######## uart_rx ########
**uart_rx: sequential cells coloured by netlist name**

Bar = 20 um. Other sequential cells in the stronger grey, the rest of the logic in the fainter grey.
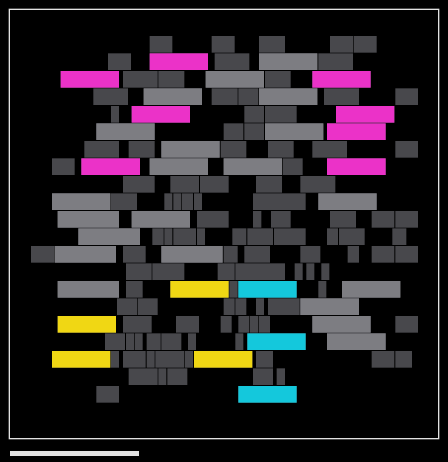

<file path="src/rtl/uart_pkg.sv">
// Shared UART definitions: FSM encodings, width/parity constants
// and bit-decision helpers, common to the receiver and transmitter.
package uart_pkg;

   typedef enum logic [2:0] {
      ST_IDLE   = 3'd0,
      ST_START  = 3'd1,
      ST_DATA   = 3'd2,
      ST_PARITY = 3'd3,
      ST_STOP   = 3'd4
   } uart_state_t;

   localparam int UART_DATA_BITS_MIN = 5;
   localparam int UART_DATA_BITS_MAX = 8;
   localparam int UART_DATA_BITS_DEF = 8;

   localparam logic UART_PAR_EVEN = 1'b0;
   localparam logic UART_PAR_ODD  = 1'b1;

   // 16x oversampling: samples at ticks 7 and 8, decision at tick 9
   localparam logic [3:0] UART_TICK_S0     = 4'd7;
   localparam logic [3:0] UART_TICK_S1     = 4'd8;
   localparam logic [3:0] UART_TICK_DECIDE = 4'd9;

   function automatic logic maj3(input logic a, input logic b,
                                 input logic c);
      return (a & b) | (a & c) | (b & c);
   endfunction

endpackage

</file>
<file path="src/rtl/uart_sync2.sv">
// Two-flop synchronizer for an asynchronous level input.
// Both flops reset to 1 (idle level of a serial line).
module uart_sync2 (
   input  logic clk,
   input  logic rst_n,
   input  logic i_d,
   output logic o_q
);

   logic r_meta;
   logic r_sync;

   // Double-register the async input into the clk domain
   always_ff @(posedge clk or negedge rst_n) begin
      if (!rst_n) begin
         r_meta <= 1'b1;
         r_sync <= 1'b1;
      end else begin
         r_meta <= i_d;
         r_sync <= r_meta;
      end
   end

   assign o_q = r_sync;

endmodule

</file>
<file path="src/rtl/uart_rx.sv">
// UART receiver: 16x oversampled, majority-voted bits, optional
// parity, valid/ready output with frame/parity/overrun pulses.
module uart_rx
   import uart_pkg::*;
#(
   parameter int DATA_BITS  = UART_DATA_BITS_DEF,
   parameter int PARITY_EN  = 0,
   parameter int PARITY_ODD = 0
) (
   input  logic                 clk,
   input  logic                 rst_n,
   input  logic                 baud_en_16x,
   input  logic                 rxd,
   output logic [DATA_BITS-1:0] rx_data,
   output logic                 rx_valid,
   input  logic                 rx_ready,
   output logic                 frame_err,
   output logic                 parity_err,
   output logic                 overrun
);

   localparam int W_DATA =
      (DATA_BITS < UART_DATA_BITS_MIN) ? UART_DATA_BITS_MIN :
      (DATA_BITS > UART_DATA_BITS_MAX) ? UART_DATA_BITS_MAX :
      DATA_BITS;
   localparam logic [2:0] LAST_BIT = 3'(W_DATA - 1);
   localparam logic PAR_SENSE =
      (PARITY_ODD != 0) ? UART_PAR_ODD : UART_PAR_EVEN;
   localparam logic HAS_PAR = (PARITY_EN != 0);

   uart_state_t          r_state;
   uart_state_t          w_next;
   logic                 w_rxd_s;
   logic                 r_rxd_d;
   logic [3:0]           r_tick;
   logic [2:0]           r_bitcnt;
   logic                 r_s7;
   logic                 r_s8;
   logic [DATA_BITS-1:0] r_shift;
   logic                 r_par_pend;
   logic [DATA_BITS-1:0] r_rx_data;
   logic                 r_rx_valid;
   logic                 r_frame_err;
   logic                 r_parity_err;
   logic                 r_overrun;

   logic w_fall;
   logic w_tick7;
   logic w_tick8;
   logic w_tick9;
   logic w_vote;
   logic w_par_exp;
   logic w_deliver;
   logic w_ferr;
   logic w_perr;

   uart_sync2 u_sync (
      .clk   (clk),
      .rst_n (rst_n),
      .i_d   (rxd),
      .o_q   (w_rxd_s)
   );

   assign w_fall    = r_rxd_d & ~w_rxd_s;
   assign w_tick7   = baud_en_16x & (r_tick == UART_TICK_S0);
   assign w_tick8   = baud_en_16x & (r_tick == UART_TICK_S1);
   assign w_tick9   = baud_en_16x & (r_tick == UART_TICK_DECIDE);
   assign w_vote    = maj3(r_s7, r_s8, w_rxd_s);
   assign w_par_exp = (^r_shift) ^ PAR_SENSE;

   // FSM state register
   always_ff @(posedge clk or negedge rst_n) begin
      if (!rst_n) r_state <= ST_IDLE;
      else        r_state <= w_next;
   end

   // FSM next-state: bits advance only on the tick-9 decision
   always_comb begin
      w_next = r_state;
      unique case (r_state)
         ST_IDLE:   if (w_fall) w_next = ST_START;
         ST_START:  if (w_tick9) w_next = w_vote ? ST_IDLE : ST_DATA;
         ST_DATA:
            if (w_tick9 && (r_bitcnt == LAST_BIT))
               w_next = HAS_PAR ? ST_PARITY : ST_STOP;
         ST_PARITY: if (w_tick9) w_next = ST_STOP;
         ST_STOP:   if (w_tick9) w_next = ST_IDLE;
         default:   w_next = ST_IDLE;
      endcase
   end

   // FSM outputs: end-of-frame outcome strobes
   always_comb begin
      w_deliver = 1'b0;
      w_ferr    = 1'b0;
      w_perr    = 1'b0;
      if (r_state == ST_STOP && w_tick9) begin
         w_ferr    = ~w_vote;
         w_perr    = w_vote & r_par_pend;
         w_deliver = w_vote & ~r_par_pend;
      end
   end

   // Bit timing, vote samples, shift register and parity tracking
   always_ff @(posedge clk or negedge rst_n) begin
      if (!rst_n) begin
         r_rxd_d    <= 1'b1;
         r_tick     <= '0;
         r_bitcnt   <= '0;
         r_s7       <= 1'b1;
         r_s8       <= 1'b1;
         r_shift    <= '0;
         r_par_pend <= 1'b0;
      end else begin
         r_rxd_d <= w_rxd_s;
         if (r_state == ST_IDLE) begin
            r_tick     <= '0;
            r_bitcnt   <= '0;
            r_par_pend <= 1'b0;
         end else if (baud_en_16x) begin
            r_tick <= r_tick + 4'd1;
         end
         if (w_tick7) r_s7 <= w_rxd_s;
         if (w_tick8) r_s8 <= w_rxd_s;
         if (r_state == ST_DATA && w_tick9) begin
            r_shift  <= {w_vote, r_shift[DATA_BITS-1:1]};
            r_bitcnt <= r_bitcnt + 3'd1;
         end
         if (r_state == ST_PARITY && w_tick9 && (w_vote != w_par_exp))
            r_par_pend <= 1'b1;
      end
   end

   // Output word, valid/ready handshake and error pulses
   always_ff @(posedge clk or negedge rst_n) begin
      if (!rst_n) begin
         r_rx_data    <= '0;
         r_rx_valid   <= 1'b0;
         r_frame_err  <= 1'b0;
         r_parity_err <= 1'b0;
         r_overrun    <= 1'b0;
      end else begin
         r_frame_err  <= w_ferr;
         r_parity_err <= w_perr;
         r_overrun    <= w_deliver & r_rx_valid & ~rx_ready;
         if (w_deliver) begin
            if (!r_rx_valid || rx_ready) begin
               r_rx_data  <= r_shift;
               r_rx_valid <= 1'b1;
            end
         end else if (r_rx_valid && rx_ready) begin
            r_rx_valid <= 1'b0;
         end
      end
   end

   assign rx_data    = r_rx_data;
   assign rx_valid   = r_rx_valid;
   assign frame_err  = r_frame_err;
   assign parity_err = r_parity_err;
   assign overrun    = r_overrun;

endmodule
</file>
<file path="config.mk">
export PLATFORM = sky130hd
export DESIGN_NAME = uart_rx
export DESIGN_NICKNAME = d
export VERILOG_FILES = /design/src/rtl/uart_pkg.sv /design/src/rtl/uart_sync2.sv /design/src/rtl/uart_rx.sv
export SDC_FILE = /design/constraint.sdc
export NUM_CORES = 1
export LEC_CHECK = 0
export CAP_MARGIN = 40
export CORE_MARGIN = 3
export CORE_UTILIZATION = 45
export DETAILED_ROUTE_END_ITERATION = 12
export PLACE_DENSITY = 0.66
export SYNTH_ARGS = -nofsm -noshare
export SYNTH_HDL_FRONTEND = slang
export SYNTH_SLANG_ARGS = --single-unit
</file>
<file path="constraint.sdc">
create_clock -name clk -period 3.21 [get_ports clk]
set_clock_uncertainty 0.2 [all_clocks]
set_input_delay 0.642 -clock clk [delete_from_list [all_inputs] [get_ports clk]]
set_output_delay 0.642 -clock clk [all_outputs]
set_load 0.01 [all_outputs]
</file>
######## urv_dm_arbiter ########
--- src/rtl/urv_dm_arbiter_pkg.sv ---
// Shared definitions for the uRV data-memory arbiter: state encodings,
// requester IDs and the captured-request record.
package urv_dm_arbiter_pkg;

  typedef enum logic [1:0] {
    URV_DMA_IDLE = 2'd0,
    URV_DMA_CPU  = 2'd1,
    URV_DMA_DBG  = 2'd2
  } dma_state_t;

  typedef enum logic {
    URV_DMA_REQ_CPU = 1'b0,
    URV_DMA_REQ_DBG = 1'b1
  } dma_requester_t;

  typedef struct packed {
    logic [31:0] addr;
    logic [31:0] data;
    logic [3:0]  sel;
    logic        we;
  } dma_req_t;

endpackage

--- src/rtl/urv_dm_req_latch.sv ---
// Single-entry request holding register with a valid flag; a clear and a
// load in the same cycle leave the new request captured.
module urv_dm_req_latch
  import urv_dm_arbiter_pkg::*;
(
  input  logic     clk_i,
  input  logic     rst_i,
  input  logic     load,
  input  logic     clear,
  input  dma_req_t d,
  output dma_req_t q,
  output logic     valid
);

  always_ff @(posedge clk_i or posedge rst_i) begin
    if (rst_i) begin
      q     <= '0;
      valid <= 1'b0;
    end else begin
      if (clear)
        valid <= 1'b0;
      if (load) begin
        q     <= d;
        valid <= 1'b1;
      end
    end
  end

endmodule

--- src/rtl/urv_dm_arbiter.sv ---
// Shares the single data-memory bus between CPU load/store pulses and a
// debug req/ack master, one transaction at a time.
module urv_dm_arbiter
  import urv_dm_arbiter_pkg::*;
#(
  parameter int g_starve_limit = 4
) (
  input  logic        clk_i,
  input  logic        rst_i,
  input  logic [31:0] cpu_addr_i,
  input  logic [31:0] cpu_data_i,
  input  logic [3:0]  cpu_sel_i,
  input  logic        cpu_load_i,
  input  logic        cpu_store_i,
  output logic        cpu_stall_req_o,
  output logic        cpu_load_done_o,
  output logic [31:0] cpu_data_o,
  input  logic [31:0] dbg_addr_i,
  input  logic [31:0] dbg_data_i,
  input  logic [3:0]  dbg_sel_i,
  input  logic        dbg_we_i,
  input  logic        dbg_req_i,
  output logic        dbg_ack_o,
  output logic [31:0] dbg_data_o,
  output logic [31:0] mem_addr_o,
  output logic [31:0] mem_data_o,
  output logic [3:0]  mem_sel_o,
  output logic        mem_we_o,
  output logic        mem_req_o,
  input  logic        mem_ack_i,
  input  logic [31:0] mem_data_i
);

  localparam logic [3:0] STARVE_LIMIT = 4'(g_starve_limit);

  dma_state_t     state, state_next;
  dma_requester_t grant_src;
  dma_req_t       pulse_req, pend_req, cpu_req, dbg_req, grant_req;
  logic           pend_valid, pend_load, pend_clear;
  logic           cpu_pulse, cpu_cand, dbg_cand, arb_point;
  logic           grant_cpu, grant_dbg;
  logic [3:0]     starve_cnt;

  urv_dm_req_latch u_cpu_pending (
    .clk_i (clk_i),
    .rst_i (rst_i),
    .load  (pend_load),
    .clear (pend_clear),
    .d     (pulse_req),
    .q     (pend_req),
    .valid (pend_valid)
  );

  // A debug request that is completing now, or whose ack is still visible,
  // is stale and must not be granted a second time.
  always_comb begin
    cpu_pulse  = (cpu_load_i | cpu_store_i) & ~pend_valid;
    pulse_req  = '{addr: cpu_addr_i, data: cpu_data_i, sel: cpu_sel_i, we: cpu_store_i};
    dbg_req    = '{addr: dbg_addr_i, data: dbg_data_i, sel: dbg_sel_i, we: dbg_we_i};
    cpu_req    = pend_valid ? pend_req : pulse_req;
    arb_point  = (state == URV_DMA_IDLE) | mem_ack_i;
    cpu_cand   = pend_valid | cpu_pulse;
    dbg_cand   = dbg_req_i & ~((state == URV_DMA_DBG) & mem_ack_i) & ~dbg_ack_o;
    grant_cpu  = arb_point & cpu_cand & ~(dbg_cand & (starve_cnt == STARVE_LIMIT));
    grant_dbg  = arb_point & dbg_cand & ~grant_cpu;
    grant_src  = grant_dbg ? URV_DMA_REQ_DBG : URV_DMA_REQ_CPU;
    grant_req  = (grant_src == URV_DMA_REQ_DBG) ? dbg_req : cpu_req;
    pend_load  = cpu_pulse & ~grant_cpu;
    pend_clear = pend_valid & grant_cpu;

    state_next = state;
    if (grant_cpu)
      state_next = URV_DMA_CPU;
    else if (grant_dbg)
      state_next = URV_DMA_DBG;
    else if (arb_point)
      state_next = URV_DMA_IDLE;
  end

  always_ff @(posedge clk_i or posedge rst_i) begin
    if (rst_i)
      state <= URV_DMA_IDLE;
    else
      state <= state_next;
  end

  always_ff @(posedge clk_i or posedge rst_i) begin
    if (rst_i) begin
      cpu_load_done_o <= 1'b0;
      cpu_data_o      <= '0;
      dbg_ack_o       <= 1'b0;
      dbg_data_o      <= '0;
      mem_addr_o      <= '0;
      mem_data_o      <= '0;
      mem_sel_o       <= '0;
      mem_we_o        <= 1'b0;
    end else begin
      cpu_load_done_o <= (state == URV_DMA_CPU) & mem_ack_i & ~mem_we_o;
      dbg_ack_o       <= (state == URV_DMA_DBG) & mem_ack_i;
      if ((state == URV_DMA_CPU) && mem_ack_i && !mem_we_o)
        cpu_data_o <= mem_data_i;
      if ((state == URV_DMA_DBG) && mem_ack_i)
        dbg_data_o <= mem_data_i;
      if (grant_cpu || grant_dbg) begin
        mem_addr_o <= grant_req.addr;
        mem_data_o <= grant_req.data;
        mem_sel_o  <= grant_req.sel;
        mem_we_o   <= grant_req.we;
      end
    end
  end

  // Counts CPU wins that left debug waiting; saturates at the limit.
  always_ff @(posedge clk_i or posedge rst_i) begin
    if (rst_i)
      starve_cnt <= '0;
    else if (!dbg_req_i || grant_dbg)
      starve_cnt <= '0;
    else if (grant_cpu && starve_cnt != STARVE_LIMIT)
      starve_cnt <= starve_cnt + 4'd1;
  end

  assign mem_req_o       = (state != URV_DMA_IDLE);
  assign cpu_stall_req_o = pend_valid | (state == URV_DMA_CPU);

  cpu_pulse_while_pending: assert property (
    @(posedge clk_i) disable iff (rst_i) !(pend_valid && (cpu_load_i || cpu_store_i))
  );

endmodule

--- config.mk ---
export PLATFORM = sky130hd
export DESIGN_NAME = urv_dm_arbiter
export DESIGN_NICKNAME = d
export VERILOG_FILES = /design/src/rtl/urv_dm_arbiter_pkg.sv /design/src/rtl/urv_dm_req_latch.sv /design/src/rtl/urv_dm_arbiter.sv
export SDC_FILE = /design/constraint.sdc
export NUM_CORES = 1
export LEC_CHECK = 0
export ABC_CLOCK_PERIOD_IN_PS = 8400
export CORE_ASPECT_RATIO = 2
export CORE_MARGIN = 2
export CORE_UTILIZATION = 47
export DETAILED_ROUTE_END_ITERATION = 6
export HOLD_SLACK_MARGIN = 0.15
export PLACE_DENSITY = 0.81
export SETUP_SLACK_MARGIN = 0.2
export SLEW_MARGIN = 30
export SYNTH_ARGS = -nofsm -noshare
export SYNTH_HDL_FRONTEND = slang
export SYNTH_SLANG_ARGS = --single-unit
--- constraint.sdc ---
create_clock -name clk_i -period 8.4 [get_ports clk_i]
set_input_delay 1.68 -clock clk_i [delete_from_list [all_inputs] [get_ports clk_i]]
set_output_delay 1.68 -clock clk_i [all_outputs]
set_load 0.03 [all_outputs]
######## pc_fetch_unit_flat ########
File: src/rtl/pc_fetch_unit_if.sv
// Fetch-side bundle between the PC sequencer and its driver: redirect/stall/halt
// controls toward the sequencer, PC and fetch status back out.
interface pc_fetch_if #(
   parameter int unsigned ADDR_W = 7,
   parameter int unsigned CNT_W  = 16
);
   localparam int unsigned IMM_W  = 16;
   localparam int unsigned JIDX_W = 26;

   logic              stall;
   logic              branch_taken;
   logic [IMM_W-1:0]  branch_imm;
   logic              jump;
   logic [JIDX_W-1:0] jump_index;
   logic              halt_req;

   logic [ADDR_W-1:0] pc;
   logic [ADDR_W-1:0] pc_plus4;
   logic              fetch_valid;
   logic              halted;
   logic [CNT_W-1:0]  retired_cnt;

   modport master (
      output stall, branch_taken, branch_imm, jump, jump_index, halt_req,
      input  pc, pc_plus4, fetch_valid, halted, retired_cnt
   );

   modport slave (
      input  stall, branch_taken, branch_imm, jump, jump_index, halt_req,
      output pc, pc_plus4, fetch_valid, halted, retired_cnt
   );
endinterface

File: src/rtl/pc_fetch_unit.sv
// Program counter and fetch sequencer: boot hold, sequential step, beq/j redirect,
// stall, halt on end of address space or self-loop, saturating retired-fetch count.
module pc_fetch_unit #(
   parameter int unsigned ADDR_W      = 7,
   parameter int unsigned BOOT_CYCLES = 2,
   parameter int unsigned CNT_W       = 16
) (
   input  logic       clk,
   input  logic       reset,
   pc_fetch_if.slave  fb
);
   localparam int unsigned BOOT_W = (BOOT_CYCLES > 1) ? $clog2(BOOT_CYCLES) : 1;
   localparam logic [ADDR_W-1:0] PC_LAST   = ~ADDR_W'(3);
   localparam logic [ADDR_W-1:0] PC_STEP   = ADDR_W'(4);
   localparam logic [BOOT_W-1:0] BOOT_LAST = BOOT_W'(BOOT_CYCLES - 1);
   localparam logic [CNT_W-1:0]  CNT_MAX   = '1;

   typedef enum logic [1:0] {
      S_BOOT = 2'd0,
      S_RUN  = 2'd1,
      S_HALT = 2'd2
   } state_t;

   state_t            state;
   logic [BOOT_W-1:0] boot_cnt;
   logic [ADDR_W-1:0] pc_q;
   logic [ADDR_W-1:0] pc_plus4_q;
   logic              fetch_valid_q;
   logic              halted_q;
   logic [CNT_W-1:0]  retired_q;

   logic [ADDR_W-1:0] seq_pc_c;
   logic [ADDR_W-1:0] tgt_j_c;
   logic [ADDR_W-1:0] tgt_b_c;
   logic [ADDR_W-1:0] next_pc_c;
   logic              redirect_c;
   logic              stop_c;

   // Only the low word-index bits of the jump field reach a 2^ADDR_W byte space.
   logic unused_jidx;
   assign unused_jidx = ^fb.jump_index[25:ADDR_W-2];

   // Next-PC selection; stall and halt_req are resolved in the sequential block.
   always_comb begin
      seq_pc_c   = pc_q + PC_STEP;
      tgt_j_c    = {fb.jump_index[ADDR_W-3:0], 2'b00};
      tgt_b_c    = seq_pc_c + ADDR_W'({{14{fb.branch_imm[15]}}, fb.branch_imm, 2'b00});
      redirect_c = fb.jump | fb.branch_taken;
      next_pc_c  = fb.jump ? tgt_j_c : (fb.branch_taken ? tgt_b_c : seq_pc_c);
      stop_c     = redirect_c ? (next_pc_c == pc_q) : (pc_q == PC_LAST);
   end

   always_ff @(posedge clk or negedge reset) begin
      if (!reset) begin
         state         <= S_BOOT;
         boot_cnt      <= '0;
         pc_q          <= '0;
         pc_plus4_q    <= PC_STEP;
         fetch_valid_q <= 1'b0;
         halted_q      <= 1'b0;
         retired_q     <= '0;
      end else begin
         case (state)
            S_BOOT: begin
               if (boot_cnt == BOOT_LAST) begin
                  state         <= S_RUN;
                  boot_cnt      <= '0;
                  fetch_valid_q <= 1'b1;
               end else begin
                  boot_cnt <= boot_cnt + BOOT_W'(1);
               end
            end
            S_RUN: begin
               if (fb.halt_req) begin
                  state         <= S_HALT;
                  fetch_valid_q <= 1'b0;
                  halted_q      <= 1'b1;
               end else if (!fb.stall) begin
                  if (retired_q != CNT_MAX) retired_q <= retired_q + CNT_W'(1);
                  // End-of-space and self-loop both retire the fetch, then freeze.
                  if (stop_c) begin
                     state         <= S_HALT;
                     fetch_valid_q <= 1'b0;
                     halted_q      <= 1'b1;
                  end else begin
                     pc_q       <= next_pc_c;
                     pc_plus4_q <= next_pc_c + PC_STEP;
                  end
               end
            end
            S_HALT: begin
               fetch_valid_q <= 1'b0;
               halted_q      <= 1'b1;
            end
            default: begin
               state         <= S_BOOT;
               boot_cnt      <= '0;
               pc_q          <= '0;
               pc_plus4_q    <= PC_STEP;
               fetch_valid_q <= 1'b0;
               halted_q      <= 1'b0;
            end
         endcase
      end
   end

   assign fb.pc          = pc_q;
   assign fb.pc_plus4    = pc_plus4_q;
   assign fb.fetch_valid = fetch_valid_q;
   assign fb.halted      = halted_q;
   assign fb.retired_cnt = retired_q;
endmodule

File: src/flat_wrapper.sv
// flat-port wrapper written by rule: the top's interface ports become plain ports
module pc_fetch_unit_flat 
#(
   parameter int unsigned ADDR_W      = 7,
   parameter int unsigned BOOT_CYCLES = 2,
   parameter int unsigned CNT_W       = 16
)
  (clk, reset, fb_stall, fb_branch_taken, fb_branch_imm, fb_jump, fb_jump_index, fb_halt_req, fb_pc, fb_pc_plus4, fb_fetch_valid, fb_halted, fb_retired_cnt);
  pc_fetch_if #(.ADDR_W(ADDR_W), .CNT_W(CNT_W)) fb_i ();
  input  logic clk;
  input  logic reset;
  input wire logic [$bits(fb_i.stall)-1:0] fb_stall;
  input wire logic [$bits(fb_i.branch_taken)-1:0] fb_branch_taken;
  input wire logic [$bits(fb_i.branch_imm)-1:0] fb_branch_imm;
  input wire logic [$bits(fb_i.jump)-1:0] fb_jump;
  input wire logic [$bits(fb_i.jump_index)-1:0] fb_jump_index;
  input wire logic [$bits(fb_i.halt_req)-1:0] fb_halt_req;
  output wire logic [$bits(fb_i.pc)-1:0] fb_pc;
  output wire logic [$bits(fb_i.pc_plus4)-1:0] fb_pc_plus4;
  output wire logic [$bits(fb_i.fetch_valid)-1:0] fb_fetch_valid;
  output wire logic [$bits(fb_i.halted)-1:0] fb_halted;
  output wire logic [$bits(fb_i.retired_cnt)-1:0] fb_retired_cnt;
  assign fb_i.stall = fb_stall;
  assign fb_i.branch_taken = fb_branch_taken;
  assign fb_i.branch_imm = fb_branch_imm;
  assign fb_i.jump = fb_jump;
  assign fb_i.jump_index = fb_jump_index;
  assign fb_i.halt_req = fb_halt_req;
  assign fb_pc = fb_i.pc;
  assign fb_pc_plus4 = fb_i.pc_plus4;
  assign fb_fetch_valid = fb_i.fetch_valid;
  assign fb_halted = fb_i.halted;
  assign fb_retired_cnt = fb_i.retired_cnt;
  pc_fetch_unit #(.ADDR_W(ADDR_W), .BOOT_CYCLES(BOOT_CYCLES), .CNT_W(CNT_W)) u_core (.clk(clk), .reset(reset), .fb(fb_i));
endmodule
File: config.mk
export PLATFORM = sky130hd
export DESIGN_NAME = pc_fetch_unit_flat
export DESIGN_NICKNAME = d
export VERILOG_FILES = /design/src/rtl/pc_fetch_unit_if.sv /design/src/rtl/pc_fetch_unit.sv /design/src/flat_wrapper.sv
export SDC_FILE = /design/constraint.sdc
export NUM_CORES = 1
export LEC_CHECK = 0
export CORE_ASPECT_RATIO = 1.1
export CORE_MARGIN = 5
export CORE_UTILIZATION = 48
export DETAILED_ROUTE_END_ITERATION = 8
export PLACE_DENSITY_LB_ADDON = 0.05
export SLEW_MARGIN = 10
export SYNTH_ARGS = -nofsm -noshare
export SYNTH_HDL_FRONTEND = slang
export SYNTH_SLANG_ARGS = --single-unit
File: constraint.sdc
create_clock -name clk -period 4.9 [get_ports clk]
set_input_delay 0.49 -clock clk [delete_from_list [all_inputs] [get_ports clk]]
set_output_delay 0.49 -clock clk [all_outputs]
set_load 0.02 [all_outputs]
######## fetch_prefetch_flat ########
<file path="config.mk">
export PLATFORM = sky130hd
export DESIGN_NAME = fetch_prefetch_flat
export DESIGN_NICKNAME = d
export VERILOG_FILES = /design/src/rtl/fetch_prefetch_if.sv /design/src/rtl/fetch_prefetch.sv /design/src/flat_wrapper.sv
export SDC_FILE = /design/constraint.sdc
export NUM_CORES = 1
export LEC_CHECK = 0
export CAP_MARGIN = 5
export CORE_ASPECT_RATIO = 1.5
export CORE_MARGIN = 1.5
export CORE_UTILIZATION = 35
export DETAILED_ROUTE_END_ITERATION = 16
export GPL_ROUTABILITY_DRIVEN = 0
export PLACE_DENSITY = 0.66
export SYNTH_ARGS = -nofsm -noshare
export SYNTH_HDL_FRONTEND = slang
export SYNTH_SLANG_ARGS = --single-unit
export TNS_END_PERCENT = 20
</file>
<file path="constraint.sdc">
create_clock -name clk -period 4.45 [get_ports clk]
set_clock_uncertainty 0.2 [all_clocks]
set_input_delay 0.89 -clock clk [delete_from_list [all_inputs] [get_ports clk]]
set_output_delay 0.89 -clock clk [all_outputs]
set_load 0.005 [all_outputs]
</file>
<file path="src/rtl/fetch_prefetch_if.sv">
// Bundle of ROM read port, decode output handshake and branch redirect strobe
// for the prefetching fetch stage.
interface fetch_prefetch_if #(
    parameter int unsigned DATA_W = 32,
    parameter int unsigned ADDR_W = 32
);
    logic              rom_req;
    logic [ADDR_W-1:0] rom_addr;
    logic              rom_ack;
    logic [DATA_W-1:0] rom_data;
    logic              out_valid;
    logic              out_ready;
    logic [DATA_W-1:0] out_data;
    logic [ADDR_W-1:0] out_pc;
    logic              redir_valid;
    logic [ADDR_W-1:0] redir_pc;

    modport master (
        output rom_req, rom_addr, out_valid, out_data, out_pc,
        input  rom_ack, rom_data, out_ready, redir_valid, redir_pc
    );

    modport slave (
        input  rom_req, rom_addr, out_valid, out_data, out_pc,
        output rom_ack, rom_data, out_ready, redir_valid, redir_pc
    );
endinterface

</file>
<file path="src/rtl/fetch_prefetch.sv">
// Instruction fetch stage: prefetches sequential ROM words into a small FIFO and
// hands {pc, word} to decode; a redirect flushes the FIFO and drops any in-flight read.
module fetch_prefetch #(
    parameter int unsigned       DATA_W   = 32,
    parameter int unsigned       ADDR_W   = 32,
    parameter int unsigned       DEPTH    = 4,
    parameter int unsigned       PC_STEP  = 1,
    parameter logic [ADDR_W-1:0] RESET_PC = '0
) (
    input logic              clk,
    input logic              rst_n,
    fetch_prefetch_if.master fp_io
);
    localparam int unsigned       PtrW   = $clog2(DEPTH);
    localparam int unsigned       CntW   = $clog2(DEPTH + 1);
    localparam logic [CntW-1:0]   DepthC = CntW'(DEPTH);
    localparam logic [ADDR_W-1:0] StepC  = ADDR_W'(PC_STEP);

    logic [ADDR_W-1:0] pc_q, pc_d;
    logic [ADDR_W-1:0] rom_addr_q, rom_addr_d;
    logic              inflight_q, inflight_d;
    logic              discard_q, discard_d;
    logic [CntW-1:0]   count_q, count_d;
    logic [PtrW-1:0]   rd_ptr_q, rd_ptr_d;
    logic [PtrW-1:0]   wr_ptr_q, wr_ptr_d;
    logic [DATA_W-1:0] data_mem_q [DEPTH];
    logic [ADDR_W-1:0] pc_mem_q   [DEPTH];

    logic ack, push, pop, issue, head_valid;

    always_comb begin
        head_valid = (count_q != '0);
        ack        = inflight_q & fp_io.rom_ack;
        push       = ack & ~discard_q & ~fp_io.redir_valid;
        pop        = head_valid & fp_io.out_ready;

        count_d  = count_q;
        rd_ptr_d = rd_ptr_q;
        wr_ptr_d = wr_ptr_q;
        if (fp_io.redir_valid) begin
            count_d  = '0;
            rd_ptr_d = '0;
            wr_ptr_d = '0;
        end else begin
            if (push) wr_ptr_d = wr_ptr_q + 1'b1;
            if (pop)  rd_ptr_d = rd_ptr_q + 1'b1;
            case ({push, pop})
                2'b10:   count_d = count_q + 1'b1;
                2'b01:   count_d = count_q - 1'b1;
                default: count_d = count_q;
            endcase
        end

        // Issuing reserves a slot, so the post-edge count must leave room for it.
        issue = ~fp_io.redir_valid & (count_d < DepthC) & (~inflight_q | ack);

        pc_d       = pc_q;
        rom_addr_d = rom_addr_q;
        if (fp_io.redir_valid) begin
            pc_d = fp_io.redir_pc;
        end else if (issue) begin
            pc_d       = pc_q + StepC;
            rom_addr_d = pc_q;
        end

        inflight_d = inflight_q;
        if (issue)    inflight_d = 1'b1;
        else if (ack) inflight_d = 1'b0;

        // A redirect never cancels the bus request; the stale reply is dropped instead.
        discard_d = discard_q;
        if (ack)                                   discard_d = 1'b0;
        else if (fp_io.redir_valid && inflight_q)  discard_d = 1'b1;
    end

    always_ff @(posedge clk or negedge rst_n) begin
        if (!rst_n) begin
            pc_q       <= RESET_PC;
            rom_addr_q <= '0;
            inflight_q <= 1'b0;
            discard_q  <= 1'b0;
            count_q    <= '0;
            rd_ptr_q   <= '0;
            wr_ptr_q   <= '0;
        end else begin
            pc_q       <= pc_d;
            rom_addr_q <= rom_addr_d;
            inflight_q <= inflight_d;
            discard_q  <= discard_d;
            count_q    <= count_d;
            rd_ptr_q   <= rd_ptr_d;
            wr_ptr_q   <= wr_ptr_d;
        end
    end

    always_ff @(posedge clk) begin
        if (push) begin
            data_mem_q[wr_ptr_q] <= fp_io.rom_data;
            pc_mem_q[wr_ptr_q]   <= rom_addr_q;
        end
    end

    assign fp_io.rom_req   = inflight_q;
    assign fp_io.rom_addr  = rom_addr_q;
    assign fp_io.out_valid = head_valid;
    assign fp_io.out_data  = head_valid ? data_mem_q[rd_ptr_q] : '0;
    assign fp_io.out_pc    = head_valid ? pc_mem_q[rd_ptr_q] : '0;
endmodule

</file>
<file path="src/flat_wrapper.sv">
// flat-port wrapper written by rule: the top's interface ports become plain ports
module fetch_prefetch_flat 
#(
    parameter int unsigned       DATA_W   = 32,
    parameter int unsigned       ADDR_W   = 32,
    parameter int unsigned       DEPTH    = 4,
    parameter int unsigned       PC_STEP  = 1,
    parameter logic [ADDR_W-1:0] RESET_PC = '0
)
  (clk, rst_n, fp_io_rom_req, fp_io_rom_addr, fp_io_out_valid, fp_io_out_data, fp_io_out_pc, fp_io_rom_ack, fp_io_rom_data, fp_io_out_ready, fp_io_redir_valid, fp_io_redir_pc);
  fetch_prefetch_if #(.DATA_W(DATA_W), .ADDR_W(ADDR_W)) fp_io_i ();
  input logic clk;
  input logic rst_n;
  output wire logic [$bits(fp_io_i.rom_req)-1:0] fp_io_rom_req;
  output wire logic [$bits(fp_io_i.rom_addr)-1:0] fp_io_rom_addr;
  output wire logic [$bits(fp_io_i.out_valid)-1:0] fp_io_out_valid;
  output wire logic [$bits(fp_io_i.out_data)-1:0] fp_io_out_data;
  output wire logic [$bits(fp_io_i.out_pc)-1:0] fp_io_out_pc;
  input wire logic [$bits(fp_io_i.rom_ack)-1:0] fp_io_rom_ack;
  input wire logic [$bits(fp_io_i.rom_data)-1:0] fp_io_rom_data;
  input wire logic [$bits(fp_io_i.out_ready)-1:0] fp_io_out_ready;
  input wire logic [$bits(fp_io_i.redir_valid)-1:0] fp_io_redir_valid;
  input wire logic [$bits(fp_io_i.redir_pc)-1:0] fp_io_redir_pc;
  assign fp_io_rom_req = fp_io_i.rom_req;
  assign fp_io_rom_addr = fp_io_i.rom_addr;
  assign fp_io_out_valid = fp_io_i.out_valid;
  assign fp_io_out_data = fp_io_i.out_data;
  assign fp_io_out_pc = fp_io_i.out_pc;
  assign fp_io_i.rom_ack = fp_io_rom_ack;
  assign fp_io_i.rom_data = fp_io_rom_data;
  assign fp_io_i.out_ready = fp_io_out_ready;
  assign fp_io_i.redir_valid = fp_io_redir_valid;
  assign fp_io_i.redir_pc = fp_io_redir_pc;
  fetch_prefetch #(.DATA_W(DATA_W), .ADDR_W(ADDR_W), .DEPTH(DEPTH), .PC_STEP(PC_STEP), .RESET_PC(RESET_PC)) u_core (.clk(clk), .rst_n(rst_n), .fp_io(fp_io_i));
endmodule
</file>

## Gallery

Signal metal coverage by tile.
picture 1
16 x 24 tiles, from dark purple (low) to yellow (high), scaled to the fullest tile. Values are wire area over tile area, all layers added.
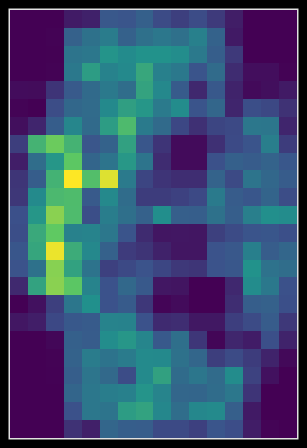
picture 2
13 x 13 tiles, from dark purple (low) to yellow (high), scaled to the fullest tile. Values are wire area over tile area, all layers added.
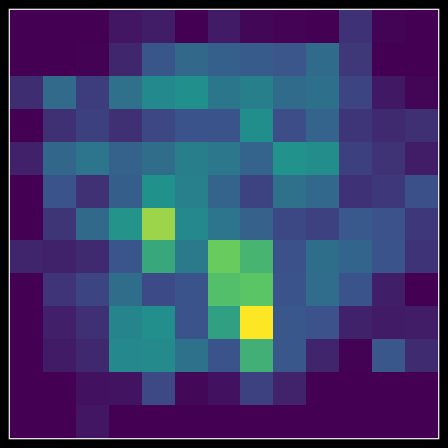
picture 3
15 x 16 tiles, from dark purple (low) to yellow (high), scaled to the fullest tile. Values are wire area over tile area, all layers added.
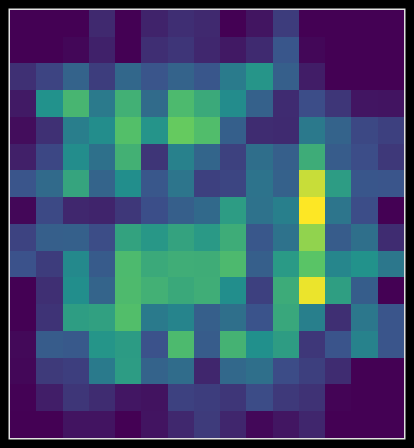
picture 4
11 x 21 tiles, from dark purple (low) to yellow (high), scaled to the fullest tile. Values are wire area over tile area, all layers added.
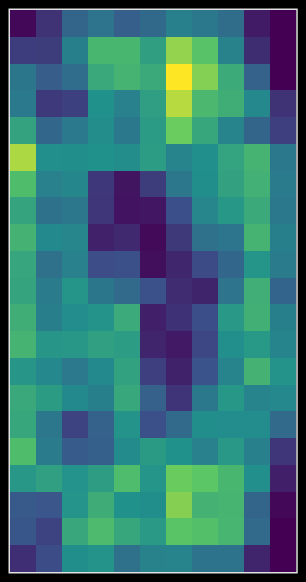
| from | picture |
|---|---|
| uart_rx | picture 2 |
| fetch_prefetch_flat | picture 1 |
| pc_fetch_unit_flat | picture 3 |
| urv_dm_arbiter | picture 4 |

**pc_fetch_unit_flat: routed metal, one colour a layer**

Two of the layers only.
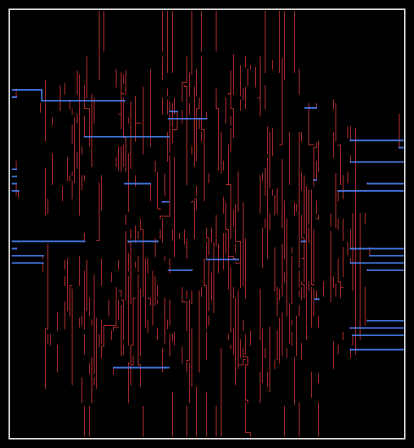
Key: blue = M3 [wire length 221 um]; red = M2 [wire length 2280 um]

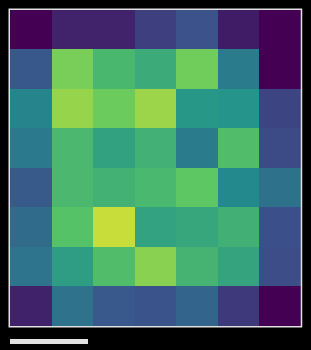
**Above:** pc_fetch_unit_flat (cell area per tile).
Bar = 20 um. 7 x 8 tiles, from dark purple (low) to yellow (high), 0 to 100% covered.
The densest ninth of the die: middle. The fullest tile reaches 92%. The emptiest ninth of the die: top right. 13% of the tiles are over 75% full. The mean over all tiles is 45%.

==> flow_summary.toml, pc_fetch_unit_flat <==
# flow metrics
[grt]
grt_util_met1 = 0.225
grt_util_met2 = 0.279

[floorplan]
floorplan.die_area_um2 = 5990
floorplan.die.width_um = 74.3

[finish]
final_common_cell = "clkdlybuf4s50_1"
filler_cell_count = 395
logic_area_um2 = 1260
final_net_count = 328
nonClockInverterCount = 9
max_ffs_per_register = 16
buffers_excl_clock = 48
largestClassByArea = "multi-input combinational cells"
final-clk-cell-share = 0.0418

[power_and_ir_drop]
ir_drop_v = 0.000400

[job]
warnings = 60
max-cap-violations = 0

[synthesis]
number_of_standard_cells_reported_by_yosys = 225
edf_count = 0
numSynthFlops = 33
ys_seq_frac = 0.379
post_synth_instance_area_um2 = 2180
count_leader_synth = "dfrtp_1"
synth_cell_type_count = 57
yosys.stat.chipArea_um2 = 2180
synth_async_sr_flop_share = 1.00

[hold_path]
holdPathEnd = "u_core.fb.halted$_DFFE_PN0P_"
whs_path_depth = 1

[worst_setup_path]
critical_path.max_fanout = 10
critical_path.startpoint = "u_core.fb.pc[2]$_DFFE_PN0P_"
cpMaxStageDelayCell = "or4_4"
ff2ff_path_depth = 10
worst_setup_path_endpoint = "u_core.fb.halted$_DFFE_PN0P_"

[drt]
detailroute.wirelength.met2_mm = 2.28
detail_route.first_pass.iterations = 4
routed_via_count = 1786
dr.first_iter.drc_count = 90
wl_met3_um = 221

[outcome]
outcome = "complete, no violations"

[placed_design]
pre_cts_ws_ns = 1.47

[timing]
worstMarginPinSlew_ns = 0.665
-- pc_fetch_unit_flat: worst max-delay path: cells and delay by family (launching register included) --
| kind | cells | cell delay (ns) |
|---|---|---|
| xor gates and xnor gates | 2 | 0.55 |
| DFF | 1 | 0.53 |
| and+or+nand+nor | 1 | 0.57 |
| adders and majority gates | 2 | 0.60 |
| AOI/OAI and AO/OA | 4 | 0.55 |
| muxes | 1 | 0.33 |
-- pc_fetch_unit_flat: kinds of logic after synthesis --
| group | after synthesis | synth area share |
|---|---|---|
| compound gates | 45 | 0.165 |
| xor+xnor | 29 | 0.117 |
| buf+inv | 20 | 0.0431 |
| fa+ha+maj | 11 | 0.0666 |
| mux | 5 | 0.0241 |
| flops | 33 | 0.379 |
| simple gates | 82 | 0.206 |
-- pc_fetch_unit_flat: power breakdown --
group / internal [mW] / total [mW] / switching (mW)
Combinational: 0.291 / 0.638 / 0.347
Clock: 0.166 / 0.262 / 0.0968
Sequential: 0.333 / 0.405 / 0.0721
Total: 0.790 / 1.31 / 0.516
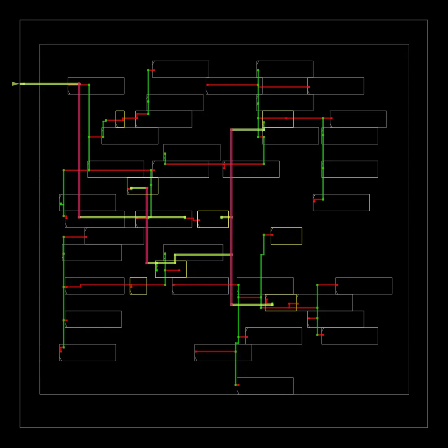
**Above:** uart_rx (the clock network).
number of buffers created by CTS: 5
clock buffer count in the final layout: 7

About 'sequential cells coloured by netlist name' of uart_rx:
Key: cyan = `r_state` [placed flops 3]; magenta = `rx_data` [placed flops 8]; yellow = `r_tick` [placed flops 4]

==> flow_summary.toml, uart_rx <==
# flow metrics
[outcome]
outcome = "complete, no violations"

[finish]
final_core_util = 0.561
area_growth_pct = 17.2
antennaDiodeCount = 0
most-common-layout-cells = "dfrtp_1 (31), clkdlybuf4s50_1 (16), nor2_1 (10), mux2_2 (10)"

[grt]
grt_util_met2 = 0.212
antenna_found_initial = 0
global_route.usage.met3 = 0.0354
globalRoute.busiestLayer = "met2"
grt_pass1_wl_mm = 4.41

[synthesis]
syn_area_per_cell_um2 = 13.3
synth_async_sr_flop_share = 1.00
synthAdderAreaFrac = 0.0440
ys_sh_xor = 0.0615
synth_area_in_compound_gates = 0.0289

[clock_network]
cts_post_setup_buffers_inserted = 0
root_buffer = "clkbuf_8"
cts-resized-gates = 0

[floorplan]
floorplan.die_area_um2 = 4420
floorplan.die.width_um = 66.5
placementRows = 21
die_height_um = 66.5

[placed_design]
dp_hpwl_mm = 1.75

[drt]
routed_wirelength_mm = 2.41
detail_route.drc_violations = 0
wl_per_cell_um = 12.7
wl_met3_um = 99
routed_via_count = 939

[worst_setup_path]
ff2ff_setup_slack_ns = 1.06
critPathRequiredTime_ns = 3.18
ff2ff_path_depth = 6
cp.depth = 5
timing_worst_setup_path_type = "in -> reg"
cpPeakStageDelay_ns = 0.61
worstReg2RegStart = "r_tick[1]$_DFFE_PN0P_"

[power_and_ir_drop]
power_per_cell_area_nw_per_um2 = 531
leakage_nw = 0.896

[timing]
ratio_of_final_minimum_period_to_clock_period = 0.792
final_max_slew_viol_count = 0
max_freq_mhz = 393
relSlewSlack = 0.710
hold-worst-slack_ns = 0.157

[hold_path]
holdPathEnd = "u_sync.o_q$_DFF_PN1_"
holdCritPathClass = "reg -> reg"
hold_start = "u_sync.r_meta$_DFF_PN1_"
==> uart_rx: cell usage after synthesis, drive strengths merged (2+ instances only) <==
master,number
nor3,3
o21ai,4
nor2,12
xnor2,7
nand2,9
inv,4
mux2i,2
nand3b,2
nand4,2
nand4b,2
ha,5
nand2b,2
a21oi,2
dfstp,5
buf,4
dfrtp,31
mux2,18
xor2,2
==> uart_rx: through the flow <==
stage	power (mW)	cell area (um^2)
2_1_floorplan	0.670	1650
3_3_place_gp	0.704	1840
3_5_place_dp	0.714	1840
4_1_cts	1.04	1930
5_1_grt	1.10	1930
6_report	1.03	1930
==> uart_rx: cell type report <==
cell class	count	area, um^2
fillers	278	1510
multi-input cells	79	691
inverters	4	15.0
flip-flops and latches	36	907
repair buffers	17	168
clock inverters	1	7.51
well taps	46	57.6
clock buffers	7	86.3
==> uart_rx: report_power, final <==
group	switching [mW]	leakage, nW	internal (mW)	total, mW
combinational	0.0760	0.375	0.0698	0.146
sequential	0.0548	0.476	0.502	0.557
clock	0.149	0.0445	0.174	0.323
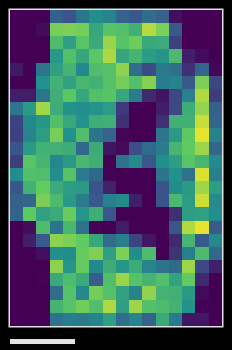
**Above:** fetch_prefetch_flat (cell area per tile).
Bar = 50 um. 16 x 24 tiles, from dark purple (low) to yellow (high), 0 to 100% covered.
20% of the tiles are nearly empty. The mean over all tiles is 41%. The emptiest ninth of the die: middle.

==> flow_summary.toml, fetch_prefetch_flat <==
# flow metrics
[drt]
routed_wirelength_mm = 29.4
routed_via_count = 7566
drtAntennaViolNets = 0
detailroute.wirelength.met2_mm = 16.1

[worst_setup_path]
cpMaxStageDelayCell = "dfrtp_4"
cp.depth = 4
worst_setup_path_endpoint = "fp_io_out_pc[30]"
ff2ff_path_depth = 11
critPathRequiredTime_ns = 3.36

[finish]
ff_latch_area_um2 = 9520
layout.nonclk_buf_frac = 0.113
layout.cell_area.non_filler_um2 = 16800
logic_area_um2 = 3720
nonClockInverterCount = 8

[power_and_ir_drop]
power_spent_charging_and_discharging_nets_mw = 1.45
p_seq_frac = 0.544
pwr.group.sequential_mw = 3.66
leakage_nw = 5.49
ir_drop_v = 0.000179

[synthesis]
synth_area_in_compound_gates = 0.0352
post_synth_instance_area_um2 = 13400
ys_sh_xor = 0.00531
synthesis.yosys.warnings = 0
synth_nets = 851

[floorplan]
tapCellCount = 489
die_height_um = 243

[clock_network]
tritoncts = "built"
cts_post_setup_buffers_inserted = 0
root_buffer = "clkbuf_16"
cts_hold_buffers = 0
cts-resized-gates = 0
cts.clk_slew.worst_paths_ns = 0.07

[outcome]
outcome = "complete, no violations"

[placed_design]
placement.cell_area_um2 = 15800

[timing]
max_freq_mhz = 261
relSlewSlack = 0.367
worstMarginPinSlew_ns = 0.950
setup_violations = 0
ratio_of_final_minimum_period_to_clock_period = 0.861

[grt]
largest_net_degree_at_the_start_of_global_routing = 74

[hold_path]
holdCritPathClass = "in -> async"
-- fetch_prefetch_flat: cells in the mapped netlist (all sizes together) (11+ instances only) --
cell type and number:
or4 22, nand2 19, mux4 64, nand3 15, nor2 40, nand4 11, mux2 33, dfrtp 73
o31ai 20, buf 17, a31oi 25, edfxtp 256, clkbuf 27, and2 71
-- fetch_prefetch_flat: metal layers --
metal | global-route usage | vias up
met5 | 0 | -
met4 | 0.0397 | 0
met3 | 0.0202 | 26
met2 | 0.282 | 207
met1 | 0.179 | 3922
li1 | - | 3411
-- fetch_prefetch_flat: registers in the layout, indices dropped and copies added, names as in the netlist --
register,flops
u_core.rd_ptr_q,2
u_core.fp_io.rom_req,1
u_core.data_mem_q,128
u_core.wr_ptr_q,2
u_core.discard_q,1
u_core.pc_q,32
u_core.pc_mem_q,128
u_core.count_q,3
u_core.fp_io.rom_addr,32
-- fetch_prefetch_flat: stage by stage --
stage,util,setup slack [ns]
floorplan,-,0.485
global placement,0.419,0.216
detailed placement,0.419,0.140
CTS,0.445,0.501
global route,0.445,0.444
finish,0.445,0.619
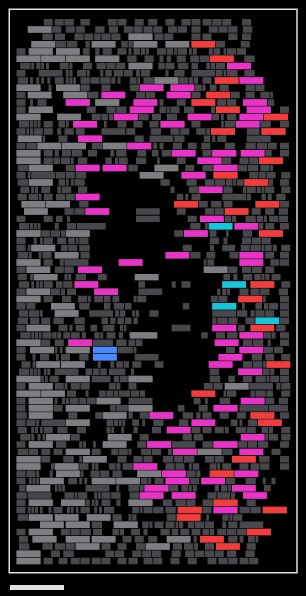
**Above:** urv_dm_arbiter (sequential cells coloured by netlist name).
Bar = 20 um. Other sequential cells in the stronger grey, the rest of the logic in the fainter grey.
Key: magenta = `u_cpu_pending.q` [placed flops 69]; cyan = `mem_sel_o` [placed flops 4, where right middle]; blue = `state` [placed flops 2]; red = `mem_data_o` [placed flops 32, where a vertical strip on the right]
Another 104 sequential cells are not coloured.
sequential share of cell area: 0.379
area taken by flip-flops and latches: 5280 um^2
Finished Core Util: 0.667
sequential power: 1.60 mW

==> flow_summary.toml, urv_dm_arbiter <==
# flow metrics
[power_and_ir_drop]
power_spent_charging_and_discharging_nets_mw = 1.70
cell_internal_pwr_mw = 2.80

[placed_design]
routabilityCongestion = 0.854
port-buffer-count = 311
dp_hpwl_mm = 19.4

[hold_path]
whs_path_depth = 2
holdCritPathClass = "reg -> reg"

[clock_network]
cts_post_setup_buffers_inserted = 0
cts_hold_buffers = 0

[synthesis]
synth_nets = 1059
post_synth_instance_area_um2 = 9970
synth_cell_type_count = 39
synth_area_in_compound_gates = 0.131
synthAdderAreaFrac = 0.00251
yosys.stat.chipArea_um2 = 9970
synthesis.yosys.warnings = 0

[drt]
highest-signal-layer = "met4"
drtAntennaViolNets = 0
detail_route.drc_violations = 0

[grt]
grt_util_met2 = 0.462

[floorplan]
floorplan.die_area_um2 = 22500
floorplan.die.width_um = 107
tapCellCount = 269

[worst_setup_path]
critical_path.max_fanout = 46
worst-path-buf-inv = 1
critical_path.startpoint = "u_cpu_pending.valid$_DFFE_PP0P_"
critPathRequiredTime_ns = 6.72
cp-start-kind = "register"
ff2ff_setup_slack_ns = 5.54

[finish]
total_number_of_sequential_cells = 211
largest-register = "u_cpu_pending.q"
multiInputCombCellCount = 588
filler_cell_count = 1577
layout.cell_area.non_filler_um2 = 14000
finalNonFillerCells = 1439

[outcome]
outcome = "complete, no violations"

[job]
warnings = 29

[timing]
hold-worst-slack_ns = 0.474
grt_setup_unrepaired = "no"
setup-tns-final_ns = 0
final-hold-violation-count = 0
-- urv_dm_arbiter: synthesized netlist by cell type, drive strengths merged --
cell type / number / share of area
dfrtp: 211 / 0.53
nand2: 103 / 0.039
mux2: 100 / 0.11
nor2: 73 / 0.028
nor3: 72 / 0.037
a211oi: 69 / 0.052
mux2i: 69 / 0.069
a32o: 68 / 0.068
clkbuf: 46 / 0.017
buf: 31 / 0.017
inv: 5 / 0.0019
o21ai: 4 / 0.0020
a21boi: 3 / 0.0023
nand3: 3 / 0.0015
nand3b: 3 / 0.0035
nand4: 3 / 0.0019
ha: 2 / 0.0025
or3: 2 / 0.0013
a21o: 1 / 0.00075
a31oi: 1 / 0.0013
and2b: 1 / 0.00075
and3b: 1 / 0.00088
clkinv: 1 / 0.00038
nand2b: 1 / 0.00063
nand4b: 1 / 0.00088
nor4bb: 1 / 0.0010
o211ai: 1 / 0.0013
o21ba: 1 / 0.0010
o21bai: 1 / 0.00075
o22ai: 1 / 0.00063
o311ai: 1 / 0.00088
or2: 1 / 0.00063
or2b: 1 / 0.00075

######## pipeline_stall_controller ########
[config.mk]
export PLATFORM = sky130hd
export DESIGN_NAME = pipeline_stall_controller
export DESIGN_NICKNAME = d
export VERILOG_FILES = /design/src/rtl/pipeline_stall_controller.sv
export SDC_FILE = /design/constraint.sdc
export NUM_CORES = 1
export LEC_CHECK = 0
export CORE_MARGIN = 2
export CORE_UTILIZATION = 49
export CTS_CLUSTER_DIAMETER = 200
export DETAILED_ROUTE_END_ITERATION = 8
export PLACE_DENSITY = 0.83
export SYNTH_ARGS = -nofsm -noshare
export SYNTH_HDL_FRONTEND = slang
export SYNTH_SLANG_ARGS = --single-unit
[constraint.sdc]
create_clock -name CLK -period 2.33 [get_ports CLK]
set_input_delay 0.233 -clock CLK [delete_from_list [all_inputs] [get_ports CLK]]
set_output_delay 0.233 -clock CLK [all_outputs]
set_load 0.1 [all_outputs]
[src/rtl/pipeline_stall_controller.sv]
// ---------------------------------------------------------------------------
// pipeline_stall_controller
//
// Central stall/flush sequencer for the 5-stage RV32IMF pipeline. Merges the
// data-memory busy, multi-cycle EX, taken-branch and load-use requests into
// per-stage hold (stall) and NOP-load (flush/bubble) controls. Owns the
// multi-cycle EX occupancy counter and a free-running stall-cycle counter.
//
// Parameters:
//   MC_CNT_W  width of EX_MC_LATENCY and the occupancy counter
//   PERF_W    width of STALL_CYCLES
//
// Ports:
//   CLK            clock, all state updates on the rising edge
//   RESET          synchronous, active-high reset
//   LU_HAZ_SIG     load-use hazard between ID and EX
//   BRANCH_TAKEN   EX-stage branch/jump resolved taken
//   DATA_MEM_BUSY  MEM-stage access not complete this cycle
//   EX_MC_START    ID/EX holds a multi-cycle operation
//   EX_MC_LATENCY  total EX cycles that operation needs (L)
//   PC_STALL       hold PC
//   IF_ID_STALL    hold IF/ID register
//   ID_EX_STALL    hold ID/EX register
//   EX_MEM_STALL   hold EX/MEM register
//   IF_ID_FLUSH    load NOP into IF/ID
//   ID_EX_BUBBLE   load NOP into ID/EX
//   EX_MEM_BUBBLE  load NOP into EX/MEM
//   MEM_WB_BUBBLE  load NOP into MEM/WB
//   MC_BUSY        a multi-cycle EX operation is occupying EX
//   STALL_CYCLES   number of cycles with PC_STALL=1, wraps
// ---------------------------------------------------------------------------
module pipeline_stall_controller #(
    parameter int unsigned MC_CNT_W = 5,
    parameter int unsigned PERF_W   = 32
) (
    input  logic                CLK,
    input  logic                RESET,
    input  logic                LU_HAZ_SIG,
    input  logic                BRANCH_TAKEN,
    input  logic                DATA_MEM_BUSY,
    input  logic                EX_MC_START,
    input  logic [MC_CNT_W-1:0] EX_MC_LATENCY,
    output logic                PC_STALL,
    output logic                IF_ID_STALL,
    output logic                ID_EX_STALL,
    output logic                EX_MEM_STALL,
    output logic                IF_ID_FLUSH,
    output logic                ID_EX_BUBBLE,
    output logic                EX_MEM_BUBBLE,
    output logic                MEM_WB_BUBBLE,
    output logic                MC_BUSY,
    output logic [PERF_W-1:0]   STALL_CYCLES
);

    localparam logic [0:0] ST_RUN     = 1'b0;
    localparam logic [0:0] ST_MC_BUSY = 1'b1;

    localparam logic [MC_CNT_W-1:0] LAT_TWO = MC_CNT_W'(2);
    localparam logic [MC_CNT_W-1:0] CNT_ONE = MC_CNT_W'(1);

    logic [0:0]          state_q, state_d;
    logic [MC_CNT_W-1:0] cnt_q, cnt_d;
    logic [PERF_W-1:0]   stall_cycles_q, stall_cycles_d;

    logic mc_launch;
    assign mc_launch = (state_q == ST_RUN) && EX_MC_START && (EX_MC_LATENCY >= LAT_TWO);

    // Control outputs and next state, one priority case per cycle.
    always_comb begin
        PC_STALL      = 1'b0;
        IF_ID_STALL   = 1'b0;
        ID_EX_STALL   = 1'b0;
        EX_MEM_STALL  = 1'b0;
        IF_ID_FLUSH   = 1'b0;
        ID_EX_BUBBLE  = 1'b0;
        EX_MEM_BUBBLE = 1'b0;
        MEM_WB_BUBBLE = 1'b0;
        state_d       = state_q;
        cnt_d         = cnt_q;

        if (RESET) begin
            // Flush every stage while reset is held; nothing is stalled.
            IF_ID_FLUSH   = 1'b1;
            ID_EX_BUBBLE  = 1'b1;
            EX_MEM_BUBBLE = 1'b1;
            MEM_WB_BUBBLE = 1'b1;
            state_d       = ST_RUN;
            cnt_d         = '0;
        end else if (DATA_MEM_BUSY) begin
            // Freeze the whole front of the pipe. A running multi-cycle unit
            // keeps counting down, but the state is held so the release cycle
            // is only taken once memory frees up.
            PC_STALL      = 1'b1;
            IF_ID_STALL   = 1'b1;
            ID_EX_STALL   = 1'b1;
            EX_MEM_STALL  = 1'b1;
            MEM_WB_BUBBLE = 1'b1;
            if ((state_q == ST_MC_BUSY) && (cnt_q != '0)) begin
                cnt_d = cnt_q - CNT_ONE;
            end
        end else if (mc_launch) begin
            // First EX cycle of the operation; remaining stall cycles = L-2
            // after this one, then one release cycle.
            PC_STALL      = 1'b1;
            IF_ID_STALL   = 1'b1;
            ID_EX_STALL   = 1'b1;
            EX_MEM_BUBBLE = 1'b1;
            state_d       = ST_MC_BUSY;
            cnt_d         = EX_MC_LATENCY - LAT_TWO;
        end else if (state_q == ST_MC_BUSY) begin
            if (cnt_q != '0) begin
                PC_STALL      = 1'b1;
                IF_ID_STALL   = 1'b1;
                ID_EX_STALL   = 1'b1;
                EX_MEM_BUBBLE = 1'b1;
                cnt_d         = cnt_q - CNT_ONE;
            end else begin
                // Release cycle: result leaves EX, a new start is not accepted.
                state_d = ST_RUN;
            end
        end else if (BRANCH_TAKEN) begin
            // Wrong-path instructions in IF/ID and ID are squashed; the PC is
            // left free so the redirect target loads. Wins over load-use.
            IF_ID_FLUSH  = 1'b1;
            ID_EX_BUBBLE = 1'b1;
        end else if (LU_HAZ_SIG) begin
            PC_STALL     = 1'b1;
            IF_ID_STALL  = 1'b1;
            ID_EX_BUBBLE = 1'b1;
        end
    end

    assign MC_BUSY = ~RESET && (state_q == ST_MC_BUSY);

    always_comb begin
        stall_cycles_d = stall_cycles_q;
        if (PC_STALL) begin
            stall_cycles_d = stall_cycles_q + PERF_W'(1);
        end
    end

    assign STALL_CYCLES = stall_cycles_q;

    always_ff @(posedge CLK) begin
        if (RESET) begin
            state_q        <= ST_RUN;
            cnt_q          <= '0;
            stall_cycles_q <= '0;
        end else begin
            state_q        <= state_d;
            cnt_q          <= cnt_d;
            stall_cycles_q <= stall_cycles_d;
        end
    end

endmodule

######## rfid_token_filter ########
$ cat config.mk
export PLATFORM = sky130hd
export DESIGN_NAME = rfid_token_filter
export DESIGN_NICKNAME = d
export VERILOG_FILES = /design/src/rtl/rfid_token_filter.sv
export SDC_FILE = /design/constraint.sdc
export NUM_CORES = 1
export LEC_CHECK = 0
export CORE_MARGIN = 2
export CORE_UTILIZATION = 50
export CTS_BUF_LIST = sky130_fd_sc_hd__clkbuf_8
export DETAILED_ROUTE_END_ITERATION = 8
export PLACE_DENSITY = 0.79
export SLEW_MARGIN = 20
export SYNTH_ARGS = -nofsm -noshare
export SYNTH_HDL_FRONTEND = slang
export SYNTH_SLANG_ARGS = --single-unit
export TNS_END_PERCENT = 10
$ cat constraint.sdc
create_clock -name CLOCK_50 -period 2.85 [get_ports CLOCK_50]
set_input_delay 0.57 -clock CLOCK_50 [delete_from_list [all_inputs] [get_ports CLOCK_50]]
set_output_delay 0.57 -clock CLOCK_50 [all_outputs]
set_load 0.1 [all_outputs]
$ cat src/rtl/rfid_token_filter.sv
// rtl/rfid_token_filter.sv - ESP32 token framer with replay detection against a circular accepted-token history
// Optional build macro: TOKEN_NULL_REJECT_EN (reject all-0s / all-1s tokens with frame_err).
module rfid_token_filter #(
    parameter int TOKEN_BYTES = 8,
    parameter int HIST_DEPTH  = 4,
    parameter int TIMEOUT_CYC = 50000
) (
    input  logic                     CLOCK_50,
    input  logic                     reset,
    input  logic [7:0]               bus_data,
    input  logic                     bus_clk,
    input  logic                     bus_latch,
    output logic                     valid_out,
    output logic                     replay_out,
    output logic                     frame_err,
    output logic [8*TOKEN_BYTES-1:0] token_out,
    output logic                     busy
);

    localparam int TW  = 8 * TOKEN_BYTES;
    localparam int CW  = $clog2(TOKEN_BYTES + 1);
    localparam int IW  = (HIST_DEPTH > 1) ? $clog2(HIST_DEPTH) : 1;
    localparam int TMW = $clog2(TIMEOUT_CYC + 1);

    localparam logic [CW-1:0]  LAST_BYTE   = CW'(TOKEN_BYTES - 1);
    localparam logic [IW-1:0]  LAST_IDX    = IW'(HIST_DEPTH - 1);
    localparam logic [TMW-1:0] TIMEOUT_VAL = TMW'(TIMEOUT_CYC);

    typedef enum logic [1:0] {
        S_IDLE    = 2'd0,
        S_RECV    = 2'd1,
        S_COMPARE = 2'd2,
        S_REPORT  = 2'd3
    } state_t;

    state_t state, state_n;

    // Two flops of synchronisation plus one for edge detection, per strobe
    logic [2:0] clk_sync;
    logic [2:0] latch_sync;
    logic       strobe;
    logic       latch_rise;

    logic [TW-1:0]  shreg;
    logic [TW-1:0]  shreg_next;
    logic [CW-1:0]  byte_cnt, byte_cnt_n;
    logic [TMW-1:0] timer, timer_n;
    logic [IW-1:0]  idx, idx_n;
    logic           hit, hit_n;
    logic           null_q, null_n;

    logic [TW-1:0]         hist [HIST_DEPTH];
    logic [HIST_DEPTH-1:0] hist_valid;
    logic [IW-1:0]         wr_ptr;
    logic                  entry_match;

    logic shift_en;
    logic tok_load;
    logic hist_we;
    logic valid_n, replay_n, ferr_n;

    // Synchronise the asynchronous ESP32 strobes into the CLOCK_50 domain
    always_ff @(posedge CLOCK_50) begin
        if (reset) begin
            clk_sync   <= 3'b000;
            latch_sync <= 3'b000;
        end else begin
            clk_sync   <= {clk_sync[1:0], bus_clk};
            latch_sync <= {latch_sync[1:0], bus_latch};
        end
    end

    assign strobe     = clk_sync[1] & ~clk_sync[2];
    assign latch_rise = latch_sync[1] & ~latch_sync[2];

    // MSB-first byte shifting; a single-byte token simply takes the new byte
    generate
        if (TOKEN_BYTES == 1) begin : gen_shift_one
            assign shreg_next = bus_data;
        end else begin : gen_shift_multi
            assign shreg_next = {shreg[TW-9:0], bus_data};
        end
    endgenerate

    assign entry_match = hist_valid[idx] && (hist[idx] == shreg);

`ifdef TOKEN_NULL_REJECT_EN
    logic shreg_next_null;
    assign shreg_next_null = (shreg_next == '0) || (shreg_next == '1);
`endif

    // State register
    always_ff @(posedge CLOCK_50) begin
        if (reset) begin
            state <= S_IDLE;
        end else begin
            state <= state_n;
        end
    end

    // Next-state and next-output decode; latch beats strobe beats timeout in RECV
    always_comb begin
        state_n    = state;
        byte_cnt_n = byte_cnt;
        timer_n    = timer;
        idx_n      = idx;
        hit_n      = hit;
        null_n     = null_q;
        shift_en   = 1'b0;
        tok_load   = 1'b0;
        hist_we    = 1'b0;
        valid_n    = 1'b0;
        replay_n   = 1'b0;
        ferr_n     = 1'b0;

        case (state)
            S_IDLE: begin
                if (latch_rise) begin
                    state_n    = S_RECV;
                    byte_cnt_n = '0;
                    timer_n    = '0;
                    hit_n      = 1'b0;
                    null_n     = 1'b0;
                end
            end

            S_RECV: begin
                if (latch_rise) begin
                    byte_cnt_n = '0;
                    timer_n    = '0;
                    ferr_n     = 1'b1;
                end else if (strobe) begin
                    shift_en = 1'b1;
                    timer_n  = '0;
                    if (byte_cnt == LAST_BYTE) begin
                        byte_cnt_n = '0;
                        idx_n      = '0;
                        hit_n      = 1'b0;
`ifdef TOKEN_NULL_REJECT_EN
                        if (shreg_next_null) begin
                            null_n  = 1'b1;
                            state_n = S_REPORT;
                        end else begin
                            state_n = S_COMPARE;
                        end
`else
                        state_n = S_COMPARE;
`endif
                    end else begin
                        byte_cnt_n = byte_cnt + 1'b1;
                    end
                end else if (timer == TIMEOUT_VAL) begin
                    ferr_n  = 1'b1;
                    state_n = S_IDLE;
                end else begin
                    timer_n = timer + 1'b1;
                end
            end

            S_COMPARE: begin
                if (entry_match) begin
                    hit_n   = 1'b1;
                    state_n = S_REPORT;
                end else if (idx == LAST_IDX) begin
                    state_n = S_REPORT;
                end else begin
                    idx_n = idx + 1'b1;
                end
            end

            S_REPORT: begin
                tok_load = 1'b1;
                state_n  = S_IDLE;
                if (null_q) begin
                    ferr_n = 1'b1;
                end else if (hit) begin
                    replay_n = 1'b1;
                end else begin
                    valid_n = 1'b1;
                    hist_we = 1'b1;
                end
            end

            default: begin
                state_n = S_IDLE;
            end
        endcase
    end

    // Datapath registers, result pulses and history bookkeeping
    always_ff @(posedge CLOCK_50) begin
        if (reset) begin
            byte_cnt   <= '0;
            timer      <= '0;
            idx        <= '0;
            hit        <= 1'b0;
            null_q     <= 1'b0;
            shreg      <= '0;
            token_out  <= '0;
            valid_out  <= 1'b0;
            replay_out <= 1'b0;
            frame_err  <= 1'b0;
            hist_valid <= '0;
            wr_ptr     <= '0;
        end else begin
            byte_cnt   <= byte_cnt_n;
            timer      <= timer_n;
            idx        <= idx_n;
            hit        <= hit_n;
            null_q     <= null_n;
            valid_out  <= valid_n;
            replay_out <= replay_n;
            frame_err  <= ferr_n;
            if (shift_en) begin
                shreg <= shreg_next;
            end
            if (tok_load) begin
                token_out <= shreg;
            end
            if (hist_we) begin
                hist_valid[wr_ptr] <= 1'b1;
                wr_ptr             <= (wr_ptr == LAST_IDX) ? '0 : wr_ptr + 1'b1;
            end
        end
    end

    // History payload; validity bits alone mark live entries, so no reset needed
    always_ff @(posedge CLOCK_50) begin
        if (hist_we) begin
            hist[wr_ptr] <= shreg;
        end
    end

    assign busy = (state != S_IDLE);

endmodule

######## temp_bcd_conv ########
## config.mk

```make
export PLATFORM = sky130hd
export DESIGN_NAME = temp_bcd_conv
export DESIGN_NICKNAME = d
export VERILOG_FILES = /design/src/rtl/temp_bcd_conv_pkg.sv /design/src/rtl/temp_bcd_conv_bcd_digit_adj.sv /design/src/rtl/temp_bcd_conv.sv
export SDC_FILE = /design/constraint.sdc
export NUM_CORES = 1
export LEC_CHECK = 0
export CAP_MARGIN = 30
export CORE_MARGIN = 4
export CORE_UTILIZATION = 30
export CTS_CLUSTER_DIAMETER = 120
export CTS_CLUSTER_SIZE = 10
export DETAILED_ROUTE_END_ITERATION = 12
export GPL_TIMING_DRIVEN = 0
export HOLD_SLACK_MARGIN = 0.05
export SETUP_SLACK_MARGIN = 0.4
export SLEW_MARGIN = 20
export SYNTH_ARGS = -nofsm -noshare
export SYNTH_HDL_FRONTEND = slang
export SYNTH_SLANG_ARGS = --single-unit
```

## constraint.sdc

```tcl
create_clock -name clk -period 5.2 [get_ports clk]
set_input_delay 0.78 -clock clk [delete_from_list [all_inputs] [get_ports clk]]
set_output_delay 0.78 -clock clk [all_outputs]
set_load 0.02 [all_outputs]
```

## src/rtl/temp_bcd_conv_pkg.sv

```systemverilog
// Shared constants, state encoding and the x625 scaling helper for the
// DS18B20 temperature-to-BCD converter.
package temp_bcd_conv_pkg;

  localparam int DATA_W = 16;
  localparam int BIN_W  = 21;
  localparam int DIGITS = 7;
  localparam int MAG_W  = 11;
  localparam int CNT_W  = $clog2(BIN_W);

  // DS18B20 resolution, shared with the 1-Wire master
  localparam int DS_RES_BITS  = 12;
  localparam int DS_FRAC_BITS = 4;

  localparam logic [DATA_W-1:0] MAG_MAX_POS = 16'd2000;
  localparam logic [DATA_W-1:0] MAG_MAX_NEG = 16'd880;
  localparam int                FRAC_MUL    = 625;

  typedef enum logic [1:0] {
    S_IDLE  = 2'd0,
    S_LOAD  = 2'd1,
    S_SHIFT = 2'd2,
    S_DONE  = 2'd3
  } state_t;

  // mag * 625 as a shift-add sum: 512 + 64 + 32 + 16 + 1
  function automatic logic [BIN_W-1:0] scale_frac(input logic [MAG_W-1:0] mag);
    logic [BIN_W-1:0] m;
    m = BIN_W'(mag);
    return (m << 9) + (m << 6) + (m << 5) + (m << 4) + m;
  endfunction

endpackage

```

## src/rtl/temp_bcd_conv_bcd_digit_adj.sv

```systemverilog
// Double-dabble digit correction: add 3 to a BCD nibble of 5 or more so the
// following left shift carries correctly into the next decade.
module bcd_digit_adj (
  input  logic [3:0] digit,
  output logic [3:0] adj
);

  assign adj = (digit >= 4'd5) ? digit + 4'd3 : digit;

endmodule

```

## src/rtl/temp_bcd_conv.sv

```systemverilog
// Converts a raw DS18B20 temperature word into sign + 7 BCD digits (XXX.XXXX degC)
// by scaling the magnitude by 625 and running a one-bit-per-clock double-dabble.
module temp_bcd_conv
  import temp_bcd_conv_pkg::*;
(
  input  logic                  clk,
  input  logic                  rst_n,
  input  logic [DATA_W-1:0]     din,
  input  logic                  din_vld,
  output logic                  busy,
  output logic                  dout_sign,
  output logic [4*DIGITS-1:0]   dout_bcd,
  output logic                  dout_err,
  output logic                  dout_vld
);

  state_t state, state_next;

  logic [DATA_W-1:0]       raw_q;
  logic [DATA_W-1:0]       pend_q;
  logic                    pend_vld;
  logic [BIN_W-1:0]        bin_q;
  logic [4*DIGITS-1:0]     bcd_q;
  logic [4*DIGITS-1:0]     bcd_adj;
  logic [CNT_W-1:0]        cnt_q;
  logic                    sign_q;
  logic                    err_q;

  logic                    sign_c;
  logic                    err_c;
  logic [DATA_W-1:0]       neg_raw;
  logic [MAG_W-1:0]        mag;
  logic [DATA_W-MAG_W-1:0] hi;
  logic [4*DIGITS+BIN_W-1:0] shift_c;
  logic                    cnt_last;

  genvar gi;
  generate
    for (gi = 0; gi < DIGITS; gi++) begin : g_adj
      bcd_digit_adj u_adj (
        .digit (bcd_q[4*gi +: 4]),
        .adj   (bcd_adj[4*gi +: 4])
      );
    end
  endgenerate

  // Range is checked on the full-width magnitude so that words like 0xF800,
  // whose 11-bit magnitude wraps to zero, are still flagged.
  always_comb begin
    sign_c  = raw_q[DATA_W-1];
    neg_raw = ~raw_q + 16'd1;
    hi      = raw_q[DATA_W-1:MAG_W];
    mag     = sign_c ? neg_raw[MAG_W-1:0] : raw_q[MAG_W-1:0];
    err_c   = !((&hi) || !(|hi)) ||
              (sign_c ? (neg_raw > MAG_MAX_NEG) : (raw_q > MAG_MAX_POS));
  end

  assign shift_c  = {bcd_adj, bin_q} << 1;
  assign cnt_last = (cnt_q == CNT_W'(BIN_W - 1));
  assign busy     = (state != S_IDLE);

  always_ff @(posedge clk or negedge rst_n) begin
    if (!rst_n) state <= S_IDLE;
    else        state <= state_next;
  end

  always_comb begin
    state_next = state;
    case (state)
      S_IDLE:  if (din_vld) state_next = S_LOAD;
      S_LOAD:  state_next = S_SHIFT;
      S_SHIFT: if (cnt_last) state_next = S_DONE;
      S_DONE:  state_next = (din_vld || pend_vld) ? S_LOAD : S_IDLE;
      default: state_next = S_IDLE;
    endcase
  end

  always_ff @(posedge clk or negedge rst_n) begin
    if (!rst_n) begin
      raw_q     <= '0;
      pend_q    <= '0;
      pend_vld  <= 1'b0;
      bin_q     <= '0;
      bcd_q     <= '0;
      cnt_q     <= '0;
      sign_q    <= 1'b0;
      err_q     <= 1'b0;
      dout_sign <= 1'b0;
      dout_bcd  <= '0;
      dout_err  <= 1'b0;
      dout_vld  <= 1'b0;
    end else begin
      dout_vld <= (state == S_DONE);
      case (state)
        S_IDLE: begin
          if (din_vld) raw_q <= din;
        end
        S_LOAD: begin
          sign_q <= sign_c;
          err_q  <= err_c;
          bin_q  <= scale_frac(mag);
          bcd_q  <= '0;
          cnt_q  <= '0;
          if (din_vld) begin
            pend_q   <= din;
            pend_vld <= 1'b1;
          end
        end
        S_SHIFT: begin
          bcd_q <= shift_c[4*DIGITS+BIN_W-1:BIN_W];
          bin_q <= shift_c[BIN_W-1:0];
          cnt_q <= cnt_q + 1'b1;
          if (din_vld) begin
            pend_q   <= din;
            pend_vld <= 1'b1;
          end
          if (cnt_last) begin
            dout_err  <= err_q;
            dout_sign <= sign_q & ~err_q;
            dout_bcd  <= err_q ? '0 : shift_c[4*DIGITS+BIN_W-1:BIN_W];
          end
        end
        S_DONE: begin
          // A strobe arriving in DONE is newer than anything pending
          if (din_vld)       raw_q <= din;
          else if (pend_vld) raw_q <= pend_q;
          pend_vld <= 1'b0;
        end
        default: ;
      endcase
    end
  end

endmodule
```

######## usart_rx ########
$ cat src/rtl/usart_pkg.sv
// Shared types and helpers for the USART receive/transmit blocks.
// Rx state encodings, default frame constants, majority vote.
package usart_pkg;

  localparam int DEF_DATA_BITS  = 8;
  localparam int DEF_OVERSAMPLE = 16;
  localparam int DEF_DIV_WIDTH  = 16;

  typedef enum logic [2:0] {
    RX_IDLE,
    RX_START,
    RX_DATA,
    RX_STOP,
    RX_WAIT_IDLE
  } rx_state_e;

  function automatic logic maj3(
    input logic a,
    input logic b,
    input logic c
  );
    return (a & b) | (a & c) | (b & c);
  endfunction

endpackage

$ cat src/rtl/usart_baud_tick.sv
// Free-running reloadable divider: one-clock tick every divisor+1 clocks.
// Divisor is picked up at each reload, so changes apply on the next period.
module usart_baud_tick #(
  parameter int DIV_WIDTH = 16
) (
  input  logic                 i_clk,
  input  logic                 i_rst_n,
  input  logic [DIV_WIDTH-1:0] i_divisor,
  output logic                 o_tick
);

  logic [DIV_WIDTH-1:0] r_cnt;
  logic                 w_zero;

  assign w_zero = (r_cnt == '0);
  assign o_tick = w_zero;

  always_ff @(posedge i_clk or negedge i_rst_n) begin
    if (!i_rst_n) begin
      r_cnt <= '0;
    end else if (w_zero) begin
      r_cnt <= i_divisor;
    end else begin
      r_cnt <= r_cnt - 1'b1;
    end
  end

endmodule

$ cat src/rtl/usart_rx.sv
// Oversampling 8N1 receiver with majority voting, start-glitch rejection,
// framing and overrun detection; valid/ready byte output.
module usart_rx
  import usart_pkg::*;
#(
  parameter int DATA_BITS  = DEF_DATA_BITS,
  parameter int OVERSAMPLE = DEF_OVERSAMPLE,
  parameter int DIV_WIDTH  = DEF_DIV_WIDTH
) (
  input  logic                 comm_clock,
  input  logic                 reset,
  input  logic [DIV_WIDTH-1:0] baud_divisor,
  input  logic                 rx,
  output logic                 out_valid,
  input  logic                 out_ready,
  output logic [DATA_BITS-1:0] out_data,
  output logic                 busy,
  output logic                 framing_error,
  output logic                 overrun_error
);

  localparam int M   = OVERSAMPLE / 2;
  localparam int SCW = $clog2(OVERSAMPLE);
  localparam int IW  = (DATA_BITS > 1) ? $clog2(DATA_BITS) : 1;

  localparam logic [SCW-1:0] SC_A   = SCW'(M - 1);
  localparam logic [SCW-1:0] SC_B   = SCW'(M);
  localparam logic [SCW-1:0] SC_C   = SCW'(M + 1);
  localparam logic [SCW-1:0] SC_END = SCW'(OVERSAMPLE - 1);
  localparam logic [IW-1:0]  IX_END = IW'(DATA_BITS - 1);

  logic                 r_sync1;
  logic                 r_sync2;
  logic                 w_rxs;
  logic                 w_tick;

  rx_state_e            r_state;
  rx_state_e            w_state_nxt;
  logic [SCW-1:0]       r_sc;
  logic [SCW-1:0]       w_sc_nxt;
  logic [IW-1:0]        r_idx;
  logic [IW-1:0]        w_idx_nxt;
  logic [DATA_BITS-1:0] r_shift;
  logic [DATA_BITS-1:0] w_shift_nxt;
  logic                 r_s0;
  logic                 r_s1;
  logic                 w_s0_nxt;
  logic                 w_s1_nxt;
  logic                 r_deliver;
  logic                 w_deliver;
  logic                 r_ferr;
  logic                 w_ferr;

  logic                 r_valid;
  logic [DATA_BITS-1:0] r_data;
  logic                 r_ovr;

  logic                 w_maj;
  logic                 w_at_a;
  logic                 w_at_b;
  logic                 w_at_c;
  logic                 w_at_end;
  logic [SCW-1:0]       w_sc_inc;

  usart_baud_tick #(
    .DIV_WIDTH (DIV_WIDTH)
  ) u_tick (
    .i_clk     (comm_clock),
    .i_rst_n   (reset),
    .i_divisor (baud_divisor),
    .o_tick    (w_tick)
  );

  // Idle-high line: synchroniser resets to 1 so reset never fakes a start.
  always_ff @(posedge comm_clock or negedge reset) begin
    if (!reset) begin
      r_sync1 <= 1'b1;
      r_sync2 <= 1'b1;
    end else begin
      r_sync1 <= rx;
      r_sync2 <= r_sync1;
    end
  end

  assign w_rxs    = r_sync2;
  assign w_maj    = maj3(r_s0, r_s1, w_rxs);
  assign w_at_a   = w_tick && (r_sc == SC_A);
  assign w_at_b   = w_tick && (r_sc == SC_B);
  assign w_at_c   = w_tick && (r_sc == SC_C);
  assign w_at_end = w_tick && (r_sc == SC_END);
  assign w_sc_inc = r_sc + 1'b1;

  always_comb begin
    w_state_nxt = r_state;
    w_sc_nxt    = r_sc;
    w_idx_nxt   = r_idx;
    w_shift_nxt = r_shift;
    w_s0_nxt    = r_s0;
    w_s1_nxt    = r_s1;
    w_deliver   = 1'b0;
    w_ferr      = 1'b0;

    if (w_at_a) w_s0_nxt = w_rxs;
    if (w_at_b) w_s1_nxt = w_rxs;

    unique case (r_state)
      RX_IDLE: begin
        if (w_tick && !w_rxs) begin
          w_state_nxt = RX_START;
          w_sc_nxt    = '0;
        end
      end
      RX_START: begin
        if (w_at_c && w_maj) begin
          w_state_nxt = RX_IDLE;
          w_sc_nxt    = '0;
        end else if (w_at_end) begin
          w_state_nxt = RX_DATA;
          w_sc_nxt    = '0;
          w_idx_nxt   = '0;
        end else if (w_tick) begin
          w_sc_nxt = w_sc_inc;
        end
      end
      RX_DATA: begin
        if (w_at_c) begin
          w_shift_nxt = (r_shift >> 1)
                      | (DATA_BITS'(w_maj) << (DATA_BITS - 1));
        end
        if (w_at_end) begin
          w_sc_nxt = '0;
          if (r_idx == IX_END) begin
            w_state_nxt = RX_STOP;
          end else begin
            w_idx_nxt = r_idx + 1'b1;
          end
        end else if (w_tick) begin
          w_sc_nxt = w_sc_inc;
        end
      end
      // Stop bit is judged mid-bit so the next start edge is never missed.
      RX_STOP: begin
        if (w_at_c) begin
          w_sc_nxt = '0;
          if (w_maj) begin
            w_state_nxt = RX_IDLE;
            w_deliver   = 1'b1;
          end else begin
            w_state_nxt = RX_WAIT_IDLE;
            w_ferr      = 1'b1;
          end
        end else if (w_tick) begin
          w_sc_nxt = w_sc_inc;
        end
      end
      RX_WAIT_IDLE: begin
        if (w_tick && w_rxs) begin
          w_state_nxt = RX_IDLE;
          w_sc_nxt    = '0;
        end
      end
      default: begin
        w_state_nxt = RX_IDLE;
        w_sc_nxt    = '0;
      end
    endcase
  end

  always_ff @(posedge comm_clock or negedge reset) begin
    if (!reset) begin
      r_state   <= RX_IDLE;
      r_sc      <= '0;
      r_idx     <= '0;
      r_shift   <= '0;
      r_s0      <= 1'b1;
      r_s1      <= 1'b1;
      r_deliver <= 1'b0;
      r_ferr    <= 1'b0;
    end else begin
      r_state   <= w_state_nxt;
      r_sc      <= w_sc_nxt;
      r_idx     <= w_idx_nxt;
      r_shift   <= w_shift_nxt;
      r_s0      <= w_s0_nxt;
      r_s1      <= w_s1_nxt;
      r_deliver <= w_deliver;
      r_ferr    <= w_ferr;
    end
  end

  // A held byte is never overwritten; a simultaneous transfer frees the slot.
  always_ff @(posedge comm_clock or negedge reset) begin
    if (!reset) begin
      r_valid <= 1'b0;
      r_data  <= '0;
      r_ovr   <= 1'b0;
    end else begin
      r_ovr <= 1'b0;
      if (r_deliver) begin
        if (!r_valid || out_ready) begin
          r_data  <= r_shift;
          r_valid <= 1'b1;
        end else begin
          r_ovr <= 1'b1;
        end
      end else if (out_ready) begin
        r_valid <= 1'b0;
      end
    end
  end

  assign out_valid     = r_valid;
  assign out_data      = r_data;
  assign busy          = (r_state != RX_IDLE);
  assign framing_error = r_ferr;
  assign overrun_error = r_ovr;

endmodule

$ cat config.mk
export PLATFORM = sky130hd
export DESIGN_NAME = usart_rx
export DESIGN_NICKNAME = d
export VERILOG_FILES = /design/src/rtl/usart_pkg.sv /design/src/rtl/usart_baud_tick.sv /design/src/rtl/usart_rx.sv
export SDC_FILE = /design/constraint.sdc
export NUM_CORES = 1
export LEC_CHECK = 0
export CORE_MARGIN = 5
export CORE_UTILIZATION = 50
export CTS_BUF_LIST = sky130_fd_sc_hd__clkbuf_4
export DETAILED_ROUTE_END_ITERATION = 10
export PLACE_DENSITY = 0.8
export SETUP_SLACK_MARGIN = 0.4
export SYNTH_ARGS = -nofsm -noshare
export SYNTH_HDL_FRONTEND = slang
export SYNTH_SLANG_ARGS = --single-unit
$ cat constraint.sdc
create_clock -name comm_clock -period 3.5 [get_ports comm_clock]
set_input_delay 0.7 -clock comm_clock [delete_from_list [all_inputs] [get_ports comm_clock]]
set_output_delay 0.7 -clock comm_clock [all_outputs]
set_load 0.01 [all_outputs]
**rfid_token_filter: the clock network**

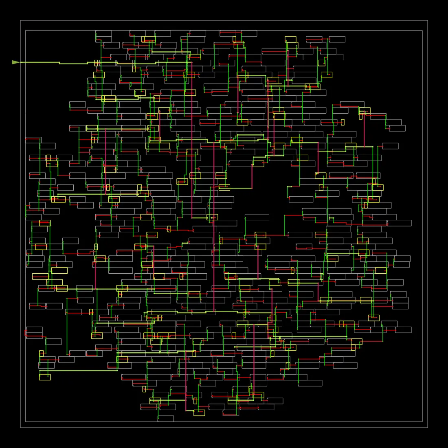
number of buffers created by CTS: 70
total number of sequential cells: 426
Clock Sinks: 426

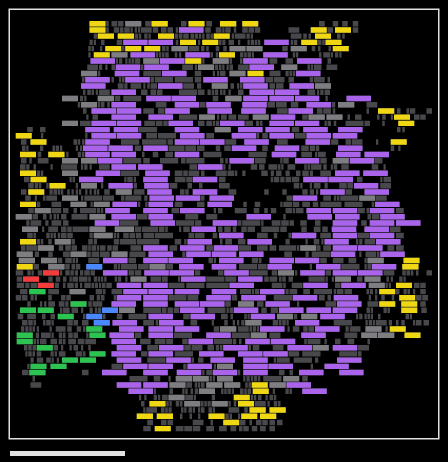
**Above:** rfid_token_filter (sequential cells coloured by netlist name).
Bar = 50 um. Other sequential cells in the stronger grey, the rest of the logic in the fainter grey.
Key: blue = `byte_cnt` [placed flops 4]; yellow = `token_out` [placed flops 64, where widely spread]; red = `clk_sync` [placed flops 3]; purple = `hist` [placed flops 256]; green = `timer` [placed flops 16, where bottom left]
Another 83 sequential cells are not coloured.
sequential share of cell area: 0.560
area taken by flip-flops and latches: 11100 um^2

==> flow_summary.toml, rfid_token_filter <==
# flow metrics
[outcome]
outcome = "finished with violations"
failed_checks = "negative setup slack"

[floorplan]
floorplan.core_util = 0.511

[timing]
postLayoutSetupSlackWorst_ns = -0.0889
hold-worst-slack_ns = 0.434
setup_violations = 3

[synthesis]
count_leader_synth = "nand2_1"
postSynthCellCount = 1301
netlist.top_cell.by_area = "edfxtp_1"
edf_count = 256
syn_area_per_cell_um2 = 12.9
synth_cell_type_count = 65

[clock_network]
tritoncts = "built"
insertion_delay_ns = 0.60
cts-resized-gates = 3
max_clock_buf_depth = 3

[finish]
area_growth_pct = 18.6

[grt]
grt_util_met2 = 0.375
## rfid_token_filter: area by class of cell
class,count,area [um^2]
clock buffer,87,1200
clock inverter,42,216
fill,2506,12900
inverter,19,73.8
multi-input combinational,788,5260
sequential,426,11100
tap,442,553
timing repair buffer,161,1420
## rfid_token_filter: kinds of logic (layout without fill, tap and decap cells)
family / after synthesis / count (layout) / share of synthesized area
buffers and inverters: 87 / 309 / 0.0268
adders and majority gates: 8 / 8 / 0.00599
and+or+nand+nor: 416 / 416 / 0.107
muxes: 101 / 101 / 0.0971
DFF: 426 / 426 / 0.663
xor gates and xnor gates: 51 / 51 / 0.0267
AOI/OAI and AO/OA: 212 / 212 / 0.0729
## rfid_token_filter: how the worst max path moves through the flow
stage / from / to / slack, ns / depth (start not counted)
3_3_place_gp: register / register / -0.20 / 9
4_1_cts: register / idx[1]$_SDFFE_PP0P_ / -0.09 / 10
3_5_place_dp: register / register / -0.20 / 9
6_report: register / register / -0.09 / 10
2_1_floorplan: state[0]$_SDFFE_PP0P_ / hist[2][0]$_DFFE_PP_ / -0.1 / 4
5_1_grt: register / register / -0.23 / 10
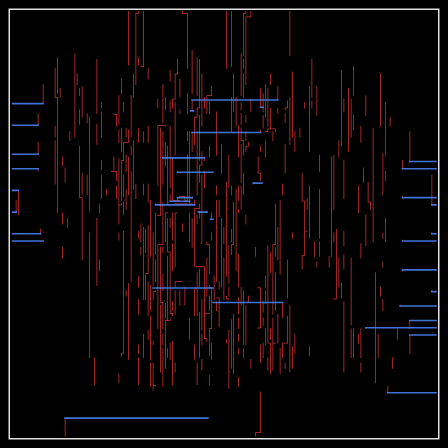
**Above:** usart_rx (routed metal, one colour a layer).
Two of the layers only.
Key: blue = M3 [wire length 217 um]; red = M2 [wire length 2110 um]
routed via count: 1833
post-DR wirelength/cell: 13.6 um
total wire length after detailed routing: 4.52 mm
gr usage total: 0.159

==> flow_summary.toml, usart_rx <==
# flow metrics
[outcome]
outcome = "complete, no violations"

[synthesis]
number_of_standard_cells_reported_by_yosys = 236
synth_area_in_compound_gates = 0.107
synthTopCellsByArea = "dfrtp_1 (46%), mux2_2 (4.5%), dfstp_2 (4.2%)"
yosys-dominant-comb-family = "simple AND/OR/NAND/NOR gates"
edf_count = 0
count_leader_synth = "dfrtp_1"

[timing]
setup_violations = 0
ratio_of_final_minimum_period_to_clock_period = 0.756

[drt]
vias_per_cell = 5.50
dr.first_iter.drc_count = 110
highest-signal-layer = "met4"

[worst_setup_path]
worstReg2RegEnd = "r_s1$_DFFE_PN1P_"
worst_setup_path_endpoint = "r_s1$_DFFE_PN1P_"
worst-path-buf-inv = 1

[floorplan]
floorplan.core_util = 0.519

[finish]
total_number_of_sequential_cells = 50
final-clk-cell-share = 0.0283
comb_area_frac = 0.393
finalNonFillerCells = 333
multiInputCombCellCount = 166

[hold_path]
holdPathEnd = "r_sync2$_DFF_PN1_"
holdCritPathClass = "reg -> reg"

[clock_network]
tritoncts = "built"

[grt]
globalRoute.busiestLayer = "met2"

[placed_design]
placed_instances = 325
## usart_rx: cells in the final DEF (no fill, tap or decap), types with 2 or more instances in the layout
cell type	synthesis	layout
nand3_1	9	9
clkbuf_4	0	6
xnor2_1	6	6
mux2_2	10	10
o21ai_0	9	9
nand2_1	14	14
nor3_1	14	14
nor4_1	5	5
nand4_1	3	3
ha_1	6	6
a22o_1	2	2
or3_2	2	2
nor2b_1	5	5
nor3b_1	2	2
dfstp_2	4	4
or3_1	4	4
clkdlybuf4s50_1	0	30
nand2b_1	3	3
nor2_1	22	22
o21a_1	5	5
or4_1	2	2
xor2_1	2	2
or4_4	3	3
dfrtp_1	46	46
o31ai_1	2	2
mux2_1	8	8
o211ai_1	4	4
a21oi_1	6	6
inv_1	10	10
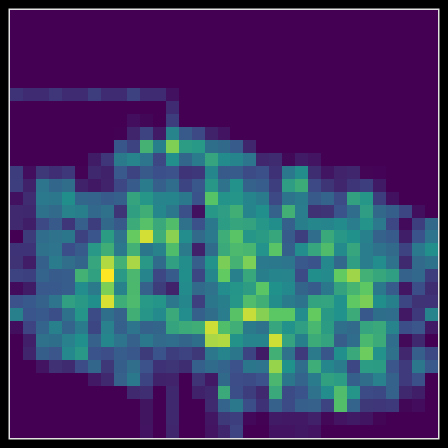
**Above:** temp_bcd_conv (signal metal coverage by tile).
33 x 33 tiles, from dark purple (low) to yellow (high), scaled to the fullest tile. Values are wire area over tile area, all layers added.
The emptiest ninth of the die: top right. The mean over all tiles is 0.098. 41% of the tiles are nearly empty. The fullest tile reaches 0.46.
total wire length after detailed routing: 17.7 mm
post-DR wirelength/cell: 14.8 um
gr usage total: 0.131
routed via count: 5823

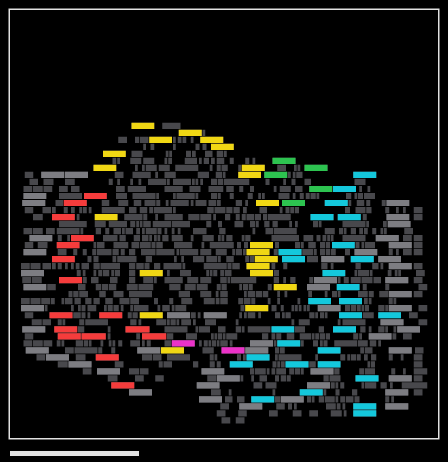
**Above:** temp_bcd_conv (sequential cells coloured by netlist name).
Bar = 50 um. Other sequential cells in the stronger grey, the rest of the logic in the fainter grey.
Key: red = `raw_q` [placed flops 16]; magenta = `state` [placed flops 2]; green = `cnt_q` [placed flops 5]; cyan = `bcd_q` [placed flops 28]; yellow = `bin_q` [placed flops 21, where middle]

==> flow_summary.toml, temp_bcd_conv <==
# flow metrics
[timing]
max_freq_mhz = 212
relSlewSlack = 0.510

[finish]
final_net_count = 950
drive_above_1_share = 0.144
finalNonFillerCells = 1193

[synthesis]
netlist.area_leader.share = 0.408
synthAdderAreaFrac = 0.144
basic_gate_share_of_the_synthesized_area_counting_and_or_nand_and_nor_cells = 0.115
yosys-mux-area-fraction = 0.0831
synthTopCellsByArea = "dfrtp_1 (41%), ha_1 (9.4%), fa_1 (5.1%)"
synth_nets = 865
synth.top_cells.by_count = "dfrtp_1 (122), nand2_1 (83), inv_1 (77)"

[worst_setup_path]
cpPeakStageDelay_ns = 0.55
worst_setup_path_endpoint = "bin_q[15]$_DFFE_PN0N_"

[floorplan]
placementRows = 57
floorplan.core_util = 0.306

[drt]
detail_route.first_pass.iterations = 4
detail_route.drc_violations = 0

[grt]
global_route.overflow_total = 0

[outcome]
outcome = "complete, no violations"

[clock_network]
clock-sinks = 122

[placed_design]
port-buffer-count = 50
-- temp_bcd_conv: what timing repair did --
| item | 4_1_cts | 5_1_grt |
|---|---|---|
| endpoints found under the setup margin | 7 | 6 |
| resized | 20 | 18 |
| hold endpoints to repair | 0 | 0 |
| pin swaps | 4 | 11 |
| buffers inserted | 11 | 4 |
-- temp_bcd_conv: registers in the layout (all words and copies together) (netlist names) --
name	cells
bcd_q	28
dout_bcd	28
bin_q	21
pend_q	16
raw_q	16
cnt_q	5
state	2
dout_err	1
dout_sign	1
dout_vld	1
err_q	1
pend_vld	1
sign_q	1
-- temp_bcd_conv: metrics by stage --
step                cell area, um^2  setup TNS [ns]
finish                         9300               0
global route                   9300               0
CTS                            9170               0
detailed placement             8440         -0.0943
global placement               8400         -200.01
floorplan                      7500               0
-- temp_bcd_conv: final cells by class --
type                    count  area [um^2]  share of cell area
multi-input cells         536         4170               0.449
flip-flops and latches    122         3060               0.329
repair buffers             66          646              0.0694
clock buffers              19          433              0.0466
well taps                 324          405              0.0436
inverters                  77          292              0.0314
plain buffers              36          149              0.0160
clock inverters            13          145              0.0156
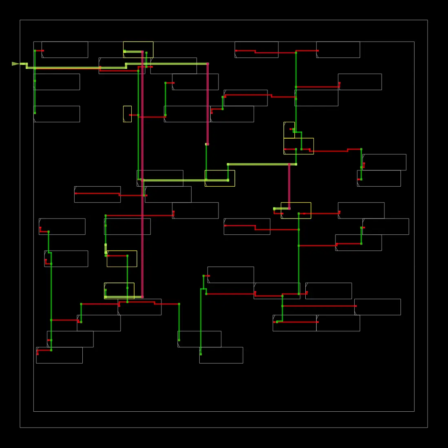
**Above:** pipeline_stall_controller (the clock network).
Fin Clk Skew: 0.00570 ns
number of buffers created by CTS: 5

==> flow_summary.toml, pipeline_stall_controller <==
# flow metrics
[finish]
final-clk-cell-share = 0.0317
area_growth_pct = 39.4
layout.cell_area.non_filler_um2 = 2880
antennaDiodeCount = 0
final_net_count = 322
ff_latch_area_um2 = 790
nonClockInverterCount = 13
layout.nonclk_buf_frac = 0.225

[timing]
hold-worst-slack_ns = 0.440
final-hold-violation-count = 0
layout_min_cycle_time_ns = 2.28
worstMarginPinSlew_ns = 0.506
final_max_slew_viol_count = 0

[clock_network]
ctsHtreeMaxLevel = 2

[drt]
vias_per_cell = 5.72
detail_route.first_pass.iterations = 4
drtAntennaViolNets = 0
routed_wirelength_mm = 5.33
detail_route.drc_violations = 0

[floorplan]
tapCellCount = 50

[synthesis]
ys_sh_xor = 0.0678
synthesis.yosys.warnings = 0
yosys.stat.chipArea_um2 = 2070
synthAdderAreaFrac = 0.0182

[job]
warnings = 28
max-cap-violations = 0

[outcome]
outcome = "complete, no violations"

[worst_setup_path]
cp.depth = 7
worstSetupEndpointType = "primary output"
cp-start-kind = "primary input"

[placed_design]
placement.cell_area_um2 = 2780
==> pipeline_stall_controller: timing repair <==
action                     4_1_cts  5_1_grt
resized                          0        3
setup endpoints to repair        0        4
hold buffers                     0        0
==> pipeline_stall_controller: Yosys cell counts (7+ instances only) <==
| master | number | share of area |
|---|---|---|
| inv_1 | 13 | 0.024 |
| nor2_1 | 27 | 0.049 |
| clkbuf_1 | 7 | 0.013 |
| nand2_1 | 16 | 0.029 |
| nand3_1 | 7 | 0.017 |
| or4_1 | 7 | 0.025 |
| nor3_1 | 7 | 0.017 |
| xor2_1 | 14 | 0.059 |
| a21oi_1 | 18 | 0.044 |
| dfxtp_1 | 38 | 0.37 |
| o31ai_1 | 9 | 0.033 |
| o21ai_0 | 13 | 0.031 |
==> pipeline_stall_controller: registers in the layout, summed over array words and instances, names as in the netlist <==
register and flops:
cnt_q 5, state_q 1, STALL_CYCLES 32
==> pipeline_stall_controller: per-layer routing <==
layer,vias up,GRT usage,wire (um)
met1,950,0.314,2520
met3,9,0.0455,270
met2,59,0.379,2460
met5,-,0,0
met4,0,0.0686,80
li1,1035,-,-

==> screenshots <==
Cell area per tile.
image #1
Bar = 50 um. 17 x 17 tiles, from dark purple (low) to yellow (high), 0 to 100% covered.
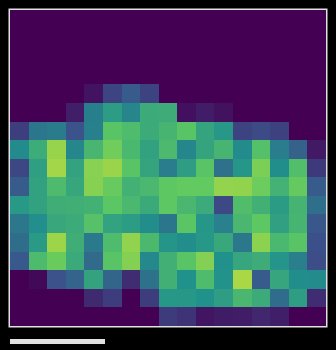
image #2
Bar = 20 um. 7 x 7 tiles, from dark purple (low) to yellow (high), 0 to 100% covered.
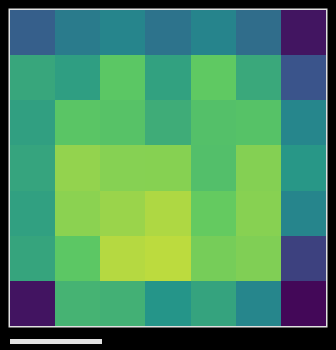
image #3
Bar = 20 um. 8 x 8 tiles, from dark purple (low) to yellow (high), 0 to 100% covered.
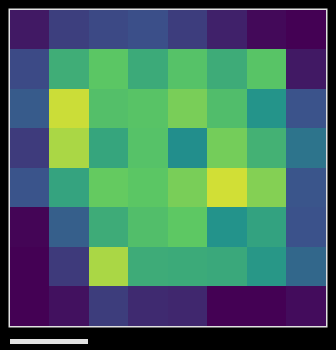
image #4
Bar = 50 um. 19 x 19 tiles, from dark purple (low) to yellow (high), 0 to 100% covered.
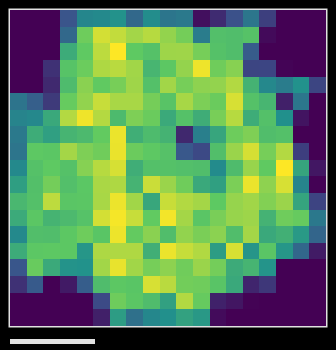
- smallest die: image #2
- lowest utilization: image #1
| from | picture |
|---|---|
| temp_bcd_conv | image #1 |
| rfid_token_filter | image #4 |
| pipeline_stall_controller | image #2 |
| usart_rx | image #3 |


######## stopwatch_ctrl ########
**stopwatch_ctrl: routed metal, one colour a layer**

Two of the layers only.
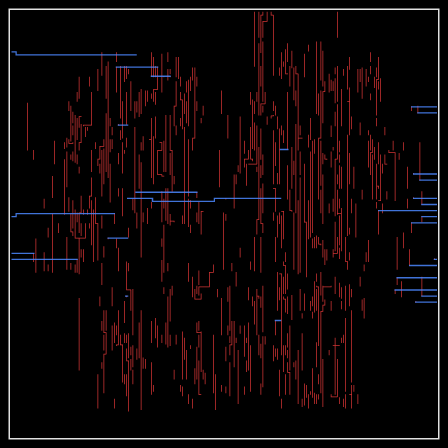

[src/rtl/stopwatch_ctrl.sv]
// stopwatch_ctrl
// ---------------------------------------------------------------------------
// Control and timekeeping stage for an MM:SS stopwatch.
// Functions:
//   - Conditions the two raw push-buttons (2-FF synchroniser, debounce,
//     one-cycle press pulse).
//   - Drives the 1-second prescaler's enable and clear.
//   - Accumulates elapsed seconds as four BCD digits from the prescaler tick.
//
// Ports:
//   clk       in   system clock (100 MHz)
//   rst       in   synchronous, active-high reset
//   btn_ss    in   raw start/stop button (asynchronous, active-high)
//   btn_clr   in   raw clear button (asynchronous, active-high)
//   tick      in   one-cycle 1 Hz pulse from the prescaler
//   cnt_en    out  prescaler enable, high while the FSM is in RUN
//   cnt_clr   out  one-cycle synchronous clear to the prescaler
//   sec_ones  out  BCD seconds units (0-9)
//   sec_tens  out  BCD seconds tens (0-5)
//   min_ones  out  BCD minutes units (0-9)
//   min_tens  out  BCD minutes tens (0-9)
//   state     out  FSM state: 00 IDLE, 01 RUN, 10 PAUSE, 11 HALT
// ---------------------------------------------------------------------------
module stopwatch_ctrl #(
  parameter int DEB_CYCLES = 2_000_000,
  parameter int DEB_W      = 21
) (
  input  logic       clk,
  input  logic       rst,
  input  logic       btn_ss,
  input  logic       btn_clr,
  input  logic       tick,
  output logic       cnt_en,
  output logic       cnt_clr,
  output logic [3:0] sec_ones,
  output logic [3:0] sec_tens,
  output logic [3:0] min_ones,
  output logic [3:0] min_tens,
  output logic [1:0] state
);

  localparam logic [1:0] ST_IDLE  = 2'b00;
  localparam logic [1:0] ST_RUN   = 2'b01;
  localparam logic [1:0] ST_PAUSE = 2'b10;
  localparam logic [1:0] ST_HALT  = 2'b11;

  localparam logic [DEB_W-1:0] DEB_LAST = DEB_W'(DEB_CYCLES - 1);

  // Button vectors: bit 0 = start/stop, bit 1 = clear.
  logic [1:0]       meta_q, meta_d;
  logic [1:0]       sync_q, sync_d;
  logic [1:0]       level_q, level_d;
  logic [1:0]       level_prev_q, level_prev_d;
  logic [1:0]       press_q, press_d;
  logic [DEB_W-1:0] deb_cnt_q [2];
  logic [DEB_W-1:0] deb_cnt_d [2];

  logic [1:0] state_q, state_d;
  logic       cnt_clr_q, cnt_clr_d;
  logic [3:0] sec_ones_q, sec_ones_d;
  logic [3:0] sec_tens_q, sec_tens_d;
  logic [3:0] min_ones_q, min_ones_d;
  logic [3:0] min_tens_q, min_tens_d;

  logic ss_press_s, clr_press_s, at_max_s, count_s;

  // Button conditioning: synchroniser, debounce counter, rising-edge pulse.
  always_comb begin
    meta_d       = {btn_clr, btn_ss};
    sync_d       = meta_q;
    level_d      = level_q;
    level_prev_d = level_q;
    // Pulse fires one cycle after the debounced level rises; releases are ignored.
    press_d      = level_q & ~level_prev_q;
    for (int i = 0; i < 2; i++) begin
      deb_cnt_d[i] = '0;
      if (sync_q[i] != level_q[i]) begin
        if (deb_cnt_q[i] == DEB_LAST) begin
          level_d[i] = sync_q[i];
        end else begin
          deb_cnt_d[i] = deb_cnt_q[i] + 1'b1;
        end
      end else begin
        deb_cnt_d[i] = '0;
      end
    end
  end

  assign ss_press_s  = press_q[0];
  assign clr_press_s = press_q[1];
  assign at_max_s    = (min_tens_q == 4'd9) && (min_ones_q == 4'd9) &&
                       (sec_tens_q == 4'd5) && (sec_ones_q == 4'd9);
  // Ticks only count while the registered state is RUN.
  assign count_s     = tick && (state_q == ST_RUN);

  // FSM next state, prescaler clear and BCD ripple-carry time accumulation.
  always_comb begin
    state_d    = state_q;
    cnt_clr_d  = 1'b0;
    sec_ones_d = sec_ones_q;
    sec_tens_d = sec_tens_q;
    min_ones_d = min_ones_q;
    min_tens_d = min_tens_q;
    if (clr_press_s) begin
      // Clear wins over start/stop and tick in the same cycle.
      state_d    = ST_IDLE;
      cnt_clr_d  = 1'b1;
      sec_ones_d = 4'd0;
      sec_tens_d = 4'd0;
      min_ones_d = 4'd0;
      min_tens_d = 4'd0;
    end else begin
      case (state_q)
        ST_IDLE:  state_d = ss_press_s ? ST_RUN : ST_IDLE;
        ST_RUN:   state_d = ss_press_s ? ST_PAUSE : ST_RUN;
        ST_PAUSE: state_d = ss_press_s ? ST_RUN : ST_PAUSE;
        ST_HALT:  state_d = ST_HALT;
        default:  state_d = ST_IDLE;
      endcase
      if (count_s) begin
        if (at_max_s) begin
          // Saturate at 99:59 rather than wrapping.
          state_d = ST_HALT;
        end else if (sec_ones_q != 4'd9) begin
          sec_ones_d = sec_ones_q + 4'd1;
        end else begin
          sec_ones_d = 4'd0;
          if (sec_tens_q != 4'd5) begin
            sec_tens_d = sec_tens_q + 4'd1;
          end else begin
            sec_tens_d = 4'd0;
            if (min_ones_q != 4'd9) begin
              min_ones_d = min_ones_q + 4'd1;
            end else begin
              min_ones_d = 4'd0;
              min_tens_d = min_tens_q + 4'd1;
            end
          end
        end
      end else begin
        sec_ones_d = sec_ones_q;
      end
    end
  end

  // State registers with synchronous reset.
  always_ff @(posedge clk) begin
    if (rst) begin
      meta_q       <= 2'b00;
      sync_q       <= 2'b00;
      level_q      <= 2'b00;
      level_prev_q <= 2'b00;
      press_q      <= 2'b00;
      deb_cnt_q[0] <= '0;
      deb_cnt_q[1] <= '0;
      state_q      <= ST_IDLE;
      cnt_clr_q    <= 1'b0;
      sec_ones_q   <= 4'd0;
      sec_tens_q   <= 4'd0;
      min_ones_q   <= 4'd0;
      min_tens_q   <= 4'd0;
    end else begin
      meta_q       <= meta_d;
      sync_q       <= sync_d;
      level_q      <= level_d;
      level_prev_q <= level_prev_d;
      press_q      <= press_d;
      deb_cnt_q[0] <= deb_cnt_d[0];
      deb_cnt_q[1] <= deb_cnt_d[1];
      state_q      <= state_d;
      cnt_clr_q    <= cnt_clr_d;
      sec_ones_q   <= sec_ones_d;
      sec_tens_q   <= sec_tens_d;
      min_ones_q   <= min_ones_d;
      min_tens_q   <= min_tens_d;
    end
  end

  assign cnt_en   = (state_q == ST_RUN);
  assign cnt_clr  = cnt_clr_q;
  assign state    = state_q;
  assign sec_ones = sec_ones_q;
  assign sec_tens = sec_tens_q;
  assign min_ones = min_ones_q;
  assign min_tens = min_tens_q;

endmodule

[config.mk]
export PLATFORM = sky130hd
export DESIGN_NAME = stopwatch_ctrl
export DESIGN_NICKNAME = d
export VERILOG_FILES = /design/src/rtl/stopwatch_ctrl.sv
export SDC_FILE = /design/constraint.sdc
export NUM_CORES = 1
export LEC_CHECK = 0
export ABC_CLOCK_PERIOD_IN_PS = 1900
export CAP_MARGIN = 20
export CELL_PAD_IN_SITES_DETAIL_PLACEMENT = 0
export CELL_PAD_IN_SITES_GLOBAL_PLACEMENT = 1
export CORE_MARGIN = 3
export CORE_UTILIZATION = 40
export CTS_CLUSTER_DIAMETER = 150
export CTS_CLUSTER_SIZE = 12
export DETAILED_ROUTE_END_ITERATION = 16
export PLACE_DENSITY_LB_ADDON = 0.3
export SLEW_MARGIN = 10
export SYNTH_ARGS = -nofsm -noshare
export SYNTH_HDL_FRONTEND = slang
export SYNTH_SLANG_ARGS = --single-unit
[constraint.sdc]
create_clock -name clk -period 1.9 [get_ports clk]
set_input_delay 0.38 -clock clk [delete_from_list [all_inputs] [get_ports clk]]
set_output_delay 0.38 -clock clk [all_outputs]
set_load 0.02 [all_outputs]
######## pe_conv_controller ########
**config.mk**
```make
export PLATFORM = sky130hd
export DESIGN_NAME = pe_conv_controller
export DESIGN_NICKNAME = d
export VERILOG_FILES = /design/src/rtl/pe_conv_controller.sv
export SDC_FILE = /design/constraint.sdc
export NUM_CORES = 1
export LEC_CHECK = 0
export ABC_AREA = 1
export CORE_MARGIN = 1
export CORE_UTILIZATION = 40
export DETAILED_ROUTE_END_ITERATION = 10
export PLACE_DENSITY_LB_ADDON = 0.2
export SLEW_MARGIN = 20
export SYNTH_ARGS = -nofsm -noshare
export SYNTH_HDL_FRONTEND = slang
export SYNTH_SLANG_ARGS = --single-unit
```
**constraint.sdc**
```tcl
create_clock -name clk -period 2.4 [get_ports clk]
set_input_delay 0.24 -clock clk [delete_from_list [all_inputs] [get_ports clk]]
set_output_delay 0.24 -clock clk [all_outputs]
set_load 0.05 [all_outputs]
```
**src/rtl/pe_conv_controller.sv**
```systemverilog
// ============================================================================
// Module   : pe_conv_controller
// Purpose  : Sequencer for the 3x3 PE-with-output-buffer datapath. Runs one
//            convolution layer pass: for each input channel it loads the
//            kernel and walks every output pixel. Channel 0 writes bias plus
//            product. Later channels read-modify-write the accumulator through
//            port A. After the last channel the finished map is streamed out
//            through port B.
// Ports    : clk, rst_n                 - clock, async active-low reset
//            start, num_in_ch, busy,
//            done                       - layer scheduler handshake
//            kernel_valid/ready,
//            Wr_kernel, Rst_kernel      - kernel load control
//            win_valid/ready            - line-buffer window handshake
//            add_bias, ena/wea/addra    - PE datapath / BRAM port A
//            enb/addrb, out_ready,
//            out_valid, out_last        - BRAM port B output stream
// Revision : 1.0 - initial release
// ============================================================================
`default_nettype none

module pe_conv_controller #(
  parameter int IMG_DIM    = 128,
  parameter int ADDR_WIDTH = 14,
  parameter int CH_WIDTH   = 10
) (
  input  logic                  clk,
  input  logic                  rst_n,
  input  logic                  start,
  input  logic [CH_WIDTH-1:0]   num_in_ch,
  output logic                  busy,
  output logic                  done,
  input  logic                  kernel_valid,
  output logic                  kernel_ready,
  input  logic                  win_valid,
  output logic                  win_ready,
  output logic                  Wr_kernel,
  output logic                  Rst_kernel,
  output logic                  add_bias,
  output logic                  ena_output_BRAM,
  output logic                  wea_output_BRAM,
  output logic [ADDR_WIDTH-1:0] addra_output_BRAM,
  output logic                  enb_output_BRAM,
  output logic [ADDR_WIDTH-1:0] addrb_output_BRAM,
  input  logic                  out_ready,
  output logic                  out_valid,
  output logic                  out_last
);

  localparam int unsigned           PIX_COUNT = IMG_DIM * IMG_DIM;
  localparam logic [ADDR_WIDTH-1:0] PIX_LAST  = ADDR_WIDTH'(PIX_COUNT - 1);

  localparam logic [2:0] S_IDLE   = 3'd0;
  localparam logic [2:0] S_CLR    = 3'd1;
  localparam logic [2:0] S_LOAD_K = 3'd2;
  localparam logic [2:0] S_WAIT   = 3'd3;
  localparam logic [2:0] S_WR     = 3'd4;
  localparam logic [2:0] S_DRAIN  = 3'd5;
  localparam logic [2:0] S_FIN    = 3'd6;

  logic [2:0]            state_q, state_d;
  logic [ADDR_WIDTH-1:0] pix_q, pix_d;
  logic [ADDR_WIDTH-1:0] rd_q, rd_d;
  logic [CH_WIDTH-1:0]   ch_q, ch_d;
  logic [CH_WIDTH-1:0]   num_ch_q, num_ch_d;
  logic                  out_valid_q, out_valid_d;
  logic                  out_last_q, out_last_d;
  logic                  done_q, done_d;
  logic                  advance;

  wire w_first_ch = (ch_q == '0);
  wire w_last_ch  = (ch_q == (num_ch_q - CH_WIDTH'(1)));

  // --------------------------------------------------------------------------
  // State and counter registers
  // --------------------------------------------------------------------------
  always_ff @(posedge clk or negedge rst_n) begin
    if (!rst_n) begin
      state_q     <= S_IDLE;
      pix_q       <= '0;
      rd_q        <= '0;
      ch_q        <= '0;
      num_ch_q    <= '0;
      out_valid_q <= 1'b0;
      out_last_q  <= 1'b0;
      done_q      <= 1'b0;
    end else begin
      state_q     <= state_d;
      pix_q       <= pix_d;
      rd_q        <= rd_d;
      ch_q        <= ch_d;
      num_ch_q    <= num_ch_d;
      out_valid_q <= out_valid_d;
      out_last_q  <= out_last_d;
      done_q      <= done_d;
    end
  end

  // --------------------------------------------------------------------------
  // Next-state and counter logic
  // --------------------------------------------------------------------------
  always_comb begin
    state_d     = state_q;
    pix_d       = pix_q;
    rd_d        = rd_q;
    ch_d        = ch_q;
    num_ch_d    = num_ch_q;
    out_valid_d = 1'b0;
    out_last_d  = 1'b0;
    // done is registered from FIN so it lands after the final out_valid,
    // in the same cycle busy drops.
    done_d      = (state_q == S_FIN);
    advance     = 1'b0;

    case (state_q)
      S_IDLE: begin
        if (start) begin
          num_ch_d = num_in_ch;
          state_d  = (num_in_ch == '0) ? S_FIN : S_CLR;
        end
      end
      S_CLR: begin
        ch_d    = '0;
        pix_d   = '0;
        state_d = S_LOAD_K;
      end
      S_LOAD_K: begin
        if (kernel_valid) state_d = S_WAIT;
      end
      S_WAIT: begin
        // Channel 0 writes in the arrival cycle. Later channels use the
        // arrival cycle as the accumulator read, so each pixel costs two
        // cycles: read here, write in S_WR.
        if (win_valid) begin
          if (w_first_ch) advance = 1'b1;
          else            state_d = S_WR;
        end
      end
      S_WR: begin
        advance = 1'b1;
      end
      S_DRAIN: begin
        if (out_ready) begin
          out_valid_d = 1'b1;
          rd_d        = rd_q + ADDR_WIDTH'(1);
          if (rd_q == PIX_LAST) begin
            out_last_d = 1'b1;
            rd_d       = '0;
            state_d    = S_FIN;
          end
        end
      end
      S_FIN: begin
        state_d = S_IDLE;
      end
      default: begin
        state_d = S_IDLE;
      end
    endcase

    if (advance) begin
      if (pix_q != PIX_LAST) begin
        pix_d   = pix_q + ADDR_WIDTH'(1);
        state_d = S_WAIT;
      end else if (!w_last_ch) begin
        pix_d   = '0;
        ch_d    = ch_q + CH_WIDTH'(1);
        state_d = S_LOAD_K;
      end else begin
        pix_d   = '0;
        rd_d    = '0;
        state_d = S_DRAIN;
      end
    end
  end

  // --------------------------------------------------------------------------
  // Output decode
  // --------------------------------------------------------------------------
  always_comb begin
    busy              = (state_q != S_IDLE);
    done              = done_q;
    kernel_ready      = 1'b0;
    win_ready         = 1'b0;
    Wr_kernel         = 1'b0;
    Rst_kernel        = 1'b1;
    add_bias          = 1'b0;
    ena_output_BRAM   = 1'b0;
    wea_output_BRAM   = 1'b0;
    addra_output_BRAM = pix_q;
    enb_output_BRAM   = 1'b0;
    addrb_output_BRAM = rd_q;
    out_valid         = out_valid_q;
    out_last          = out_last_q;

    case (state_q)
      S_CLR: begin
        Rst_kernel = 1'b0;
      end
      S_LOAD_K: begin
        kernel_ready = 1'b1;
        Wr_kernel    = kernel_valid;
      end
      S_WAIT: begin
        if (win_valid) begin
          ena_output_BRAM = 1'b1;
          if (w_first_ch) begin
            wea_output_BRAM = 1'b1;
            add_bias        = 1'b1;
            win_ready       = 1'b1;
          end
        end
      end
      S_WR: begin
        ena_output_BRAM = 1'b1;
        wea_output_BRAM = 1'b1;
        win_ready       = 1'b1;
      end
      S_DRAIN: begin
        enb_output_BRAM = out_ready;
      end
      default: begin
      end
    endcase
  end

endmodule

`default_nettype wire
```
######## trigger_conditioner ########
==> src/rtl/trigger_conditioner_pkg.sv <==
// Shared types and helpers for the trigger conditioner: FSM state encoding
// and the counter-width calculation used for the debounce and hold counters.
package trigger_conditioner_pkg;

    typedef enum logic [1:0] {
        ST_IDLE        = 2'd0,
        ST_DEB_PRESS   = 2'd1,
        ST_PRESSED     = 2'd2,
        ST_DEB_RELEASE = 2'd3
    } trig_state_e;

    // Bits needed to hold every value 0..limit without wrapping.
    function automatic int cnt_width(input int limit);
        return $clog2(limit + 1);
    endfunction

endpackage

==> src/rtl/trig_sync.sv <==
// Parameterised flop-chain synchronizer for an asynchronous single-bit input.
// Every stage resets to 0; only the last stage is visible to the caller.
module trig_sync #(
    parameter int STAGES = 2
) (
    input  logic clk_i,
    input  logic rst_i,
    input  logic d_i,
    output logic q_o
);

    logic [STAGES-1:0] sync_q;
    logic [STAGES-1:0] sync_d;

    // Shift the raw input one stage deeper per clock.
    always_comb begin
        sync_d = {sync_q[STAGES-2:0], d_i};
    end

    // Chain register with asynchronous clear.
    always_ff @(posedge clk_i or posedge rst_i) begin
        if (rst_i) begin
            sync_q <= {STAGES{1'b0}};
        end else begin
            sync_q <= sync_d;
        end
    end

    assign q_o = sync_q[STAGES-1];

endmodule

==> src/rtl/trigger_conditioner.sv <==
// Turns a raw, bouncy, asynchronous trigger into a debounced level plus
// single-cycle press, release and long-hold pulses in the wb_clk_i domain.
module trigger_conditioner
    import trigger_conditioner_pkg::*;
#(
    parameter int SYNC_STAGES     = 2,
    parameter int DEBOUNCE_CYCLES = 16,
    parameter int HOLD_CYCLES     = 1024
) (
    input  logic wb_clk_i,
    input  logic wb_rst_i,
    input  logic en_i,
    input  logic raw_i,
    output logic btn_level_o,
    output logic press_pulse_o,
    output logic release_pulse_o,
    output logic hold_pulse_o
);

    localparam int DW = cnt_width(DEBOUNCE_CYCLES);
    localparam int HW = cnt_width(HOLD_CYCLES);
    localparam logic [DW:0]   DEB_LIMIT = (DW+1)'(DEBOUNCE_CYCLES);
    localparam logic [HW-1:0] HOLD_MAX  = HW'(HOLD_CYCLES);

    logic s_in;

    trig_state_e     state_q, state_d;
    logic [DW-1:0]   deb_cnt_q, deb_cnt_d;
    logic [HW-1:0]   hold_cnt_q, hold_cnt_d;
    logic            level_q, level_d;
    logic            press_q, press_d;
    logic            release_q, release_d;
    logic            hold_q, hold_d;
    logic [DW:0]     deb_inc;
    logic [HW-1:0]   hold_inc;

    trig_sync #(
        .STAGES (SYNC_STAGES)
    ) u_sync (
        .clk_i (wb_clk_i),
        .rst_i (wb_rst_i),
        .d_i   (raw_i),
        .q_o   (s_in)
    );

    // Next-state, counter and pulse logic; en_i low overrides everything.
    always_comb begin
        state_d    = state_q;
        deb_cnt_d  = deb_cnt_q;
        hold_cnt_d = hold_cnt_q;
        press_d    = 1'b0;
        release_d  = 1'b0;
        hold_d     = 1'b0;
        deb_inc    = {1'b0, deb_cnt_q} + (DW+1)'(1);
        hold_inc   = hold_cnt_q + HW'(1);

        if (!en_i) begin
            state_d    = ST_IDLE;
            deb_cnt_d  = {DW{1'b0}};
            hold_cnt_d = {HW{1'b0}};
        end else begin
            case (state_q)
                ST_IDLE: begin
                    // A single-cycle debounce accepts the press on first sight.
                    if (s_in && (DEB_LIMIT == (DW+1)'(1))) begin
                        state_d   = ST_PRESSED;
                        deb_cnt_d = {DW{1'b0}};
                        press_d   = 1'b1;
                    end else if (s_in) begin
                        state_d   = ST_DEB_PRESS;
                        deb_cnt_d = DW'(1);
                    end else begin
                        deb_cnt_d = {DW{1'b0}};
                    end
                end
                ST_DEB_PRESS: begin
                    if (!s_in) begin
                        state_d   = ST_IDLE;
                        deb_cnt_d = {DW{1'b0}};
                    end else if (deb_inc >= DEB_LIMIT) begin
                        state_d   = ST_PRESSED;
                        deb_cnt_d = {DW{1'b0}};
                        press_d   = 1'b1;
                    end else begin
                        deb_cnt_d = deb_inc[DW-1:0];
                    end
                end
                ST_PRESSED: begin
                    // Hold timing runs on the exit edge too, so a hold that
                    // matures as the release begins is still reported.
                    if (hold_cnt_q != HOLD_MAX) begin
                        hold_cnt_d = hold_inc;
                        hold_d     = (hold_inc == HOLD_MAX);
                    end else begin
                        hold_cnt_d = hold_cnt_q;
                    end
                    if (!s_in) begin
                        state_d   = ST_DEB_RELEASE;
                        deb_cnt_d = DW'(1);
                    end else begin
                        deb_cnt_d = {DW{1'b0}};
                    end
                end
                ST_DEB_RELEASE: begin
                    if (s_in) begin
                        state_d   = ST_PRESSED;
                        deb_cnt_d = {DW{1'b0}};
                    end else if (deb_inc >= DEB_LIMIT) begin
                        state_d    = ST_IDLE;
                        deb_cnt_d  = {DW{1'b0}};
                        hold_cnt_d = {HW{1'b0}};
                        release_d  = 1'b1;
                    end else begin
                        deb_cnt_d = deb_inc[DW-1:0];
                    end
                end
                default: begin
                    state_d    = ST_IDLE;
                    deb_cnt_d  = {DW{1'b0}};
                    hold_cnt_d = {HW{1'b0}};
                end
            endcase
        end

        level_d = (state_d == ST_PRESSED) || (state_d == ST_DEB_RELEASE);
    end

    // State, counters and registered outputs with asynchronous reset.
    always_ff @(posedge wb_clk_i or posedge wb_rst_i) begin
        if (wb_rst_i) begin
            state_q    <= ST_IDLE;
            deb_cnt_q  <= {DW{1'b0}};
            hold_cnt_q <= {HW{1'b0}};
            level_q    <= 1'b0;
            press_q    <= 1'b0;
            release_q  <= 1'b0;
            hold_q     <= 1'b0;
        end else begin
            state_q    <= state_d;
            deb_cnt_q  <= deb_cnt_d;
            hold_cnt_q <= hold_cnt_d;
            level_q    <= level_d;
            press_q    <= press_d;
            release_q  <= release_d;
            hold_q     <= hold_d;
        end
    end

    assign btn_level_o     = level_q;
    assign press_pulse_o   = press_q;
    assign release_pulse_o = release_q;
    assign hold_pulse_o    = hold_q;

endmodule

==> config.mk <==
export PLATFORM = sky130hd
export DESIGN_NAME = trigger_conditioner
export DESIGN_NICKNAME = d
export VERILOG_FILES = /design/src/rtl/trigger_conditioner_pkg.sv /design/src/rtl/trig_sync.sv /design/src/rtl/trigger_conditioner.sv
export SDC_FILE = /design/constraint.sdc
export NUM_CORES = 1
export LEC_CHECK = 0
export CORE_MARGIN = 3
export CORE_UTILIZATION = 56
export DETAILED_ROUTE_END_ITERATION = 6
export HOLD_SLACK_MARGIN = 0.08
export PLACE_DENSITY_LB_ADDON = 0.12
export REMOVE_ABC_BUFFERS = 1
export SYNTH_ARGS = -nofsm -noshare
export SYNTH_HDL_FRONTEND = slang
export SYNTH_SLANG_ARGS = --single-unit
==> constraint.sdc <==
create_clock -name wb_clk_i -period 3.66 [get_ports wb_clk_i]
set_clock_uncertainty 0.2 [all_clocks]
set_input_delay 0.366 -clock wb_clk_i [delete_from_list [all_inputs] [get_ports wb_clk_i]]
set_output_delay 0.366 -clock wb_clk_i [all_outputs]
set_load 0.01 [all_outputs]
######## vga_frame_arbiter ########
[config.mk]
export PLATFORM = sky130hd
export DESIGN_NAME = vga_frame_arbiter
export DESIGN_NICKNAME = d
export VERILOG_FILES = /design/src/rtl/vga_frame_arbiter.sv
export SDC_FILE = /design/constraint.sdc
export NUM_CORES = 1
export LEC_CHECK = 0
export CORE_UTILIZATION = 24
export CTS_BUF_LIST = sky130_fd_sc_hd__clkbuf_4
export DETAILED_ROUTE_END_ITERATION = 7
export PLACE_DENSITY_LB_ADDON = 0.2
export SLEW_MARGIN = 10
export SYNTH_ARGS = -nofsm -noshare
export SYNTH_HDL_FRONTEND = slang
export SYNTH_SLANG_ARGS = --single-unit
[constraint.sdc]
create_clock -name clk_clk -period 3.1 [get_ports clk_clk]
set_input_delay 0.465 -clock clk_clk [delete_from_list [all_inputs] [get_ports clk_clk]]
set_output_delay 0.465 -clock clk_clk [all_outputs]
set_load 0.1 [all_outputs]
[src/rtl/vga_frame_arbiter.sv]
// vga_frame_arbiter: frame-level arbiter between two Avalon-ST RGB pixel
// sources and the single VGA controller sink. The grant changes only between
// frames, so the sink never receives a torn frame.
// Optional feature macro: VGA_FRAME_ARBITER_FALLBACK_EN. When it is defined, a
// SYNC timeout starts a WIDTH x HEIGHT fallback frame of FILL_COLOR.
module vga_frame_arbiter #(
  parameter int unsigned   DW         = 24,
  parameter int unsigned   WIDTH      = 640,
  parameter int unsigned   HEIGHT     = 480,
  parameter int unsigned   TIMEOUT    = 1024,
  parameter logic [DW-1:0] FILL_COLOR = '0
) (
  input  logic          clk_clk,
  input  logic          reset_reset_n,
  input  logic          sel,
  input  logic [DW-1:0] s0_data,
  input  logic          s0_valid,
  input  logic          s0_sop,
  input  logic          s0_eop,
  output logic          s0_ready,
  input  logic [DW-1:0] s1_data,
  input  logic          s1_valid,
  input  logic          s1_sop,
  input  logic          s1_eop,
  output logic          s1_ready,
  output logic [DW-1:0] m_data,
  output logic          m_valid,
  output logic          m_sop,
  output logic          m_eop,
  input  logic          m_ready,
  output logic          active_src,
  output logic          frame_done,
  output logic [15:0]   frame_cnt,
  output logic          fallback_active
);

  localparam int unsigned CNT_W = 16;

  typedef enum logic [1:0] {
    SYNC   = 2'd0,
    STREAM = 2'd1,
    FILL   = 2'd2
  } state_t;

  state_t             state_q, state_d;
  logic               active_src_q, active_src_d;
  logic [CNT_W-1:0]   frame_cnt_q, frame_cnt_d;
  logic               frame_done_q, frame_done_d;

  logic [DW-1:0]      g_data;
  logic               g_valid;
  logic               g_sop;
  logic               g_eop;
  logic               g_ready;

`ifdef VGA_FRAME_ARBITER_FALLBACK_EN
  localparam int unsigned FILL_LAST = (WIDTH * HEIGHT) - 1;

  logic [CNT_W-1:0]   to_cnt_q, to_cnt_d;
  logic [31:0]        beat_q, beat_d;
`else
  logic               unused_cfg;
  // Fallback configuration has no effect when the feature is compiled out.
  assign unused_cfg = ^{TIMEOUT, WIDTH, HEIGHT, FILL_COLOR};
`endif

  // Select the granted source's stream.
  always_comb begin
    if (active_src_q) begin
      g_data  = s1_data;
      g_valid = s1_valid;
      g_sop   = s1_sop;
      g_eop   = s1_eop;
    end else begin
      g_data  = s0_data;
      g_valid = s0_valid;
      g_sop   = s0_sop;
      g_eop   = s0_eop;
    end
  end

  // Next-state and streaming outputs; sink sees nothing outside a frame.
  always_comb begin
    state_d      = state_q;
    active_src_d = active_src_q;
    frame_cnt_d  = frame_cnt_q;
    frame_done_d = 1'b0;
    m_data       = '0;
    m_valid      = 1'b0;
    m_sop        = 1'b0;
    m_eop        = 1'b0;
    g_ready      = 1'b0;
`ifdef VGA_FRAME_ARBITER_FALLBACK_EN
    to_cnt_d     = '0;
    beat_d       = beat_q;
`endif

    case (state_q)
      SYNC: begin
        // Drop mid-frame beats; hold the sop beat for STREAM to forward.
        g_ready = ~g_sop;
        if (g_valid && g_sop) begin
          state_d = STREAM;
        end
`ifdef VGA_FRAME_ARBITER_FALLBACK_EN
        else begin
          to_cnt_d = to_cnt_q + CNT_W'(1);
          if (32'(to_cnt_d) >= TIMEOUT) begin
            state_d  = FILL;
            to_cnt_d = '0;
            beat_d   = '0;
          end
        end
`endif
      end

      STREAM: begin
        m_data  = g_data;
        m_valid = g_valid;
        m_sop   = g_sop;
        m_eop   = g_eop;
        g_ready = m_ready;
        if (g_valid && m_ready && g_eop) begin
          state_d      = SYNC;
          frame_done_d = 1'b1;
          frame_cnt_d  = frame_cnt_q + CNT_W'(1);
          active_src_d = sel;
        end
      end

`ifdef VGA_FRAME_ARBITER_FALLBACK_EN
      FILL: begin
        m_data  = FILL_COLOR;
        m_valid = 1'b1;
        m_sop   = (beat_q == 32'd0);
        m_eop   = (beat_q == FILL_LAST);
        if (m_ready) begin
          if (beat_q == FILL_LAST) begin
            state_d      = SYNC;
            frame_done_d = 1'b1;
            frame_cnt_d  = frame_cnt_q + CNT_W'(1);
            active_src_d = sel;
            beat_d       = '0;
          end else begin
            beat_d = beat_q + 32'd1;
          end
        end
      end
`endif

      default: begin
        state_d = SYNC;
      end
    endcase
  end

  // State and bookkeeping registers.
  always_ff @(posedge clk_clk or negedge reset_reset_n) begin
    if (!reset_reset_n) begin
      state_q      <= SYNC;
      active_src_q <= 1'b0;
      frame_cnt_q  <= '0;
      frame_done_q <= 1'b0;
`ifdef VGA_FRAME_ARBITER_FALLBACK_EN
      to_cnt_q     <= '0;
      beat_q       <= '0;
`endif
    end else begin
      state_q      <= state_d;
      active_src_q <= active_src_d;
      frame_cnt_q  <= frame_cnt_d;
      frame_done_q <= frame_done_d;
`ifdef VGA_FRAME_ARBITER_FALLBACK_EN
      to_cnt_q     <= to_cnt_d;
      beat_q       <= beat_d;
`endif
    end
  end

  // The non-granted source is always drained so it never backs up.
  assign s0_ready   = active_src_q ? 1'b1 : g_ready;
  assign s1_ready   = active_src_q ? g_ready : 1'b1;
  assign active_src = active_src_q;
  assign frame_done = frame_done_q;
  assign frame_cnt  = frame_cnt_q;

`ifdef VGA_FRAME_ARBITER_FALLBACK_EN
  assign fallback_active = (state_q == FILL);
`else
  assign fallback_active = 1'b0;
`endif

endmodule
**stopwatch_ctrl: sequential cells coloured by netlist name**

Bar = 20 um. Other sequential cells in the stronger grey, the rest of the logic in the fainter grey.
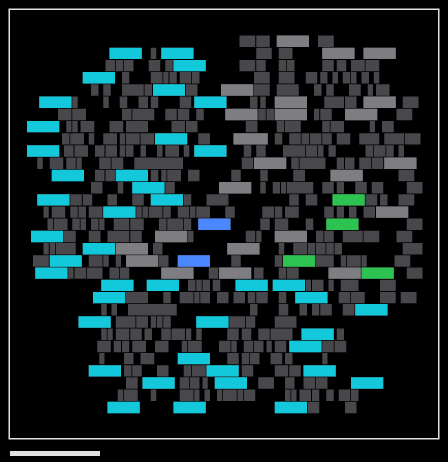
Key: blue = `level_prev_d` [placed flops 2]; green = `sec_tens` [placed flops 4, where right middle]; cyan = `deb_cnt_q` [placed flops 42, where widely spread]

Notes on 'routed metal, one colour a layer' of stopwatch_ctrl above:
Key: red = M2 [wire length 2910 um]; blue = M3 [wire length 223 um]
gr usage total: 0.158
total wire length after detailed routing: 6.58 mm
post-DR wirelength/cell: 12.4 um
routed via count: 2790

==> flow_summary.toml, stopwatch_ctrl <==
# flow metrics
[outcome]
outcome = "complete, no violations"

[synthesis]
synthesis.yosys.warnings = 0
synth_area_in_compound_gates = 0.127
netlist.top_cell.by_area = "dfxtp_1"
count_leader_synth = "dfxtp_1"
synth_nets = 375
synthFlopType = "dfxtp_1"

[clock_network]
cts.clk_slew.worst_paths_ns = 0.08
clock-sinks = 71
cts_post_setup_buffers_inserted = 0
tritoncts = "built"
insertion_delay_ns = 0.34
max_clock_buf_depth = 2

[drt]
detailroute.wirelength.met2_mm = 2.91
detail_route.drc_violations = 0
vias_per_cell = 5.26
wl_met3_um = 222

[grt]
via_count_of_the_first_global_routing_pass = 2562
antenna_found_initial = 0
largest_net_degree_at_the_start_of_global_routing = 15

[hold_path]
holdPathEnd = "press_q[1]$_SDFF_PP0_"

[finish]
antennaDiodeCount = 0
final_net_count = 436
drive_above_1_share = 0.160
final_common_cell = "dfxtp_1"
layout.cell_area.non_filler_um2 = 4030
logic_area_um2 = 1670

[worst_setup_path]
worst_setup_path_endpoint = "deb_cnt_q[0][40]$_SDFF_PP0_"
critPathRequiredTime_ns = 2.18
worstReg2RegEnd = "deb_cnt_q[0][40]$_SDFF_PP0_"
cp-start-kind = "register"
ff2ff_setup_slack_ns = 0.08
worstReg2RegStart = "deb_cnt_q[0][35]$_SDFF_PP0_"
cp.depth = 4
worst-path-buf-inv = 0
ff2ff_path_depth = 4

[timing]
max_freq_mhz = 550
ratio_of_final_minimum_period_to_clock_period = 0.958

[placed_design]
routabilityCongestion = 0.791

[floorplan]
floorplan.die.width_um = 95.3
-- stopwatch_ctrl: stage by stage --
stage          setup TNS [ns]  hold slack, ns   util
3_3_place_gp           -0.718           0.374  0.508
2_1_floorplan               0           0.367      -
3_5_place_dp           -0.866           0.381  0.508
6_report                    0           0.385  0.539
5_1_grt                     0           0.399  0.539
4_1_cts                     0           0.390  0.536
-- stopwatch_ctrl: cell type report --
| cell class | count | area share |
|---|---|---|
| flip-flops and latches | 71 | 0.353 |
| clock inverters | 4 | 0.0174 |
| inverters | 15 | 0.0140 |
| multi-input cells | 265 | 0.414 |
| well taps | 99 | 0.0307 |
| repair buffers | 65 | 0.136 |
| clock buffers | 11 | 0.0351 |
-- stopwatch_ctrl: layer usage --
metal,vias up,GRT usage
met4,0,0.0721
met2,30,0.241
met5,-,0
met3,9,0.0308
li1,1436,-
met1,1315,0.216
-- stopwatch_ctrl: flip-flops by register name, indices dropped and copies added, names as in the netlist, 2 cells and up --
| register | count |
|---|---|
| sec_ones | 4 |
| meta_q | 2 |
| press_q | 2 |
| sec_tens | 4 |
| level_prev_q | 2 |
| deb_cnt_q | 42 |
| min_ones | 4 |
| level_prev_d | 2 |
| sync_q | 2 |
| min_tens | 4 |
| state | 2 |
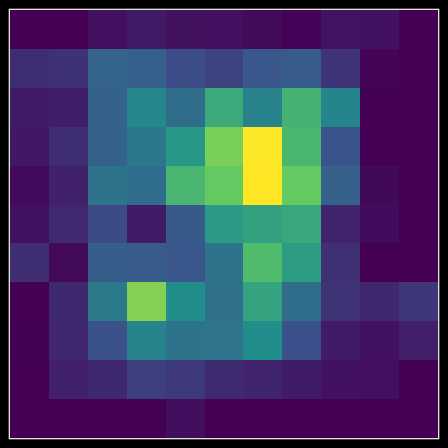
**Above:** trigger_conditioner (signal metal coverage by tile).
11 x 11 tiles, from dark purple (low) to yellow (high), scaled to the fullest tile. Values are wire area over tile area, all layers added.
The densest ninth of the die: middle. The fullest tile reaches 0.60. The emptiest ninth of the die: bottom right. The mean over all tiles is 0.13. 14% of the tiles are over half the peak. 23% of the tiles are nearly empty.

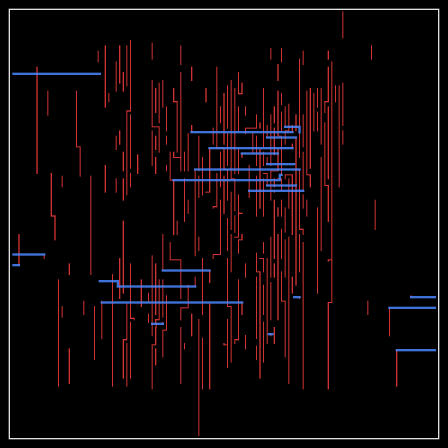
**Above:** trigger_conditioner (routed metal, one colour a layer).
Two of the layers only.
Key: red = M2 [wire length 1120 um]; blue = M3 [wire length 145 um]

==> flow_summary.toml, trigger_conditioner <==
# flow metrics
[outcome]
outcome = "complete, no violations"

[worst_setup_path]
worst_setup_path_endpoint = "hold_cnt_q[9]$_DFFE_PP0P_"
cpPeakStageDelay_ns = 0.43
worstSetupEndpointType = "register"
worstReg2RegEnd = "hold_cnt_q[9]$_DFFE_PP0P_"
path_cells = "ha_1 -> a31oi_1 -> a41o_1 -> a211o_1 -> and2_4 -> a211o_1"
critical_path.max_fanout = 7

[finish]
finalNonFillerCells = 175
layout.clock_buffers = 3
final_core_util = 0.643
logic_area_um2 = 656
comb_area_frac = 0.456

[synthesis]
synthAdderAreaFrac = 0.0376
synthesis.yosys.warnings = 0
yosys-mux-area-fraction = 0.0151
edf_count = 0

[drt]
routed_via_count = 1074
vias_per_cell = 6.14
dr.first_iter.drc_count = 41
detail_route.first_pass.iterations = 4
detail_route.drc_violations = 0

[grt]
global_route.overflow_total = 0
grt_util_met1 = 0.261

[clock_network]
cts_post_setup_buffers_inserted = 0
insertion_delay_ns = 0.30
tritoncts = "built"

[timing]
setup_violations = 0

[floorplan]
placementRows = 17
design.core.area_um2 = 2230
## trigger_conditioner: routing by layer
metal / share of wire / vias up
met5: 0 / -
met4: 0.026 / 0
met3: 0.059 / 6
met2: 0.46 / 36
met1: 0.46 / 504
li1: - / 528
## trigger_conditioner: worst min path at each step
stage / startpoint / endpoint / cells after the start
after floorplan: u_sync.sync_q[0]$_DFF_PP0_ / u_sync.sync_q[1]$_DFF_PP0_ / 0
after global placement: u_sync.sync_q[0]$_DFF_PP0_ / u_sync.sync_q[1]$_DFF_PP0_ / 0
after detailed placement: u_sync.sync_q[0]$_DFF_PP0_ / u_sync.sync_q[1]$_DFF_PP0_ / 0
after CTS: u_sync.sync_q[0]$_DFF_PP0_ / u_sync.sync_q[1]$_DFF_PP0_ / 0
after global routing: u_sync.sync_q[0]$_DFF_PP0_ / u_sync.sync_q[1]$_DFF_PP0_ / 0
final: u_sync.sync_q[0]$_DFF_PP0_ / u_sync.sync_q[1]$_DFF_PP0_ / 0
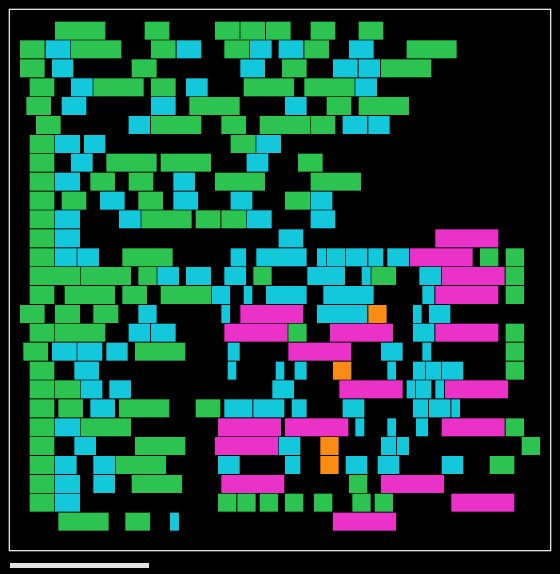
**Above:** vga_frame_arbiter (placement by cell class).
Bar = 20 um.
Key: orange = clock drivers and dummy loads [cells 4, share of their area 1.1%]; green = remaining buffers and delay cells [cells 106, share of their area 48%]; cyan = remaining logic cells [cells 110, share of their area 34%]; magenta = registers [cells 19, share of their area 17%]
area of the core region: 5510 um^2
placement row count: 27
area of all placed cells without fillers: 2830 um^2
Finished Core Util: 0.514

==> flow_summary.toml, vga_frame_arbiter <==
# flow metrics
[outcome]
outcome = "complete, no violations"

[timing]
setup_violations = 0
relSlewSlack = 0.449
grt_setup_unrepaired = "no"
max_freq_mhz = 480

[hold_path]
holdCritPathClass = "reg -> reg"
hold_start = "frame_cnt[15]$_DFFE_PN0P_"
holdPathEnd = "frame_cnt[15]$_DFFE_PN0P_"

[finish]
finalNonFillerCells = 311
final-clk-cell-share = 0.0106
multiInputCombCellCount = 107
layout.clock_buffers = 4
seq_share = 0.168
filler_cell_count = 536
antennaDiodeCount = 0

[worst_setup_path]
worstReg2RegEnd = "frame_cnt[10]$_DFFE_PN0P_"
cp-start-kind = "register"
cp.depth = 4
critPathRequiredTime_ns = 2.63
timing.critical_path.max_delay_family = "buffers and inverters"

[synthesis]
numSynthFlops = 19
synthTopCellsByArea = "dfrtp_1 (35%), mux2i_1 (20%), nor2b_1 (12%)"
synth_cell_type_count = 28
synth_area_in_compound_gates = 0.0781
ys_seq_frac = 0.345
post_synth_instance_area_um2 = 1380
synthAdderAreaFrac = 0.00908
yosys-dominant-comb-family = "simple AND/OR/NAND/NOR gates"
postSynthCellCount = 137

[clock_network]
cts-buffers-inserted = 3
cts-resized-gates = 0

[drt]
vias_per_cell = 4.38
dr.first_iter.drc_count = 38
drtAntennaViolNets = 0

[floorplan]
floorplan.die_area_um2 = 6050
die_height_um = 77.8

[grt]
via_count_of_the_first_global_routing_pass = 1385

[placed_design]
placement.cell_area_um2 = 2800
-- vga_frame_arbiter: cells in the mapped netlist, drive strengths merged --
cell type / count
o21ai: 1
mux2: 1
nor4: 1
and2: 1
clkbuf: 3
and3: 1
nand2: 9
a2111oi: 1
a211oi: 3
xnor2: 12
dfrtp: 19
conb: 1
mux2i: 27
nor2: 2
buf: 5
a21oi: 1
nand3: 6
inv: 3
o211ai: 2
nand4: 5
ha: 1
nor2b: 27
nand3b: 1
a311oi: 1
xor2: 3
-- vga_frame_arbiter: cells in the final DEF, fill, tap and decap left out, drive strengths merged --
cell type,instances
a211oi,3
nor2,2
a2111oi,1
nand3,6
nand3b,1
mux2i,27
o21ai,1
o211ai,2
dfrtp,19
nor4,1
mux2,1
buf,49
nand2,9
conb,1
xor2,3
a21oi,1
and3,1
inv,3
a311oi,1
clkbuf,4
and2,1
nand4,5
xnor2,12
ha,1
nor2b,27
clkdlybuf4s50,57
-- vga_frame_arbiter: routing by layer --
metal  vias to the layer above  GRT usage
li1                        671          -
met1                       615      0.154
met2                        75      0.212
met3                         0     0.0576
met4                         0     0.0340
met5                         -          0
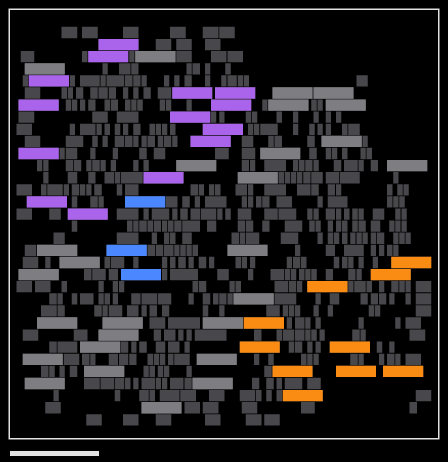
**Above:** pe_conv_controller (sequential cells coloured by netlist name).
Bar = 20 um. Other sequential cells in the stronger grey, the rest of the logic in the fainter grey.
Key: orange = `num_ch_q` [placed flops 10, where bottom right]; blue = `state_q` [placed flops 3]; purple = `addrb_output_BRAM` [placed flops 14]
area taken by flip-flops and latches: 1350 um^2
Finished Core Util: 0.516
sequential share of cell area: 0.313

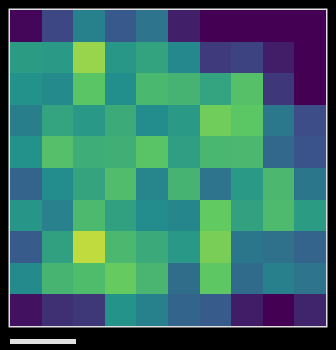
**Above:** pe_conv_controller (cell area per tile).
Bar = 20 um. 10 x 10 tiles, from dark purple (low) to yellow (high), 0 to 100% covered.
The emptiest ninth of the die: top right. 8.0% of the tiles are nearly empty. The fullest tile reaches 90%. The mean over all tiles is 45%. 6.0% of the tiles are over 75% full.
area of the core region: 8380 um^2
initial core utilization: 0.423

==> flow_summary.toml, pe_conv_controller <==
# flow metrics
[drt]
dr.first_iter.drc_count = 117
vias_per_cell = 4.80

[clock_network]
max_clock_buf_depth = 2
tritoncts = "built"
cts.clk_slew.worst_paths_ns = 0.10
root_buffer = "clkbuf_8"

[timing]
relSlewSlack = 0.524
ratio_of_final_minimum_period_to_clock_period = 0.938
setup-tns-final_ns = 0

[synthesis]
numSynthFlops = 54
edf_count = 0
number_of_standard_cells_reported_by_yosys = 500
synthesis.yosys.warnings = 0
synth_async_sr_flop_share = 1.00

[placed_design]
port-buffer-count = 55
pre_cts_ws_ns = 0.208
placement.cell_area_um2 = 4200

[finish]
multiInputCombCellCount = 347
buffers_excl_clock = 61
antennaDiodeCount = 0
comb_area_frac = 0.412
final_common_cell = "nand2_1"

[outcome]
outcome = "complete, no violations"

[job]
warnings = 27

[worst_setup_path]
timing_worst_setup_path_type = "reg -> out"
cp.depth = 5
worstReg2RegEnd = "addrb_output_BRAM[10]$_DFF_PN0_"
[pe_conv_controller: layer usage]
| metal | track usage | routed length, um |
|---|---|---|
| met5 | 0 | 0 |
| met3 | 0.0284 | 241 |
| met2 | 0.327 | 3870 |
| met4 | 0.0547 | 112 |
| met1 | 0.256 | 3970 |
[pe_conv_controller: cell families (layout without fill, tap and decap cells)]
logic type,Yosys count,in the layout,share of synthesized area
and+or+nand+nor,266,266,0.344
buffers and inverters,99,160,0.117
DFF,54,54,0.381
AOI/OAI and AO/OA,53,53,0.0822
xor gates and xnor gates,22,22,0.0543
adders and majority gates,5,5,0.0176
muxes,1,1,0.00317
[pe_conv_controller: what timing repair did]
item / in CTS / in global routing
resized: 1 / 1
buffers inserted: 0 / 0
hold endpoints to repair: 28 / 0
setup endpoints to repair: 1 / 1
hold buffers: 1 / 0

==> layout pictures side by side <==
The clock network.
panel A
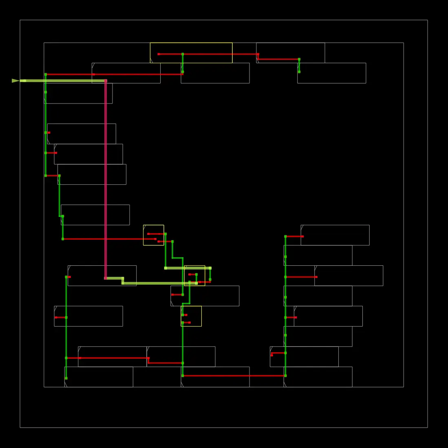
panel B
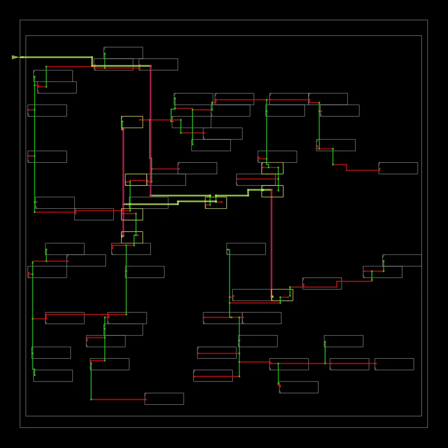
panel C
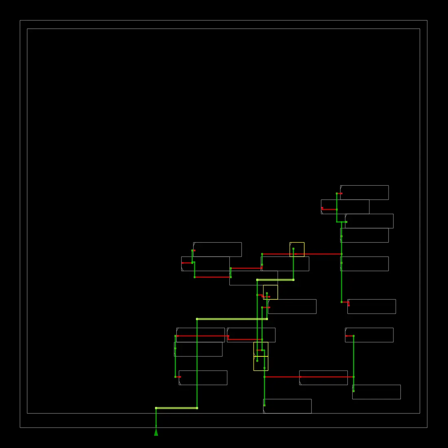
panel C -> vga_frame_arbiter
panel A -> trigger_conditioner
panel B -> pe_conv_controller
Of these, most sequential cells: panel B
Of these, fewest sequential cells: panel C


######## mem_port_arbiter ########
File: config.mk
export PLATFORM = sky130hd
export DESIGN_NAME = mem_port_arbiter
export DESIGN_NICKNAME = d
export VERILOG_FILES = /design/src/rtl/mem_port_arbiter.sv
export SDC_FILE = /design/constraint.sdc
export NUM_CORES = 1
export LEC_CHECK = 0
export CORE_ASPECT_RATIO = 1.2
export CORE_MARGIN = 4
export CORE_UTILIZATION = 42
export DETAILED_ROUTE_END_ITERATION = 16
export PLACE_DENSITY_LB_ADDON = 0.1
export SYNTH_ARGS = -nofsm -noshare
export SYNTH_HDL_FRONTEND = slang
export SYNTH_SLANG_ARGS = --single-unit
File: constraint.sdc
create_clock -name i_clk -period 1.9 [get_ports i_clk]
set_input_delay 0.285 -clock i_clk [delete_from_list [all_inputs] [get_ports i_clk]]
set_output_delay 0.285 -clock i_clk [all_outputs]
set_load 0.01 [all_outputs]
File: src/rtl/mem_port_arbiter.sv
// mem_port_arbiter: round-robin arbiter that shares one single-port memory between
// three requesters (0 = instruction fetch, 1 = load/store, 2 = external/debug).
// Each access is sequenced as IDLE -> ISSUE -> (WAIT -> RESP for reads) -> IDLE.
// Ports:
//   i_clk, i_reset            clock, synchronous active-high reset
//   i_if_*                    fetch read request and address
//   i_ls_*                    load/store request, we, address, write data
//   i_ex_*                    external request, we, address, write data
//   o_gnt                     one-hot grant pulse {ex, ls, if} in the ISSUE cycle
//   o_rvalid                  one-hot read-data-valid pulse {ex, ls, if}
//   o_rdata                   registered read data shared by all requesters
//   o_busy                    high whenever the FSM is not idle
//   o_mem_*                   memory strobe, write enable, address and write data
//   i_mem_rdata               memory read data, valid MEM_LAT cycles after the strobe
module mem_port_arbiter #(
    parameter int ADDR_W  = 8,
    parameter int DATA_W  = 8,
    parameter int MEM_LAT = 2
) (
    input  logic              i_clk,
    input  logic              i_reset,
    input  logic              i_if_req,
    input  logic [ADDR_W-1:0] i_if_addr,
    input  logic              i_ls_req,
    input  logic              i_ls_we,
    input  logic [ADDR_W-1:0] i_ls_addr,
    input  logic [DATA_W-1:0] i_ls_wdata,
    input  logic              i_ex_req,
    input  logic              i_ex_we,
    input  logic [ADDR_W-1:0] i_ex_addr,
    input  logic [DATA_W-1:0] i_ex_wdata,
    output logic [2:0]        o_gnt,
    output logic [2:0]        o_rvalid,
    output logic [DATA_W-1:0] o_rdata,
    output logic              o_busy,
    output logic              o_mem_en,
    output logic              o_mem_we,
    output logic [ADDR_W-1:0] o_mem_addr,
    output logic [DATA_W-1:0] o_mem_wdata,
    input  logic [DATA_W-1:0] i_mem_rdata
);
    typedef enum logic [1:0] {IDLE, ISSUE, WAIT, RESP} state_t;

    state_t            r_state, w_next;
    logic [1:0]        r_last, r_id, w_c1, w_c2, w_win;
    logic              r_we;
    logic [ADDR_W-1:0] r_addr;
    logic [DATA_W-1:0] r_wdata, r_rdata;
    logic [3:0]        r_cnt;
    logic [2:0]        w_req;

    assign w_req       = {i_ex_req, i_ls_req, i_if_req};
    assign o_busy      = r_state != IDLE;
    assign o_mem_addr  = r_addr;
    assign o_mem_wdata = r_wdata;
    assign o_rdata     = r_rdata;

    // Search order last+1, last+2, last (mod 3); the last winner has lowest priority.
    always_comb begin
        w_c1  = (r_last == 2'd2) ? 2'd0 : r_last + 2'd1;
        w_c2  = (w_c1 == 2'd2) ? 2'd0 : w_c1 + 2'd1;
        w_win = w_req[w_c1] ? w_c1 : w_req[w_c2] ? w_c2 : r_last;
    end

    always_comb begin
        w_next   = r_state;
        o_gnt    = 3'b000;
        o_rvalid = 3'b000;
        o_mem_en = 1'b0;
        o_mem_we = 1'b0;
        case (r_state)
            IDLE:  w_next = (|w_req) ? ISSUE : IDLE;
            ISSUE: begin
                o_mem_en = 1'b1;
                o_mem_we = r_we;
                o_gnt    = 3'b001 << r_id;
                w_next   = r_we ? IDLE : WAIT;
            end
            WAIT:  w_next = (r_cnt == 4'd0) ? RESP : WAIT;
            RESP: begin
                o_rvalid = 3'b001 << r_id;
                w_next   = IDLE;
            end
            default: w_next = IDLE;
        endcase
    end

    always_ff @(posedge i_clk) begin
        if (i_reset) begin
            r_state <= IDLE;
            r_last  <= 2'd2;
            r_id    <= 2'd0;
            r_we    <= 1'b0;
            r_addr  <= '0;
            r_wdata <= '0;
            r_rdata <= '0;
            r_cnt   <= 4'd0;
        end else begin
            r_state <= w_next;
            if (r_state == IDLE && |w_req) begin
                r_id   <= w_win;
                r_last <= w_win;
                r_we   <= (w_win == 2'd2) ? i_ex_we : (w_win == 2'd1) ? i_ls_we : 1'b0;
                r_addr <= (w_win == 2'd2) ? i_ex_addr : (w_win == 2'd1) ? i_ls_addr : i_if_addr;
                // Fetch never writes, so the write-data bus keeps its previous value.
                if (w_win != 2'd0)
                    r_wdata <= (w_win == 2'd2) ? i_ex_wdata : i_ls_wdata;
            end
            if (r_state == ISSUE)
                r_cnt <= 4'(MEM_LAT - 1);
            if (r_state == WAIT) begin
                r_cnt <= r_cnt - 4'd1;
                if (r_cnt == 4'd0)
                    r_rdata <= i_mem_rdata;
            end
        end
    end
endmodule

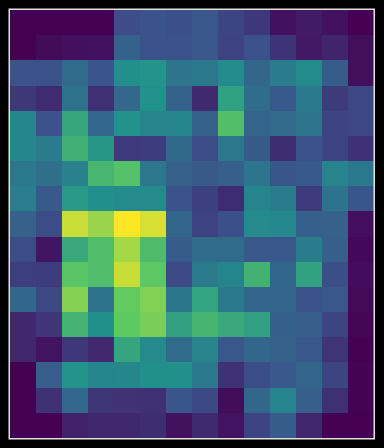
**Above:** mem_port_arbiter (signal metal coverage by tile).
14 x 17 tiles, from dark purple (low) to yellow (high), scaled to the fullest tile. Values are wire area over tile area, all layers added.
The fullest tile reaches 0.51. The densest ninth of the die: left middle. The mean over all tiles is 0.16. 6.7% of the tiles are nearly empty. 16% of the tiles are over half the peak.
gr usage total: 0.208
routed via count: 2171

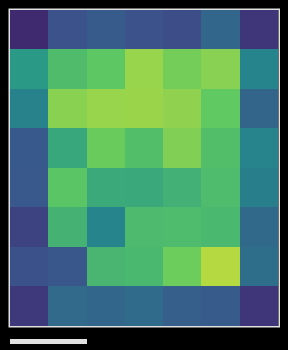
**Above:** mem_port_arbiter (cell area per tile).
Bar = 20 um. 7 x 8 tiles, from dark purple (low) to yellow (high), 0 to 100% covered.
The fullest tile reaches 89%. 21% of the tiles are over 75% full. The densest ninth of the die: middle. The emptiest ninth of the die: bottom left. The mean over all tiles is 52%.

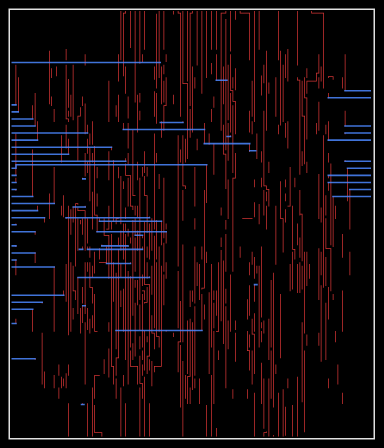
**Above:** mem_port_arbiter (routed metal, one colour a layer).
Two of the layers only.
Key: blue = M3 [wire length 413 um]; red = M2 [wire length 3020 um]
total wire length after detailed routing: 5.84 mm
post-DR wirelength/cell: 14.0 um

==> flow_summary.toml <==
# flow metrics
[synthesis]
count_leader_synth = "nor2_1"
post_synth_instance_area_um2 = 1950
number_of_standard_cells_reported_by_yosys = 265
synthAdderAreaFrac = 0.0386
synth.top_cells.by_count = "nor2_1 (40), a21oi_1 (38), nand2_1 (37)"
synth_cell_type_count = 35

[hold_path]
hold_start = "o_rdata[5]$_SDFFE_PP0P_"

[timing]
max_freq_mhz = 562
finalClockSkew_ns = 0.00383

[clock_network]
root_buffer = "clkbuf_8"
cts-buffers-inserted = 5
ctsHtreeMaxLevel = 2

[power_and_ir_drop]
overall_power_mw = 2.20
power.combinational.fraction = 0.319

[worst_setup_path]
critPathRequiredTime_ns = 1.62
worst_setup_path_endpoint = "o_rvalid[2]"
worstReg2RegStart = "r_last[1]$_SDFFE_PP1P_"
cp-start-kind = "register"
worst-path-buf-inv = 1
critical_path.max_fanout = 4

[drt]
drtAntennaViolNets = 0

[grt]
global_route.overflow_total = 0
antenna_found_initial = 0

[placed_design]
routabilityCongestion = 0.928
dp_hpwl_mm = 4.57

[floorplan]
design.core.area_um2 = 4360

[outcome]
outcome = "complete, no violations"

[finish]
final_net_count = 421
layout make-up:
type                            count  area share
Tap cell                           56      0.0227
Clock inverter                      1     0.00974
Timing Repair Buffer              104       0.332
Multi-Input combinational cell    207       0.376
Inverter                            8      0.0106
Sequential cell                    34       0.222
Clock buffer                        6      0.0268
metal layers:
layer  routed length [um]  share of wire
met1                 2300           0.39
met2                 3020           0.52
met3                  413          0.071
met4                  103          0.018
met5                    0              0
layout by cell type, fill, tap and decap left out, types with 2 or more instances in the layout:
cell and instances:
or2_2 2, nor3_1 11, nand3_1 2, buf_4 14, ha_1 5, o21ai_1 2, o21ai_0 19, mux2i_1 8
clkdlybuf4s50_1 80, nand2b_1 4, nor2_1 40, inv_1 6, a211oi_1 9, nand2_1 37, clkbuf_8 6, dlygate4sd2_1 6
and3b_1 4, buf_12 2, dfxtp_1 31, dfxtp_2 3, nor4_1 7, nor3b_1 3, a21oi_1 38
power by group through the flow:
stage | Sequential, mW | Combinational, mW | Clock (mW)
final | 0.839 | 0.703 | 0.663
after CTS | 0.837 | 0.703 | 0.678
after floorplan | 0.858 | 0.332 | 0
after global placement | 0.850 | 0.698 | 0
after detailed placement | 0.851 | 0.705 | 0
after global routing | 0.849 | 0.776 | 0.703


==> gallery <==
Signal metal coverage by tile.
shot_01.png
19 x 19 tiles, from dark purple (low) to yellow (high), scaled to the fullest tile. Values are wire area over tile area, all layers added.
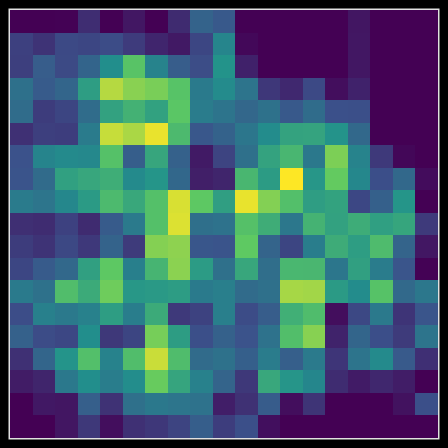
shot_02.png
19 x 19 tiles, from dark purple (low) to yellow (high), scaled to the fullest tile. Values are wire area over tile area, all layers added.
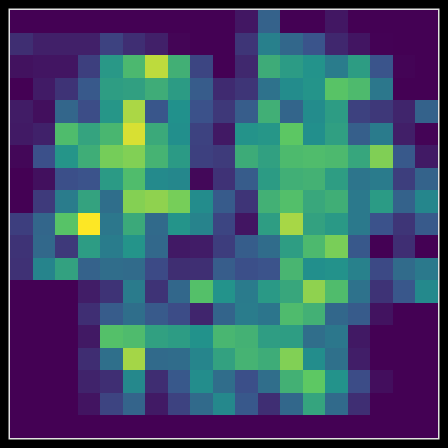
shot_03.png
14 x 14 tiles, from dark purple (low) to yellow (high), scaled to the fullest tile. Values are wire area over tile area, all layers added.
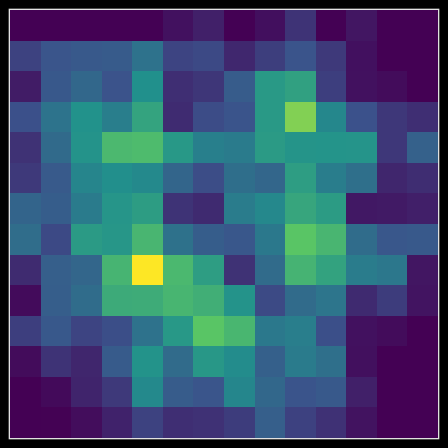
shot_04.png
16 x 16 tiles, from dark purple (low) to yellow (high), scaled to the fullest tile. Values are wire area over tile area, all layers added.
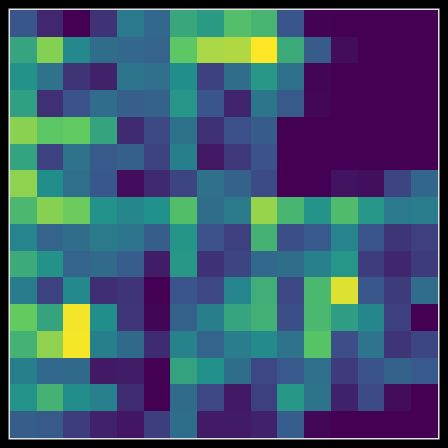
shot_05.png
37 x 37 tiles, from dark purple (low) to yellow (high), scaled to the fullest tile. Values are wire area over tile area, all layers added.
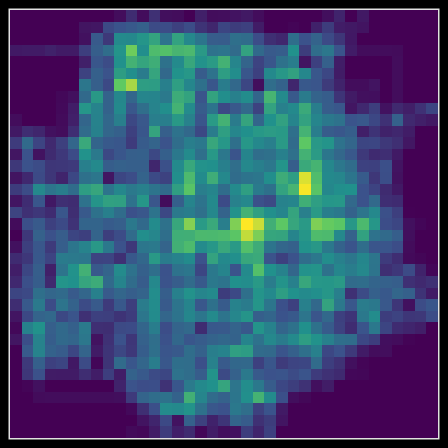
shot_06.png
16 x 16 tiles, from dark purple (low) to yellow (high), scaled to the fullest tile. Values are wire area over tile area, all layers added.
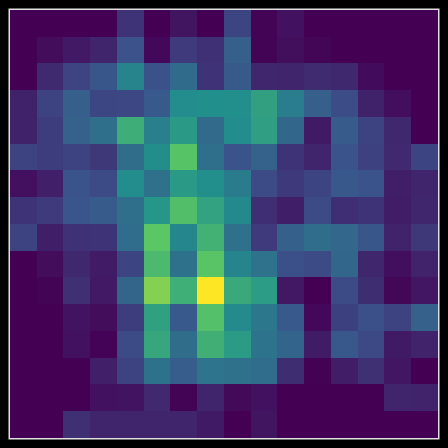
shot_04.png -> vga_frame_arbiter
shot_06.png -> usart_rx
shot_03.png -> pipeline_stall_controller
shot_05.png -> rfid_token_filter
shot_01.png -> pe_conv_controller
shot_02.png -> stopwatch_ctrl


==> gallery <==
Routed metal, one colour a layer.
Two of the layers only.
(a)
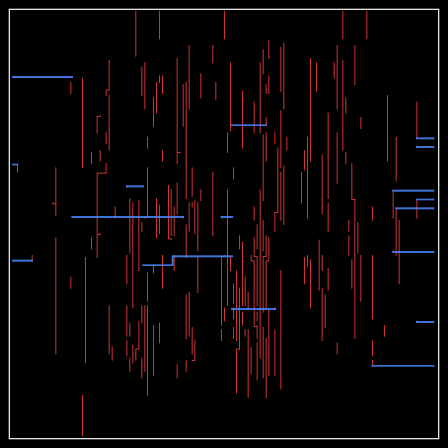
(b)
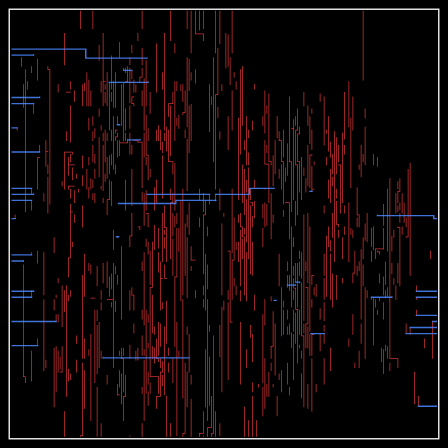
(c)
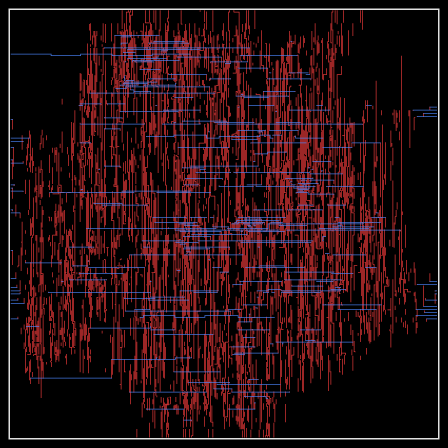
(d)
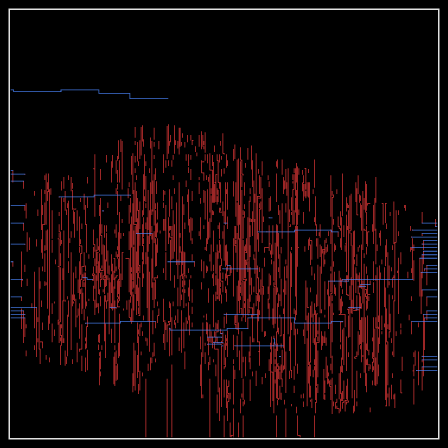
(e)
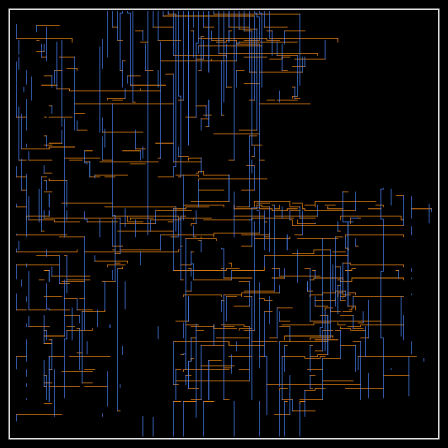
(f)
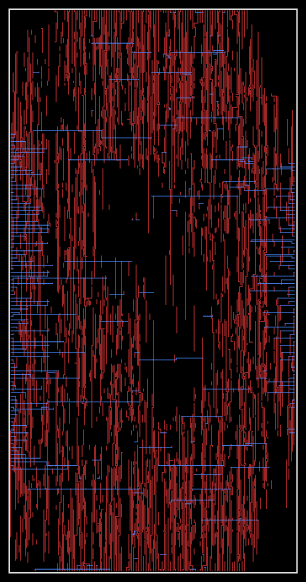
For uart_rx, see (a).
For temp_bcd_conv, see (d).
For rfid_token_filter, see (c).
For vga_frame_arbiter, see (e).
For pe_conv_controller, see (b).
For urv_dm_arbiter, see (f).
- most wire: (c)

Key to (c):
Key: blue = M3 [wire length 3430 um]; red = M2 [wire length 20000 um]

Power is estimated from default activity; no workload was simulated.
